# ---- pc_sequencer ----
[config.mk]
export PLATFORM = sky130hd
export DESIGN_NAME = pc_sequencer
export DESIGN_NICKNAME = d
export VERILOG_FILES = /design/src/rtl/pc_sequencer_pkg.sv /design/src/rtl/npc_select.sv /design/src/rtl/pc_sequencer.sv
export SDC_FILE = /design/constraint.sdc
export NUM_CORES = 1
export LEC_CHECK = 0
export ABC_AREA = 1
export CAP_MARGIN = 5
export CORE_AREA = 10 10 167 169
export CTS_CLUSTER_DIAMETER = 60
export CTS_CLUSTER_SIZE = 40
export DETAILED_ROUTE_END_ITERATION = 10
export DIE_AREA = 0 0 177 179
export HOLD_SLACK_MARGIN = 0.06
export SLEW_MARGIN = 20
export SYNTH_ARGS = -nofsm -noshare
export SYNTH_HDL_FRONTEND = slang
export SYNTH_SLANG_ARGS = --single-unit
[constraint.sdc]
create_clock -name Clk -period 5.55 [get_ports Clk]
set_input_delay 0.555 -clock Clk [delete_from_list [all_inputs] [get_ports Clk]]
set_output_delay 0.555 -clock Clk [all_outputs]
set_load 0.02 [all_outputs]
[src/rtl/pc_sequencer_pkg.sv]
// Shared types and constants for the fetch/execute PC sequencer.
// Imported by pc_sequencer and npc_select.
package pc_sequencer_pkg;

  typedef enum logic [1:0] {
    ST_IDLE  = 2'd0,
    ST_FETCH = 2'd1,
    ST_EXEC  = 2'd2,
    ST_HALT  = 2'd3
  } state_e;

  localparam logic [31:0] EXC_VECTOR_DEF = 32'h0000_0180;

  localparam int IMM16_LSB = 0;
  localparam int IMM16_W   = 16;
  localparam int TGT26_LSB = 0;
  localparam int TGT26_W   = 26;

  // Branch displacement is a word offset: sign-extend, then scale by 4.
  function automatic logic [31:0] branch_offset(
    input logic [15:0] imm
  );
    return {{14{imm[15]}}, imm, 2'b00};
  endfunction

endpackage

[src/rtl/npc_select.sv]
// Redirect-target mux for a retiring instruction, with the
// misaligned-target trap folded in.
module npc_select
  import pc_sequencer_pkg::*;
#(
  parameter logic [31:0] EXC_VECTOR = EXC_VECTOR_DEF
) (
  input  logic [31:0]        i_pc,
  input  logic [TGT26_W-1:0] i_tgt26,
  input  logic               i_branch_taken,
  input  logic               i_jump,
  input  logic               i_jump_reg,
  input  logic [31:0]        i_rs_value,
  output logic [31:0]        o_target,
  output logic               o_misaligned
);

  logic [31:0] w_pc4;
  logic [31:0] w_br_tgt;
  logic [31:0] w_j_tgt;
  logic [31:0] w_tgt;

  assign w_pc4    = i_pc + 32'd4;
  assign w_br_tgt = w_pc4 +
    branch_offset(i_tgt26[IMM16_LSB +: IMM16_W]);
  assign w_j_tgt  = {w_pc4[31:28],
    i_tgt26[TGT26_LSB +: TGT26_W], 2'b00};

  // Sources may be asserted together; order sets precedence.
  always_comb begin
    w_tgt = w_pc4;
    priority case (1'b1)
      i_jump_reg:     w_tgt = i_rs_value;
      i_jump:         w_tgt = w_j_tgt;
      i_branch_taken: w_tgt = w_br_tgt;
      default:        w_tgt = w_pc4;
    endcase
  end

  assign o_misaligned = |w_tgt[1:0];
  assign o_target     = o_misaligned ? EXC_VECTOR : w_tgt;

endmodule

[src/rtl/pc_sequencer.sv]
// Fetch/execute sequencer: drives NPC into the pc register and
// owns the instruction-fetch handshake.
module pc_sequencer
  import pc_sequencer_pkg::*;
#(
  parameter logic [31:0] EXC_VECTOR = EXC_VECTOR_DEF,
  parameter int          CNT_W      = 32
) (
  input  logic             Clk,
  input  logic             Reset,
  input  logic [31:0]      PC,
  output logic [31:0]      NPC,
  output logic             imem_req,
  input  logic             imem_ready,
  input  logic [31:0]      imem_rdata,
  output logic [31:0]      instr,
  output logic             instr_valid,
  input  logic             exec_done,
  input  logic             branch_taken,
  input  logic             jump,
  input  logic             jump_reg,
  input  logic [31:0]      rs_value,
  input  logic             halt_req,
  output logic             halted,
  output logic             exc,
  output logic [CNT_W-1:0] instret
);

  state_e           r_state;
  state_e           w_next;
  logic [31:0]      r_instr;
  logic             r_instr_valid;
  logic [CNT_W-1:0] r_instret;
  logic [31:0]      w_target;
  logic             w_misaligned;
  logic             w_load;
  logic             w_retire;

  npc_select #(
    .EXC_VECTOR (EXC_VECTOR)
  ) u_npc_select (
    .i_pc           (PC),
    .i_tgt26        (r_instr[TGT26_W-1:0]),
    .i_branch_taken (branch_taken),
    .i_jump         (jump),
    .i_jump_reg     (jump_reg),
    .i_rs_value     (rs_value),
    .o_target       (w_target),
    .o_misaligned   (w_misaligned)
  );

  always_comb begin
    w_next   = r_state;
    NPC      = PC;
    imem_req = 1'b0;
    halted   = 1'b0;
    exc      = 1'b0;
    w_load   = 1'b0;
    w_retire = 1'b0;
    unique case (r_state)
      ST_IDLE: w_next = ST_FETCH;
      ST_FETCH: begin
        imem_req = 1'b1;
        if (imem_ready) begin
          w_load = 1'b1;
          w_next = ST_EXEC;
        end
      end
      ST_EXEC: begin
        if (exec_done) begin
          w_retire = 1'b1;
          NPC      = w_target;
          exc      = w_misaligned;
          w_next   = halt_req ? ST_HALT : ST_FETCH;
        end
      end
      ST_HALT: halted = 1'b1;
      default: w_next = ST_IDLE;
    endcase
  end

  always_ff @(posedge Clk or negedge Reset) begin
    if (!Reset) begin
      r_state       <= ST_IDLE;
      r_instr       <= '0;
      r_instr_valid <= 1'b0;
      r_instret     <= '0;
    end else begin
      r_state <= w_next;
      if (w_load) begin
        r_instr       <= imem_rdata;
        r_instr_valid <= 1'b1;
      end else if (w_retire) begin
        r_instr_valid <= 1'b0;
      end
      if (w_retire)
        r_instret <= r_instret + CNT_W'(1);
    end
  end

  assign instr       = r_instr;
  assign instr_valid = r_instr_valid;
  assign instret     = r_instret;

endmodule

# ---- hc_sr04_top ----
### config.mk
export PLATFORM = sky130hd
export DESIGN_NAME = hc_sr04_top
export DESIGN_NICKNAME = d
export VERILOG_FILES = /design/src/rtl/hc_sr04_top.sv
export SDC_FILE = /design/constraint.sdc
export NUM_CORES = 1
export LEC_CHECK = 0
export CORE_MARGIN = 3
export CORE_UTILIZATION = 34
export CTS_CLUSTER_DIAMETER = 100
export CTS_CLUSTER_SIZE = 40
export DETAILED_ROUTE_END_ITERATION = 10
export PLACE_DENSITY = 0.49
export SYNTH_ARGS = -nofsm -noshare
export SYNTH_HDL_FRONTEND = slang
export SYNTH_SLANG_ARGS = --single-unit
### constraint.sdc
create_clock -name CLK -period 5.3 [get_ports CLK]
set_input_delay 1.06 -clock CLK [delete_from_list [all_inputs] [get_ports CLK]]
set_output_delay 1.06 -clock CLK [all_outputs]
set_load 0.03 [all_outputs]
### src/rtl/hc_sr04_top.sv
// HC-SR04 ultrasonic range finder top level.
// Fires periodic trigger pulses, measures the echo width in centimetres,
// converts the result to BCD by shift-add-3 and drives a multiplexed
// three-digit seven-segment display plus a "measuring" LED.
module hc_sr04_top #(
  parameter int BCD_DIGITS = 3,
  parameter int SSEG       = 7,
  parameter int MAX_RANGE  = 400,
  parameter int DST_SZ     = $clog2(MAX_RANGE),
  parameter int NUM_LEN    = 4,
  parameter int BCD_LEN    = BCD_DIGITS * NUM_LEN,
  parameter int STRB_DIV   = 2941,
  parameter int TRIG_LEN   = 500,
  parameter int MEAS_PER   = 3000000,
  parameter int REFR_DIV   = 50000
) (
  input  logic                  CLK,
  input  logic                  RST_n,
  input  logic                  I_EN,
  input  logic                  I_ECHO,
  output logic                  O_TRIG,
  output logic [BCD_DIGITS-1:0] O_MUX_HEX,
  output logic [SSEG-1:0]       O_HEX,
  output logic                  O_FL
);

  localparam int PER_W  = $clog2(MEAS_PER);
  localparam int DIV_W  = $clog2(STRB_DIV);
  localparam int REF_W  = $clog2(REFR_DIV);
  localparam int SEL_W  = $clog2(BCD_DIGITS);
  localparam int ITER_W = $clog2(DST_SZ);
  localparam int SH_W   = BCD_LEN + DST_SZ;

  localparam logic [PER_W-1:0]  PER_LAST  = PER_W'(MEAS_PER - 1);
  localparam logic [PER_W-1:0]  TRIG_END  = PER_W'(TRIG_LEN);
  localparam logic [DIV_W-1:0]  DIV_LAST  = DIV_W'(STRB_DIV - 1);
  localparam logic [DST_SZ-1:0] DST_MAX   = DST_SZ'(MAX_RANGE);
  localparam logic [REF_W-1:0]  REF_LAST  = REF_W'(REFR_DIV - 1);
  localparam logic [SEL_W-1:0]  SEL_LAST  = SEL_W'(BCD_DIGITS - 1);
  localparam logic [ITER_W-1:0] ITER_LAST = ITER_W'(DST_SZ - 1);

  // Centimetre counter increment that sticks at the maximum range.
  function automatic logic [DST_SZ-1:0] sat_inc(input logic [DST_SZ-1:0] v);
    return (v >= DST_MAX) ? v : v + 1'b1;
  endfunction

  // One shift-add-3 step: correct every BCD digit >= 5, then shift left.
  function automatic logic [SH_W-1:0] dd_step(input logic [SH_W-1:0] v);
    logic [SH_W-1:0]    t;
    logic [NUM_LEN-1:0] dg;
    t = v;
    for (int i = 0; i < BCD_DIGITS; i++) begin
      dg = t[DST_SZ + i*NUM_LEN +: NUM_LEN];
      if (dg > NUM_LEN'(4)) t[DST_SZ + i*NUM_LEN +: NUM_LEN] = dg + NUM_LEN'(3);
    end
    return {t[SH_W-2:0], 1'b0};
  endfunction

  // Active-low segment pattern (bit0 = a); non-decimal nibbles blank.
  function automatic logic [6:0] seg7(input logic [NUM_LEN-1:0] n);
    case (n)
      NUM_LEN'(0): return 7'b1000000;
      NUM_LEN'(1): return 7'b1111001;
      NUM_LEN'(2): return 7'b0100100;
      NUM_LEN'(3): return 7'b0110000;
      NUM_LEN'(4): return 7'b0011001;
      NUM_LEN'(5): return 7'b0010010;
      NUM_LEN'(6): return 7'b0000010;
      NUM_LEN'(7): return 7'b1111000;
      NUM_LEN'(8): return 7'b0000000;
      NUM_LEN'(9): return 7'b0010000;
      default:     return 7'b1111111;
    endcase
  endfunction

  logic [PER_W-1:0]  per_cnt_q, per_cnt_d;
  logic              trig_q, trig_d;
  logic              echo_meta_q, echo_sync_q, echo_prev_q;
  logic              echo_rise, echo_fall;
  logic [DIV_W-1:0]  div_q, div_d;
  logic [DST_SZ-1:0] cm_q, cm_d;
  logic              strobe_q, strobe_d;
  logic              fl_q, fl_d;
  logic [DST_SZ-1:0] dst_q, dst_d;
  logic              conv_q, conv_d;
  logic [SH_W-1:0]   sh_q, sh_d;
  logic [ITER_W-1:0] it_q, it_d;
  logic              busy_q, busy_d;
  logic [BCD_LEN-1:0] bcd_dst_q, bcd_dst_d;
  logic [REF_W-1:0]  refr_q, refr_d;
  logic [SEL_W-1:0]  sel_q, sel_d;
  logic [NUM_LEN-1:0] nib;

  // Names kept stable for hierarchical probing.
  logic [DST_SZ-1:0]  dst;
  logic [BCD_LEN-1:0] bcd_dst;
  logic               strobe;
  logic               conv;
  logic               busy;
  assign dst     = dst_q;
  assign bcd_dst = bcd_dst_q;
  assign strobe  = strobe_q;
  assign conv    = conv_q;
  assign busy    = busy_q;

  // Trigger period counter; the pulse occupies the first TRIG_LEN counts.
  always_comb begin
    per_cnt_d = '0;
    trig_d    = 1'b0;
    if (!I_EN) begin
      trig_d    = (per_cnt_q < TRIG_END);
      per_cnt_d = (per_cnt_q == PER_LAST) ? '0 : per_cnt_q + 1'b1;
    end
  end

  // Trigger state registers.
  always_ff @(posedge CLK or negedge RST_n) begin
    if (!RST_n) begin
      per_cnt_q <= '0;
      trig_q    <= 1'b0;
    end else begin
      per_cnt_q <= per_cnt_d;
      trig_q    <= trig_d;
    end
  end

  // Two-flop echo synchroniser plus previous-value flop for edge detection.
  always_ff @(posedge CLK or negedge RST_n) begin
    if (!RST_n) begin
      echo_meta_q <= 1'b0;
      echo_sync_q <= 1'b0;
      echo_prev_q <= 1'b0;
    end else begin
      echo_meta_q <= I_ECHO;
      echo_sync_q <= echo_meta_q;
      echo_prev_q <= echo_sync_q;
    end
  end

  assign echo_rise = echo_sync_q & ~echo_prev_q;
  assign echo_fall = ~echo_sync_q & echo_prev_q;

  // Echo width measurement: strobe divider, cm counter, result latch.
  always_comb begin
    div_d    = div_q;
    cm_d     = cm_q;
    strobe_d = 1'b0;
    fl_d     = fl_q;
    dst_d    = dst_q;
    conv_d   = 1'b0;
    if (echo_rise) begin
      div_d = '0;
      cm_d  = '0;
      fl_d  = 1'b1;
    end else if (echo_sync_q) begin
      if (div_q == DIV_LAST) begin
        div_d    = '0;
        strobe_d = 1'b1;
        cm_d     = sat_inc(cm_q);
      end else begin
        div_d = div_q + 1'b1;
      end
    end
    if (echo_fall) begin
      fl_d = 1'b0;
      // Holding the display means a finished echo is simply discarded.
      if (!I_EN) begin
        dst_d  = cm_q;
        conv_d = 1'b1;
      end
    end
  end

  // Measurement state registers.
  always_ff @(posedge CLK or negedge RST_n) begin
    if (!RST_n) begin
      div_q    <= '0;
      cm_q     <= '0;
      strobe_q <= 1'b0;
      fl_q     <= 1'b0;
      dst_q    <= '0;
      conv_q   <= 1'b0;
    end else begin
      div_q    <= div_d;
      cm_q     <= cm_d;
      strobe_q <= strobe_d;
      fl_q     <= fl_d;
      dst_q    <= dst_d;
      conv_q   <= conv_d;
    end
  end

  // Sequential double-dabble; bcd_dst changes only when all bits are shifted in.
  always_comb begin
    sh_d      = sh_q;
    it_d      = it_q;
    busy_d    = busy_q;
    bcd_dst_d = bcd_dst_q;
    if (busy_q) begin
      sh_d = dd_step(sh_q);
      it_d = it_q + 1'b1;
      if (it_q == ITER_LAST) begin
        busy_d    = 1'b0;
        bcd_dst_d = sh_d[SH_W-1 -: BCD_LEN];
      end
    end else if (conv_q) begin
      sh_d   = {{BCD_LEN{1'b0}}, dst_q};
      it_d   = '0;
      busy_d = 1'b1;
    end
  end

  // Converter state registers.
  always_ff @(posedge CLK or negedge RST_n) begin
    if (!RST_n) begin
      sh_q      <= '0;
      it_q      <= '0;
      busy_q    <= 1'b0;
      bcd_dst_q <= '0;
    end else begin
      sh_q      <= sh_d;
      it_q      <= it_d;
      busy_q    <= busy_d;
      bcd_dst_q <= bcd_dst_d;
    end
  end

  // Refresh timer rotating the active digit units -> tens -> hundreds.
  always_comb begin
    refr_d = (refr_q == REF_LAST) ? '0 : refr_q + 1'b1;
    sel_d  = sel_q;
    if (refr_q == REF_LAST) sel_d = (sel_q == SEL_LAST) ? '0 : sel_q + 1'b1;
  end

  // Display scan registers.
  always_ff @(posedge CLK or negedge RST_n) begin
    if (!RST_n) begin
      refr_q <= '0;
      sel_q  <= '0;
    end else begin
      refr_q <= refr_d;
      sel_q  <= sel_d;
    end
  end

  // Select the nibble of the active digit.
  always_comb begin
    nib = '0;
    for (int i = 0; i < BCD_DIGITS; i++) begin
      if (sel_q == SEL_W'(i)) nib = bcd_dst_q[i*NUM_LEN +: NUM_LEN];
    end
  end

  assign O_MUX_HEX = ~(BCD_DIGITS'(1) << sel_q);
  assign O_HEX     = seg7(nib);
  assign O_TRIG    = trig_q;
  assign O_FL      = fl_q;

endmodule

# ---- usb_tx_sched ----
[src/rtl/usb_pkg.sv]
// -----------------------------------------------------------------------------
// usb_pkg
// Shared definitions for the USB transmit path: the packet codes understood by
// usb_tx (also used by the RX-side protocol logic), the scheduler state
// encoding, and a small helper used to size counters.
// -----------------------------------------------------------------------------
package usb_pkg;

    // Packet codes presented to usb_tx on TX_Packet
    localparam logic [1:0] TX_PACKET_DATA0 = 2'd0;
    localparam logic [1:0] TX_PACKET_ACK   = 2'd1;
    localparam logic [1:0] TX_PACKET_NAK   = 2'd2;
    localparam logic [1:0] TX_PACKET_STALL = 2'd3;

    typedef enum logic [2:0] {
        ST_IDLE     = 3'd0,
        ST_START    = 3'd1,
        ST_WAIT_ACT = 3'd2,
        ST_ACTIVE   = 3'd3,
        ST_GAP      = 3'd4
    } sched_state_t;

    function automatic int cnt_max(input int a, input int b);
        return (a > b) ? a : b;
    endfunction

endpackage

[src/rtl/flex_counter.sv]
// -----------------------------------------------------------------------------
// flex_counter
// Saturating up-counter with synchronous clear and a compare flag.
//   clk             : clock
//   n_rst           : asynchronous active-low reset
//   clear_i         : synchronous clear, wins over count_enable_i
//   count_enable_i  : increment by one this cycle
//   rollover_val_i  : compare value
//   rollover_flag_o : high while the current count equals rollover_val_i
// The count never wraps; it holds at all-ones.
// -----------------------------------------------------------------------------
module flex_counter #(
    parameter int CNT_W = 7
) (
    input  logic             clk,
    input  logic             n_rst,
    input  logic             clear_i,
    input  logic             count_enable_i,
    input  logic [CNT_W-1:0] rollover_val_i,
    output logic             rollover_flag_o
);

    logic [CNT_W-1:0] count_q;
    logic [CNT_W-1:0] count_d;

    always_comb begin
        count_d = count_q;
        if (clear_i) begin
            count_d = '0;
        end else if (count_enable_i && (count_q != {CNT_W{1'b1}})) begin
            count_d = count_q + 1'b1;
        end
    end

    always_ff @(posedge clk or negedge n_rst) begin
        if (!n_rst) begin
            count_q <= '0;
        end else begin
            count_q <= count_d;
        end
    end

    assign rollover_flag_o = (count_q == rollover_val_i);

endmodule

[src/rtl/usb_tx_sched.sv]
// -----------------------------------------------------------------------------
// usb_tx_sched
// Chooses the next packet for usb_tx, issues the start pulse, follows the
// transfer to completion and enforces an idle gap after every transfer.
//   clk, n_rst          : clock, asynchronous active-low reset
//   Hs_Req / Hs_Type    : handshake request (level) and type 1=ACK 2=NAK 3=STALL
//   Data_Req            : DATA0 request (level)
//   Buffer_Occupancy    : bytes waiting in the TX buffer
//   RX_Transfer_Active  : receiver busy, no new start allowed
//   TX_Transfer_Active  : usb_tx is sending
//   TX_Error            : usb_tx reported a failure
//   TX_Start            : one-cycle start pulse to usb_tx
//   TX_Packet           : packet code, held from acceptance to next acceptance
//   Hs_Ack / Data_Ack   : one-cycle request-accepted pulses
//   Busy                : high whenever not idle
//   Tx_Done / Tx_Err    : one-cycle completion / failure pulses
// -----------------------------------------------------------------------------
module usb_tx_sched
    import usb_pkg::*;
#(
    parameter int GAP_CYCLES    = 16,
    parameter int START_TIMEOUT = 64
) (
    input  logic       clk,
    input  logic       n_rst,
    input  logic       Hs_Req,
    input  logic [1:0] Hs_Type,
    input  logic       Data_Req,
    input  logic [6:0] Buffer_Occupancy,
    input  logic       RX_Transfer_Active,
    input  logic       TX_Transfer_Active,
    input  logic       TX_Error,
    output logic       TX_Start,
    output logic [1:0] TX_Packet,
    output logic       Hs_Ack,
    output logic       Data_Ack,
    output logic       Busy,
    output logic       Tx_Done,
    output logic       Tx_Err
);

    localparam int CNT_W = $clog2(cnt_max(GAP_CYCLES, START_TIMEOUT)) + 1;

    sched_state_t state_q;
    logic         tx_start_q;
    logic [1:0]   tx_packet_q;
    logic         hs_ack_q;
    logic         data_ack_q;
    logic         busy_q;
    logic         tx_done_q;
    logic         tx_err_q;

    logic             cnt_clear;
    logic             cnt_en;
    logic             cnt_flag;
    logic [CNT_W-1:0] cnt_roll;
    logic             wait_exit;
    logic             hs_type_ok;

    assign hs_type_ok = (Hs_Type == TX_PACKET_ACK) || (Hs_Type == TX_PACKET_NAK) ||
                        (Hs_Type == TX_PACKET_STALL);

    // One counter serves both the start timeout and the gap. It only runs in
    // WAIT_ACT and GAP and is held cleared elsewhere; leaving WAIT_ACT clears
    // it on the same edge so GAP always starts counting from zero.
    assign wait_exit = TX_Error || TX_Transfer_Active || cnt_flag;
    assign cnt_en    = (state_q == ST_WAIT_ACT) || (state_q == ST_GAP);
    assign cnt_clear = !cnt_en || ((state_q == ST_WAIT_ACT) && wait_exit);
    assign cnt_roll  = (state_q == ST_WAIT_ACT) ? CNT_W'(START_TIMEOUT - 1)
                                                : CNT_W'(GAP_CYCLES - 1);

    flex_counter #(
        .CNT_W (CNT_W)
    ) u_cnt (
        .clk             (clk),
        .n_rst           (n_rst),
        .clear_i         (cnt_clear),
        .count_enable_i  (cnt_en),
        .rollover_val_i  (cnt_roll),
        .rollover_flag_o (cnt_flag)
    );

    always_ff @(posedge clk or negedge n_rst) begin
        if (!n_rst) begin
            state_q     <= ST_IDLE;
            tx_start_q  <= 1'b0;
            tx_packet_q <= TX_PACKET_DATA0;
            hs_ack_q    <= 1'b0;
            data_ack_q  <= 1'b0;
            busy_q      <= 1'b0;
            tx_done_q   <= 1'b0;
            tx_err_q    <= 1'b0;
        end else begin
            tx_start_q <= 1'b0;
            hs_ack_q   <= 1'b0;
            data_ack_q <= 1'b0;
            tx_done_q  <= 1'b0;
            tx_err_q   <= 1'b0;

            case (state_q)
                ST_IDLE: begin
                    if (!RX_Transfer_Active) begin
                        if (Hs_Req) begin
                            hs_ack_q <= 1'b1;
                            if (hs_type_ok) begin
                                tx_packet_q <= Hs_Type;
                                state_q     <= ST_START;
                                busy_q      <= 1'b1;
                            end else begin
                                // Illegal type: acknowledge so the requester
                                // releases, but report it and send nothing.
                                tx_err_q <= 1'b1;
                            end
                        end else if (Data_Req) begin
                            data_ack_q  <= 1'b1;
                            // Empty buffer answers the IN token with NAK.
                            tx_packet_q <= (Buffer_Occupancy != '0) ? TX_PACKET_DATA0
                                                                    : TX_PACKET_NAK;
                            state_q     <= ST_START;
                            busy_q      <= 1'b1;
                        end
                    end
                end

                ST_START: begin
                    tx_start_q <= 1'b1;
                    state_q    <= ST_WAIT_ACT;
                end

                ST_WAIT_ACT: begin
                    // Error and timeout take precedence over activity.
                    if (TX_Error || cnt_flag) begin
                        tx_err_q <= 1'b1;
                        state_q  <= ST_GAP;
                    end else if (TX_Transfer_Active) begin
                        state_q <= ST_ACTIVE;
                    end
                end

                ST_ACTIVE: begin
                    if (TX_Error) begin
                        tx_err_q <= 1'b1;
                        state_q  <= ST_GAP;
                    end else if (!TX_Transfer_Active) begin
                        tx_done_q <= 1'b1;
                        state_q   <= ST_GAP;
                    end
                end

                ST_GAP: begin
                    if (cnt_flag) begin
                        state_q <= ST_IDLE;
                        busy_q  <= 1'b0;
                    end
                end

                default: begin
                    state_q <= ST_IDLE;
                    busy_q  <= 1'b0;
                end
            endcase
        end
    end

    assign TX_Start  = tx_start_q;
    assign TX_Packet = tx_packet_q;
    assign Hs_Ack    = hs_ack_q;
    assign Data_Ack  = data_ack_q;
    assign Busy      = busy_q;
    assign Tx_Done   = tx_done_q;
    assign Tx_Err    = tx_err_q;

endmodule

[config.mk]
export PLATFORM = sky130hd
export DESIGN_NAME = usb_tx_sched
export DESIGN_NICKNAME = d
export VERILOG_FILES = /design/src/rtl/usb_pkg.sv /design/src/rtl/flex_counter.sv /design/src/rtl/usb_tx_sched.sv
export SDC_FILE = /design/constraint.sdc
export NUM_CORES = 1
export LEC_CHECK = 0
export CAP_MARGIN = 20
export CORE_MARGIN = 2
export CORE_UTILIZATION = 40
export CTS_CLUSTER_DIAMETER = 100
export DETAILED_ROUTE_END_ITERATION = 8
export PLACE_DENSITY_LB_ADDON = 0.15
export RECOVER_POWER = 25
export SETUP_SLACK_MARGIN = 0.05
export SLEW_MARGIN = 25
export SYNTH_ARGS = -nofsm -noshare
export SYNTH_HDL_FRONTEND = slang
export SYNTH_SLANG_ARGS = --single-unit
[constraint.sdc]
create_clock -name clk -period 2.2 [get_ports clk]
set_clock_uncertainty 0.15 [all_clocks]
set_input_delay 0.33 -clock clk [delete_from_list [all_inputs] [get_ports clk]]
set_output_delay 0.33 -clock clk [all_outputs]
set_load 0.01 [all_outputs]
# ---- neuron_buffer_controller_flat ----
==> src/rtl/neuron_buffer_controller_if.sv <==
// Handshake and sequencing bundle between the layer controller/buffer swapper and neuron_buffer_controller.
// NBC_IO_ARB_EN adds the host IO arbitration signals.
interface neuron_buffer_controller_if #(
    parameter int A = 7
);
    logic           start;
    logic [3:0]     numLayers;
    logic [A-1:0]   numReads;
    logic [15:0]    poolMask;
    logic           stall;
    logic           readBufferSelect;
    logic           doPooling;
    logic [A-1:0]   readBuffAddress;
    logic [A-1:0]   writeBuffAddress;
    logic           nRWrite;
    logic           nWWrite;
    logic [3:0]     layerIdx;
    logic           busy;
    logic           done;
`ifdef NBC_IO_ARB_EN
    logic           ioReq;
    logic           ioWrite;
    logic [A-1:0]   ioAddr;
    logic           ioGnt;

    modport master (
        output start, numLayers, numReads, poolMask, stall, ioReq, ioWrite, ioAddr,
        input  readBufferSelect, doPooling, readBuffAddress, writeBuffAddress,
               nRWrite, nWWrite, layerIdx, busy, done, ioGnt
    );
    modport slave (
        input  start, numLayers, numReads, poolMask, stall, ioReq, ioWrite, ioAddr,
        output readBufferSelect, doPooling, readBuffAddress, writeBuffAddress,
               nRWrite, nWWrite, layerIdx, busy, done, ioGnt
    );
`else
    modport master (
        output start, numLayers, numReads, poolMask, stall,
        input  readBufferSelect, doPooling, readBuffAddress, writeBuffAddress,
               nRWrite, nWWrite, layerIdx, busy, done
    );
    modport slave (
        input  start, numLayers, numReads, poolMask, stall,
        output readBufferSelect, doPooling, readBuffAddress, writeBuffAddress,
               nRWrite, nWWrite, layerIdx, busy, done
    );
`endif
endinterface

==> src/rtl/neuron_buffer_controller.sv <==
// Ping-pong neuron buffer sequencer: per-layer read walk, LAT-delayed write strobes, buffer swap.
// Optional host IO arbitration in IDLE is enabled by defining NBC_IO_ARB_EN.
module neuron_buffer_controller #(
    parameter int A   = 7,
    parameter int LAT = 3
) (
    input logic                        clk,
    input logic                        reset,
    neuron_buffer_controller_if.slave  bus
);
    typedef enum logic [2:0] {IDLE, READ, DRAIN, SWAP, DONE} state_t;

    state_t         state_reg;
    logic [3:0]     num_layers_reg;
    logic [3:0]     layer_reg;
    logic [A-1:0]   num_reads_reg;
    logic [A-1:0]   rd_addr_reg;
    logic [A-1:0]   wr_addr_reg;
    logic [15:0]    pool_mask_reg;
    logic [LAT-1:0] valid_reg;
    logic [LAT-1:0] valid_next;
    logic           sel_reg;
    logic           pool_reg;
    logic           busy_reg;
    logic           done_reg;

    logic           advance;
    logic           write_fire;
    logic           last_read;
    logic           start_ok;
    logic [3:0]     layer_next;

    genvar gi;

    // Valid pipe: stage 0 takes a 1 for every issued read, the last stage marks a returning word.
    assign valid_next[0] = (state_reg == READ);
    generate
        for (gi = 1; gi < LAT; gi++) begin : g_pipe
            assign valid_next[gi] = valid_reg[gi-1];
        end
    endgenerate

    assign advance    = ((state_reg == READ) || (state_reg == DRAIN)) && !bus.stall;
    // Gated by the live stall so a stalled cycle holds the word instead of writing it twice.
    assign write_fire = valid_reg[LAT-1] && !bus.stall;
    assign last_read  = (rd_addr_reg == num_reads_reg - A'(1));
    assign layer_next = layer_reg + 4'd1;

`ifdef NBC_IO_ARB_EN
    logic gnt_reg;

    assign start_ok             = bus.start && !bus.ioReq && !gnt_reg;
    assign bus.ioGnt            = gnt_reg;
    assign bus.readBuffAddress  = gnt_reg ? bus.ioAddr : rd_addr_reg;
    assign bus.nRWrite          = gnt_reg && bus.ioWrite;

    always_ff @(posedge clk or posedge reset) begin
        if (reset) begin
            gnt_reg <= 1'b0;
        end else begin
            gnt_reg <= (state_reg == IDLE) && bus.ioReq;
        end
    end
`else
    assign start_ok             = bus.start;
    assign bus.readBuffAddress  = rd_addr_reg;
    assign bus.nRWrite          = 1'b0;
`endif

    assign bus.writeBuffAddress = wr_addr_reg;
    assign bus.nWWrite          = write_fire;
    assign bus.readBufferSelect = sel_reg;
    assign bus.doPooling        = pool_reg;
    assign bus.layerIdx         = layer_reg;
    assign bus.busy             = busy_reg;
    assign bus.done             = done_reg;

    always_ff @(posedge clk or posedge reset) begin
        if (reset) begin
            state_reg      <= IDLE;
            num_layers_reg <= '0;
            num_reads_reg  <= '0;
            pool_mask_reg  <= '0;
            layer_reg      <= '0;
            rd_addr_reg    <= '0;
            wr_addr_reg    <= '0;
            valid_reg      <= '0;
            sel_reg        <= 1'b0;
            pool_reg       <= 1'b0;
            busy_reg       <= 1'b0;
            done_reg       <= 1'b0;
        end else begin
            done_reg <= 1'b0;
            if (advance) begin
                valid_reg <= valid_next;
            end
            if (write_fire) begin
                wr_addr_reg <= wr_addr_reg + A'(1);
            end
            case (state_reg)
                IDLE: begin
                    if (start_ok) begin
                        num_layers_reg <= bus.numLayers;
                        num_reads_reg  <= bus.numReads;
                        pool_mask_reg  <= bus.poolMask;
                        layer_reg      <= '0;
                        rd_addr_reg    <= '0;
                        wr_addr_reg    <= '0;
                        sel_reg        <= 1'b0;
                        busy_reg       <= 1'b1;
                        if (bus.numLayers == 4'd0) begin
                            state_reg <= DONE;
                            done_reg  <= 1'b1;
                            pool_reg  <= 1'b0;
                        end else begin
                            state_reg <= READ;
                            pool_reg  <= bus.poolMask[0];
                        end
                    end
                end
                READ: begin
                    if (!bus.stall) begin
                        rd_addr_reg <= rd_addr_reg + A'(1);
                        if (last_read) begin
                            state_reg <= DRAIN;
                        end
                    end
                end
                DRAIN: begin
                    if (!bus.stall && (valid_next == '0)) begin
                        state_reg <= SWAP;
                    end
                end
                SWAP: begin
                    sel_reg     <= ~sel_reg;
                    rd_addr_reg <= '0;
                    wr_addr_reg <= '0;
                    layer_reg   <= layer_next;
                    if (layer_next == num_layers_reg) begin
                        state_reg <= DONE;
                        done_reg  <= 1'b1;
                    end else begin
                        state_reg <= READ;
                        pool_reg  <= pool_mask_reg[layer_next];
                    end
                end
                DONE: begin
                    state_reg <= IDLE;
                    busy_reg  <= 1'b0;
                    pool_reg  <= 1'b0;
                end
                default: begin
                    state_reg <= IDLE;
                end
            endcase
        end
    end
endmodule

==> src/flat_wrapper.sv <==
// flat-port wrapper written by rule: the top's interface ports become plain ports
module neuron_buffer_controller_flat 
#(
    parameter int A   = 7,
    parameter int LAT = 3
)
  (clk, reset, bus_start, bus_numLayers, bus_numReads, bus_poolMask, bus_stall, bus_readBufferSelect, bus_doPooling, bus_readBuffAddress, bus_writeBuffAddress, bus_nRWrite, bus_nWWrite, bus_layerIdx, bus_busy, bus_done);
  neuron_buffer_controller_if #(.A(A)) bus_i ();
  input logic clk;
  input logic reset;
  input wire logic [$bits(bus_i.start)-1:0] bus_start;
  input wire logic [$bits(bus_i.numLayers)-1:0] bus_numLayers;
  input wire logic [$bits(bus_i.numReads)-1:0] bus_numReads;
  input wire logic [$bits(bus_i.poolMask)-1:0] bus_poolMask;
  input wire logic [$bits(bus_i.stall)-1:0] bus_stall;
  output wire logic [$bits(bus_i.readBufferSelect)-1:0] bus_readBufferSelect;
  output wire logic [$bits(bus_i.doPooling)-1:0] bus_doPooling;
  output wire logic [$bits(bus_i.readBuffAddress)-1:0] bus_readBuffAddress;
  output wire logic [$bits(bus_i.writeBuffAddress)-1:0] bus_writeBuffAddress;
  output wire logic [$bits(bus_i.nRWrite)-1:0] bus_nRWrite;
  output wire logic [$bits(bus_i.nWWrite)-1:0] bus_nWWrite;
  output wire logic [$bits(bus_i.layerIdx)-1:0] bus_layerIdx;
  output wire logic [$bits(bus_i.busy)-1:0] bus_busy;
  output wire logic [$bits(bus_i.done)-1:0] bus_done;
  assign bus_i.start = bus_start;
  assign bus_i.numLayers = bus_numLayers;
  assign bus_i.numReads = bus_numReads;
  assign bus_i.poolMask = bus_poolMask;
  assign bus_i.stall = bus_stall;
  assign bus_readBufferSelect = bus_i.readBufferSelect;
  assign bus_doPooling = bus_i.doPooling;
  assign bus_readBuffAddress = bus_i.readBuffAddress;
  assign bus_writeBuffAddress = bus_i.writeBuffAddress;
  assign bus_nRWrite = bus_i.nRWrite;
  assign bus_nWWrite = bus_i.nWWrite;
  assign bus_layerIdx = bus_i.layerIdx;
  assign bus_busy = bus_i.busy;
  assign bus_done = bus_i.done;
  neuron_buffer_controller #(.A(A), .LAT(LAT)) u_core (.clk(clk), .reset(reset), .bus(bus_i));
endmodule
==> config.mk <==
export PLATFORM = sky130hd
export DESIGN_NAME = neuron_buffer_controller_flat
export DESIGN_NICKNAME = d
export VERILOG_FILES = /design/src/rtl/neuron_buffer_controller_if.sv /design/src/rtl/neuron_buffer_controller.sv /design/src/flat_wrapper.sv
export SDC_FILE = /design/constraint.sdc
export NUM_CORES = 1
export LEC_CHECK = 0
export ABC_AREA = 0
export CORE_AREA = 2 2 73 75
export CTS_BUF_LIST = sky130_fd_sc_hd__clkbuf_4 sky130_fd_sc_hd__clkbuf_8
export DETAILED_ROUTE_END_ITERATION = 7
export DIE_AREA = 0 0 75 77
export PLACE_DENSITY_LB_ADDON = 0.3
export SLEW_MARGIN = 20
export SYNTH_ARGS = -nofsm -noshare
export SYNTH_HDL_FRONTEND = slang
export SYNTH_SLANG_ARGS = --single-unit
==> constraint.sdc <==
create_clock -name clk -period 4.4 [get_ports clk]
set_clock_uncertainty 0.05 [all_clocks]
set_input_delay 0.44 -clock clk [delete_from_list [all_inputs] [get_ports clk]]
set_output_delay 0.44 -clock clk [all_outputs]
set_load 0.02 [all_outputs]

==> screenshots <==
Met3 routing.
image #1
Bar = 20 microns.
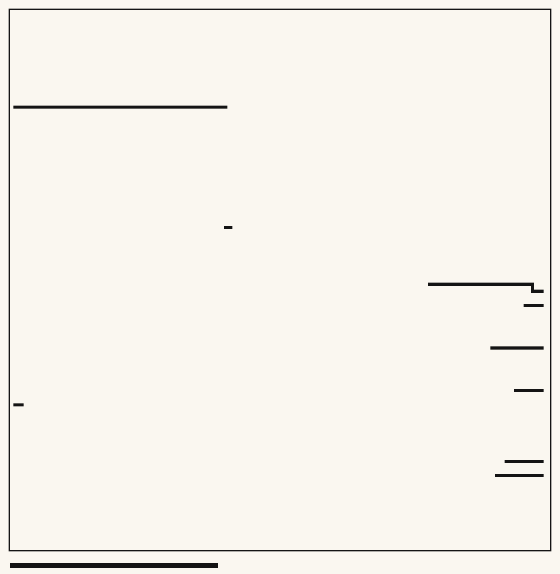
image #2
Bar = 50 microns.
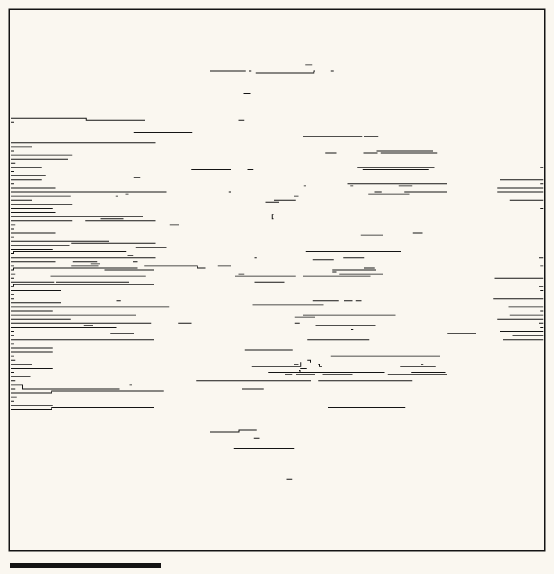
image #3
Bar = 50 microns.
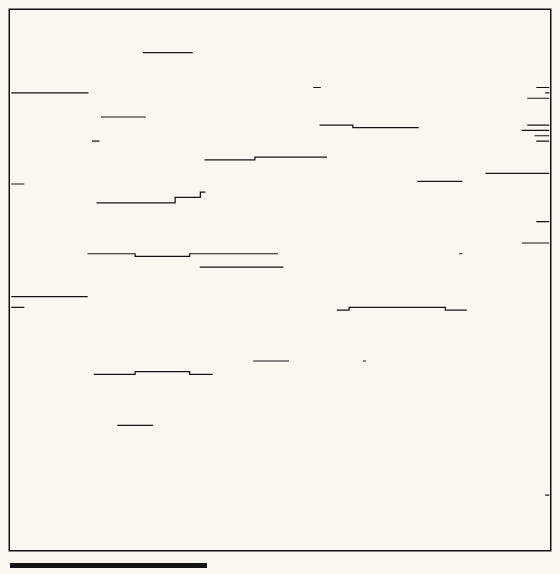
image #4
Bar = 20 microns.
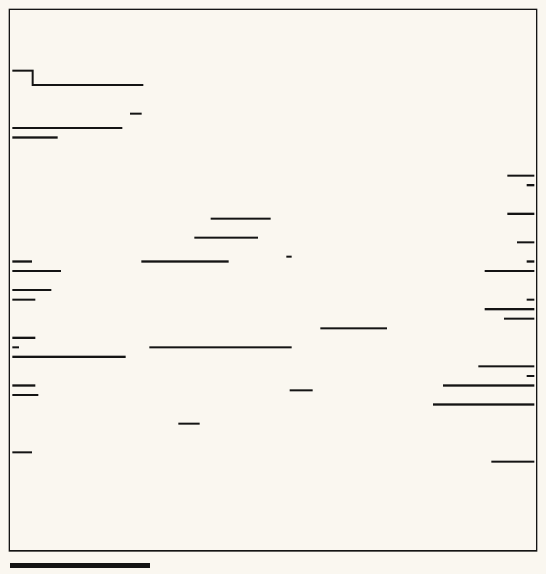
- image #3 = hc_sr04_top
- image #4 = neuron_buffer_controller_flat
- image #1 = usb_tx_sched
- image #2 = pc_sequencer
The one with the largest die is image #2.
The one with the smallest die is image #1.

Key to image #1:
The wires run mostly horizontal. 8 nets have wire on it. The layer holds 2.9% of the routed length. The longest straight run is 20.2 microns. The layer carries 49.4 microns of wire.

usb_tx_sched, port wiring:
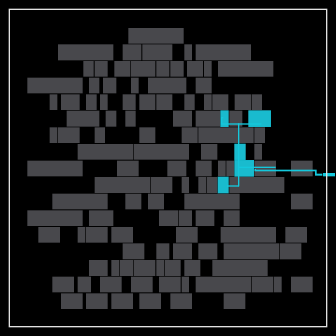
Key: cyan = `TX_Error` [bits 1, direction input, edge east, end cells 5, buffers 1, wire 37.3 microns]

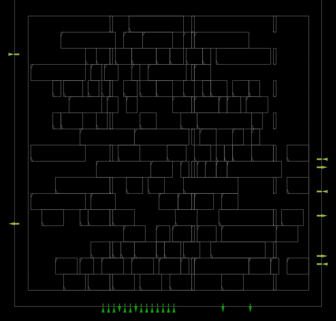
usb_tx_sched: placed standard cells
site row count: 17
number of fillers in the final layout: 203
sequential share of cell area: 36.5%

==> Flow_metrics.wiki, usb_tx_sched <==
== Metrics ==
{| class="wikitable"
! Metric !! Value
|-
| Share of the clock period used by the worst path || 91.8%
|-
| First-pass GRT wire length || 3.28 mm
|-
| Shortest clock period the worst path allows after layout || 2.02 ns
|-
| Worst path max stage delay || 0.49 ns
|-
| Last weighted congestion value of the routability-driven placer || 0.778
|-
| Post-detailed-routing wire length || 1.73 mm
|-
| Buffer-and-inverter tally for the worst setup path || 0
|-
| Clk network pwr share || 34.2%
|-
| Arr. time, crit path || 2.09 ns
|-
| OpenROAD warnings || 26
|-
| Worst Path Class, Setup || reg -> reg
|-
| Power Dens Cells || 464 nW/um^2
|-
| Total of cells resized after clock tree synthesis || 0
|-
| Clock buffer and inverter area fraction after layout || 2.94%
|-
| Number of global-route vias before repair || 756
|-
| Area fraction in xor and xnor cells || 1.92%
|-
| Start point of the critical path || u_cnt.count_q[0]
|-
| Storage element area || 450 sq um
|-
| Top sig layer || met4
|-
| TritonCTS clock tree || yes
|-
| Number of flip-flops in the largest register || 7
|-
| Hold EP || Busy
|-
| Required time at the endpoint of the critical path || 2.27 ns
|-
| Max clock buf depth || 2
|-
| Dominant non-sequential cell family after synthesis || simple AND/OR/NAND/NOR gates
|-
| Status || finished clean
|-
| Layout cells sized above 1 || 12.8%
|-
| Final Instance Count excl. Fillers || 145
|-
| Post-synthesis instance area || 915 sq um
|-
| Average wire length per cell after detail routing || 11.9 microns
|-
| Switching part of the total || 19.6%
|-
| Worst hold path cell count || 1
|-
| Highest clock frequency the design can meet || 495 MHz
|-
| Number of antenna violations at the first check in global routing || 0
|-
| Slew @ Worst Pin || 0.937 ns
|-
| Die x size || 51.8 microns
|-
| Detail Placement HPWL || 1.33 mm
|-
| TAP cells || 28
|}
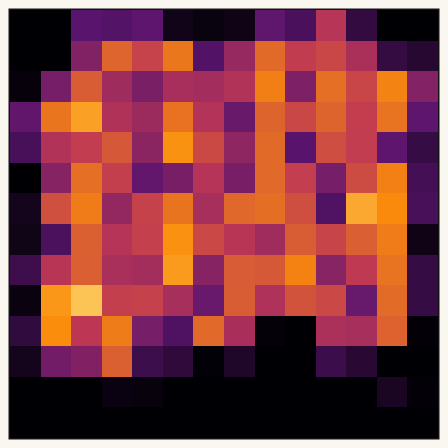
hc_sr04_top: cell area per tile
14 x 14 tiles, from black (low) to pale yellow (high), 0 to 100% covered.
4.1% of the tiles are over 75% full. The fullest tile reaches 87%. The mean over all tiles is 35%. 21% of the tiles are nearly empty.

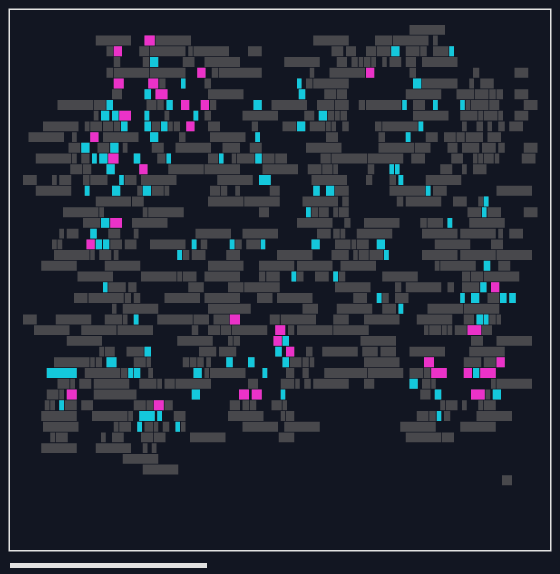
hc_sr04_top: selected gate families
Bar = 50 microns.
Key: cyan = NAND gates [cells 100, most used nand2_1]; magenta = AND and OR gates [cells 32, most used or4_1]

==> Flow_metrics.wiki, hc_sr04_top <==
== Metrics ==
{| class="wikitable"
! Metric !! Value
|-
| Share of the clock period used by the worst path || 76.5%
|-
| Post-Syn Instances || 582
|-
| Status || finished clean
|-
| Total of flip-flops plus latches after synthesis || 114
|-
| OpenROAD warnings || 36
|-
| Clock group power || 0.00122 W
|-
| Hold Worst Slack || 0.349 ns
|-
| Wire length on met2 || 5.29 mm
|-
| Sequential cells || 114
|-
| Post-synth top area share || 48.9%
|-
| Comb_multi_in || 407
|-
| Area fraction in mux cells || 7.70%
|-
| Type of the worst min-delay path || reg -> reg
|-
| Cell Type Count || 49
|-
| Pre-placement core utilization || 34.9%
|}
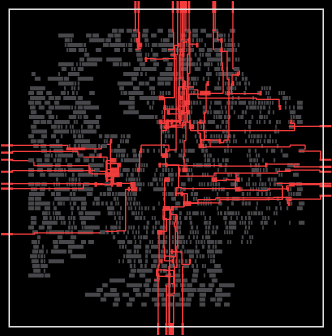
pc_sequencer: port wiring
Key: red = `PC` [bits 32, direction input, edge 12 north, 7 east, 7 west, 6 south, end cells 93, buffers 36, wire 2870 microns]

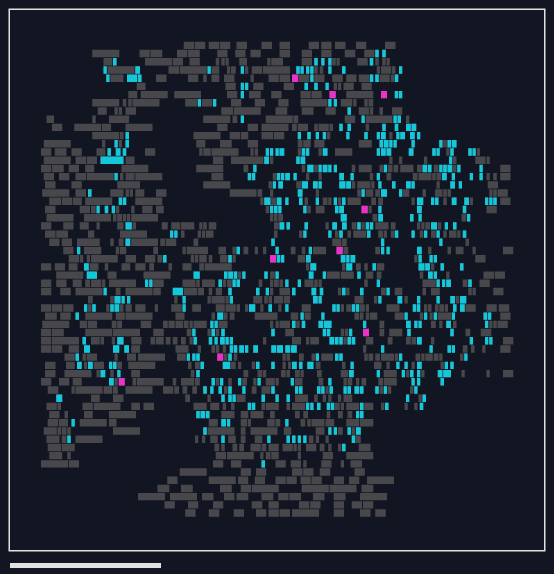
pc_sequencer: selected gate families
Bar = 50 microns.
Key: cyan = NAND gates [cells 465, most used nand2_1]; magenta = AND and OR gates [cells 9, most used or2_2]

==> Flow_metrics.wiki, pc_sequencer <==
== Metrics ==
{| class="wikitable"
! Metric !! Value
|-
| Most frequent cell after synthesis || nand2_1
|-
| Endpoint type of the worst setup path || output port
|-
| Number of antenna violations at the first check in global routing || 1
|-
| Average wire length per cell after detail routing || 18.5 microns
|-
| Commonest register cell after synthesis || dfrtp_1
|-
| Overflow left after global routing || 0
|-
| Largest delay share family, worst path || simple AND/OR/NAND/NOR gates
|-
| Shortest clock period the worst path allows after layout || 5.22 ns
|-
| Cell Type Count || 47
|-
| Share of the clock period used by the worst path || 94.0%
|-
| GR Layer Usage met1 || 22.9%
|-
| Post-Route Setup TNS || 0 ns
|-
| Number of DRC markers after the initial detailed-route iteration || 490
|-
| Clk pin slew, worst setup/hold paths || 0.06 ns
|-
| Clock Sinks || 67
|-
| Status || finished clean
|-
| Number of fillers in the final layout || 2673
|-
| TritonCTS clock tree || yes
|-
| Post-route worst setup slack || 0.333 ns
|-
| Number of vias per cell || 4.83
|-
| Most frequent cells in the layout || nand2_1, clkdlybuf4s50_1, inv_1, nor2_1, nand3_1
|-
| Core Region || 24700 sq um
|-
| Inverter tally of the final layout excluding the clock network || 170
|-
| Count of unresolved DRC violations after routing || 0
|-
| Max clock buf depth || 2
|-
| Proportion of power drawn by combinational gates || 63.2%
|-
| Proportion of synthesized flip-flops having asynchronous set or reset || 100%
|-
| Slew @ Worst Pin || 0.948 ns
|-
| Number of levels in the clock H-tree || 3
|-
| Number of post-CTS setup repair buffers || 0
|-
| Ys cells || 1157
|-
| WL met3 || 2.39 mm
|-
| Setup repair after global routing missed its margin || false
|-
| Chip Area, Yosys || 7280 sq um
|-
| Number of clock buffers in the layout || 10
|-
| Post-synth top area share || 23.0%
|}
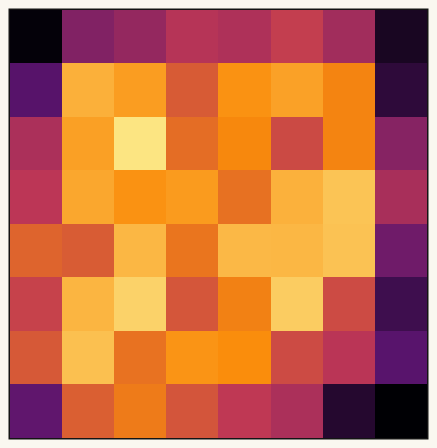
neuron_buffer_controller_flat: cell area per tile
8 x 8 tiles, from black (low) to pale yellow (high), 0 to 100% covered.
33% of the tiles are over 75% full. The mean over all tiles is 59%. The fullest tile reaches 94%. The densest ninth of the die: centre.

==> Flow_metrics.wiki, neuron_buffer_controller_flat <==
== Metrics ==
{| class="wikitable"
! Metric !! Value
|-
| Highest-count logic cell in the final layout || dfrtp_1
|-
| Final Instance Count excl. Fillers || 378
|-
| Post-place instance area || 3370 sq um
|-
| Required time at the endpoint of the critical path || 3.91 ns
|-
| Instance count on the critical path || 3
|-
| Number of levels in the clock H-tree || 2
|-
| Power dissipated by switching net loads || 0.000823 W
|-
| Top fanout value on the critical path || 7
|-
| Post-synth top area share || 48.8%
|-
| Max Transition Viols Final || 0
|-
| Layout cells sized above 1 || 12.7%
|-
| Status || finished clean
|-
| Detail Placement HPWL || 3.84 mm
|-
| Setup Slack @ Placement || 1.79 ns
|-
| Number of global-route vias before repair || 2043
|-
| Worst hold path cell count || 1
|-
| Cells after DPL || 370
|-
| Post-synthesis instance area || 2820 sq um
|-
| Average wire length per cell after detail routing || 14.4 microns
|}

# ---- sequential_divider ----
sequential_divider, selected gate families:
Bar = 20 microns.
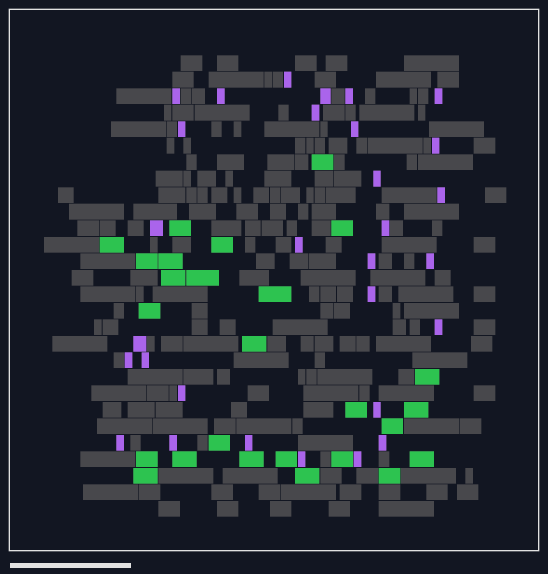

<file path="config.mk">
export PLATFORM = sky130hd
export DESIGN_NAME = sequential_divider
export DESIGN_NICKNAME = d
export VERILOG_FILES = /design/src/rtl/sequential_divider.sv
export SDC_FILE = /design/constraint.sdc
export NUM_CORES = 1
export LEC_CHECK = 0
export ABC_CLOCK_PERIOD_IN_PS = 3000
export CORE_AREA = 5 5 82 84
export CTS_BUF_LIST = sky130_fd_sc_hd__clkbuf_4 sky130_fd_sc_hd__clkbuf_8 sky130_fd_sc_hd__clkbuf_16
export CTS_CLUSTER_SIZE = 8
export DETAILED_ROUTE_END_ITERATION = 7
export DIE_AREA = 0 0 87 89
export PLACE_DENSITY_LB_ADDON = 0.15
export SYNTH_ARGS = -nofsm -noshare
export SYNTH_HDL_FRONTEND = slang
export SYNTH_SLANG_ARGS = --single-unit
</file>
<file path="constraint.sdc">
create_clock -name clock -period 3 [get_ports clock]
set_clock_uncertainty 0.05 [all_clocks]
set_input_delay 0.9 -clock clock [delete_from_list [all_inputs] [get_ports clock]]
set_output_delay 0.9 -clock clock [all_outputs]
set_load 0.05 [all_outputs]
</file>
<file path="src/rtl/sequential_divider.sv">
// Unsigned N-bit sequential restoring divider: one quotient bit per clock, N cycles per
// operation, using the same start/ready handshake as the companion sequential multiplier.
module sequential_divider #(
    parameter int N = 8
) (
    input  logic         clock,
    input  logic         reset,
    input  logic [N-1:0] dividend,
    input  logic [N-1:0] divisor,
    input  logic         start,
    output logic [N-1:0] quotient,
    output logic [N-1:0] remainder,
    output logic         div_by_zero,
    output logic         ready
);

    localparam int              CNT_W = $clog2(N);
    localparam logic [CNT_W-1:0] LAST = CNT_W'(N - 1);

    typedef enum logic {
        IDLE = 1'b0,
        BUSY = 1'b1
    } state_t;

    state_t           state;
    state_t           state_next;

    // The partial remainder is always below the divisor between iterations, so its
    // (N+1)-th bit is always zero and only N bits are stored; the trial keeps N+1 bits.
    logic [N-1:0]     p;
    logic [N-1:0]     d;
    logic [N-1:0]     v;
    logic [CNT_W-1:0] cnt;
    logic             zero_flag;

    logic             accept;
    logic             last_iter;
    logic [N:0]       p_shift;
    logic [N:0]       trial;
    logic [N-1:0]     p_iter;
    logic [N-1:0]     d_iter;

    always_ff @(posedge clock or posedge reset) begin
        if (reset) begin
            state <= IDLE;
        end else begin
            // NOTE: non-blocking so every register samples pre-edge values, like real flops.
            state <= state_next;
        end
    end

    always_comb begin
        // NOTE: default assigned first so every path drives state_next and no latch is inferred.
        state_next = state;
        case (state)
            IDLE:    if (start) state_next = BUSY;
            BUSY:    if (cnt == LAST) state_next = IDLE;
            default: state_next = IDLE;
        endcase
    end

    always_comb begin
        ready     = (state == IDLE);
        accept    = (state == IDLE) && start;
        last_iter = (state == BUSY) && (cnt == LAST);
    end

    // One restoring step: shift {P,D}, trial-subtract V, keep the difference if non-negative.
    always_comb begin
        p_shift = {p, d[N-1]};
        trial   = p_shift - {1'b0, v};
        p_iter  = p_shift[N-1:0];
        d_iter  = {d[N-2:0], 1'b0};
        if (!trial[N]) begin
            p_iter    = trial[N-1:0];
            d_iter[0] = 1'b1;
        end
    end

    always_ff @(posedge clock or posedge reset) begin
        if (reset) begin
            p         <= '0;
            d         <= '0;
            v         <= '0;
            cnt       <= '0;
            zero_flag <= 1'b0;
        end else if (accept) begin
            p         <= '0;
            d         <= dividend;
            v         <= divisor;
            cnt       <= '0;
            zero_flag <= (divisor == '0);
        end else if (state == BUSY) begin
            p   <= p_iter;
            d   <= d_iter;
            cnt <= last_iter ? '0 : cnt + CNT_W'(1);
        end
    end

    // Results change only on the completion edge and hold through the next operation.
    always_ff @(posedge clock or posedge reset) begin
        if (reset) begin
            quotient    <= '0;
            remainder   <= '0;
            div_by_zero <= 1'b0;
        end else if (last_iter) begin
            quotient    <= d_iter;
            remainder   <= p_iter;
            div_by_zero <= zero_flag;
        end
    end

endmodule

</file>
# ---- menu_input_ctl ----
## src/rtl/menu_input_ctl.sv

```systemverilog
// Menu mouse-input controller: synchronizes and debounces the left button,
// decodes the cursor region and issues one-cycle click pulses per region.
module menu_input_ctl #(
  parameter int          DEBOUNCE_CYCLES = 1_000_000,
  parameter logic [11:0] TOP_X0   = 12'd312,
  parameter logic [11:0] TOP_X1   = 12'd712,
  parameter logic [11:0] TOP_Y0   = 12'd200,
  parameter logic [11:0] TOP_Y1   = 12'd300,
  parameter logic [11:0] BOT_X0   = 12'd312,
  parameter logic [11:0] BOT_X1   = 12'd712,
  parameter logic [11:0] BOT_Y0   = 12'd468,
  parameter logic [11:0] BOT_Y1   = 12'd568,
  parameter logic [11:0] START_X0 = 12'd312,
  parameter logic [11:0] START_X1 = 12'd712,
  parameter logic [11:0] START_Y0 = 12'd334,
  parameter logic [11:0] START_Y1 = 12'd434
) (
  input  logic        clk,
  input  logic        rst,
  input  logic [11:0] xpos,
  input  logic [11:0] ypos,
  input  logic        btn_left_raw,
  input  logic        is_game_on,
  output logic        top,
  output logic        bottom,
  output logic        mouse_left,
  output logic [1:0]  hover
);

  localparam int CW = (DEBOUNCE_CYCLES > 1) ? $clog2(DEBOUNCE_CYCLES) : 1;
  localparam logic [CW-1:0] CNT_LOAD = CW'(DEBOUNCE_CYCLES - 1);

  localparam logic [1:0] RG_NONE  = 2'd0;
  localparam logic [1:0] RG_TOP   = 2'd1;
  localparam logic [1:0] RG_BOT   = 2'd2;
  localparam logic [1:0] RG_START = 2'd3;

  typedef enum logic [1:0] {IDLE, PRESS_DB, HELD, RELEASE_DB} state_t;

  state_t        r_state;
  logic [CW-1:0] r_cnt;
  logic          r_sync1, r_sync2;
  logic          r_top, r_bottom, r_mouse_left;
  logic [1:0]    r_hover;
  logic          w_in_top, w_in_bot, w_in_start;
  logic [1:0]    w_region;

  // Two-flop synchronizer for the asynchronous button; r_sync2 is btn_sync.
  always_ff @(posedge clk or posedge rst) begin
    if (rst) begin
      r_sync1 <= 1'b0;
      r_sync2 <= 1'b0;
    end else begin
      r_sync1 <= btn_left_raw;
      r_sync2 <= r_sync1;
    end
  end

  // Region decode over inclusive rectangles; start wins over top over bottom.
  always_comb begin
    w_in_top   = (xpos >= TOP_X0) && (xpos <= TOP_X1) &&
                 (ypos >= TOP_Y0) && (ypos <= TOP_Y1);
    w_in_bot   = (xpos >= BOT_X0) && (xpos <= BOT_X1) &&
                 (ypos >= BOT_Y0) && (ypos <= BOT_Y1);
    w_in_start = (xpos >= START_X0) && (xpos <= START_X1) &&
                 (ypos >= START_Y0) && (ypos <= START_Y1);
    w_region = RG_NONE;
    if (w_in_start)    w_region = RG_START;
    else if (w_in_top) w_region = RG_TOP;
    else if (w_in_bot) w_region = RG_BOT;
  end

  // Hover is the decoded region delayed by one register.
  always_ff @(posedge clk or posedge rst) begin
    if (rst) r_hover <= RG_NONE;
    else     r_hover <= w_region;
  end

  // Debounce FSM; the region is sampled only in the cycle a press is accepted.
  // The FSM runs while the game is on so a press in flight is silently consumed.
  always_ff @(posedge clk or posedge rst) begin
    if (rst) begin
      r_state      <= IDLE;
      r_cnt        <= '0;
      r_top        <= 1'b0;
      r_bottom     <= 1'b0;
      r_mouse_left <= 1'b0;
    end else begin
      r_top        <= 1'b0;
      r_bottom     <= 1'b0;
      r_mouse_left <= 1'b0;
      case (r_state)
        IDLE: begin
          if (r_sync2) begin
            r_state <= PRESS_DB;
            r_cnt   <= CNT_LOAD;
          end
        end
        PRESS_DB: begin
          if (!r_sync2) begin
            r_state <= IDLE;
          end else if (r_cnt == '0) begin
            r_state <= HELD;
            if (!is_game_on) begin
              r_top        <= (w_region == RG_TOP);
              r_bottom     <= (w_region == RG_BOT);
              r_mouse_left <= (w_region == RG_START);
            end
          end else begin
            r_cnt <= r_cnt - 1'b1;
          end
        end
        HELD: begin
          if (!r_sync2) begin
            r_state <= RELEASE_DB;
            r_cnt   <= CNT_LOAD;
          end
        end
        RELEASE_DB: begin
          if (r_sync2) begin
            r_state <= HELD;
          end else if (r_cnt == '0) begin
            r_state <= IDLE;
          end else begin
            r_cnt <= r_cnt - 1'b1;
          end
        end
        default: r_state <= IDLE;
      endcase
    end
  end

  assign top        = r_top;
  assign bottom     = r_bottom;
  assign mouse_left = r_mouse_left;
  assign hover      = r_hover;

endmodule
```

## config.mk

```make
export PLATFORM = sky130hd
export DESIGN_NAME = menu_input_ctl
export DESIGN_NICKNAME = d
export VERILOG_FILES = /design/src/rtl/menu_input_ctl.sv
export SDC_FILE = /design/constraint.sdc
export NUM_CORES = 1
export LEC_CHECK = 0
export ABC_CLOCK_PERIOD_IN_PS = 4700
export CELL_PAD_IN_SITES_DETAIL_PLACEMENT = 1
export CELL_PAD_IN_SITES_GLOBAL_PLACEMENT = 1
export CORE_MARGIN = 3
export CORE_UTILIZATION = 42
export DETAILED_ROUTE_END_ITERATION = 6
export PLACE_DENSITY_LB_ADDON = 0.05
export SYNTH_ARGS = -nofsm -noshare
export SYNTH_HDL_FRONTEND = slang
export SYNTH_SLANG_ARGS = --single-unit
```

## constraint.sdc

```tcl
create_clock -name clk -period 4.7 [get_ports clk]
set_input_delay 0.705 -clock clk [delete_from_list [all_inputs] [get_ports clk]]
set_output_delay 0.705 -clock clk [all_outputs]
set_load 0.01 [all_outputs]
```

# ---- fp_mul_pipeline ----
**src/rtl/fp_mul_pipeline.sv**
```systemverilog
// Pipelined fp32 multiplier: classify (S1), 24x24 multiply (S2), normalize/round/pack (S3).
// Define FP_MUL_OUT_REG_EN to add an output register after S3 (latency 4 instead of 3).
`timescale 1ns/1ps

module fp_mul_pipeline (
  input  logic        clk,
  input  logic        rst_n,
  input  logic        valid_data_in,
  input  logic [31:0] in1,
  input  logic [31:0] in2,
  input  logic [2:0]  rounding_mode,
  output logic [31:0] out,
  output logic        overflow,
  output logic        underflow,
  output logic        inexact,
  output logic        invalid_operation,
  output logic        valid_data_out
);

  localparam logic [2:0] RM_RNE = 3'd0;
  localparam logic [2:0] RM_RTZ = 3'd1;
  localparam logic [2:0] RM_RDN = 3'd2;
  localparam logic [2:0] RM_RUP = 3'd3;
  localparam logic [2:0] RM_RMM = 3'd4;

  localparam logic [31:0] QNAN_DEFAULT = 32'h7FC0_0000;
  localparam logic [31:0] QUIET_BIT    = 32'h0040_0000;

  // ---------------------------------------------------------------- S1 comb
  logic [7:0]  e1, e2;
  logic [22:0] m1, m2;
  logic        zero1, zero2, inf1, inf2, qnan1, qnan2, snan1, snan2;
  logic        s1_sign_next;
  logic [9:0]  s1_exp_next;
  logic [2:0]  s1_mode_next;
  logic        s1_special_next;
  logic [31:0] s1_spec_res_next;
  logic        s1_spec_inv_next;

  always_comb begin
    e1 = in1[30:23];
    e2 = in2[30:23];
    m1 = in1[22:0];
    m2 = in2[22:0];
    // exponent 0 covers both true zeros and flushed denorms
    zero1 = (e1 == 8'd0);
    zero2 = (e2 == 8'd0);
    inf1  = (e1 == 8'hFF) && (m1 == 23'd0);
    inf2  = (e2 == 8'hFF) && (m2 == 23'd0);
    qnan1 = (e1 == 8'hFF) && m1[22];
    qnan2 = (e2 == 8'hFF) && m2[22];
    snan1 = (e1 == 8'hFF) && !m1[22] && (m1 != 23'd0);
    snan2 = (e2 == 8'hFF) && !m2[22] && (m2 != 23'd0);

    s1_sign_next = in1[31] ^ in2[31];
    s1_exp_next  = {2'b00, e1} + {2'b00, e2} - 10'd127;
    s1_mode_next = (rounding_mode > RM_RMM) ? RM_RNE : rounding_mode;

    s1_special_next  = 1'b1;
    s1_spec_res_next = 32'd0;
    // any signalling NaN operand raises invalid, whichever NaN is returned
    s1_spec_inv_next = snan1 | snan2;
    if (qnan1) begin
      s1_spec_res_next = in1;
    end else if (qnan2) begin
      s1_spec_res_next = in2;
    end else if (snan1) begin
      s1_spec_res_next = in1 | QUIET_BIT;
    end else if (snan2) begin
      s1_spec_res_next = in2 | QUIET_BIT;
    end else if ((inf1 && zero2) || (zero1 && inf2)) begin
      s1_spec_res_next = QNAN_DEFAULT;
      s1_spec_inv_next = 1'b1;
    end else if (inf1 || inf2) begin
      s1_spec_res_next = {s1_sign_next, 8'hFF, 23'd0};
    end else if (zero1 || zero2) begin
      s1_spec_res_next = {s1_sign_next, 31'd0};
    end else begin
      s1_special_next = 1'b0;
    end
  end

  // ---------------------------------------------------------------- S1 reg
  logic        s1_valid_reg, s1_sign_reg, s1_special_reg, s1_spec_inv_reg;
  logic [9:0]  s1_exp_reg;
  logic [22:0] s1_m1_reg, s1_m2_reg;
  logic [2:0]  s1_mode_reg;
  logic [31:0] s1_spec_res_reg;

  always_ff @(posedge clk or negedge rst_n) begin
    if (!rst_n) begin
      s1_valid_reg    <= 1'b0;
      s1_sign_reg     <= 1'b0;
      s1_special_reg  <= 1'b0;
      s1_spec_inv_reg <= 1'b0;
      s1_exp_reg      <= 10'd0;
      s1_m1_reg       <= 23'd0;
      s1_m2_reg       <= 23'd0;
      s1_mode_reg     <= 3'd0;
      s1_spec_res_reg <= 32'd0;
    end else begin
      s1_valid_reg    <= valid_data_in;
      s1_sign_reg     <= s1_sign_next;
      s1_special_reg  <= s1_special_next;
      s1_spec_inv_reg <= s1_spec_inv_next;
      s1_exp_reg      <= s1_exp_next;
      s1_m1_reg       <= m1;
      s1_m2_reg       <= m2;
      s1_mode_reg     <= s1_mode_next;
      s1_spec_res_reg <= s1_spec_res_next;
    end
  end

  // ---------------------------------------------------------------- S2 reg
  logic        s2_valid_reg, s2_sign_reg, s2_special_reg, s2_spec_inv_reg;
  logic [9:0]  s2_exp_reg;
  logic [47:0] s2_prod_reg;
  logic [2:0]  s2_mode_reg;
  logic [31:0] s2_spec_res_reg;
  logic [47:0] s2_prod_next;

  assign s2_prod_next = {24'd0, 1'b1, s1_m1_reg} * {24'd0, 1'b1, s1_m2_reg};

  always_ff @(posedge clk or negedge rst_n) begin
    if (!rst_n) begin
      s2_valid_reg    <= 1'b0;
      s2_sign_reg     <= 1'b0;
      s2_special_reg  <= 1'b0;
      s2_spec_inv_reg <= 1'b0;
      s2_exp_reg      <= 10'd0;
      s2_prod_reg     <= 48'd0;
      s2_mode_reg     <= 3'd0;
      s2_spec_res_reg <= 32'd0;
    end else begin
      s2_valid_reg    <= s1_valid_reg;
      s2_sign_reg     <= s1_sign_reg;
      s2_special_reg  <= s1_special_reg;
      s2_spec_inv_reg <= s1_spec_inv_reg;
      s2_exp_reg      <= s1_exp_reg;
      s2_prod_reg     <= s2_prod_next;
      s2_mode_reg     <= s1_mode_reg;
      s2_spec_res_reg <= s1_spec_res_reg;
    end
  end

  // ---------------------------------------------------------------- S3 comb
  logic               p47, guard, sticky, lsb, inc;
  logic [22:0]        mant, mant_f;
  logic [23:0]        mant_r;
  logic signed [10:0] exp_n, exp_r;
  logic [31:0]        s3_res_next;
  logic               s3_of_next, s3_uf_next, s3_ix_next, s3_inv_next;

  always_comb begin
    p47    = s2_prod_reg[47];
    mant   = p47 ? s2_prod_reg[46:24] : s2_prod_reg[45:23];
    guard  = p47 ? s2_prod_reg[23]    : s2_prod_reg[22];
    sticky = p47 ? (|s2_prod_reg[22:0]) : (|s2_prod_reg[21:0]);
    lsb    = mant[0];
    exp_n  = $signed({s2_exp_reg[9], s2_exp_reg}) + $signed({10'd0, p47});

    case (s2_mode_reg)
      RM_RNE:  inc = guard & (sticky | lsb);
      RM_RTZ:  inc = 1'b0;
      RM_RDN:  inc = (guard | sticky) & s2_sign_reg;
      RM_RUP:  inc = (guard | sticky) & ~s2_sign_reg;
      RM_RMM:  inc = guard;
      default: inc = guard & (sticky | lsb);
    endcase

    mant_r = {1'b0, mant} + {23'd0, inc};
    // a carry out of the mantissa means it rolled over to 1.0 x 2^(e+1)
    exp_r  = exp_n + $signed({10'd0, mant_r[23]});
    mant_f = mant_r[23] ? 23'd0 : mant_r[22:0];

    s3_res_next = {s2_sign_reg, exp_r[7:0], mant_f};
    s3_of_next  = 1'b0;
    s3_uf_next  = 1'b0;
    s3_ix_next  = guard | sticky;
    s3_inv_next = 1'b0;

    if (s2_special_reg) begin
      s3_res_next = s2_spec_res_reg;
      s3_ix_next  = 1'b0;
      s3_inv_next = s2_spec_inv_reg;
    end else if (exp_n <= 11'sd0) begin
      s3_res_next = {s2_sign_reg, 31'd0};
      s3_uf_next  = 1'b1;
      s3_ix_next  = 1'b1;
    end else if (exp_r >= 11'sd255) begin
      s3_of_next = 1'b1;
      s3_ix_next = 1'b1;
      case (s2_mode_reg)
        RM_RTZ:  s3_res_next = {s2_sign_reg, 31'h7F7F_FFFF};
        RM_RDN:  s3_res_next = s2_sign_reg ? 32'hFF80_0000 : 32'h7F7F_FFFF;
        RM_RUP:  s3_res_next = s2_sign_reg ? 32'hFF7F_FFFF : 32'h7F80_0000;
        default: s3_res_next = {s2_sign_reg, 8'hFF, 23'd0};
      endcase
    end

    if (!s2_valid_reg) begin
      s3_of_next  = 1'b0;
      s3_uf_next  = 1'b0;
      s3_ix_next  = 1'b0;
      s3_inv_next = 1'b0;
    end
  end

  // ---------------------------------------------------------------- S3 reg
  logic [31:0] s3_res_reg;
  logic        s3_of_reg, s3_uf_reg, s3_ix_reg, s3_inv_reg, s3_valid_reg;

  always_ff @(posedge clk or negedge rst_n) begin
    if (!rst_n) begin
      s3_res_reg   <= 32'd0;
      s3_of_reg    <= 1'b0;
      s3_uf_reg    <= 1'b0;
      s3_ix_reg    <= 1'b0;
      s3_inv_reg   <= 1'b0;
      s3_valid_reg <= 1'b0;
    end else begin
      s3_res_reg   <= s3_res_next;
      s3_of_reg    <= s3_of_next;
      s3_uf_reg    <= s3_uf_next;
      s3_ix_reg    <= s3_ix_next;
      s3_inv_reg   <= s3_inv_next;
      s3_valid_reg <= s2_valid_reg;
    end
  end

`ifdef FP_MUL_OUT_REG_EN
  logic [31:0] o_res_reg;
  logic        o_of_reg, o_uf_reg, o_ix_reg, o_inv_reg, o_valid_reg;

  always_ff @(posedge clk or negedge rst_n) begin
    if (!rst_n) begin
      o_res_reg   <= 32'd0;
      o_of_reg    <= 1'b0;
      o_uf_reg    <= 1'b0;
      o_ix_reg    <= 1'b0;
      o_inv_reg   <= 1'b0;
      o_valid_reg <= 1'b0;
    end else begin
      o_res_reg   <= s3_res_reg;
      o_of_reg    <= s3_of_reg;
      o_uf_reg    <= s3_uf_reg;
      o_ix_reg    <= s3_ix_reg;
      o_inv_reg   <= s3_inv_reg;
      o_valid_reg <= s3_valid_reg;
    end
  end

  assign out               = o_res_reg;
  assign overflow          = o_of_reg;
  assign underflow         = o_uf_reg;
  assign inexact           = o_ix_reg;
  assign invalid_operation = o_inv_reg;
  assign valid_data_out    = o_valid_reg;
`else
  assign out               = s3_res_reg;
  assign overflow          = s3_of_reg;
  assign underflow         = s3_uf_reg;
  assign inexact           = s3_ix_reg;
  assign invalid_operation = s3_inv_reg;
  assign valid_data_out    = s3_valid_reg;
`endif

endmodule

```
**config.mk**
```make
export PLATFORM = sky130hd
export DESIGN_NAME = fp_mul_pipeline
export DESIGN_NICKNAME = d
export VERILOG_FILES = /design/src/rtl/fp_mul_pipeline.sv
export SDC_FILE = /design/constraint.sdc
export NUM_CORES = 2
export LEC_CHECK = 0
export CAP_MARGIN = 40
export CORE_MARGIN = 2
export CORE_UTILIZATION = 55
export CTS_BUF_LIST = sky130_fd_sc_hd__clkbuf_4
export DETAILED_ROUTE_END_ITERATION = 10
export GPL_ROUTABILITY_DRIVEN = 0
export PLACE_DENSITY = 0.85
export SYNTH_ARGS = -nofsm -noshare
export SYNTH_HDL_FRONTEND = slang
export SYNTH_SLANG_ARGS = --single-unit
```
**constraint.sdc**
```tcl
create_clock -name clk -period 6.8 [get_ports clk]
set_input_delay 1.36 -clock clk [delete_from_list [all_inputs] [get_ports clk]]
set_output_delay 1.36 -clock clk [all_outputs]
set_load 0.02 [all_outputs]
```
menu_input_ctl, met3 routing:
Bar = 20 microns.
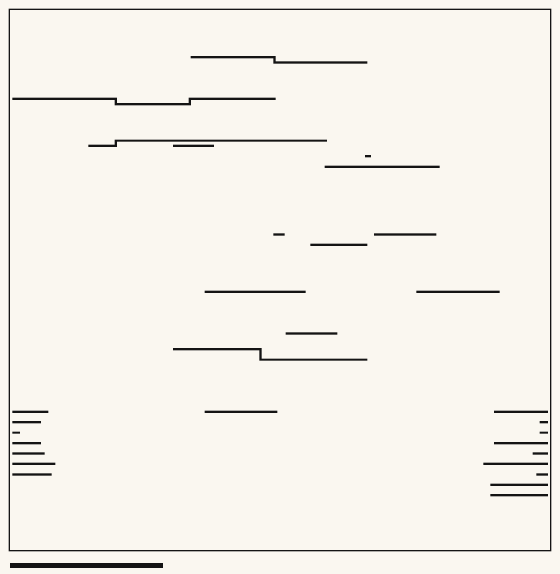
24 nets have wire on it. The longest straight run is 27.4 microns.

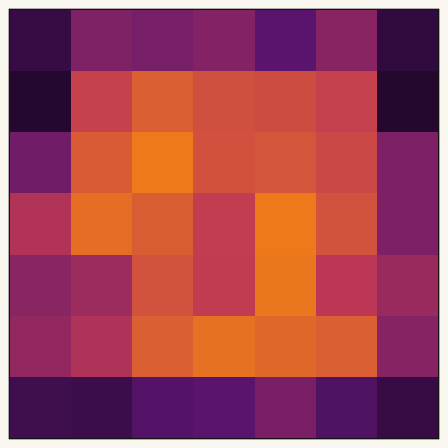
menu_input_ctl: cell area per tile
7 x 7 tiles, from black (low) to pale yellow (high), 0 to 100% covered.
The fullest tile reaches 70%. The mean over all tiles is 43%. The densest ninth of the die: centre.

==> Flow_metrics.wiki, menu_input_ctl <==
== Metrics ==
{| class="wikitable"
! Metric !! Value
|-
| Status || finished clean
|-
| Most used cell along the critical path || nand3_1
|-
| Chip Area || 4960 sq um
|-
| Post-synthesis sequential area ratio || 41.6%
|-
| Highest clock frequency the design can meet || 400 MHz
|-
| Standard cell with the maximum stage delay on the critical path || dfrtp_1
|-
| TritonCTS clock tree || yes
|-
| Slew @ Worst Pin || 1.13 ns
|-
| Clock Tree Root || clkbuf_8
|-
| Number of max-capacitance violations reported || 0
|-
| Non-clock buffer instance count of the final layout || 34
|-
| Core Region || 3830 sq um
|-
| Count of TritonRoute iterations in the first routing pass || 4
|-
| Most frequent cell after synthesis || dfrtp_1
|-
| Post-detailed-routing wire length || 5.25 mm
|-
| Number of top-level pins || 33
|-
| Fraction of met2 tracks used by global routing || 38.7%
|-
| Multi-input gate share of the layout cell area || 44.2%
|-
| Reg2reg end || r_cnt[12]
|-
| Detail Placement HPWL || 3.97 mm
|-
| Number of synthesized flops with an enable pin || 0
|-
| Simple-gate share of the synthesized area || 33.5%
|-
| OpenROAD warnings || 26
|-
| Startpoint class of the critical path || register
|-
| Sequence of cells on the critical path || inv_1, nor2_1, a21boi_0, nand3_1, nand3_1
|}
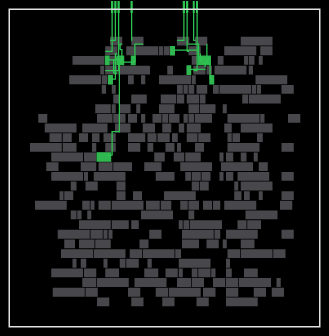
sequential_divider: port wiring
Key: green = `divisor` [bits 8, direction input, edge north, end cells 10, buffers 8, wire 206 microns]

## Picture notes: 'selected gate families' of sequential_divider
Key: purple = NAND gates [cells 30, most used nand2_1]; green = multiplexers [cells 26, most used mux2i_1]

==> Flow_metrics.wiki, sequential_divider <==
== Metrics ==
{| class="wikitable"
! Metric !! Value
|-
| Status || finished clean
|-
| TritonCTS clock tree || yes
|-
| Hold EP || remainder[3]
|-
| Number of vias per cell || 5.04
|-
| Standard cell with the maximum stage delay on the critical path || a221o_1
|-
| Commonest register cell after synthesis || dfrtp_1
|-
| Number of hold violations in the final report || 0
|-
| GR Layer Usage met1 || 19.5%
|-
| Post-synthesis instance area || 2300 sq um
|-
| Later-pin clock latency in the skew report || 0.30 ns
|-
| Top fanout value on the critical path || 8
|-
| OpenROAD warnings || 26
|-
| Site row count || 28
|-
| Simple-gate share of the synthesized area || 9.36%
|-
| Overflow left after global routing || 0
|-
| Y dimension of the die || 89 microns
|-
| Most used routing layer || met2
|-
| Number of DRC markers after the initial detailed-route iteration || 92
|-
| Start point of the critical path || d[7]
|-
| Number of antenna violations at the first check in global routing || 0
|-
| Worst path max stage delay || 0.50 ns
|-
| Most frequent cells in the layout || dfrtp_1, clkdlybuf4s50_1, nand2_1, o21ai_0
|}
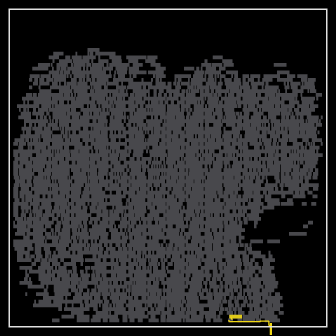
fp_mul_pipeline: port wiring
Key: yellow = `valid_data_in` [bits 1, direction input, edge south, end cells 1, buffers 1, wire 37.7 microns]

==> Flow_metrics.wiki, fp_mul_pipeline <==
== Metrics ==
{| class="wikitable"
! Metric !! Value
|-
| End-of-flow core utilization || 64.5%
|-
| Clock Sinks || 229
|-
| Post-route worst setup slack || -0.0391 ns
|-
| Final Instance Count excl. Fillers || 3861
|-
| Share of the clock period used by the worst path || 101%
|-
| Violations in the final reports || negative setup slack
|-
| Number of post-CTS setup repair buffers || 3
|-
| Buffer-and-inverter tally for the worst setup path || 8
|-
| Vias after detailed routing || 21900
|-
| Status || finished with violations
|-
| Post-CTS Hold Buffers || 0
|-
| Final Setup Violations || 2
|-
| Type of the worst min-delay path || reg -> reg
|-
| GR Layer Usage met1 || 37.3%
|-
| Ys cells || 2884
|}

# ---- capdriver_seq ----
capdriver_seq, port wiring:
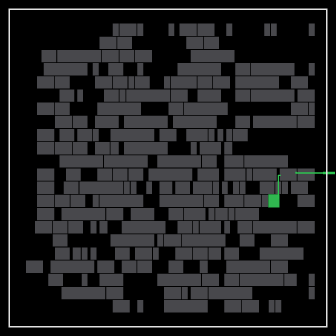

==> src/rtl/capdriver_seq.sv <==
`default_nettype none
// ============================================================================
// capdriver_seq : applies a captured capacitor drive word one GROUP at a time,
// MSB group first. Define CAPDRIVER_BBM_EN for break-before-make enables.
// Revision: 1.0
// ============================================================================
module capdriver_seq #(
    parameter int WIDTH = 16,
    parameter int GROUP = 4
) (
    input  logic             clk,
    input  logic             rst_n,
    input  logic [WIDTH-1:0] dac_state,
    input  logic             dac_drive_invert,
    input  logic             upd_valid,
    output logic             upd_ready,
    output logic [WIDTH-1:0] dac_drive,
    output logic [WIDTH-1:0] dac_drive_en,
    output logic             upd_done,
    output logic             busy
);
    localparam int NGROUPS = WIDTH / GROUP;
    localparam int GW      = (NGROUPS > 1) ? $clog2(NGROUPS) : 1;

    generate
        if ((WIDTH % GROUP) != 0) begin : g_bad_group
            $error("capdriver_seq: WIDTH must be an integer multiple of GROUP");
        end
    endgenerate

`ifdef CAPDRIVER_BBM_EN
    typedef enum logic [1:0] {
        S_IDLE  = 2'd0,
        S_APPLY = 2'd1,
        S_DONE  = 2'd2,
        S_BREAK = 2'd3
    } state_t;
`else
    typedef enum logic [1:0] {
        S_IDLE  = 2'd0,
        S_APPLY = 2'd1,
        S_DONE  = 2'd2
    } state_t;
`endif

    state_t           state_q, state_d;
    logic [WIDTH-1:0] target_q, target_d;
    logic [WIDTH-1:0] drive_q, drive_d;
    logic [GW-1:0]    grp_q, grp_d;
    logic [GROUP-1:0] tgt_grp;
    logic             last_grp;

    assign tgt_grp  = target_q[grp_q*GROUP +: GROUP];
    assign last_grp = (grp_q == '0);

`ifdef CAPDRIVER_BBM_EN
    logic [WIDTH-1:0] en_q, en_d;
    logic [GROUP-1:0] cur_grp;

    assign cur_grp = drive_q[grp_q*GROUP +: GROUP];
`endif

    always_comb begin
        state_d  = state_q;
        target_d = target_q;
        drive_d  = drive_q;
        grp_d    = grp_q;
`ifdef CAPDRIVER_BBM_EN
        en_d     = en_q;
`endif
        case (state_q)
            S_IDLE: begin
                if (upd_valid) begin
                    target_d = dac_drive_invert ? dac_state : ~dac_state;
                    grp_d    = GW'(NGROUPS - 1);
                    state_d  = S_APPLY;
                end
            end
            S_APPLY: begin
`ifdef CAPDRIVER_BBM_EN
                // Changing groups get their drivers released for one cycle first.
                if (tgt_grp != cur_grp) begin
                    en_d[grp_q*GROUP +: GROUP] = '0;
                    state_d = S_BREAK;
                end else begin
                    drive_d[grp_q*GROUP +: GROUP] = tgt_grp;
                    if (last_grp) begin
                        state_d = S_DONE;
                    end else begin
                        grp_d = grp_q - 1'b1;
                    end
                end
`else
                drive_d[grp_q*GROUP +: GROUP] = tgt_grp;
                if (last_grp) begin
                    state_d = S_DONE;
                end else begin
                    grp_d = grp_q - 1'b1;
                end
`endif
            end
`ifdef CAPDRIVER_BBM_EN
            S_BREAK: begin
                drive_d[grp_q*GROUP +: GROUP] = tgt_grp;
                en_d[grp_q*GROUP +: GROUP]    = '1;
                if (last_grp) begin
                    state_d = S_DONE;
                end else begin
                    grp_d   = grp_q - 1'b1;
                    state_d = S_APPLY;
                end
            end
`endif
            S_DONE: begin
                state_d = S_IDLE;
            end
            default: begin
                state_d = S_IDLE;
            end
        endcase
    end

    always_ff @(posedge clk or negedge rst_n) begin
        if (!rst_n) begin
            state_q  <= S_IDLE;
            target_q <= '0;
            drive_q  <= '0;
            grp_q    <= '0;
`ifdef CAPDRIVER_BBM_EN
            en_q     <= '1;
`endif
        end else begin
            state_q  <= state_d;
            target_q <= target_d;
            drive_q  <= drive_d;
            grp_q    <= grp_d;
`ifdef CAPDRIVER_BBM_EN
            en_q     <= en_d;
`endif
        end
    end

    assign dac_drive = drive_q;
`ifdef CAPDRIVER_BBM_EN
    assign dac_drive_en = en_q;
`else
    assign dac_drive_en = '1;
`endif
    assign upd_ready = (state_q == S_IDLE);
    assign busy      = (state_q != S_IDLE);
    assign upd_done  = (state_q == S_DONE);

endmodule
`default_nettype wire

==> config.mk <==
export PLATFORM = sky130hd
export DESIGN_NAME = capdriver_seq
export DESIGN_NICKNAME = d
export VERILOG_FILES = /design/src/rtl/capdriver_seq.sv
export SDC_FILE = /design/constraint.sdc
export NUM_CORES = 1
export LEC_CHECK = 0
export CAP_MARGIN = 20
export CORE_MARGIN = 2
export CORE_UTILIZATION = 51
export CTS_BUF_LIST = sky130_fd_sc_hd__clkbuf_4 sky130_fd_sc_hd__clkbuf_8 sky130_fd_sc_hd__clkbuf_16
export DETAILED_ROUTE_END_ITERATION = 6
export GPL_TIMING_DRIVEN = 1
export MAX_ROUTING_LAYER = met4
export PLACE_DENSITY = 0.82
export SLEW_MARGIN = 20
export SYNTH_ARGS = -nofsm -noshare
export SYNTH_HDL_FRONTEND = slang
export SYNTH_SLANG_ARGS = --single-unit
==> constraint.sdc <==
create_clock -name clk -period 4 [get_ports clk]
set_input_delay 0.6 -clock clk [delete_from_list [all_inputs] [get_ports clk]]
set_output_delay 0.6 -clock clk [all_outputs]
set_load 0.005 [all_outputs]
# ---- kypd_scan_ctrl ----
==> src/rtl/kypd_pkg.sv <==
// kypd_pkg: shared definitions for the PmodKYPD scan controller.
//   KYPD_COLS / KYPD_ROWS : matrix dimensions
//   scan_state_t          : scan FSM states
//   KEYMAP[col][row]      : hex code of the key at column/row (index 0 = column/row 1)
package kypd_pkg;

    localparam int KYPD_COLS = 4;
    localparam int KYPD_ROWS = 4;

    typedef enum logic [1:0] {
        IDLE,
        DRIVE,
        SAMPLE
    } scan_state_t;

    localparam logic [3:0] KEYMAP [KYPD_COLS][KYPD_ROWS] = '{
        '{4'h1, 4'h4, 4'h7, 4'h0},
        '{4'h2, 4'h5, 4'h8, 4'hF},
        '{4'h3, 4'h6, 4'h9, 4'hE},
        '{4'hA, 4'hB, 4'hC, 4'hD}
    };

endpackage

==> src/rtl/kypd_event_fifo.sv <==
// kypd_event_fifo: synchronous FIFO of 4-bit key codes.
//   clk, rst_n  : clock, synchronous active-low reset
//   push, push_data, full : write side; a push while full is ignored
//                           unless a pop happens in the same cycle
//   valid, data, ready    : read side; head pops when valid && ready
// No fall-through: a push onto an empty FIFO shows valid the next cycle.
module kypd_event_fifo #(
    parameter int DEPTH = 4
) (
    input  logic       clk,
    input  logic       rst_n,
    input  logic       push,
    input  logic [3:0] push_data,
    output logic       full,
    output logic       valid,
    output logic [3:0] data,
    input  logic       ready
);

    localparam int AW = $clog2(DEPTH);
    localparam logic [AW:0] FULL_CNT = (AW+1)'(DEPTH);

    logic [3:0]    mem [DEPTH];
    logic [AW-1:0] wr_ptr;
    logic [AW-1:0] rd_ptr;
    logic [AW:0]   count;
    logic          pop;
    logic          do_push;

    assign valid   = (count != '0);
    assign full    = (count == FULL_CNT);
    assign data    = mem[rd_ptr];
    assign pop     = valid & ready;
    // A pop frees the slot in the same cycle, so full+pop still accepts a push.
    assign do_push = push & (~full | pop);

    always_ff @(posedge clk) begin
        if (!rst_n) begin
            wr_ptr <= '0;
            rd_ptr <= '0;
            count  <= '0;
            for (int unsigned i = 0; i < DEPTH; i++) begin
                mem[i] <= '0;
            end
        end else begin
            if (do_push) begin
                mem[wr_ptr] <= push_data;
                wr_ptr      <= wr_ptr + AW'(1);
            end
            if (pop) begin
                rd_ptr <= rd_ptr + AW'(1);
            end
            case ({do_push, pop})
                2'b10:   count <= count + (AW+1)'(1);
                2'b01:   count <= count - (AW+1)'(1);
                default: count <= count;
            endcase
        end
    end

endmodule

==> src/rtl/kypd_scan_ctrl.sv <==
// kypd_scan_ctrl: 4x4 PmodKYPD scanner with per-key debounce and press FIFO.
//   clk, rst_n : clock, synchronous active-low reset
//   col_n      : active-low one-cold column strobes (bit 3 = column 1)
//   row_n      : active-low asynchronous row returns (bit 3 = row 1)
//   key_valid, key_code, key_ready : press-event stream (valid/ready)
//   key_down   : debounced pressed bitmap indexed by key code
//   overflow   : one-cycle pulse when a press event is dropped (FIFO full)
module kypd_scan_ctrl
    import kypd_pkg::*;
#(
    parameter int SETTLE_CYC     = 1000,
    parameter int DEBOUNCE_SCANS = 4,
    parameter int FIFO_DEPTH     = 4
) (
    input  logic        clk,
    input  logic        rst_n,
    output logic [3:0]  col_n,
    input  logic [3:0]  row_n,
    output logic        key_valid,
    output logic [3:0]  key_code,
    input  logic        key_ready,
    output logic [15:0] key_down,
    output logic        overflow
);

    localparam int SW = $clog2(SETTLE_CYC);
    localparam int CW = $clog2(DEBOUNCE_SCANS + 1);
    localparam logic [SW-1:0] SETTLE_LAST = SW'(SETTLE_CYC - 1);
    localparam logic [CW-1:0] DB_LAST     = CW'(DEBOUNCE_SCANS - 1);

    scan_state_t   state;
    logic [1:0]    col_idx;
    logic [1:0]    row_idx;
    logic [SW-1:0] settle_cnt;

    logic [3:0]    row_meta;
    logic [3:0]    row_sync;

    logic [CW-1:0] cnt [16];
    logic [3:0]    cur_key;
    logic          row_hit;
    logic          push_q;
    logic [3:0]    push_code;
    logic          fifo_full;

    always_ff @(posedge clk) begin
        if (!rst_n) begin
            row_meta <= '1;
            row_sync <= '1;
        end else begin
            row_meta <= row_n;
            row_sync <= row_meta;
        end
    end

    // Scan FSM. col_n is registered from the current state and column, so it
    // trails the state by one cycle; the lag is the same at every column
    // change, and the SAMPLE window still sees the column that was settled.
    always_ff @(posedge clk) begin
        if (!rst_n) begin
            state      <= IDLE;
            col_idx    <= '0;
            row_idx    <= '0;
            settle_cnt <= '0;
            col_n      <= '1;
        end else begin
            col_n <= (state == IDLE) ? 4'b1111 : ~(4'b1000 >> col_idx);
            case (state)
                IDLE: begin
                    state      <= DRIVE;
                    col_idx    <= '0;
                    settle_cnt <= '0;
                end
                DRIVE: begin
                    if (settle_cnt == SETTLE_LAST) begin
                        state      <= SAMPLE;
                        row_idx    <= '0;
                        settle_cnt <= '0;
                    end else begin
                        settle_cnt <= settle_cnt + SW'(1);
                    end
                end
                SAMPLE: begin
                    if (row_idx == 2'd3) begin
                        state   <= DRIVE;
                        col_idx <= col_idx + 2'd1;
                    end else begin
                        row_idx <= row_idx + 2'd1;
                    end
                end
                default: state <= IDLE;
            endcase
        end
    end

    // Row r lives at bit 3-r, which for a 2-bit index is simply ~r.
    assign cur_key = KEYMAP[col_idx][row_idx];
    assign row_hit = ~row_sync[~row_idx];

    // Per-key debounce; one key is visited per SAMPLE cycle, so at most one
    // press event is raised per cycle.
    always_ff @(posedge clk) begin
        if (!rst_n) begin
            key_down  <= '0;
            push_q    <= 1'b0;
            push_code <= '0;
            for (int unsigned k = 0; k < 16; k++) begin
                cnt[k] <= '0;
            end
        end else begin
            push_q <= 1'b0;
            if (state == SAMPLE) begin
                if (row_hit == key_down[cur_key]) begin
                    cnt[cur_key] <= '0;
                end else if (cnt[cur_key] == DB_LAST) begin
                    key_down[cur_key] <= ~key_down[cur_key];
                    cnt[cur_key]      <= '0;
                    if (row_hit) begin
                        push_q    <= 1'b1;
                        push_code <= cur_key;
                    end
                end else begin
                    cnt[cur_key] <= cnt[cur_key] + CW'(1);
                end
            end
        end
    end

    always_ff @(posedge clk) begin
        if (!rst_n) begin
            overflow <= 1'b0;
        end else begin
            overflow <= push_q & fifo_full & ~(key_valid & key_ready);
        end
    end

    kypd_event_fifo #(
        .DEPTH (FIFO_DEPTH)
    ) u_fifo (
        .clk       (clk),
        .rst_n     (rst_n),
        .push      (push_q),
        .push_data (push_code),
        .full      (fifo_full),
        .valid     (key_valid),
        .data      (key_code),
        .ready     (key_ready)
    );

endmodule

==> config.mk <==
export PLATFORM = sky130hd
export DESIGN_NAME = kypd_scan_ctrl
export DESIGN_NICKNAME = d
export VERILOG_FILES = /design/src/rtl/kypd_pkg.sv /design/src/rtl/kypd_event_fifo.sv /design/src/rtl/kypd_scan_ctrl.sv
export SDC_FILE = /design/constraint.sdc
export NUM_CORES = 1
export LEC_CHECK = 0
export CAP_MARGIN = 20
export CORE_ASPECT_RATIO = 1.2
export CORE_MARGIN = 5
export CORE_UTILIZATION = 54
export DETAILED_ROUTE_END_ITERATION = 6
export PLACE_DENSITY = 0.73
export SETUP_SLACK_MARGIN = 0.4
export SYNTH_ARGS = -nofsm -noshare
export SYNTH_HDL_FRONTEND = slang
export SYNTH_SLANG_ARGS = --single-unit
==> constraint.sdc <==
create_clock -name clk -period 5.2 [get_ports clk]
set_clock_uncertainty 0.1 [all_clocks]
set_input_delay 1.04 -clock clk [delete_from_list [all_inputs] [get_ports clk]]
set_output_delay 1.04 -clock clk [all_outputs]
set_load 0.1 [all_outputs]
kypd_scan_ctrl, port wiring:
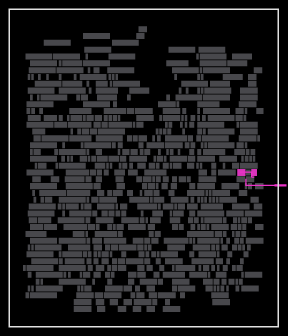
Key: magenta = `key_ready` [bits 1, direction input, edge east, end cells 2, buffers 1, wire 22.3 microns]

==> Flow_metrics.wiki, kypd_scan_ctrl <==
== Metrics ==
{| class="wikitable"
! Metric !! Value
|-
| Register bank with the most flops || cnt
|-
| Most used routing layer || met2
|-
| Registers with the most flip-flops || cnt (48), key_down (16), u_fifo.mem (16)
|-
| WL met3 || 711 microns
|-
| Arr. time, crit path || 4.58 ns
|-
| Final #Nets || 595
|-
| Site row count || 42
|-
| Share of the clock period used by the worst path || 85.2%
|-
| Number of hold violations in the final report || 0
|-
| Group with the largest share of power || the clock network
|-
| Post-route worst setup slack || 0.769 ns
|-
| Start point of the critical path || col_idx[0]
|-
| Highest-count logic cell in the final layout || nor2_1
|-
| Antenna diodes || 0
|-
| Number of levels in the clock H-tree || 4
|-
| Status || finished clean
|}
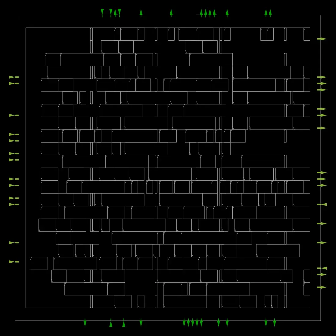
capdriver_seq: placed standard cells
sequential share of cell area: 39.0%
site row count: 22

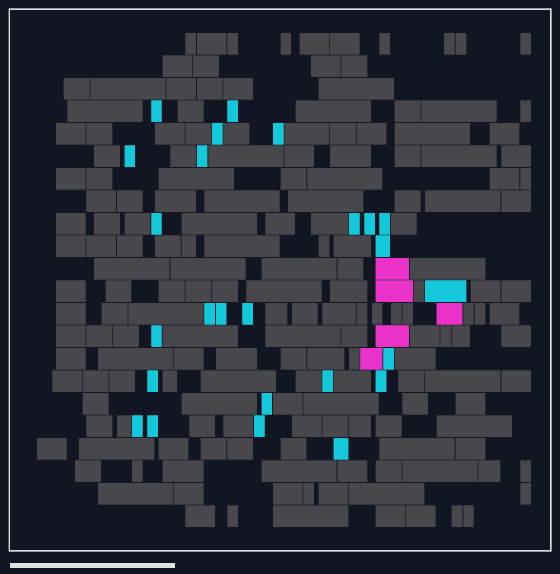
capdriver_seq: selected gate families
Bar = 20 microns.
Key: cyan = NAND gates [cells 25, most used nand2_1]; magenta = AND and OR gates [cells 5, most used or4_4]

About 'port wiring' of capdriver_seq:
Key: green = `upd_done` [bits 1, direction output, edge east, end cells 1, buffers 1, wire 11.1 microns]

==> Flow_metrics.wiki, capdriver_seq <==
== Metrics ==
{| class="wikitable"
! Metric !! Value
|-
| Status || finished clean
|-
| Setup Slack @ Placement || 1.89 ns
|-
| Chip Area, Yosys || 1920 sq um
|-
| Post-synth top area share || 47.0%
|-
| Number of CTS-inserted buffers || 5
|-
| Cells taking the most area after synthesis || dfrtp_1, xor2_1, o2bb2ai_1
|-
| Setup repair after global routing missed its margin || false
|-
| Worst path max stage delay || 0.56 ns
|-
| Layout cells sized above 1 || 14.1%
|-
| Largest area class, layout || registers
|-
| Power dissipated by switching net loads || 0.000547 W
|-
| Worst hold path cell count || 2
|-
| Power Dens Cells || 651 nW/um^2
|-
| Depth of the worst register-to-register path || 4
|-
| Count of TritonRoute iterations in the first routing pass || 4
|-
| Sequential cells || 36
|-
| Detail Placement HPWL || 2.50 mm
|-
| Largest net degree at the start of global routing || 37
|-
| Area of combinational cells with multiple inputs || 856 sq um
|-
| Most used routing layer || met2
|-
| Number of top-level pins || 55
|-
| Worst Path Class, Setup || reg -> out
|-
| Maximum VDD drop || 0.271 mV
|-
| Area fraction in xor and xnor cells || 7.32%
|-
| First-pass GRT wire length || 5.59 mm
|-
| Antenna diodes || 0
|-
| Clock group power || 0.000245 W
|-
| Post-synthesis instance area || 1920 sq um
|-
| Simple-gate share of the synthesized area || 9.73%
|-
| Finished layout cell area || 2310 sq um
|-
| FA/HA/MAJ Cells, Area Fraction || 3.27%
|-
| I/O Buffers || 38
|-
| Later-pin clock latency in the skew report || 0.29 ns
|-
| Switching part of the total || 36.4%
|-
| Total of flip-flops plus latches after synthesis || 36
|-
| Top fanout value on the critical path || 10
|-
| Clock buffer and inverter area fraction after layout || 3.52%
|-
| Setup slack of the most critical reg-to-reg path || 1.91 ns
|-
| Synth cell count leaders || dfrtp_1, nand2_1, buf_4, xor2_1, o2bb2ai_1
|-
| Clk network pwr share || 16.3%
|-
| End-of-flow core utilization || 63.5%
|-
| Share of the clock period used by the worst path || 52.3%
|-
| Arr. time, crit path || 1.49 ns
|-
| Die x size || 65.3 microns
|-
| GR Layer Usage met1 || 22.4%
|-
| Most frequent cell after synthesis || dfrtp_1
|-
| Buffer-and-inverter tally for the worst setup path || 2
|-
| Met1 wire length || 1.42 mm
|-
| Final Setup Violations || 0
|-
| Average instance area after synthesis || 11.4 sq um
|-
| Setup skew after layout || 0.00602 ns
|-
| Shortest clock period the worst path allows after layout || 2.09 ns
|-
| Count of yosys warnings during synthesis || 0
|}

# ---- rwt_sample_unpack ----
rwt_sample_unpack, selected gate families:
Bar = 50 microns.
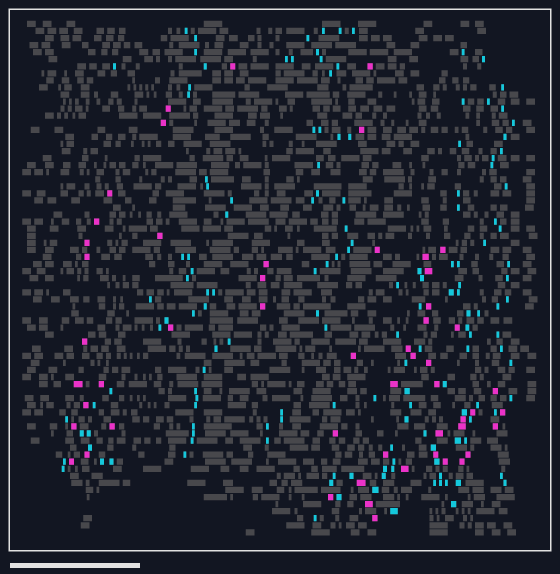

**src/rtl/rwt_sample_pkg.sv**
```systemverilog
// Shared types and lane helpers for the sample unpacker.
package rwt_sample_pkg;

  localparam int SWIDTH = 16;
  localparam int LANES  = 4;
  localparam int BUFN   = 8;

  typedef logic [SWIDTH-1:0] sample_t;

  function automatic logic [2:0] popcount4(input logic [3:0] m);
    popcount4 = 3'(m[0]) + 3'(m[1]) + 3'(m[2]) + 3'(m[3]);
  endfunction

  function automatic logic [1:0] nth_set_lane(
    input logic [3:0] m,
    input logic [1:0] j
  );
    logic [2:0] seen;
    nth_set_lane = 2'd0;
    seen = 3'd0;
    for (int i = 0; i < 4; i++) begin
      if (m[i]) begin
        if (seen == {1'b0, j}) nth_set_lane = 2'(i);
        seen = seen + 3'd1;
      end
    end
  endfunction

endpackage

```
**src/rtl/rwt_lane_scatter.sv**
```systemverilog
// Places up to 4 ordered samples onto the set lanes of a mask.
module rwt_lane_scatter
  import rwt_sample_pkg::*;
(
  input  logic [LANES*SWIDTH-1:0] samples,
  input  logic [2:0]              nvalid,
  input  logic [LANES-1:0]        mask,
  output logic [LANES*SWIDTH-1:0] word
);

  logic [2:0] nset;

  assign nset = popcount4(mask);

  always_comb begin
    word = '0;
    for (int j = 0; j < LANES; j++) begin
      if (3'(j) < nvalid && 3'(j) < nset) begin
        word[nth_set_lane(mask, 2'(j))*SWIDTH +: SWIDTH] =
          samples[j*SWIDTH +: SWIDTH];
      end
    end
  end

endmodule

```
**src/rtl/rwt_sample_unpack.sv**
```systemverilog
// Packed 4x16 stream to masked 4-lane stream unpacker.
// Optional RWT_SAMPLE_UNPACK_UNDERFLOW_EN adds underflow_count.
module rwt_sample_unpack #(
  parameter int DWIDTH = 64,
  parameter int SWIDTH = 16,
  parameter int LANES  = 4
) (
  input  logic              clk,
  input  logic              reset,
  input  logic [LANES-1:0]  enables,
  input  logic [DWIDTH-1:0] s_axi_tdata,
  input  logic              s_axi_tvalid,
  output logic              s_axi_tready,
  input  logic              s_axi_tlast,
  output logic [DWIDTH-1:0] m_axi_tdata,
  output logic              m_axi_tvalid,
  input  logic              m_axi_tready,
  output logic              m_axi_tlast,
  output logic [LANES-1:0]  m_axi_enables
`ifdef RWT_SAMPLE_UNPACK_UNDERFLOW_EN
  ,
  output logic [31:0]       underflow_count
`endif
);

  import rwt_sample_pkg::*;

  if (LANES != DWIDTH / SWIDTH || LANES != 4 ||
      SWIDTH != rwt_sample_pkg::SWIDTH) begin : g_cfg_err
    $error("rwt_sample_unpack: need LANES == DWIDTH/SWIDTH == 4");
  end

  sample_t    mem_q [BUFN];
  sample_t    mem_d [BUFN];
  logic [3:0] cnt_q, cnt_d;
  logic       lp_q, lp_d;
  logic [3:0] en_q, en_d;

  logic [2:0] n;
  logic [3:0] n4;
  logic [2:0] take;
  logic [2:0] cons;
  logic [3:0] base;
  logic       acc;
  logic       keep;
  logic       fire;
  logic [63:0] smp_w;

  assign n    = popcount4(en_q);
  assign n4   = {1'b0, n};
  assign en_d = (cnt_q == 4'd0 && !lp_q) ? enables : en_q;

  assign s_axi_tready = (cnt_q <= 4'd4) && !lp_q;
  assign acc          = s_axi_tvalid && s_axi_tready;
  // Beats arriving with no lane enabled are swallowed.
  assign keep         = acc && (en_d != 4'd0);

  assign m_axi_tvalid  = (n != 3'd0) &&
                         (cnt_q >= n4 || (lp_q && cnt_q != 4'd0));
  assign m_axi_tlast   = lp_q && (cnt_q <= n4);
  assign m_axi_enables = en_q;
  assign fire          = m_axi_tvalid && m_axi_tready;

  assign take = (cnt_q < n4) ? cnt_q[2:0] : n;
  assign cons = fire ? take : 3'd0;
  assign base = cnt_q - {1'b0, cons};

  assign smp_w = {mem_q[3], mem_q[2], mem_q[1], mem_q[0]};

  rwt_lane_scatter u_scatter (
    .samples (smp_w),
    .nvalid  (take),
    .mask    (en_q),
    .word    (m_axi_tdata)
  );

  always_comb begin
    for (int i = 0; i < BUFN; i++) begin
      mem_d[i] = '0;
      if (i + int'(cons) < BUFN) mem_d[i] = mem_q[3'(i + int'(cons))];
    end
    // New samples land right behind whatever survives this cycle.
    if (keep) begin
      for (int k = 0; k < 4; k++) begin
        mem_d[3'(int'(base) + k)] = s_axi_tdata[k*SWIDTH +: SWIDTH];
      end
    end
    cnt_d = base + (keep ? 4'd4 : 4'd0);
    lp_d  = lp_q;
    if (fire && m_axi_tlast) lp_d = 1'b0;
    if (keep && s_axi_tlast) lp_d = 1'b1;
  end

  always_ff @(posedge clk) begin
    if (reset) begin
      cnt_q <= 4'd0;
      lp_q  <= 1'b0;
      en_q  <= 4'd0;
    end else begin
      cnt_q <= cnt_d;
      lp_q  <= lp_d;
      en_q  <= en_d;
    end
  end

  always_ff @(posedge clk) begin
    for (int i = 0; i < BUFN; i++) mem_q[i] <= mem_d[i];
  end

`ifdef RWT_SAMPLE_UNPACK_UNDERFLOW_EN
  logic        seen_q;
  logic [31:0] uf_q;

  always_ff @(posedge clk) begin
    if (reset) begin
      seen_q <= 1'b0;
      uf_q   <= '0;
    end else begin
      if (fire) seen_q <= 1'b1;
      if (seen_q && m_axi_tready && !m_axi_tvalid &&
          en_q != 4'd0 && uf_q != '1) begin
        uf_q <= uf_q + 32'd1;
      end
    end
  end

  assign underflow_count = uf_q;
`endif

endmodule

```
**config.mk**
```make
export PLATFORM = sky130hd
export DESIGN_NAME = rwt_sample_unpack
export DESIGN_NICKNAME = d
export VERILOG_FILES = /design/src/rtl/rwt_sample_pkg.sv /design/src/rtl/rwt_lane_scatter.sv /design/src/rtl/rwt_sample_unpack.sv
export SDC_FILE = /design/constraint.sdc
export NUM_CORES = 1
export LEC_CHECK = 0
export CELL_PAD_IN_SITES_DETAIL_PLACEMENT = 1
export CELL_PAD_IN_SITES_GLOBAL_PLACEMENT = 1
export CORE_MARGIN = 4
export CORE_UTILIZATION = 35
export CTS_CLUSTER_SIZE = 10
export DETAILED_ROUTE_END_ITERATION = 8
export PLACE_DENSITY_LB_ADDON = 0.1
export SYNTH_ARGS = -nofsm -noshare
export SYNTH_HDL_FRONTEND = slang
export SYNTH_SLANG_ARGS = --single-unit
```
**constraint.sdc**
```tcl
create_clock -name clk -period 9.17 [get_ports clk]
set_input_delay 1.834 -clock clk [delete_from_list [all_inputs] [get_ports clk]]
set_output_delay 1.834 -clock clk [all_outputs]
set_load 0.02 [all_outputs]
```
# ---- mul_pipe_ctrl ----
==> src/rtl/mul_pipe_ctrl.sv <==
// Pipeline registers and control for the E->M->W multiplier stages; an op accepted in cycle N writes back in N+2.
// Stall freezes every stage and writeback; flush kills all in-flight ops; issue_ready mirrors ~stall.
module mul_pipe_ctrl #(
    parameter int XLEN = 32,
    parameter int RAW  = 5
) (
    input  logic              clk,
    input  logic              rst,
    input  logic              issue_valid,
    output logic              issue_ready,
    input  logic [1:0]        issue_op,
    input  logic [RAW-1:0]    issue_rd,
    input  logic              stall,
    input  logic              flush,
    input  logic [2*XLEN-1:0] e_product,
    input  logic              e_negate,
    input  logic [XLEN-1:0]   e_opA,
    input  logic [XLEN-1:0]   e_opB,
    output logic [2*XLEN-1:0] m_product_in,
    output logic              m_negate,
    output logic [XLEN-1:0]   m_opA,
    output logic [XLEN-1:0]   m_opB,
    input  logic [2*XLEN-1:0] m_product_out,
    output logic [2*XLEN-1:0] w_product,
    output logic              w_negate,
    output logic [XLEN-1:0]   w_opA,
    output logic [XLEN-1:0]   w_opB,
    output logic [1:0]        w_op,
    input  logic [XLEN-1:0]   w_result,
    output logic              wb_valid,
    output logic [RAW-1:0]    wb_rd,
    output logic [XLEN-1:0]   wb_data,
    input  logic [RAW-1:0]    src_rs1,
    input  logic [RAW-1:0]    src_rs2,
    output logic              raw_hazard
);

    logic           v_m;
    logic           v_w;
    logic [1:0]     m_op;
    logic [RAW-1:0] m_rd;
    logic [RAW-1:0] w_rd;
    logic           acc;

    assign acc         = issue_valid & ~stall & ~flush;
    assign issue_ready = ~stall;

    always_ff @(posedge clk or posedge rst) begin
        if (rst) begin
            v_m          <= 1'b0;
            v_w          <= 1'b0;
            m_product_in <= '0;
            m_negate     <= 1'b0;
            m_opA        <= '0;
            m_opB        <= '0;
            m_op         <= '0;
            m_rd         <= '0;
            w_product    <= '0;
            w_negate     <= 1'b0;
            w_opA        <= '0;
            w_opB        <= '0;
            w_op         <= '0;
            w_rd         <= '0;
        end else if (flush) begin
            // Data registers keep their contents; only the valids matter once flushed.
            v_m <= 1'b0;
            v_w <= 1'b0;
        end else if (!stall) begin
            v_m          <= acc;
            m_product_in <= e_product;
            m_negate     <= e_negate;
            m_opA        <= e_opA;
            m_opB        <= e_opB;
            m_op         <= issue_op;
            m_rd         <= issue_rd;
            v_w          <= v_m;
            w_product    <= m_product_out;
            w_negate     <= m_negate;
            w_opA        <= m_opA;
            w_opB        <= m_opB;
            w_op         <= m_op;
            w_rd         <= m_rd;
        end
    end

    // W holds through a stall, so gating with ~stall yields exactly one write on release.
    assign wb_valid = v_w & ~stall & ~flush & (w_rd != '0);
    assign wb_rd    = w_rd;
    assign wb_data  = w_result;

    // Only M can conflict; the W result is forwarded from wb_data.
    assign raw_hazard = v_m & (m_rd != '0) & ((m_rd == src_rs1) | (m_rd == src_rs2));

endmodule

==> config.mk <==
export PLATFORM = sky130hd
export DESIGN_NAME = mul_pipe_ctrl
export DESIGN_NICKNAME = d
export VERILOG_FILES = /design/src/rtl/mul_pipe_ctrl.sv
export SDC_FILE = /design/constraint.sdc
export NUM_CORES = 1
export LEC_CHECK = 0
export ABC_CLOCK_PERIOD_IN_PS = 12600
export CORE_AREA = 2 2 215 217
export CTS_BUF_LIST = sky130_fd_sc_hd__clkbuf_4
export DETAILED_ROUTE_END_ITERATION = 7
export DIE_AREA = 0 0 217 219
export DONT_BUFFER_PORTS = 1
export GPL_TIMING_DRIVEN = 0
export HOLD_SLACK_MARGIN = 0.1
export SLEW_MARGIN = 20
export SYNTH_ARGS = -nofsm -noshare
export SYNTH_HDL_FRONTEND = slang
export SYNTH_SLANG_ARGS = --single-unit
export TNS_END_PERCENT = 30
==> constraint.sdc <==
create_clock -name clk -period 12.6 [get_ports clk]
set_input_delay 2.52 -clock clk [delete_from_list [all_inputs] [get_ports clk]]
set_output_delay 2.52 -clock clk [all_outputs]
set_load 0.005 [all_outputs]
rwt_sample_unpack, cell area per tile:
21 x 21 tiles, from black (low) to pale yellow (high), 0 to 100% covered.
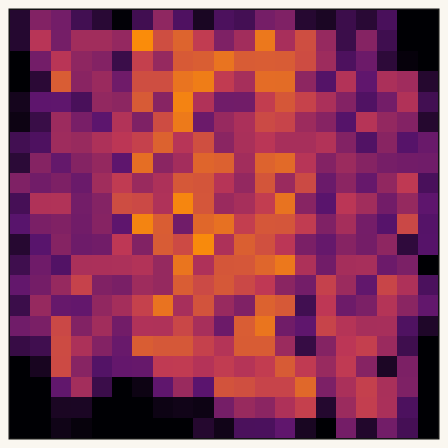
The mean over all tiles is 37%. The fullest tile reaches 75%. 7.5% of the tiles are nearly empty. The densest ninth of the die: centre. The emptiest ninth of the die: south-west.

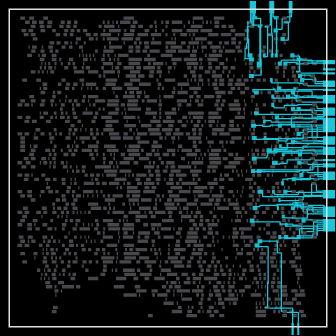
rwt_sample_unpack: port wiring
Key: cyan = `m_axi_tdata` [bits 64, direction output, edge 53 east, 9 north, 2 south, end cells 64, buffers 64, wire 2110 microns]

Notes on 'selected gate families' of rwt_sample_unpack above:
Key: cyan = NAND gates [cells 150, most used nand2_1]; magenta = AND and OR gates [cells 53, most used and2_1]

==> Flow_metrics.wiki, rwt_sample_unpack <==
== Metrics ==
{| class="wikitable"
! Metric !! Value
|-
| Most used cell along the critical path || inv_1
|-
| Detail Placement HPWL || 51.4 mm
|-
| Final Setup Violations || 0
|-
| Number of top-level pins || 144
|-
| Reg2reg end || mem_q[3][5]
|-
| Area fraction in mux cells || 22.0%
|-
| Status || finished clean
|-
| Average instance area after synthesis || 8.39 sq um
|-
| Slew @ Worst Pin || 1.26 ns
|-
| Post-synthesis sequential area ratio || 19.6%
|-
| Top fanout value on the critical path || 15
|-
| Count of unresolved DRC violations after routing || 0
|-
| Met1 wire length || 31.2 mm
|-
| Arr. time, crit path || 6.21 ns
|-
| Non-clock buffer instance count of the final layout || 185
|-
| Ys cells || 1668
|-
| Area fraction in xor and xnor cells || 0.894%
|-
| Proportion of synthesized flip-flops having asynchronous set or reset || 0%
|-
| Cell Type Count || 81
|-
| Total nets after synthesis || 1786
|-
| Start point of the worst hold path || lp_q
|-
| Comb_multi_in || 1319
|-
| I/O Buffers || 143
|-
| Overflow left after global routing || 0
|-
| TritonCTS clock tree || yes
|-
| Area of combinational cells with multiple inputs || 10400 sq um
|-
| Last weighted congestion value of the routability-driven placer || 0.905
|-
| Number of DRC markers after the initial detailed-route iteration || 1583
|-
| Instance count on the critical path || 16
|-
| Simple-gate share of the synthesized area || 14.1%
|-
| Vias after detailed routing || 15400
|-
| Number of synthesized flops with an enable pin || 0
|-
| Chip Area || 43300 sq um
|-
| Buffer-and-inverter tally for the worst setup path || 5
|-
| Count of yosys warnings during synthesis || 0
|-
| Number of max-capacitance violations reported || 0
|-
| Number of flip-flops in the largest register || 128
|-
| Share of the clock period used by the worst path || 87.7%
|-
| Largest area contributor in the synthesized netlist || dfxtp_1
|-
| OpenROAD warnings || 52
|-
| Multi-input gate share of the layout cell area || 63.5%
|-
| Clk pin slew, worst setup/hold paths || 0.06 ns
|-
| Hold EP || lp_q
|-
| Required time at the endpoint of the critical path || 7.34 ns
|-
| Total of cells resized after clock tree synthesis || 0
|}
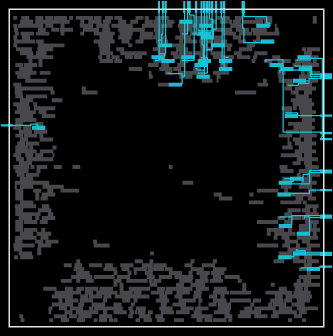
mul_pipe_ctrl: port wiring
Key: cyan = `w_opA` [bits 32, direction output, edge 17 north, 14 east, 1 west, end cells 32, buffers 0, wire 1220 microns]

==> Flow_metrics.wiki, mul_pipe_ctrl <==
== Metrics ==
{| class="wikitable"
! Metric !! Value
|-
| Status || finished clean
|-
| Most frequent cells in the layout || dfrtp_1, mux2_4, clkbuf_4, buf_4, buf_12
|-
| Fraction of met2 tracks used by global routing || 18.8%
|-
| Worst path max stage delay || 0.25 ns
|-
| Largest net degree at the start of global routing || 95
|-
| Critical Path End || wb_valid
|-
| Highest-count logic cell in the final layout || dfrtp_1
|-
| Overflow left after global routing || 0
|-
| Inverter tally of the final layout excluding the clock network || 2
|-
| Hold EP || w_op[0]
|-
| Total of flip-flops plus latches after synthesis || 274
|-
| Area of combinational cells with multiple inputs || 4250 sq um
|-
| Chip Area, Yosys || 11900 sq um
|-
| Total of cells resized after clock tree synthesis || 0
|-
| Cells taking the most area after synthesis || dfrtp_1, mux2_4, buf_12
|-
| Final Setup Violations || 0
|-
| Type of the worst min-delay path || reg -> reg
|-
| Layout cells sized above 1 || 59.4%
|-
| Final #Nets || 962
|-
| Post-Syn Instances || 634
|-
| Worst hold path cell count || 1
|-
| Chip Area || 47500 sq um
|}

==> gallery <==
Met3 routing.
Bar = 50 microns.
shot_01.png
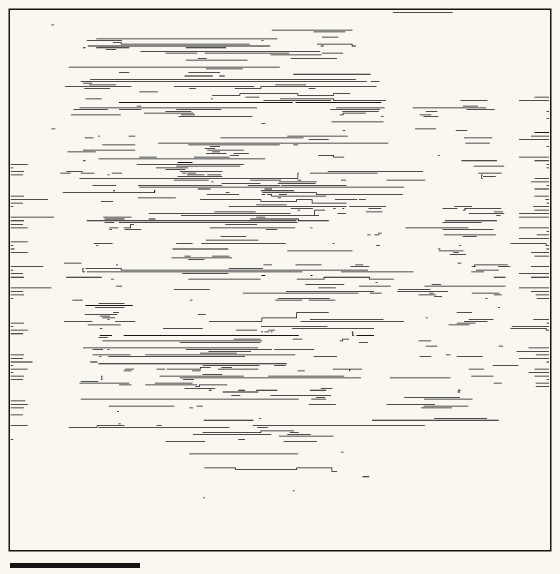
shot_02.png
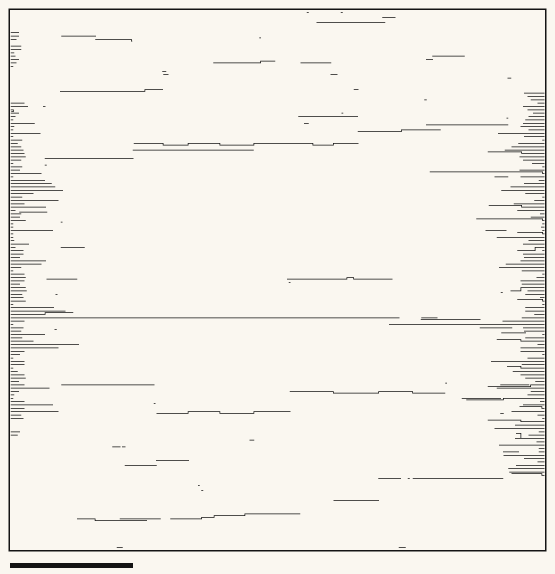
- rwt_sample_unpack = shot_01.png
- mul_pipe_ctrl = shot_02.png


# ---- vline_fetch ----
vline_fetch, placed standard cells:
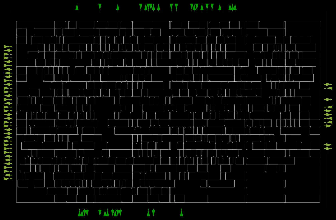

## src/rtl/vline_fetch.sv

```systemverilog
// vline_fetch: streams one video line of 16-bit RAM words into the line buffer.
// Optional return watchdog enabled by defining VLINE_FETCH_TIMEOUT_EN.
module vline_fetch #(
    parameter int ADDR_W    = 19,
    parameter int WORDS     = 128,
    parameter int MAX_OUTST = 4,
    parameter int TIMEOUT   = 255
) (
    input  logic              i_clk_mem,
    input  logic              i_reset,
    input  logic              i_line_start,
    input  logic [ADDR_W-1:0] i_line_base,
    output logic              o_busy,
    output logic              o_done,
    output logic              o_overrun,
    output logic              o_mem_rd,
    output logic [ADDR_W-1:0] o_mem_addr,
    input  logic              i_mem_ack,
    input  logic              i_mem_rdata_valid,
    input  logic [15:0]       i_mem_rdata,
    output logic              o_vdata_reset,
    output logic              o_vdata_valid,
    output logic [15:0]       o_vdata,
    output logic              o_timeout
);

    localparam int CW = $clog2(WORDS) + 1;
    localparam int OW = $clog2(MAX_OUTST + 1);
    localparam logic [CW-1:0] WORDS_C = CW'(WORDS);
    localparam logic [OW-1:0] MAXO_C  = OW'(MAX_OUTST);

    localparam logic [1:0] S_IDLE  = 2'd0;
    localparam logic [1:0] S_CLEAR = 2'd1;
    localparam logic [1:0] S_FETCH = 2'd2;
    localparam logic [1:0] S_DONE  = 2'd3;

    logic [1:0]        state_q, state_d;
    logic [ADDR_W-1:0] addr_q, addr_d;
    logic [CW-1:0]     issued_q, issued_d;
    logic [CW-1:0]     rcvd_q, rcvd_d;
    logic [OW-1:0]     outst_q, outst_d;
    logic              busy_q, busy_d;
    logic              done_q, done_d;
    logic              ovr_q, ovr_d;
    logic              rd_q, rd_d;
    logic              vreset_q, vreset_d;
    logic              vvalid_q, vvalid_d;
    logic [15:0]       vdata_q, vdata_d;
    logic              ack_ok, ret_ok;

`ifdef VLINE_FETCH_TIMEOUT_EN
    localparam int TW = $clog2(TIMEOUT + 1);
    localparam logic [TW-1:0] TMO_C = TW'(TIMEOUT);
    logic [TW-1:0] tmo_q, tmo_d;
    logic          timeout_q, timeout_d;
`endif

    assign ack_ok = rd_q & i_mem_ack;
    // Returns with nothing in flight, or outside FETCH, are stray and dropped.
    assign ret_ok = (state_q == S_FETCH) & i_mem_rdata_valid & (outst_q != '0);

    always_comb begin
        state_d  = state_q;
        addr_d   = addr_q;
        issued_d = issued_q;
        rcvd_d   = rcvd_q;
        outst_d  = outst_q;
        vdata_d  = vdata_q;
        vvalid_d = 1'b0;
        vreset_d = 1'b0;
        done_d   = 1'b0;
        ovr_d    = ovr_q | (i_line_start & (state_q != S_IDLE));
`ifdef VLINE_FETCH_TIMEOUT_EN
        tmo_d     = tmo_q;
        timeout_d = 1'b0;
`endif
        case (state_q)
            S_IDLE: begin
                if (i_line_start) begin
                    state_d  = S_CLEAR;
                    addr_d   = i_line_base;
                    issued_d = '0;
                    rcvd_d   = '0;
                    outst_d  = '0;
                    vreset_d = 1'b1;
`ifdef VLINE_FETCH_TIMEOUT_EN
                    tmo_d = '0;
`endif
                end
            end
            S_CLEAR: state_d = S_FETCH;
            S_FETCH: begin
                if (ack_ok) begin
                    addr_d   = addr_q + 1'b1;
                    issued_d = issued_q + 1'b1;
                end
                if (ret_ok) begin
                    rcvd_d   = rcvd_q + 1'b1;
                    vvalid_d = 1'b1;
                    vdata_d  = i_mem_rdata;
                end
                case ({ack_ok, ret_ok})
                    2'b10:   outst_d = outst_q + 1'b1;
                    2'b01:   outst_d = outst_q - 1'b1;
                    default: outst_d = outst_q;
                endcase
                if (rcvd_d == WORDS_C) begin
                    state_d = S_DONE;
                    done_d  = 1'b1;
                end
`ifdef VLINE_FETCH_TIMEOUT_EN
                if (i_mem_rdata_valid) begin
                    tmo_d = '0;
                end else if (outst_q != '0) begin
                    tmo_d = tmo_q + 1'b1;
                end
                if (state_d == S_FETCH && tmo_d == TMO_C) begin
                    state_d   = S_DONE;
                    done_d    = 1'b1;
                    timeout_d = 1'b1;
                end
`endif
            end
            default: state_d = S_IDLE;
        endcase
        busy_d = (state_d != S_IDLE);
        rd_d   = (state_d == S_FETCH) & (issued_d < WORDS_C) & (outst_d < MAXO_C);
    end

    always_ff @(posedge i_clk_mem) begin
        if (i_reset) begin
            state_q  <= S_IDLE;
            addr_q   <= '0;
            issued_q <= '0;
            rcvd_q   <= '0;
            outst_q  <= '0;
            busy_q   <= 1'b0;
            done_q   <= 1'b0;
            ovr_q    <= 1'b0;
            rd_q     <= 1'b0;
            vreset_q <= 1'b0;
            vvalid_q <= 1'b0;
            vdata_q  <= '0;
        end else begin
            state_q  <= state_d;
            addr_q   <= addr_d;
            issued_q <= issued_d;
            rcvd_q   <= rcvd_d;
            outst_q  <= outst_d;
            busy_q   <= busy_d;
            done_q   <= done_d;
            ovr_q    <= ovr_d;
            rd_q     <= rd_d;
            vreset_q <= vreset_d;
            vvalid_q <= vvalid_d;
            vdata_q  <= vdata_d;
        end
    end

`ifdef VLINE_FETCH_TIMEOUT_EN
    always_ff @(posedge i_clk_mem) begin
        if (i_reset) begin
            tmo_q     <= '0;
            timeout_q <= 1'b0;
        end else begin
            tmo_q     <= tmo_d;
            timeout_q <= timeout_d;
        end
    end
    assign o_timeout = timeout_q;
`else
    assign o_timeout = 1'b0;
`endif

    assign o_busy        = busy_q;
    assign o_done        = done_q;
    assign o_overrun     = ovr_q;
    assign o_mem_rd      = rd_q;
    assign o_mem_addr    = addr_q;
    assign o_vdata_reset = vreset_q;
    assign o_vdata_valid = vvalid_q;
    assign o_vdata       = vdata_q;

endmodule
```

## config.mk

```make
export PLATFORM = sky130hd
export DESIGN_NAME = vline_fetch
export DESIGN_NICKNAME = d
export VERILOG_FILES = /design/src/rtl/vline_fetch.sv
export SDC_FILE = /design/constraint.sdc
export NUM_CORES = 1
export LEC_CHECK = 0
export CORE_AREA = 2 2 112 70
export DETAILED_ROUTE_END_ITERATION = 16
export DIE_AREA = 0 0 114 72
export GPL_ROUTABILITY_DRIVEN = 0
export GPL_TIMING_DRIVEN = 0
export PLACE_DENSITY = 0.74
export SLEW_MARGIN = 20
export SYNTH_ARGS = -nofsm -noshare
export SYNTH_HDL_FRONTEND = slang
export SYNTH_SLANG_ARGS = --single-unit
```

## constraint.sdc

```tcl
create_clock -name i_clk_mem -period 3.78 [get_ports i_clk_mem]
set_input_delay 0.945 -clock i_clk_mem [delete_from_list [all_inputs] [get_ports i_clk_mem]]
set_output_delay 0.945 -clock i_clk_mem [all_outputs]
set_load 0.01 [all_outputs]
```

# ---- instr_sequencer ----
`src/rtl/isa_pkg.sv`:
```
// Shared ISA definitions for the 16-bit-instruction / 8-bit-data control path:
// opcode and sequencer state encodings, instruction field positions, strobe bundle.
package isa_pkg;

   localparam int OPC_MSB = 15;
   localparam int OPC_LSB = 13;
   localparam int IMM_BIT = 12;

   typedef enum logic [2:0] {
      ST  = 3'b000,
      LD  = 3'b001,
      ADD = 3'b010,
      SUB = 3'b011,
      BEQ = 3'b100,
      LDI = 3'b101,
      HLT = 3'b110,
      NOP = 3'b111
   } opcode_e;

   typedef enum logic [2:0] {
      IDLE,
      FETCH,
      EXEC,
      MEM,
      HALT,
      FAULT
   } state_e;

   typedef struct packed {
      logic reg_write;
      logic mem_to_reg;
      logic alu_f;
      logic addition;
      logic branch;
      logic mem_write;
   } ctrl_t;

   function automatic opcode_e get_opcode(input logic [15:0] instr);
      return opcode_e'(instr[OPC_MSB:OPC_LSB]);
   endfunction

endpackage

```
`src/rtl/instr_decoder.sv`:
```
// Pure combinational opcode -> datapath strobe decode; the sequencer decides
// in which cycles these strobes are actually allowed onto the datapath.
module instr_decoder
   import isa_pkg::*;
(
   input  opcode_e opcode,
   output ctrl_t   ctrl
);

   always_comb begin
      ctrl = '0;
      case (opcode)
         ST:  ctrl.mem_write = 1'b1;
         LD:  ctrl.mem_to_reg = 1'b1;
         ADD: begin
            ctrl.reg_write = 1'b1;
            ctrl.addition  = 1'b1;
         end
         SUB: begin
            ctrl.reg_write = 1'b1;
            ctrl.alu_f     = 1'b1;
         end
         BEQ: begin
            ctrl.branch = 1'b1;
            ctrl.alu_f  = 1'b1;
         end
         LDI: ctrl.reg_write = 1'b1;
         default: ;
      endcase
   end

endmodule

```
`src/rtl/instr_sequencer.sv`:
```
// Multi-cycle sequencer: owns the PC, fetches over a handshaked instruction port,
// drives decoded strobes during EXEC/MEM and handles halt, single-step and timeouts.
module instr_sequencer
   import isa_pkg::*;
#(
   parameter int ADDR_W   = 5,
   parameter int INSTR_W  = 16,
   parameter int TIMEOUT  = 15,
   parameter int RESET_PC = 0,
   parameter int CNT_W    = 8
) (
   input  logic               clk,
   input  logic               reset,
   input  logic               run,
   input  logic               step,
   output logic               imem_req,
   output logic [ADDR_W-1:0]  imem_addr,
   input  logic               imem_ack,
   input  logic [INSTR_W-1:0] imem_data,
   output logic [INSTR_W-1:0] instruction,
   output logic [ADDR_W-1:0]  currentInstructionAddress,
   input  logic [ADDR_W-1:0]  nextInstructionAddress,
   output logic               dmem_req,
   input  logic               dmem_ack,
   output logic               regWrite,
   output logic               memToReg,
   output logic               aluF,
   output logic               addition,
   output logic               branch,
   output logic               memWrite,
   output logic               halted,
   output logic               fault,
   output logic [CNT_W-1:0]   retired
);

   localparam int WAIT_W = $clog2(TIMEOUT + 1);
   localparam logic [ADDR_W-1:0] PC_INIT   = ADDR_W'(RESET_PC);
   localparam logic [WAIT_W-1:0] WAIT_LAST = WAIT_W'(TIMEOUT - 1);

   state_e            state;
   logic [ADDR_W-1:0] pc;
   logic [WAIT_W-1:0] wait_cnt;
   logic              run_q;
   opcode_e           opcode;
   ctrl_t             ctrl;

   assign opcode = get_opcode(instruction[OPC_MSB:0]);

   instr_decoder u_decoder (
      .opcode (opcode),
      .ctrl   (ctrl)
   );

   // Leaving HALT resets the PC, so IDLE never needs to know where it came from.
   always_ff @(posedge clk or negedge reset) begin
      if (!reset) begin
         state       <= IDLE;
         pc          <= PC_INIT;
         instruction <= '0;
         retired     <= '0;
         wait_cnt    <= '0;
         run_q       <= 1'b0;
      end else begin
         run_q <= run;
         case (state)
            IDLE: begin
               if (run || step) begin
                  state    <= FETCH;
                  wait_cnt <= '0;
               end
            end
            FETCH: begin
               if (imem_ack) begin
                  instruction <= imem_data;
                  state       <= EXEC;
               end else if (wait_cnt == WAIT_LAST) begin
                  state <= FAULT;
               end else begin
                  wait_cnt <= wait_cnt + 1'b1;
               end
            end
            EXEC: begin
               wait_cnt <= '0;
               case (opcode)
                  ST, LD: state <= MEM;
                  HLT:    state <= HALT;
                  default: begin
                     pc      <= nextInstructionAddress;
                     retired <= retired + 1'b1;
                     state   <= run ? FETCH : IDLE;
                  end
               endcase
            end
            MEM: begin
               if (dmem_ack) begin
                  pc       <= nextInstructionAddress;
                  retired  <= retired + 1'b1;
                  wait_cnt <= '0;
                  state    <= run ? FETCH : IDLE;
               end else if (wait_cnt == WAIT_LAST) begin
                  state <= FAULT;
               end else begin
                  wait_cnt <= wait_cnt + 1'b1;
               end
            end
            HALT: begin
               if (run && !run_q) begin
                  state <= IDLE;
                  pc    <= PC_INIT;
               end
            end
            FAULT: ;
            default: state <= IDLE;
         endcase
      end
   end

   // Memory strobes belong to MEM only; a load writes back in its ack cycle.
   always_comb begin
      regWrite = 1'b0;
      memToReg = 1'b0;
      aluF     = 1'b0;
      addition = 1'b0;
      branch   = 1'b0;
      memWrite = 1'b0;
      case (state)
         EXEC: begin
            regWrite = ctrl.reg_write;
            aluF     = ctrl.alu_f;
            addition = ctrl.addition;
            branch   = ctrl.branch;
         end
         MEM: begin
            memWrite = ctrl.mem_write;
            memToReg = ctrl.mem_to_reg;
            regWrite = ctrl.mem_to_reg & dmem_ack;
         end
         default: ;
      endcase
   end

   assign imem_req                  = (state == FETCH);
   assign dmem_req                  = (state == MEM);
   assign halted                    = (state == HALT);
   assign fault                     = (state == FAULT);
   assign imem_addr                 = pc;
   assign currentInstructionAddress = pc;

endmodule

```
`config.mk`:
```
export PLATFORM = sky130hd
export DESIGN_NAME = instr_sequencer
export DESIGN_NICKNAME = d
export VERILOG_FILES = /design/src/rtl/isa_pkg.sv /design/src/rtl/instr_decoder.sv /design/src/rtl/instr_sequencer.sv
export SDC_FILE = /design/constraint.sdc
export NUM_CORES = 1
export LEC_CHECK = 0
export ABC_AREA = 1
export CORE_ASPECT_RATIO = 1.5
export CORE_MARGIN = 2
export CORE_UTILIZATION = 40
export DETAILED_ROUTE_END_ITERATION = 6
export PLACE_DENSITY = 0.8
export SYNTH_ARGS = -nofsm -noshare
export SYNTH_HDL_FRONTEND = slang
export SYNTH_SLANG_ARGS = --single-unit
```
`constraint.sdc`:
```
create_clock -name clk -period 2.9 [get_ports clk]
set_input_delay 0.435 -clock clk [delete_from_list [all_inputs] [get_ports clk]]
set_output_delay 0.435 -clock clk [all_outputs]
set_load 0.05 [all_outputs]
```
vline_fetch, port wiring:
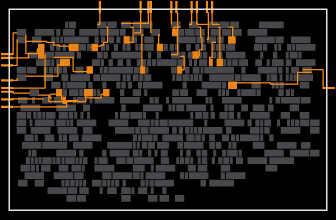
Key: orange = `i_line_base` [bits 19, direction input, edge 10 north, 8 west, 1 east, end cells 20, buffers 19, wire 447 microns]

Notes on 'placed standard cells' of vline_fetch above:
sequential share of cell area: 28.3%
Final Instance Count excl. Fillers: 590

==> Flow_metrics.wiki, vline_fetch <==
== Metrics ==
{| class="wikitable"
! Metric !! Value
|-
| FA/HA/MAJ Cells, Area Fraction || 3.80%
|-
| AND-OR/OR-AND share of the synthesized area || 21.7%
|-
| Site row count || 24
|-
| Clk pin slew, worst setup/hold paths || 0.05 ns
|-
| Clock group power || 0.000868 W
|-
| First-pass GRT wire length || 15.3 mm
|-
| Most used cell along the critical path || xnor2_1
|-
| Inverter tally of the final layout excluding the clock network || 10
|-
| End-of-flow core utilization || 61.3%
|-
| Power of the sequential group || 0.000776 W
|-
| Synthesis-to-finish area growth || 38.5%
|-
| Arr. time, crit path || 3.62 ns
|-
| Total nets after synthesis || 453
|-
| Number of DRC markers after the initial detailed-route iteration || 361
|-
| Multi-input gate share of the layout cell area || 40.4%
|-
| Area fraction in mux cells || 2.89%
|-
| Storage element area || 1240 sq um
|-
| Buffer-and-inverter tally for the worst setup path || 3
|-
| Number of max-capacitance violations reported || 0
|-
| Relative contribution of sequential cells to total power || 36.0%
|-
| Number of flip-flops in the largest register || 19
|-
| Fraction of met2 tracks used by global routing || 32.1%
|-
| Total of flip-flops plus latches after synthesis || 62
|-
| Post-Syn Instances || 404
|-
| Later-pin clock latency in the skew report || 0.34 ns
|-
| Chip Area, Yosys || 3160 sq um
|-
| Type of the worst min-delay path || reg -> reg
|-
| Area fraction in xor and xnor cells || 1.94%
|-
| Number of post-CTS setup repair buffers || 0
|-
| Share of the clock period used by the worst path || 89.4%
|-
| Total of cells resized after clock tree synthesis || 0
|-
| Post-place instance area || 4080 sq um
|-
| Area of combinational cells with multiple inputs || 1770 sq um
|-
| Wire length on met2 || 3.83 mm
|-
| Worst path max stage delay || 0.51 ns
|-
| Standard cell with the maximum stage delay on the critical path || clkdlybuf4s50_1
|-
| Depth of the worst register-to-register path || 13
|-
| WL met3 || 978 microns
|-
| Most frequent cell after synthesis || nand2_1
|-
| Detail Placement HPWL || 6.73 mm
|-
| Average instance area after synthesis || 7.83 sq um
|-
| Routing usage on met3 || 10.0%
|-
| Post-synthesis sequential area ratio || 39.3%
|-
| Clock Tree Root || clkbuf_16
|-
| Status || finished clean
|-
| Largest area contributor in the synthesized netlist || dfxtp_1
|-
| GR Layer Usage met1 || 34.4%
|-
| Post-Route Setup TNS || 0 ns
|}
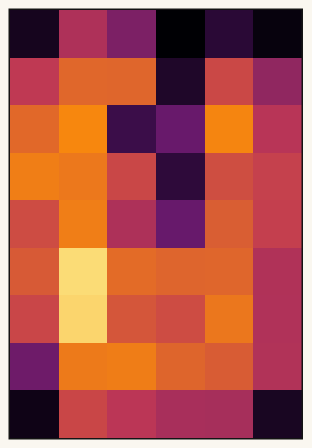
instr_sequencer: cell area per tile
6 x 9 tiles, from black (low) to pale yellow (high), 0 to 100% covered.
The mean over all tiles is 49%. 1.9% of the tiles are nearly empty. The emptiest ninth of the die: north.

==> Flow_metrics.wiki, instr_sequencer <==
== Metrics ==
{| class="wikitable"
! Metric !! Value
|-
| Buffer-and-inverter tally for the worst setup path || 2
|-
| End-of-flow core utilization || 58.4%
|-
| Synthesis-to-finish area growth || 40.0%
|-
| Max clock buf depth || 2
|-
| Status || finished clean
|-
| Depth of the worst register-to-register path || 7
|-
| Total nets after synthesis || 307
|-
| Critical Path End || aluF
|-
| Proportion of synthesized flip-flops having asynchronous set or reset || 100%
|-
| Site row count || 31
|-
| Total of cells resized after clock tree synthesis || 0
|-
| Switching part of the total || 53.0%
|-
| Chip Area, Yosys || 2040 sq um
|-
| Count of TritonRoute iterations in the first routing pass || 4
|-
| Number of clock buffers in the layout || 7
|-
| Number of vias per cell || 4.70
|}

# ---- sipo_deserializer_8_bit ----
sipo_deserializer_8_bit, selected gate families:
Bar = 20 microns.
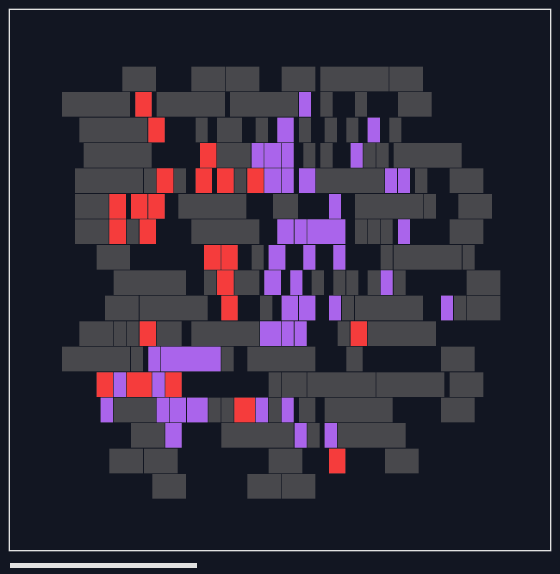

**src/rtl/sipo_pkg.sv**
```systemverilog
// Shared types and constants for the SIPO deserializer.
package sipo_pkg;

  typedef enum logic {
    IDLE  = 1'b0,
    SHIFT = 1'b1
  } sipo_state_t;

  localparam int unsigned SIPO_DEFAULT_DATA_WIDTH = 8;

  // Width needed to count 0..width inclusive.
  function automatic int unsigned sipo_count_width(input int unsigned width);
    return $clog2(width + 1);
  endfunction

endpackage

```
**src/rtl/sipo_output_holding_register.sv**
```systemverilog
// Valid/ready output holding register: loads completed words, flags drops.
module sipo_output_holding_register #(
  parameter int unsigned DATA_WIDTH = 8
) (
  input  logic                  clk,
  input  logic                  rst,
  input  logic                  load_valid_i,
  input  logic [DATA_WIDTH-1:0] load_data_i,
  input  logic                  ready_i,
  output logic [DATA_WIDTH-1:0] data_o,
  output logic                  valid_o,
  output logic                  overrun_o
);

  logic [DATA_WIDTH-1:0] data_q, data_d;
  logic                  valid_q, valid_d;
  logic                  overrun_q, overrun_d;

  // Load when empty or draining this edge; otherwise a new word is dropped.
  always_comb begin
    data_d    = data_q;
    valid_d   = valid_q;
    overrun_d = 1'b0;
    if (valid_q && ready_i) begin
      valid_d = 1'b0;
    end
    if (load_valid_i) begin
      if (!valid_q || ready_i) begin
        data_d  = load_data_i;
        valid_d = 1'b1;
      end else begin
        overrun_d = 1'b1;
      end
    end
  end

  // Register the holding state with synchronous reset.
  always_ff @(posedge clk) begin
    if (rst) begin
      data_q    <= '0;
      valid_q   <= 1'b0;
      overrun_q <= 1'b0;
    end else begin
      data_q    <= data_d;
      valid_q   <= valid_d;
      overrun_q <= overrun_d;
    end
  end

  assign data_o    = data_q;
  assign valid_o   = valid_q;
  assign overrun_o = overrun_q;

endmodule

```
**src/rtl/sipo_deserializer_8_bit.sv**
```systemverilog
// Framed serial-in/parallel-out receiver with valid/ready output register.
module sipo_deserializer_8_bit
  import sipo_pkg::*;
#(
  parameter int unsigned DATA_WIDTH = SIPO_DEFAULT_DATA_WIDTH,
  parameter bit          MSB_FIRST  = 1'b1
) (
  input  logic                               Clk_In,
  input  logic                               Reset_In,
  input  logic                               Serial_Valid_In,
  input  logic                               Serial_Data_In,
  input  logic                               Frame_Start_In,
  input  logic                               Parallel_Ready_In,
  output logic [DATA_WIDTH-1:0]              Parallel_Data_Out,
  output logic                               Parallel_Valid_Out,
  output logic [$clog2(DATA_WIDTH+1)-1:0]    Bit_Count_Out,
  output logic                               Overrun_Error_Out,
  output logic                               Frame_Error_Out,
  output logic [DATA_WIDTH-1:0]              SIPO_Shift_Register
);

  localparam int unsigned CW = sipo_count_width(DATA_WIDTH);

  sipo_state_t           state_q, state_d;
  logic [CW-1:0]         count_q, count_d;
  logic [DATA_WIDTH-1:0] shreg_q, shreg_d;
  logic                  frame_err_q, frame_err_d;
  logic [DATA_WIDTH-1:0] shifted;
  logic                  word_done;

  // Next-state: framing, counting and shifting of qualified bits.
  always_comb begin
    shifted     = MSB_FIRST ? {shreg_q[DATA_WIDTH-2:0], Serial_Data_In}
                            : {Serial_Data_In, shreg_q[DATA_WIDTH-1:1]};
    state_d     = state_q;
    count_d     = count_q;
    shreg_d     = shreg_q;
    frame_err_d = 1'b0;
    word_done   = 1'b0;
    if (Serial_Valid_In) begin
      case (state_q)
        IDLE: begin
          if (Frame_Start_In) begin
            shreg_d = shifted;
            count_d = CW'(1);
            state_d = SHIFT;
          end
        end
        SHIFT: begin
          shreg_d = shifted;
          // A start strobe wins over completion: the word in flight is aborted.
          if (Frame_Start_In) begin
            frame_err_d = 1'b1;
            count_d     = CW'(1);
          end else if (count_q == CW'(DATA_WIDTH - 1)) begin
            word_done = 1'b1;
            count_d   = '0;
            state_d   = IDLE;
          end else begin
            count_d = count_q + CW'(1);
          end
        end
        default: state_d = IDLE;
      endcase
    end
  end

  // State registers with synchronous reset.
  always_ff @(posedge Clk_In) begin
    if (Reset_In) begin
      state_q     <= IDLE;
      count_q     <= '0;
      shreg_q     <= '0;
      frame_err_q <= 1'b0;
    end else begin
      state_q     <= state_d;
      count_q     <= count_d;
      shreg_q     <= shreg_d;
      frame_err_q <= frame_err_d;
    end
  end

  sipo_output_holding_register #(
    .DATA_WIDTH(DATA_WIDTH)
  ) u_hold (
    .clk          (Clk_In),
    .rst          (Reset_In),
    .load_valid_i (word_done),
    .load_data_i  (shifted),
    .ready_i      (Parallel_Ready_In),
    .data_o       (Parallel_Data_Out),
    .valid_o      (Parallel_Valid_Out),
    .overrun_o    (Overrun_Error_Out)
  );

  assign Bit_Count_Out       = count_q;
  assign Frame_Error_Out     = frame_err_q;
  assign SIPO_Shift_Register = shreg_q;

endmodule

```
**config.mk**
```make
export PLATFORM = sky130hd
export DESIGN_NAME = sipo_deserializer_8_bit
export DESIGN_NICKNAME = d
export VERILOG_FILES = /design/src/rtl/sipo_pkg.sv /design/src/rtl/sipo_output_holding_register.sv /design/src/rtl/sipo_deserializer_8_bit.sv
export SDC_FILE = /design/constraint.sdc
export NUM_CORES = 1
export LEC_CHECK = 0
export ABC_AREA = 1
export CAP_MARGIN = 20
export CORE_MARGIN = 5
export CORE_UTILIZATION = 45
export CTS_BUF_LIST = sky130_fd_sc_hd__clkbuf_4
export CTS_CLUSTER_DIAMETER = 200
export DETAILED_ROUTE_END_ITERATION = 12
export GPL_TIMING_DRIVEN = 1
export PLACE_DENSITY = 0.76
export SETUP_SLACK_MARGIN = 0.02
export SLEW_MARGIN = 20
export SYNTH_ARGS = -nofsm -noshare
export SYNTH_HDL_FRONTEND = slang
export SYNTH_SLANG_ARGS = --single-unit
export TNS_END_PERCENT = 5
```
**constraint.sdc**
```tcl
create_clock -name Clk_In -period 1.7 [get_ports Clk_In]
set_input_delay 0.34 -clock Clk_In [delete_from_list [all_inputs] [get_ports Clk_In]]
set_output_delay 0.34 -clock Clk_In [all_outputs]
set_load 0.005 [all_outputs]
```
# ---- draw_bg_scroll_flat ----
**config.mk**
```make
export PLATFORM = sky130hd
export DESIGN_NAME = draw_bg_scroll_flat
export DESIGN_NICKNAME = d
export VERILOG_FILES = /design/src/rtl/vga_pkg.sv /design/src/rtl/vga_if.sv /design/src/rtl/vga_delay.sv /design/src/rtl/draw_bg_scroll.sv /design/src/flat_wrapper.sv
export SDC_FILE = /design/constraint.sdc
export NUM_CORES = 1
export LEC_CHECK = 0
export ABC_AREA = 1
export CAP_MARGIN = 15
export CORE_ASPECT_RATIO = 1.2
export CORE_UTILIZATION = 51
export CTS_CLUSTER_DIAMETER = 40
export CTS_CLUSTER_SIZE = 16
export DETAILED_ROUTE_END_ITERATION = 10
export GPL_TIMING_DRIVEN = 0
export PLACE_DENSITY = 0.85
export SYNTH_ARGS = -nofsm -noshare
export SYNTH_HDL_FRONTEND = slang
export SYNTH_SLANG_ARGS = --single-unit
```
**constraint.sdc**
```tcl
create_clock -name clk -period 1.7 [get_ports clk]
set_input_delay 0.34 -clock clk [delete_from_list [all_inputs] [get_ports clk]]
set_output_delay 0.34 -clock clk [all_outputs]
set_load 0.02 [all_outputs]
```
**src/rtl/vga_pkg.sv**
```systemverilog
// Shared VGA drawing-chain definitions.
//   HOR_PIXELS / VER_PIXELS : visible resolution of the timing generator
//   CNT_W                   : width of the hcount / vcount counters
//   bg_mode_t               : background render mode selector
//   bg_side_t               : per-pixel side-band bits carried alongside the ROM fetch
package vga_pkg;

  localparam int HOR_PIXELS = 800;
  localparam int VER_PIXELS = 600;
  localparam int CNT_W      = 11;
  localparam int RGB_W      = 12;

  typedef enum logic [1:0] {
    BG_ROM   = 2'd0,
    BG_FILL  = 2'd1,
    BG_CHECK = 2'd2,
    BG_RSVD  = 2'd3
  } bg_mode_t;

  // valid is cleared by reset so a refilling pipeline emits all-zero pixels
  // instead of border colour.
  typedef struct packed {
    logic             valid;
    logic             active;
    logic             check;
    bg_mode_t         mode;
    logic [RGB_W-1:0] fill;
  } bg_side_t;

endpackage

```
**src/rtl/vga_if.sv**
```systemverilog
// VGA timing bundle passed between drawing stages.
//   vga_in  : timing consumed by a stage (counters, syncs, blanks)
//   vga_out : timing produced by a stage plus its rgb pixel
interface vga_if;
  import vga_pkg::*;

  logic [CNT_W-1:0] vcount;
  logic [CNT_W-1:0] hcount;
  logic             vsync;
  logic             hsync;
  logic             vblnk;
  logic             hblnk;
  logic [RGB_W-1:0] rgb;

  modport vga_in  (input  vcount, hcount, vsync, hsync, vblnk, hblnk);
  modport vga_out (output vcount, hcount, vsync, hsync, vblnk, hblnk, rgb);

endinterface

```
**src/rtl/vga_delay.sv**
```systemverilog
// Fixed-depth shift register for timing / side-band bits.
//   clk    : pixel clock
//   rst_n  : synchronous active-low reset, clears every stage
//   i_data : word entering the pipe
//   o_data : i_data delayed by DEPTH cycles (DEPTH >= 1)
module vga_delay #(
  parameter int DEPTH = 1,
  parameter int WIDTH = 1
) (
  input  logic             clk,
  input  logic             rst_n,
  input  logic [WIDTH-1:0] i_data,
  output logic [WIDTH-1:0] o_data
);

  logic [DEPTH-1:0][WIDTH-1:0] r_pipe;

  always_ff @(posedge clk) begin
    if (!rst_n) begin
      r_pipe <= '0;
    end else begin
      r_pipe[0] <= i_data;
      for (int i = 1; i < DEPTH; i++) begin
        r_pipe[i] <= r_pipe[i-1];
      end
    end
  end

  assign o_data = r_pipe[DEPTH-1];

endmodule

```
**src/rtl/draw_bg_scroll.sv**
```systemverilog
// Scrolling, upscaled background renderer; first stage of the drawing chain.
//   clk, rst_n            : pixel clock, synchronous active-low reset
//   mode, fill_rgb        : render mode and solid-fill colour
//   scroll_en/dx/dy, home : per-frame offset control, sampled at the frame tick
//   rom_addr, rom_data    : external synchronous ROM ({src_y, src_x} -> pixel)
//   vga_in                : timing from the generator
//   vga_out               : timing delayed by ROM_LATENCY+2 cycles plus rgb
module draw_bg_scroll
  import vga_pkg::*;
#(
  parameter int          BG_W        = 128,
  parameter int          BG_H        = 128,
  parameter int          SCALE_LOG2  = 3,
  parameter int          ROM_LATENCY = 1,
  parameter logic [11:0] BORDER_RGB  = 12'h888,
  parameter int          ADDR_W      = $clog2(BG_W) + $clog2(BG_H)
) (
  input  logic              clk,
  input  logic              rst_n,
  input  bg_mode_t          mode,
  input  logic [11:0]       fill_rgb,
  input  logic              scroll_en,
  input  logic [3:0]        scroll_dx,
  input  logic [3:0]        scroll_dy,
  input  logic              home,
  output logic [ADDR_W-1:0] rom_addr,
  input  logic [11:0]       rom_data,
  vga_if.vga_in             vga_in,
  vga_if.vga_out            vga_out
);

  localparam int XW  = $clog2(BG_W);
  localparam int YW  = $clog2(BG_H);
  localparam int LAT = ROM_LATENCY + 2;
  localparam int TW  = 2 * CNT_W + 4;

  logic              r_vblnk_prev;
  logic              r_primed;
  logic [XW-1:0]     r_off_x;
  logic [YW-1:0]     r_off_y;
  logic [ADDR_W-1:0] r_rom_addr;
  logic [11:0]       r_rgb;

  logic              w_tick;
  logic [XW-1:0]     w_src_x;
  logic [YW-1:0]     w_src_y;
  bg_side_t          w_side;
  bg_side_t          w_side_d;
  logic [TW-1:0]     w_tim_in;
  logic [TW-1:0]     w_tim_d;
  logic [11:0]       w_rgb;

  // r_primed blocks a tick on the first sample after reset, when the vblnk
  // history does not yet hold a real value.
  assign w_tick = r_primed & vga_in.vblnk & ~r_vblnk_prev;

  always_ff @(posedge clk) begin
    if (!rst_n) begin
      r_vblnk_prev <= 1'b0;
      r_primed     <= 1'b0;
      r_off_x      <= '0;
      r_off_y      <= '0;
    end else begin
      r_vblnk_prev <= vga_in.vblnk;
      r_primed     <= 1'b1;
      if (w_tick) begin
        if (home) begin
          r_off_x <= '0;
          r_off_y <= '0;
        end else if (scroll_en) begin
          // Sign-extend the 4-bit step; truncation to the index width wraps.
          r_off_x <= r_off_x + XW'($signed(scroll_dx));
          r_off_y <= r_off_y + YW'($signed(scroll_dy));
        end
      end
    end
  end

  // Truncating the scaled counter before the add is the modulo-image wrap.
  assign w_src_x = XW'(vga_in.hcount >> SCALE_LOG2) + r_off_x;
  assign w_src_y = YW'(vga_in.vcount >> SCALE_LOG2) + r_off_y;

  always_comb begin
    w_side        = '0;
    w_side.valid  = 1'b1;
    w_side.active = ~vga_in.hblnk & ~vga_in.vblnk;
    w_side.check  = w_src_x[3] ^ w_src_y[3];
    w_side.mode   = mode;
    w_side.fill   = fill_rgb;
  end

  always_ff @(posedge clk) begin
    if (!rst_n) begin
      r_rom_addr <= '0;
    end else begin
      r_rom_addr <= {w_src_y, w_src_x};
    end
  end

  assign rom_addr = r_rom_addr;

  // Side-band leaves its last stage in the same cycle rom_data is valid.
  vga_delay #(
    .DEPTH (ROM_LATENCY + 1),
    .WIDTH ($bits(bg_side_t))
  ) u_side_dly (
    .clk    (clk),
    .rst_n  (rst_n),
    .i_data (w_side),
    .o_data (w_side_d)
  );

  assign w_tim_in = {vga_in.vcount, vga_in.hcount, vga_in.vsync,
                     vga_in.hsync, vga_in.vblnk, vga_in.hblnk};

  vga_delay #(
    .DEPTH (LAT),
    .WIDTH (TW)
  ) u_tim_dly (
    .clk    (clk),
    .rst_n  (rst_n),
    .i_data (w_tim_in),
    .o_data (w_tim_d)
  );

  always_comb begin
    w_rgb = 12'h000;
    if (w_side_d.valid) begin
      if (!w_side_d.active) begin
        w_rgb = BORDER_RGB;
      end else begin
        case (w_side_d.mode)
          BG_ROM:   w_rgb = rom_data;
          BG_FILL:  w_rgb = w_side_d.fill;
          BG_CHECK: w_rgb = w_side_d.check ? 12'hFFF : 12'h000;
          default:  w_rgb = BORDER_RGB;
        endcase
      end
    end
  end

  always_ff @(posedge clk) begin
    if (!rst_n) begin
      r_rgb <= '0;
    end else begin
      r_rgb <= w_rgb;
    end
  end

  assign {vga_out.vcount, vga_out.hcount, vga_out.vsync,
          vga_out.hsync, vga_out.vblnk, vga_out.hblnk} = w_tim_d;
  assign vga_out.rgb = r_rgb;

endmodule

```
**src/flat_wrapper.sv**
```systemverilog
// flat-port wrapper written by rule: the top's interface ports become plain ports
module draw_bg_scroll_flat import vga_pkg::*;
#(
  parameter int          BG_W        = 128,
  parameter int          BG_H        = 128,
  parameter int          SCALE_LOG2  = 3,
  parameter int          ROM_LATENCY = 1,
  parameter logic [11:0] BORDER_RGB  = 12'h888,
  parameter int          ADDR_W      = $clog2(BG_W) + $clog2(BG_H)
)
  (clk, rst_n, mode, fill_rgb, scroll_en, scroll_dx, scroll_dy, home, rom_addr, rom_data, vga_in_vcount, vga_in_hcount, vga_in_vsync, vga_in_hsync, vga_in_vblnk, vga_in_hblnk, vga_out_vcount, vga_out_hcount, vga_out_vsync, vga_out_hsync, vga_out_vblnk, vga_out_hblnk, vga_out_rgb);
  vga_if vga_in_i ();
  vga_if vga_out_i ();
  input  logic clk;
  input  logic rst_n;
  input  bg_mode_t mode;
  input  logic [11:0] fill_rgb;
  input  logic scroll_en;
  input  logic [3:0] scroll_dx;
  input  logic [3:0] scroll_dy;
  input  logic home;
  output logic [ADDR_W-1:0] rom_addr;
  input  logic [11:0] rom_data;
  input wire logic [$bits(vga_in_i.vcount)-1:0] vga_in_vcount;
  input wire logic [$bits(vga_in_i.hcount)-1:0] vga_in_hcount;
  input wire logic [$bits(vga_in_i.vsync)-1:0] vga_in_vsync;
  input wire logic [$bits(vga_in_i.hsync)-1:0] vga_in_hsync;
  input wire logic [$bits(vga_in_i.vblnk)-1:0] vga_in_vblnk;
  input wire logic [$bits(vga_in_i.hblnk)-1:0] vga_in_hblnk;
  output wire logic [$bits(vga_out_i.vcount)-1:0] vga_out_vcount;
  output wire logic [$bits(vga_out_i.hcount)-1:0] vga_out_hcount;
  output wire logic [$bits(vga_out_i.vsync)-1:0] vga_out_vsync;
  output wire logic [$bits(vga_out_i.hsync)-1:0] vga_out_hsync;
  output wire logic [$bits(vga_out_i.vblnk)-1:0] vga_out_vblnk;
  output wire logic [$bits(vga_out_i.hblnk)-1:0] vga_out_hblnk;
  output wire logic [$bits(vga_out_i.rgb)-1:0] vga_out_rgb;
  assign vga_in_i.vcount = vga_in_vcount;
  assign vga_in_i.hcount = vga_in_hcount;
  assign vga_in_i.vsync = vga_in_vsync;
  assign vga_in_i.hsync = vga_in_hsync;
  assign vga_in_i.vblnk = vga_in_vblnk;
  assign vga_in_i.hblnk = vga_in_hblnk;
  assign vga_out_vcount = vga_out_i.vcount;
  assign vga_out_hcount = vga_out_i.hcount;
  assign vga_out_vsync = vga_out_i.vsync;
  assign vga_out_hsync = vga_out_i.hsync;
  assign vga_out_vblnk = vga_out_i.vblnk;
  assign vga_out_hblnk = vga_out_i.hblnk;
  assign vga_out_rgb = vga_out_i.rgb;
  draw_bg_scroll #(.BG_W(BG_W), .BG_H(BG_H), .SCALE_LOG2(SCALE_LOG2), .ROM_LATENCY(ROM_LATENCY), .BORDER_RGB(BORDER_RGB), .ADDR_W(ADDR_W)) u_core (.clk(clk), .rst_n(rst_n), .mode(mode), .fill_rgb(fill_rgb), .scroll_en(scroll_en), .scroll_dx(scroll_dx), .scroll_dy(scroll_dy), .home(home), .rom_addr(rom_addr), .rom_data(rom_data), .vga_in(vga_in_i), .vga_out(vga_out_i));
endmodule
```
# ---- sumcheck_round_eval ----
`src/rtl/field_arith_defs.sv`:
```
// Shared prime-field definitions: width `F_NBITS, modulus q = 2^61-1 and the
// offset constant used for single-compare modular reduction.
`ifndef F_NBITS
`define F_NBITS 61
`endif

package field_arith_defs;

    localparam int F_NBITS = `F_NBITS;

    // Mersenne prime 2^F_NBITS - 1
    localparam logic [F_NBITS-1:0] FIELD_Q = '1;

    // 2^F_NBITS - q: a+b >= q exactly when a+b+offset carries out of F_NBITS bits
    localparam logic [F_NBITS:0] FIELD_OFFSET = {1'b1, {F_NBITS{1'b0}}} - {1'b0, FIELD_Q};

    function automatic logic [F_NBITS-1:0] add_mod(input logic [F_NBITS-1:0] a,
                                                   input logic [F_NBITS-1:0] b);
        logic [F_NBITS+1:0] t;
        t = {2'b00, a} + {2'b00, b} + {1'b0, FIELD_OFFSET};
        return (t[F_NBITS+1:F_NBITS] != 2'b00) ? t[F_NBITS-1:0] : (a + b);
    endfunction

endpackage

```
`src/rtl/field_adder.sv`:
```
// Registered modular adder: one-cycle en pulse, result valid when ready returns high.
module field_adder
    import field_arith_defs::*;
(
    input  logic               clk,
    input  logic               rst,
    input  logic               en,
    input  logic [`F_NBITS-1:0] a,
    input  logic [`F_NBITS-1:0] b,
    output logic [`F_NBITS-1:0] sum,
    output logic               ready
);

    logic busy;

    // NOTE: state registers use non-blocking assignments so every flop samples pre-edge values.
    always_ff @(posedge clk or posedge rst) begin
        if (rst) begin
            sum  <= '0;
            busy <= 1'b0;
        end else begin
            busy <= en;
            if (en) sum <= add_mod(a, b);
        end
    end

    assign ready = ~busy;

endmodule

```
`src/rtl/field_multiplier.sv`:
```
// Iterative modular multiplier: MSB-first double-and-add, one operand bit per cycle.
module field_multiplier
    import field_arith_defs::*;
(
    input  logic               clk,
    input  logic               rst,
    input  logic               en,
    input  logic [`F_NBITS-1:0] a,
    input  logic [`F_NBITS-1:0] b,
    output logic [`F_NBITS-1:0] p,
    output logic               ready
);

    localparam int CW = $clog2(F_NBITS);

    logic [F_NBITS-1:0] a_q;
    logic [F_NBITS-1:0] b_q;
    logic [F_NBITS-1:0] acc;
    logic [F_NBITS-1:0] dbl;
    logic [CW-1:0]      cnt;
    logic               busy;

    assign dbl = add_mod(acc, acc);

    always_ff @(posedge clk or posedge rst) begin
        if (rst) begin
            a_q  <= '0;
            b_q  <= '0;
            acc  <= '0;
            cnt  <= '0;
            busy <= 1'b0;
        end else if (en) begin
            a_q  <= a;
            b_q  <= b;
            acc  <= '0;
            cnt  <= CW'(F_NBITS - 1);
            busy <= 1'b1;
        end else if (busy) begin
            acc <= b_q[F_NBITS-1] ? add_mod(dbl, a_q) : dbl;
            b_q <= b_q << 1;
            if (cnt == '0) busy <= 1'b0;
            else           cnt  <= cnt - 1'b1;
        end
    end

    assign p     = acc;
    assign ready = ~busy;

endmodule

```
`src/rtl/sumcheck_round_eval.sv`:
```
// Sumcheck round evaluator: f(r) by Horner over the shared field units.
// Define SUMCHECK_CHECK_EN to add the f(0)+f(1) == claim check; otherwise check_ok is 1.
module sumcheck_round_eval
    import field_arith_defs::*;
(
    input  logic                     clk,
    input  logic                     rst,
    input  logic                     en,
    input  logic                     cubic,
    input  logic [3:0][`F_NBITS-1:0] c_in,
    input  logic [`F_NBITS-1:0]      r_in,
    input  logic [`F_NBITS-1:0]      claim_in,
    output logic [`F_NBITS-1:0]      eval_out,
    output logic                     check_ok,
    output logic                     ready,
    output logic                     ready_pulse
);

    localparam logic [2:0] ST_IDLE = 3'd0;
    localparam logic [2:0] ST_MUL  = 3'd1;
    localparam logic [2:0] ST_ADD  = 3'd2;
`ifdef SUMCHECK_CHECK_EN
    localparam logic [2:0] ST_CHK0 = 3'd3;
    localparam logic [2:0] ST_CHK1 = 3'd4;
    localparam logic [2:0] ST_CHK2 = 3'd5;
`endif

    logic [2:0]                 state;
    logic                       en_dly;
    logic                       ready_dly;
    logic                       start;
    logic [3:0][F_NBITS-1:0]    c_q;
    logic [F_NBITS-1:0]         r_q;
    logic                       cubic_q;
    logic [F_NBITS-1:0]         acc;
    logic [1:0]                 idx;

    logic                       mul_en;
    logic                       mul_ready;
    logic [F_NBITS-1:0]         mul_p;
    logic                       add0_en;
    logic                       add0_ready;
    logic [F_NBITS-1:0]         add0_sum;
    logic [F_NBITS-1:0]         add0_a;
    logic [F_NBITS-1:0]         add0_b;

    assign start       = en & ~en_dly;
    assign ready       = (state == ST_IDLE) & ~start;
    assign ready_pulse = ready & ~ready_dly;

    field_multiplier u_mul (
        .clk   (clk),
        .rst   (rst),
        .en    (mul_en),
        .a     (acc),
        .b     (r_q),
        .p     (mul_p),
        .ready (mul_ready)
    );

    field_adder u_add0 (
        .clk   (clk),
        .rst   (rst),
        .en    (add0_en),
        .a     (add0_a),
        .b     (add0_b),
        .sum   (add0_sum),
        .ready (add0_ready)
    );

`ifdef SUMCHECK_CHECK_EN
    logic                 add1_en;
    logic                 add1_ready;
    logic [F_NBITS-1:0]   add1_sum;
    logic [F_NBITS-1:0]   claim_q;

    field_adder u_add1 (
        .clk   (clk),
        .rst   (rst),
        .en    (add1_en),
        .a     (c_q[1]),
        .b     (c_q[2]),
        .sum   (add1_sum),
        .ready (add1_ready)
    );
`else
    logic unused_claim;
    assign unused_claim = ^claim_in;
    assign check_ok     = 1'b1;
`endif

    // NOTE: outputs of always_comb get a default first so no path leaves them unassigned (no latch).
    always_comb begin
        add0_a = mul_p;
        add0_b = c_q[idx];
`ifdef SUMCHECK_CHECK_EN
        case (state)
            ST_CHK0: begin add0_a = c_q[0];   add0_b = c_q[0];   end
            ST_CHK1: begin add0_a = add0_sum; add0_b = add1_sum; end
            ST_CHK2: begin add0_a = add0_sum; add0_b = cubic_q ? c_q[3] : '0; end
            default: ;
        endcase
`endif
    end

    always_ff @(posedge clk or posedge rst) begin
        if (rst) begin
            state     <= ST_IDLE;
            en_dly    <= 1'b1;
            ready_dly <= 1'b1;
            c_q       <= '0;
            r_q       <= '0;
            cubic_q   <= 1'b0;
            acc       <= '0;
            idx       <= '0;
            mul_en    <= 1'b0;
            add0_en   <= 1'b0;
            eval_out  <= '0;
`ifdef SUMCHECK_CHECK_EN
            add1_en   <= 1'b0;
            claim_q   <= '0;
            check_ok  <= 1'b0;
`endif
        end else begin
            en_dly    <= en;
            ready_dly <= ready;
            mul_en    <= 1'b0;
            add0_en   <= 1'b0;
`ifdef SUMCHECK_CHECK_EN
            add1_en   <= 1'b0;
`endif
            case (state)
                ST_IDLE: if (start) begin
                    c_q     <= c_in;
                    r_q     <= r_in;
                    cubic_q <= cubic;
`ifdef SUMCHECK_CHECK_EN
                    claim_q <= claim_in;
`endif
                    acc     <= cubic ? c_in[3] : c_in[2];
                    idx     <= cubic ? 2'd2 : 2'd1;
                    mul_en  <= 1'b1;
                    state   <= ST_MUL;
                end
                ST_MUL: if (mul_ready && !mul_en) begin
                    add0_en <= 1'b1;
                    state   <= ST_ADD;
                end
                // idx names the coefficient being added; reaching c0 ends the Horner chain
                ST_ADD: if (add0_ready && !add0_en) begin
                    acc <= add0_sum;
                    if (idx == 2'd0) begin
`ifdef SUMCHECK_CHECK_EN
                        add0_en <= 1'b1;
                        add1_en <= 1'b1;
                        state   <= ST_CHK0;
`else
                        eval_out <= add0_sum;
                        state    <= ST_IDLE;
`endif
                    end else begin
                        idx    <= idx - 2'd1;
                        mul_en <= 1'b1;
                        state  <= ST_MUL;
                    end
                end
`ifdef SUMCHECK_CHECK_EN
                ST_CHK0: if (add0_ready && add1_ready && !add0_en) begin
                    add0_en <= 1'b1;
                    state   <= ST_CHK1;
                end
                ST_CHK1: if (add0_ready && !add0_en) begin
                    add0_en <= 1'b1;
                    state   <= ST_CHK2;
                end
                ST_CHK2: if (add0_ready && !add0_en) begin
                    eval_out <= acc;
                    check_ok <= (add0_sum == claim_q);
                    state    <= ST_IDLE;
                end
`endif
                default: state <= ST_IDLE;
            endcase
        end
    end

endmodule

```
`config.mk`:
```
export PLATFORM = sky130hd
export DESIGN_NAME = sumcheck_round_eval
export DESIGN_NICKNAME = d
export VERILOG_FILES = /design/src/rtl/field_arith_defs.sv /design/src/rtl/field_adder.sv /design/src/rtl/field_multiplier.sv /design/src/rtl/sumcheck_round_eval.sv
export SDC_FILE = /design/constraint.sdc
export NUM_CORES = 2
export LEC_CHECK = 0
export CAP_MARGIN = 20
export CORE_AREA = 2 2 323 325
export DETAILED_ROUTE_END_ITERATION = 7
export DIE_AREA = 0 0 325 327
export SLEW_MARGIN = 20
export SYNTH_ARGS = -nofsm -noshare
export SYNTH_HDL_FRONTEND = slang
export SYNTH_HIERARCHICAL = 1
export SYNTH_SLANG_ARGS = --single-unit
```
`constraint.sdc`:
```
create_clock -name clk -period 39 [get_ports clk]
set_clock_uncertainty 0.1 [all_clocks]
set_input_delay 9.75 -clock clk [delete_from_list [all_inputs] [get_ports clk]]
set_output_delay 9.75 -clock clk [all_outputs]
set_load 0.02 [all_outputs]
```
# ---- vram_host_port ----
===== config.mk =====
export PLATFORM = sky130hd
export DESIGN_NAME = vram_host_port
export DESIGN_NICKNAME = d
export VERILOG_FILES = /design/src/rtl/vram_host_port.sv
export SDC_FILE = /design/constraint.sdc
export NUM_CORES = 1
export LEC_CHECK = 0
export ABC_AREA = 1
export CORE_MARGIN = 2
export CORE_UTILIZATION = 41
export CTS_BUF_LIST = sky130_fd_sc_hd__clkbuf_2
export DETAILED_ROUTE_END_ITERATION = 10
export MAX_ROUTING_LAYER = met4
export PLACE_DENSITY_LB_ADDON = 0.1
export SLEW_MARGIN = 30
export SYNTH_ARGS = -nofsm -noshare
export SYNTH_HDL_FRONTEND = slang
export SYNTH_SLANG_ARGS = --single-unit

===== constraint.sdc =====
create_clock -name clk -period 8.1 [get_ports clk]
set_input_delay 1.62 -clock clk [delete_from_list [all_inputs] [get_ports clk]]
set_output_delay 1.62 -clock clk [all_outputs]
set_load 0.01 [all_outputs]

===== src/rtl/vram_host_port.sv =====
// Host register window (ADDR/DATA/INCR/STATUS) onto 64K x 16 VRAM; one access in flight at a time.
// VRAM is touched only in blit_cycle_i grant slots; host accesses that need VRAM while busy are dropped and set err.
module vram_host_port (
   input  logic        clk,
   input  logic        reset_i,
   input  logic        blit_cycle_i,
   input  logic        reg_wr_i,
   input  logic        reg_rd_i,
   input  logic [1:0]  reg_num_i,
   input  logic [15:0] reg_data_i,
   output logic [15:0] reg_data_o,
   output logic        busy_o,
   output logic        vram_sel_o,
   output logic        vram_wr_o,
   output logic [15:0] vram_addr_o,
   output logic [15:0] vram_data_o,
   input  logic [15:0] vram_data_i
);

   typedef enum logic [1:0] {ST_IDLE, ST_WR_PEND, ST_RD_PEND, ST_RD_DATA} state_t;

   localparam logic [1:0] REG_ADDR   = 2'd0;
   localparam logic [1:0] REG_DATA   = 2'd1;
   localparam logic [1:0] REG_INCR   = 2'd2;
   localparam logic [1:0] REG_STATUS = 2'd3;

   state_t      r_state;
   logic [15:0] r_addr;
   logic [15:0] r_incr;
   logic [15:0] r_rd_buf;
   logic [15:0] r_reg_data;
   logic [15:0] r_vram_addr;
   logic [15:0] r_vram_data;
   logic        r_err;

   logic        w_busy;
   logic        w_pend;
   logic [15:0] w_addr_next;

   assign w_busy      = (r_state != ST_IDLE);
   assign w_pend      = (r_state == ST_WR_PEND) || (r_state == ST_RD_PEND);
   assign w_addr_next = r_addr + r_incr;

   // Strobe is gated by reset as well so an abandoned access cannot glitch out.
   assign vram_sel_o  = blit_cycle_i && w_pend && !reset_i;
   assign vram_wr_o   = (r_state == ST_WR_PEND);
   assign busy_o      = w_busy;
   assign reg_data_o  = r_reg_data;
   assign vram_addr_o = r_vram_addr;
   assign vram_data_o = r_vram_data;

   always_ff @(posedge clk or posedge reset_i) begin
      if (reset_i) begin
         r_state     <= ST_IDLE;
         r_addr      <= 16'h0000;
         r_incr      <= 16'h0001;
         r_rd_buf    <= 16'h0000;
         r_reg_data  <= 16'h0000;
         r_vram_addr <= 16'h0000;
         r_vram_data <= 16'h0000;
         r_err       <= 1'b0;
      end else begin
         case (r_state)
            ST_WR_PEND: if (blit_cycle_i) r_state <= ST_IDLE;
            ST_RD_PEND: if (blit_cycle_i) r_state <= ST_RD_DATA;
            ST_RD_DATA: begin
               r_rd_buf <= vram_data_i;
               r_state  <= ST_IDLE;
            end
            default: ;
         endcase

         // Host side only launches accesses from IDLE, so it never fights the FSM above.
         if (reg_wr_i) begin
            case (reg_num_i)
               REG_ADDR: begin
                  if (w_busy) begin
                     r_err <= 1'b1;
                  end else begin
                     r_addr      <= reg_data_i;
                     r_vram_addr <= reg_data_i;
                     r_state     <= ST_RD_PEND;
                  end
               end
               REG_DATA: begin
                  if (w_busy) begin
                     r_err <= 1'b1;
                  end else begin
                     r_vram_addr <= r_addr;
                     r_vram_data <= reg_data_i;
                     r_addr      <= w_addr_next;
                     r_state     <= ST_WR_PEND;
                  end
               end
               REG_INCR: begin
                  if (w_busy) r_err <= 1'b1;
                  else        r_incr <= reg_data_i;
               end
               default: ;
            endcase
         end else if (reg_rd_i) begin
            case (reg_num_i)
               REG_ADDR: r_reg_data <= r_addr;
               REG_DATA: begin
                  if (w_busy) begin
                     r_err <= 1'b1;
                  end else begin
                     r_reg_data  <= r_rd_buf;
                     r_addr      <= w_addr_next;
                     r_vram_addr <= w_addr_next;
                     r_state     <= ST_RD_PEND;
                  end
               end
               REG_INCR: r_reg_data <= r_incr;
               default: begin
                  r_reg_data <= {14'b0, r_err, w_busy};
                  r_err      <= 1'b0;
               end
            endcase
         end
      end
   end

endmodule


sumcheck_round_eval, hierarchy map:
Bar = 100 microns.
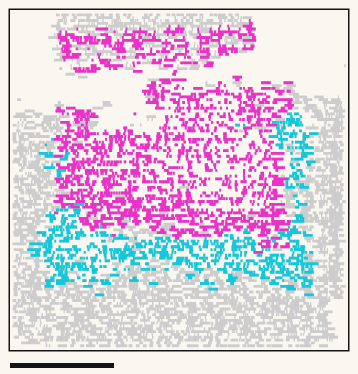
Key: magenta = `u_mul` [cells 1621]; cyan = `u_add0` [cells 789]
Another 2221 cells are not coloured.

==> Flow_metrics.wiki, sumcheck_round_eval <==
== Metrics ==
{| class="wikitable"
! Metric !! Value
|-
| Vias after detailed routing || 33600
|-
| Number of max-capacitance violations reported || 0
|-
| First-pass GRT wire length || 207 mm
|-
| Number of global-route vias before repair || 33400
|-
| Number of clock buffers in the layout || 112
|-
| Area fraction in xor and xnor cells || 2.87%
|-
| Last weighted congestion value of the routability-driven placer || 0.967
|-
| Overflow left after global routing || 0
|-
| Y dimension of the die || 327 microns
|-
| Most used routing layer || met2
|-
| Register bank with the most flops || c_q
|-
| Post-synth top area share || 41.9%
|-
| Arr. time, crit path || 11.24 ns
|-
| Final Setup Violations || 0
|-
| Largest area class, layout || logic gates
|-
| Detail Placement HPWL || 101 mm
|-
| Area of combinational cells with multiple inputs || 22200 sq um
|-
| Post-synthesis instance area || 40900 sq um
|-
| Reg2reg end || u_add0/sum[51]
|-
| Multi-input gate share of the layout cell area || 46.2%
|-
| Status || finished clean
|-
| Instance count on the critical path || 4
|-
| Later-pin clock latency in the skew report || 0.68 ns
|-
| Largest delay share family, worst path || buffers and inverters
|-
| Cell Type Count || 119
|-
| Highest-count logic cell in the final layout || nand2_1
|-
| Average instance area after synthesis || 9.48 sq um
|-
| Static power due to leakage || 22.3 nW
|-
| Number of synthesized flops with an enable pin || 0
|-
| Ys cells || 4319
|-
| Number of flip-flops in the largest register || 244
|-
| Cells taking the most area after synthesis || dfrtp_1, nand2_1, mux2_2
|}
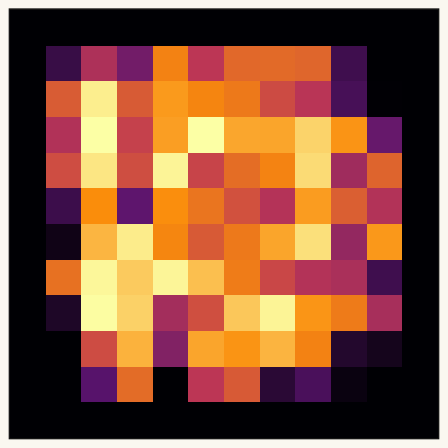
sipo_deserializer_8_bit: cell area per tile
12 x 12 tiles, from black (low) to pale yellow (high), 0 to 100% covered.
The fullest tile reaches 100%. The emptiest ninth of the die: south-east. The mean over all tiles is 40%. 35% of the tiles are nearly empty. 23% of the tiles are over 75% full.

Notes on 'selected gate families' of sipo_deserializer_8_bit above:
Key: red = inverting AOI/OAI gates [cells 23, most used a21oi_1]; purple = NAND gates [cells 43, most used nand2_1]

==> Flow_metrics.wiki, sipo_deserializer_8_bit <==
== Metrics ==
{| class="wikitable"
! Metric !! Value
|-
| Share of the clock period used by the worst path || 95.3%
|-
| Headroom to the max-slew limit || 73.6%
|-
| Status || finished clean
|-
| Setup skew after layout || 0.00435 ns
|-
| Clk pin slew, worst setup/hold paths || 0.13 ns
|-
| Comb_multi_in || 83
|-
| Instance count on the critical path || 1
|-
| Clock Sinks || 24
|-
| Sequential share of cell area || 35.5%
|-
| Clock Tree Root || clkbuf_4
|-
| Met1 wire length || 1.07 mm
|-
| Detail Placement HPWL || 1.57 mm
|-
| Number of top-level pins || 29
|-
| Most frequent cell after synthesis || nand2_1
|-
| GR Layer Usage met1 || 18.1%
|-
| Die x size || 57.7 microns
|-
| Endpoint type of the worst setup path || output port
|-
| Buffer-and-inverter tally for the worst setup path || 1
|-
| Startpoint class of the critical path || register
|-
| Standard cell with the maximum stage delay on the critical path || clkdlybuf4s50_1
|-
| Fraction of met2 tracks used by global routing || 19.0%
|-
| Sequential cells || 24
|-
| Post-detailed-routing wire length || 2.10 mm
|-
| Area of combinational cells with multiple inputs || 412 sq um
|-
| Synthesis-to-finish area growth || 32.9%
|-
| Synth cell count leaders || nand2_1, inv_1, dfxtp_1, nor2_1, a21oi_1
|-
| Average instance area after synthesis || 7.26 sq um
|-
| Depth of the worst register-to-register path || 7
|-
| Dominant non-sequential cell family after synthesis || simple AND/OR/NAND/NOR gates
|-
| Total nets after synthesis || 148
|-
| Layout cells sized above 1 || 8.82%
|-
| Shortest clock period the worst path allows after layout || 1.62 ns
|-
| Setup repair after global routing missed its margin || false
|-
| Proportion of synthesized flip-flops having asynchronous set or reset || 0%
|-
| Overflow left after global routing || 0
|-
| Routing usage on met3 || 2.90%
|-
| OpenROAD warnings || 26
|-
| Number of clock buffers in the layout || 3
|-
| Final Setup Violations || 0
|-
| Power dissipated by switching net loads || 0.000232 W
|}
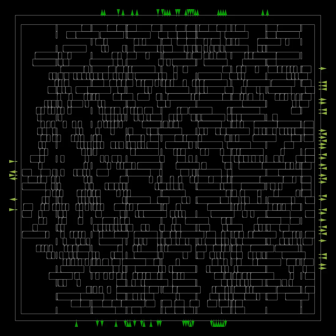
vram_host_port: placed standard cells
sequential cells: 99
Final Instance Count excl. Fillers: 994

==> Flow_metrics.wiki, vram_host_port <==
== Metrics ==
{| class="wikitable"
! Metric !! Value
|-
| Number of global-route vias before repair || 4841
|-
| Total of flip-flops plus latches after synthesis || 99
|-
| Number of levels in the clock H-tree || 3
|-
| Power after layout || 0.00278 W
|-
| Dominant non-sequential cell family after synthesis || simple AND/OR/NAND/NOR gates
|-
| Most used cell along the critical path || clkdlybuf4s50_1
|-
| Final non-clock buffer share || 13.4%
|-
| Number of DRC markers after the initial detailed-route iteration || 504
|-
| Chip Area, Yosys || 5580 sq um
|-
| Start point of the critical path || blit_cycle_i
|-
| Post-Syn Instances || 738
|-
| AND-OR/OR-AND share of the synthesized area || 17.0%
|-
| Routing usage on met3 || 3.77%
|-
| Startpoint class of the critical path || input port
|-
| Sequential share of cell area || 36.6%
|-
| Largest delay share family, worst path || buffers and inverters
|-
| Highest-count logic cell in the final layout || nand2_1
|-
| Synthesis-to-finish area growth || 21.4%
|-
| Area fraction in xor and xnor cells || 0.785%
|-
| Post-CTS Hold Buffers || 0
|-
| Post-synthesis sequential area ratio || 44.4%
|-
| Post-place instance area || 6560 sq um
|-
| Antenna diodes || 1
|-
| Hold EP || vram_data_o[5]
|-
| Final #Nets || 872
|-
| Top sig layer || met4
|-
| Largest area class, layout || logic gates
|-
| Shortest clock period the worst path allows after layout || 4.44 ns
|-
| Required time at the endpoint of the critical path || 6.48 ns
|-
| Finished layout cell area || 6770 sq um
|-
| Post-detailed-routing wire length || 16.5 mm
|-
| Later-pin clock latency in the skew report || 0.66 ns
|-
| Number of vias per cell || 5.16
|-
| Post-route worst setup slack || 3.66 ns
|-
| Non-clock buffer instance count of the final layout || 91
|-
| Inverter tally of the final layout excluding the clock network || 98
|-
| Highest clock frequency the design can meet || 225 MHz
|-
| Cell Type Count || 41
|-
| Count of TritonRoute iterations in the first routing pass || 5
|-
| Most frequent cell after synthesis || nand2_1
|-
| Number of post-CTS setup repair buffers || 0
|-
| Proportion of synthesized flip-flops having asynchronous set or reset || 100%
|-
| Power Dens Cells || 411 nW/um^2
|-
| Comb_multi_in || 513
|-
| Commonest register cell after synthesis || dfrtp_1
|-
| Vias after detailed routing || 5130
|-
| Slew @ Worst Pin || 0.807 ns
|-
| First-pass GRT wire length || 26.1 mm
|-
| Last weighted congestion value of the routability-driven placer || 0.955
|-
| Fraction of met2 tracks used by global routing || 34.5%
|-
| Static power due to leakage || 3.31 nW
|-
| Area fraction in mux cells || 0%
|-
| Number of synthesized flops with an enable pin || 0
|-
| Status || finished clean
|-
| GR Layer Usage met1 || 34.8%
|}
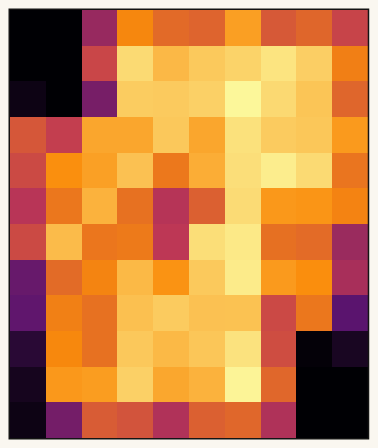
draw_bg_scroll_flat: cell area per tile
10 x 12 tiles, from black (low) to pale yellow (high), 0 to 100% covered.
8.3% of the tiles are nearly empty. The mean over all tiles is 64%. 46% of the tiles are over 75% full. The fullest tile reaches 98%.

==> Flow_metrics.wiki, draw_bg_scroll_flat <==
== Metrics ==
{| class="wikitable"
! Metric !! Value
|-
| Arr. time, crit path || 1.33 ns
|-
| Average wire length per cell after detail routing || 11.4 microns
|-
| Sequential share of cell area || 39.7%
|-
| Overflow left after global routing || 0
|-
| Later-pin clock latency in the skew report || 0.41 ns
|-
| Clock Tree Root || clkbuf_16
|-
| Power consumed by combinational cells || 0.000732 W
|-
| Maximum VDD drop || 0.623 mV
|-
| AND-OR/OR-AND share of the synthesized area || 4.14%
|-
| Number of global-route vias before repair || 4197
|-
| Slew @ Worst Pin || 0.572 ns
|-
| Clk network pwr share || 43.2%
|-
| Number of vias per cell || 4.44
|-
| Post-Syn Instances || 728
|-
| Post-place instance area || 7090 sq um
|-
| Comb_multi_in || 374
|-
| Max Transition Viols Final || 0
|-
| Critical Path End || vga_out_rgb[8]
|-
| Status || finished clean
|-
| Number of levels in the clock H-tree || 4
|-
| Most used routing layer || met2
|-
| Synth cell count leaders || nand2_1, inv_1, dfxtp_1, nand3_1, a21oi_1
|-
| Power Dens Cells || 1030 nW/um^2
|-
| Power after layout || 0.00791 W
|-
| Hold Worst Slack || 0.394 ns
|-
| Instance count on the critical path || 1
|-
| Number of clock buffers in the layout || 18
|-
| Number of DRC markers after the initial detailed-route iteration || 128
|-
| Number of top-level pins || 116
|-
| Sequence of cells on the critical path || clkdlybuf4s50_1
|-
| Total internal power || 0.00600 W
|-
| Clk pin slew, worst setup/hold paths || 0.06 ns
|-
| Cells taking the most area after synthesis || dfxtp_1, nand2_1, inv_1
|-
| Final #Nets || 956
|-
| Max clock buf depth || 2
|-
| Clock group power || 0.00342 W
|-
| Inverter tally of the final layout excluding the clock network || 161
|-
| Post-Route Setup TNS || 0 ns
|-
| Power of the sequential group || 0.00376 W
|-
| Core Region || 11000 sq um
|-
| Cell Type Count || 24
|-
| Pre-placement core utilization || 52.3%
|-
| Source of the worst register-to-register timing path || u_core.r_off_x[0]
|-
| Count of TritonRoute iterations in the first routing pass || 5
|-
| GR Layer Usage met1 || 20.2%
|-
| Final Setup Violations || 0
|-
| Total of flip-flops plus latches after synthesis || 152
|-
| Endpoint type of the worst setup path || output port
|-
| Number of antenna violations at the first check in global routing || 0
|-
| TritonCTS clock tree || yes
|-
| Dominant non-sequential cell family after synthesis || simple AND/OR/NAND/NOR gates
|-
| Antenna diodes || 0
|-
| Commonest register cell after synthesis || dfxtp_1
|-
| Startpoint class of the critical path || register
|-
| OpenROAD warnings || 27
|-
| Total nets after synthesis || 820
|-
| Simple-gate share of the synthesized area || 20.6%
|-
| Group with the largest share of power || sequential cells
|-
| Count of yosys warnings during synthesis || 0
|-
| Start point of the worst hold path || rst_n
|}


==> layout pictures side by side <==
Met3 routing.
Bar = 20 microns.
(a)
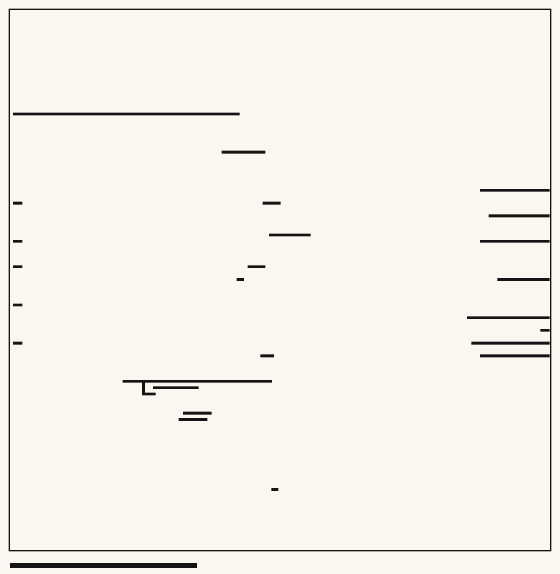
(b)
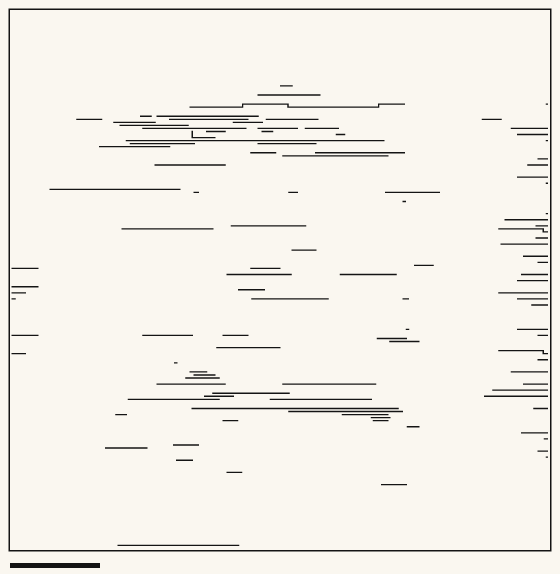
(c)
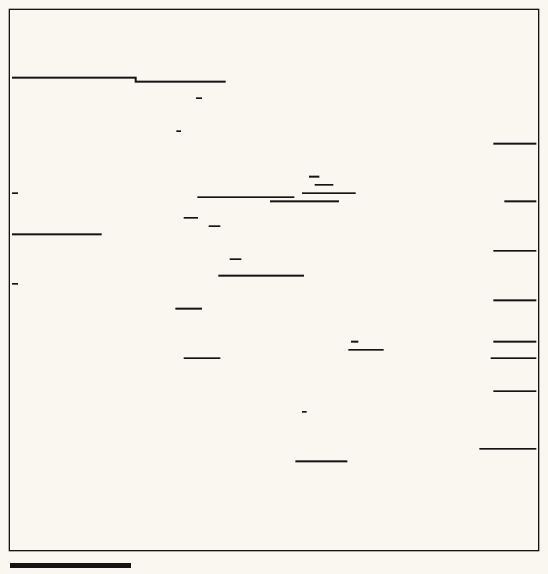
(d)
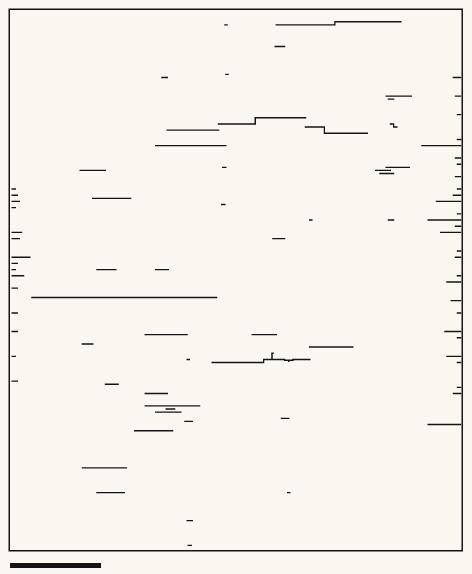
(e)
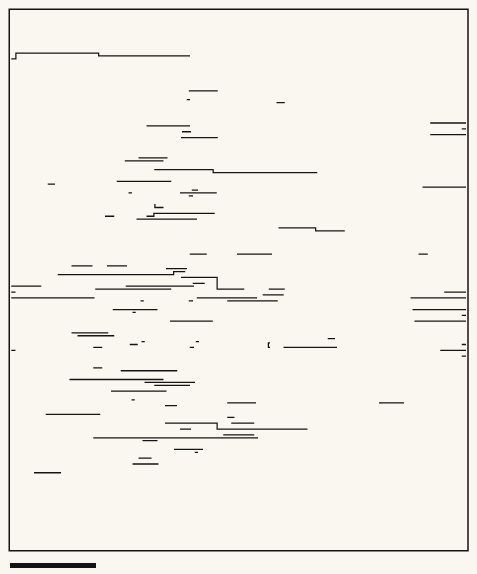
(f)
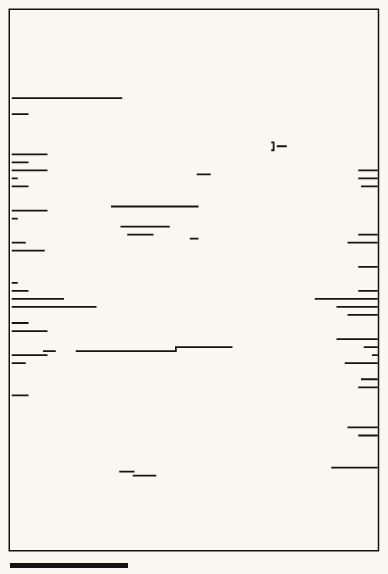
(a) is sipo_deserializer_8_bit.
(d) is draw_bg_scroll_flat.
(e) is kypd_scan_ctrl.
(f) is instr_sequencer.
(b) is vram_host_port.
(c) is sequential_divider.
Of these, smallest die: (a)


==> screenshots <==
Placed standard cells.
Plate I
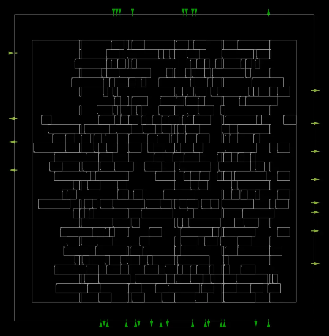
Plate II
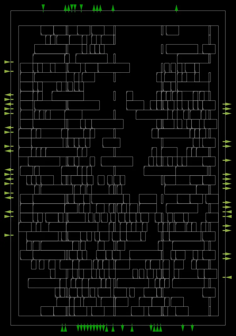
Plate III
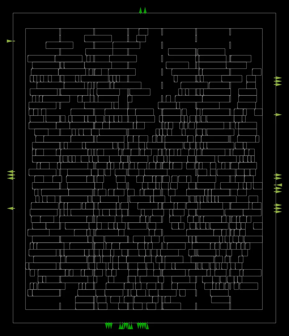
Plate IV
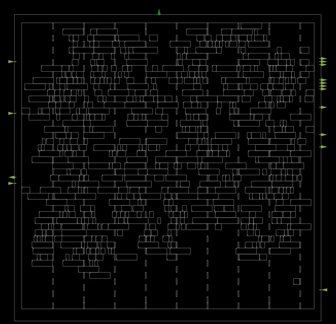
Plate V
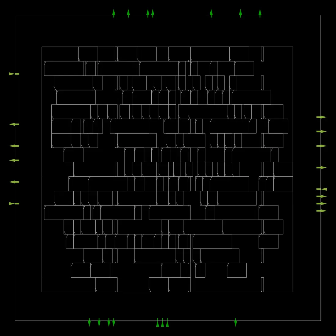
Plate VI
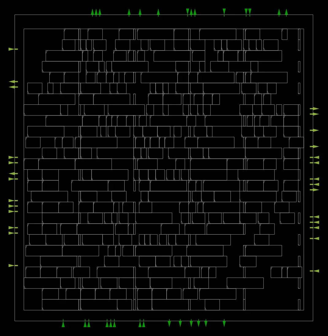
The one with the fewest sequential cells is Plate V.
The one with the fewest cells is Plate V.
Plate IV -> hc_sr04_top
Plate V -> sipo_deserializer_8_bit
Plate II -> instr_sequencer
Plate VI -> neuron_buffer_controller_flat
Plate III -> kypd_scan_ctrl
Plate I -> sequential_divider

Power figures rest on the tool's default switching activity, not on a simulated workload.
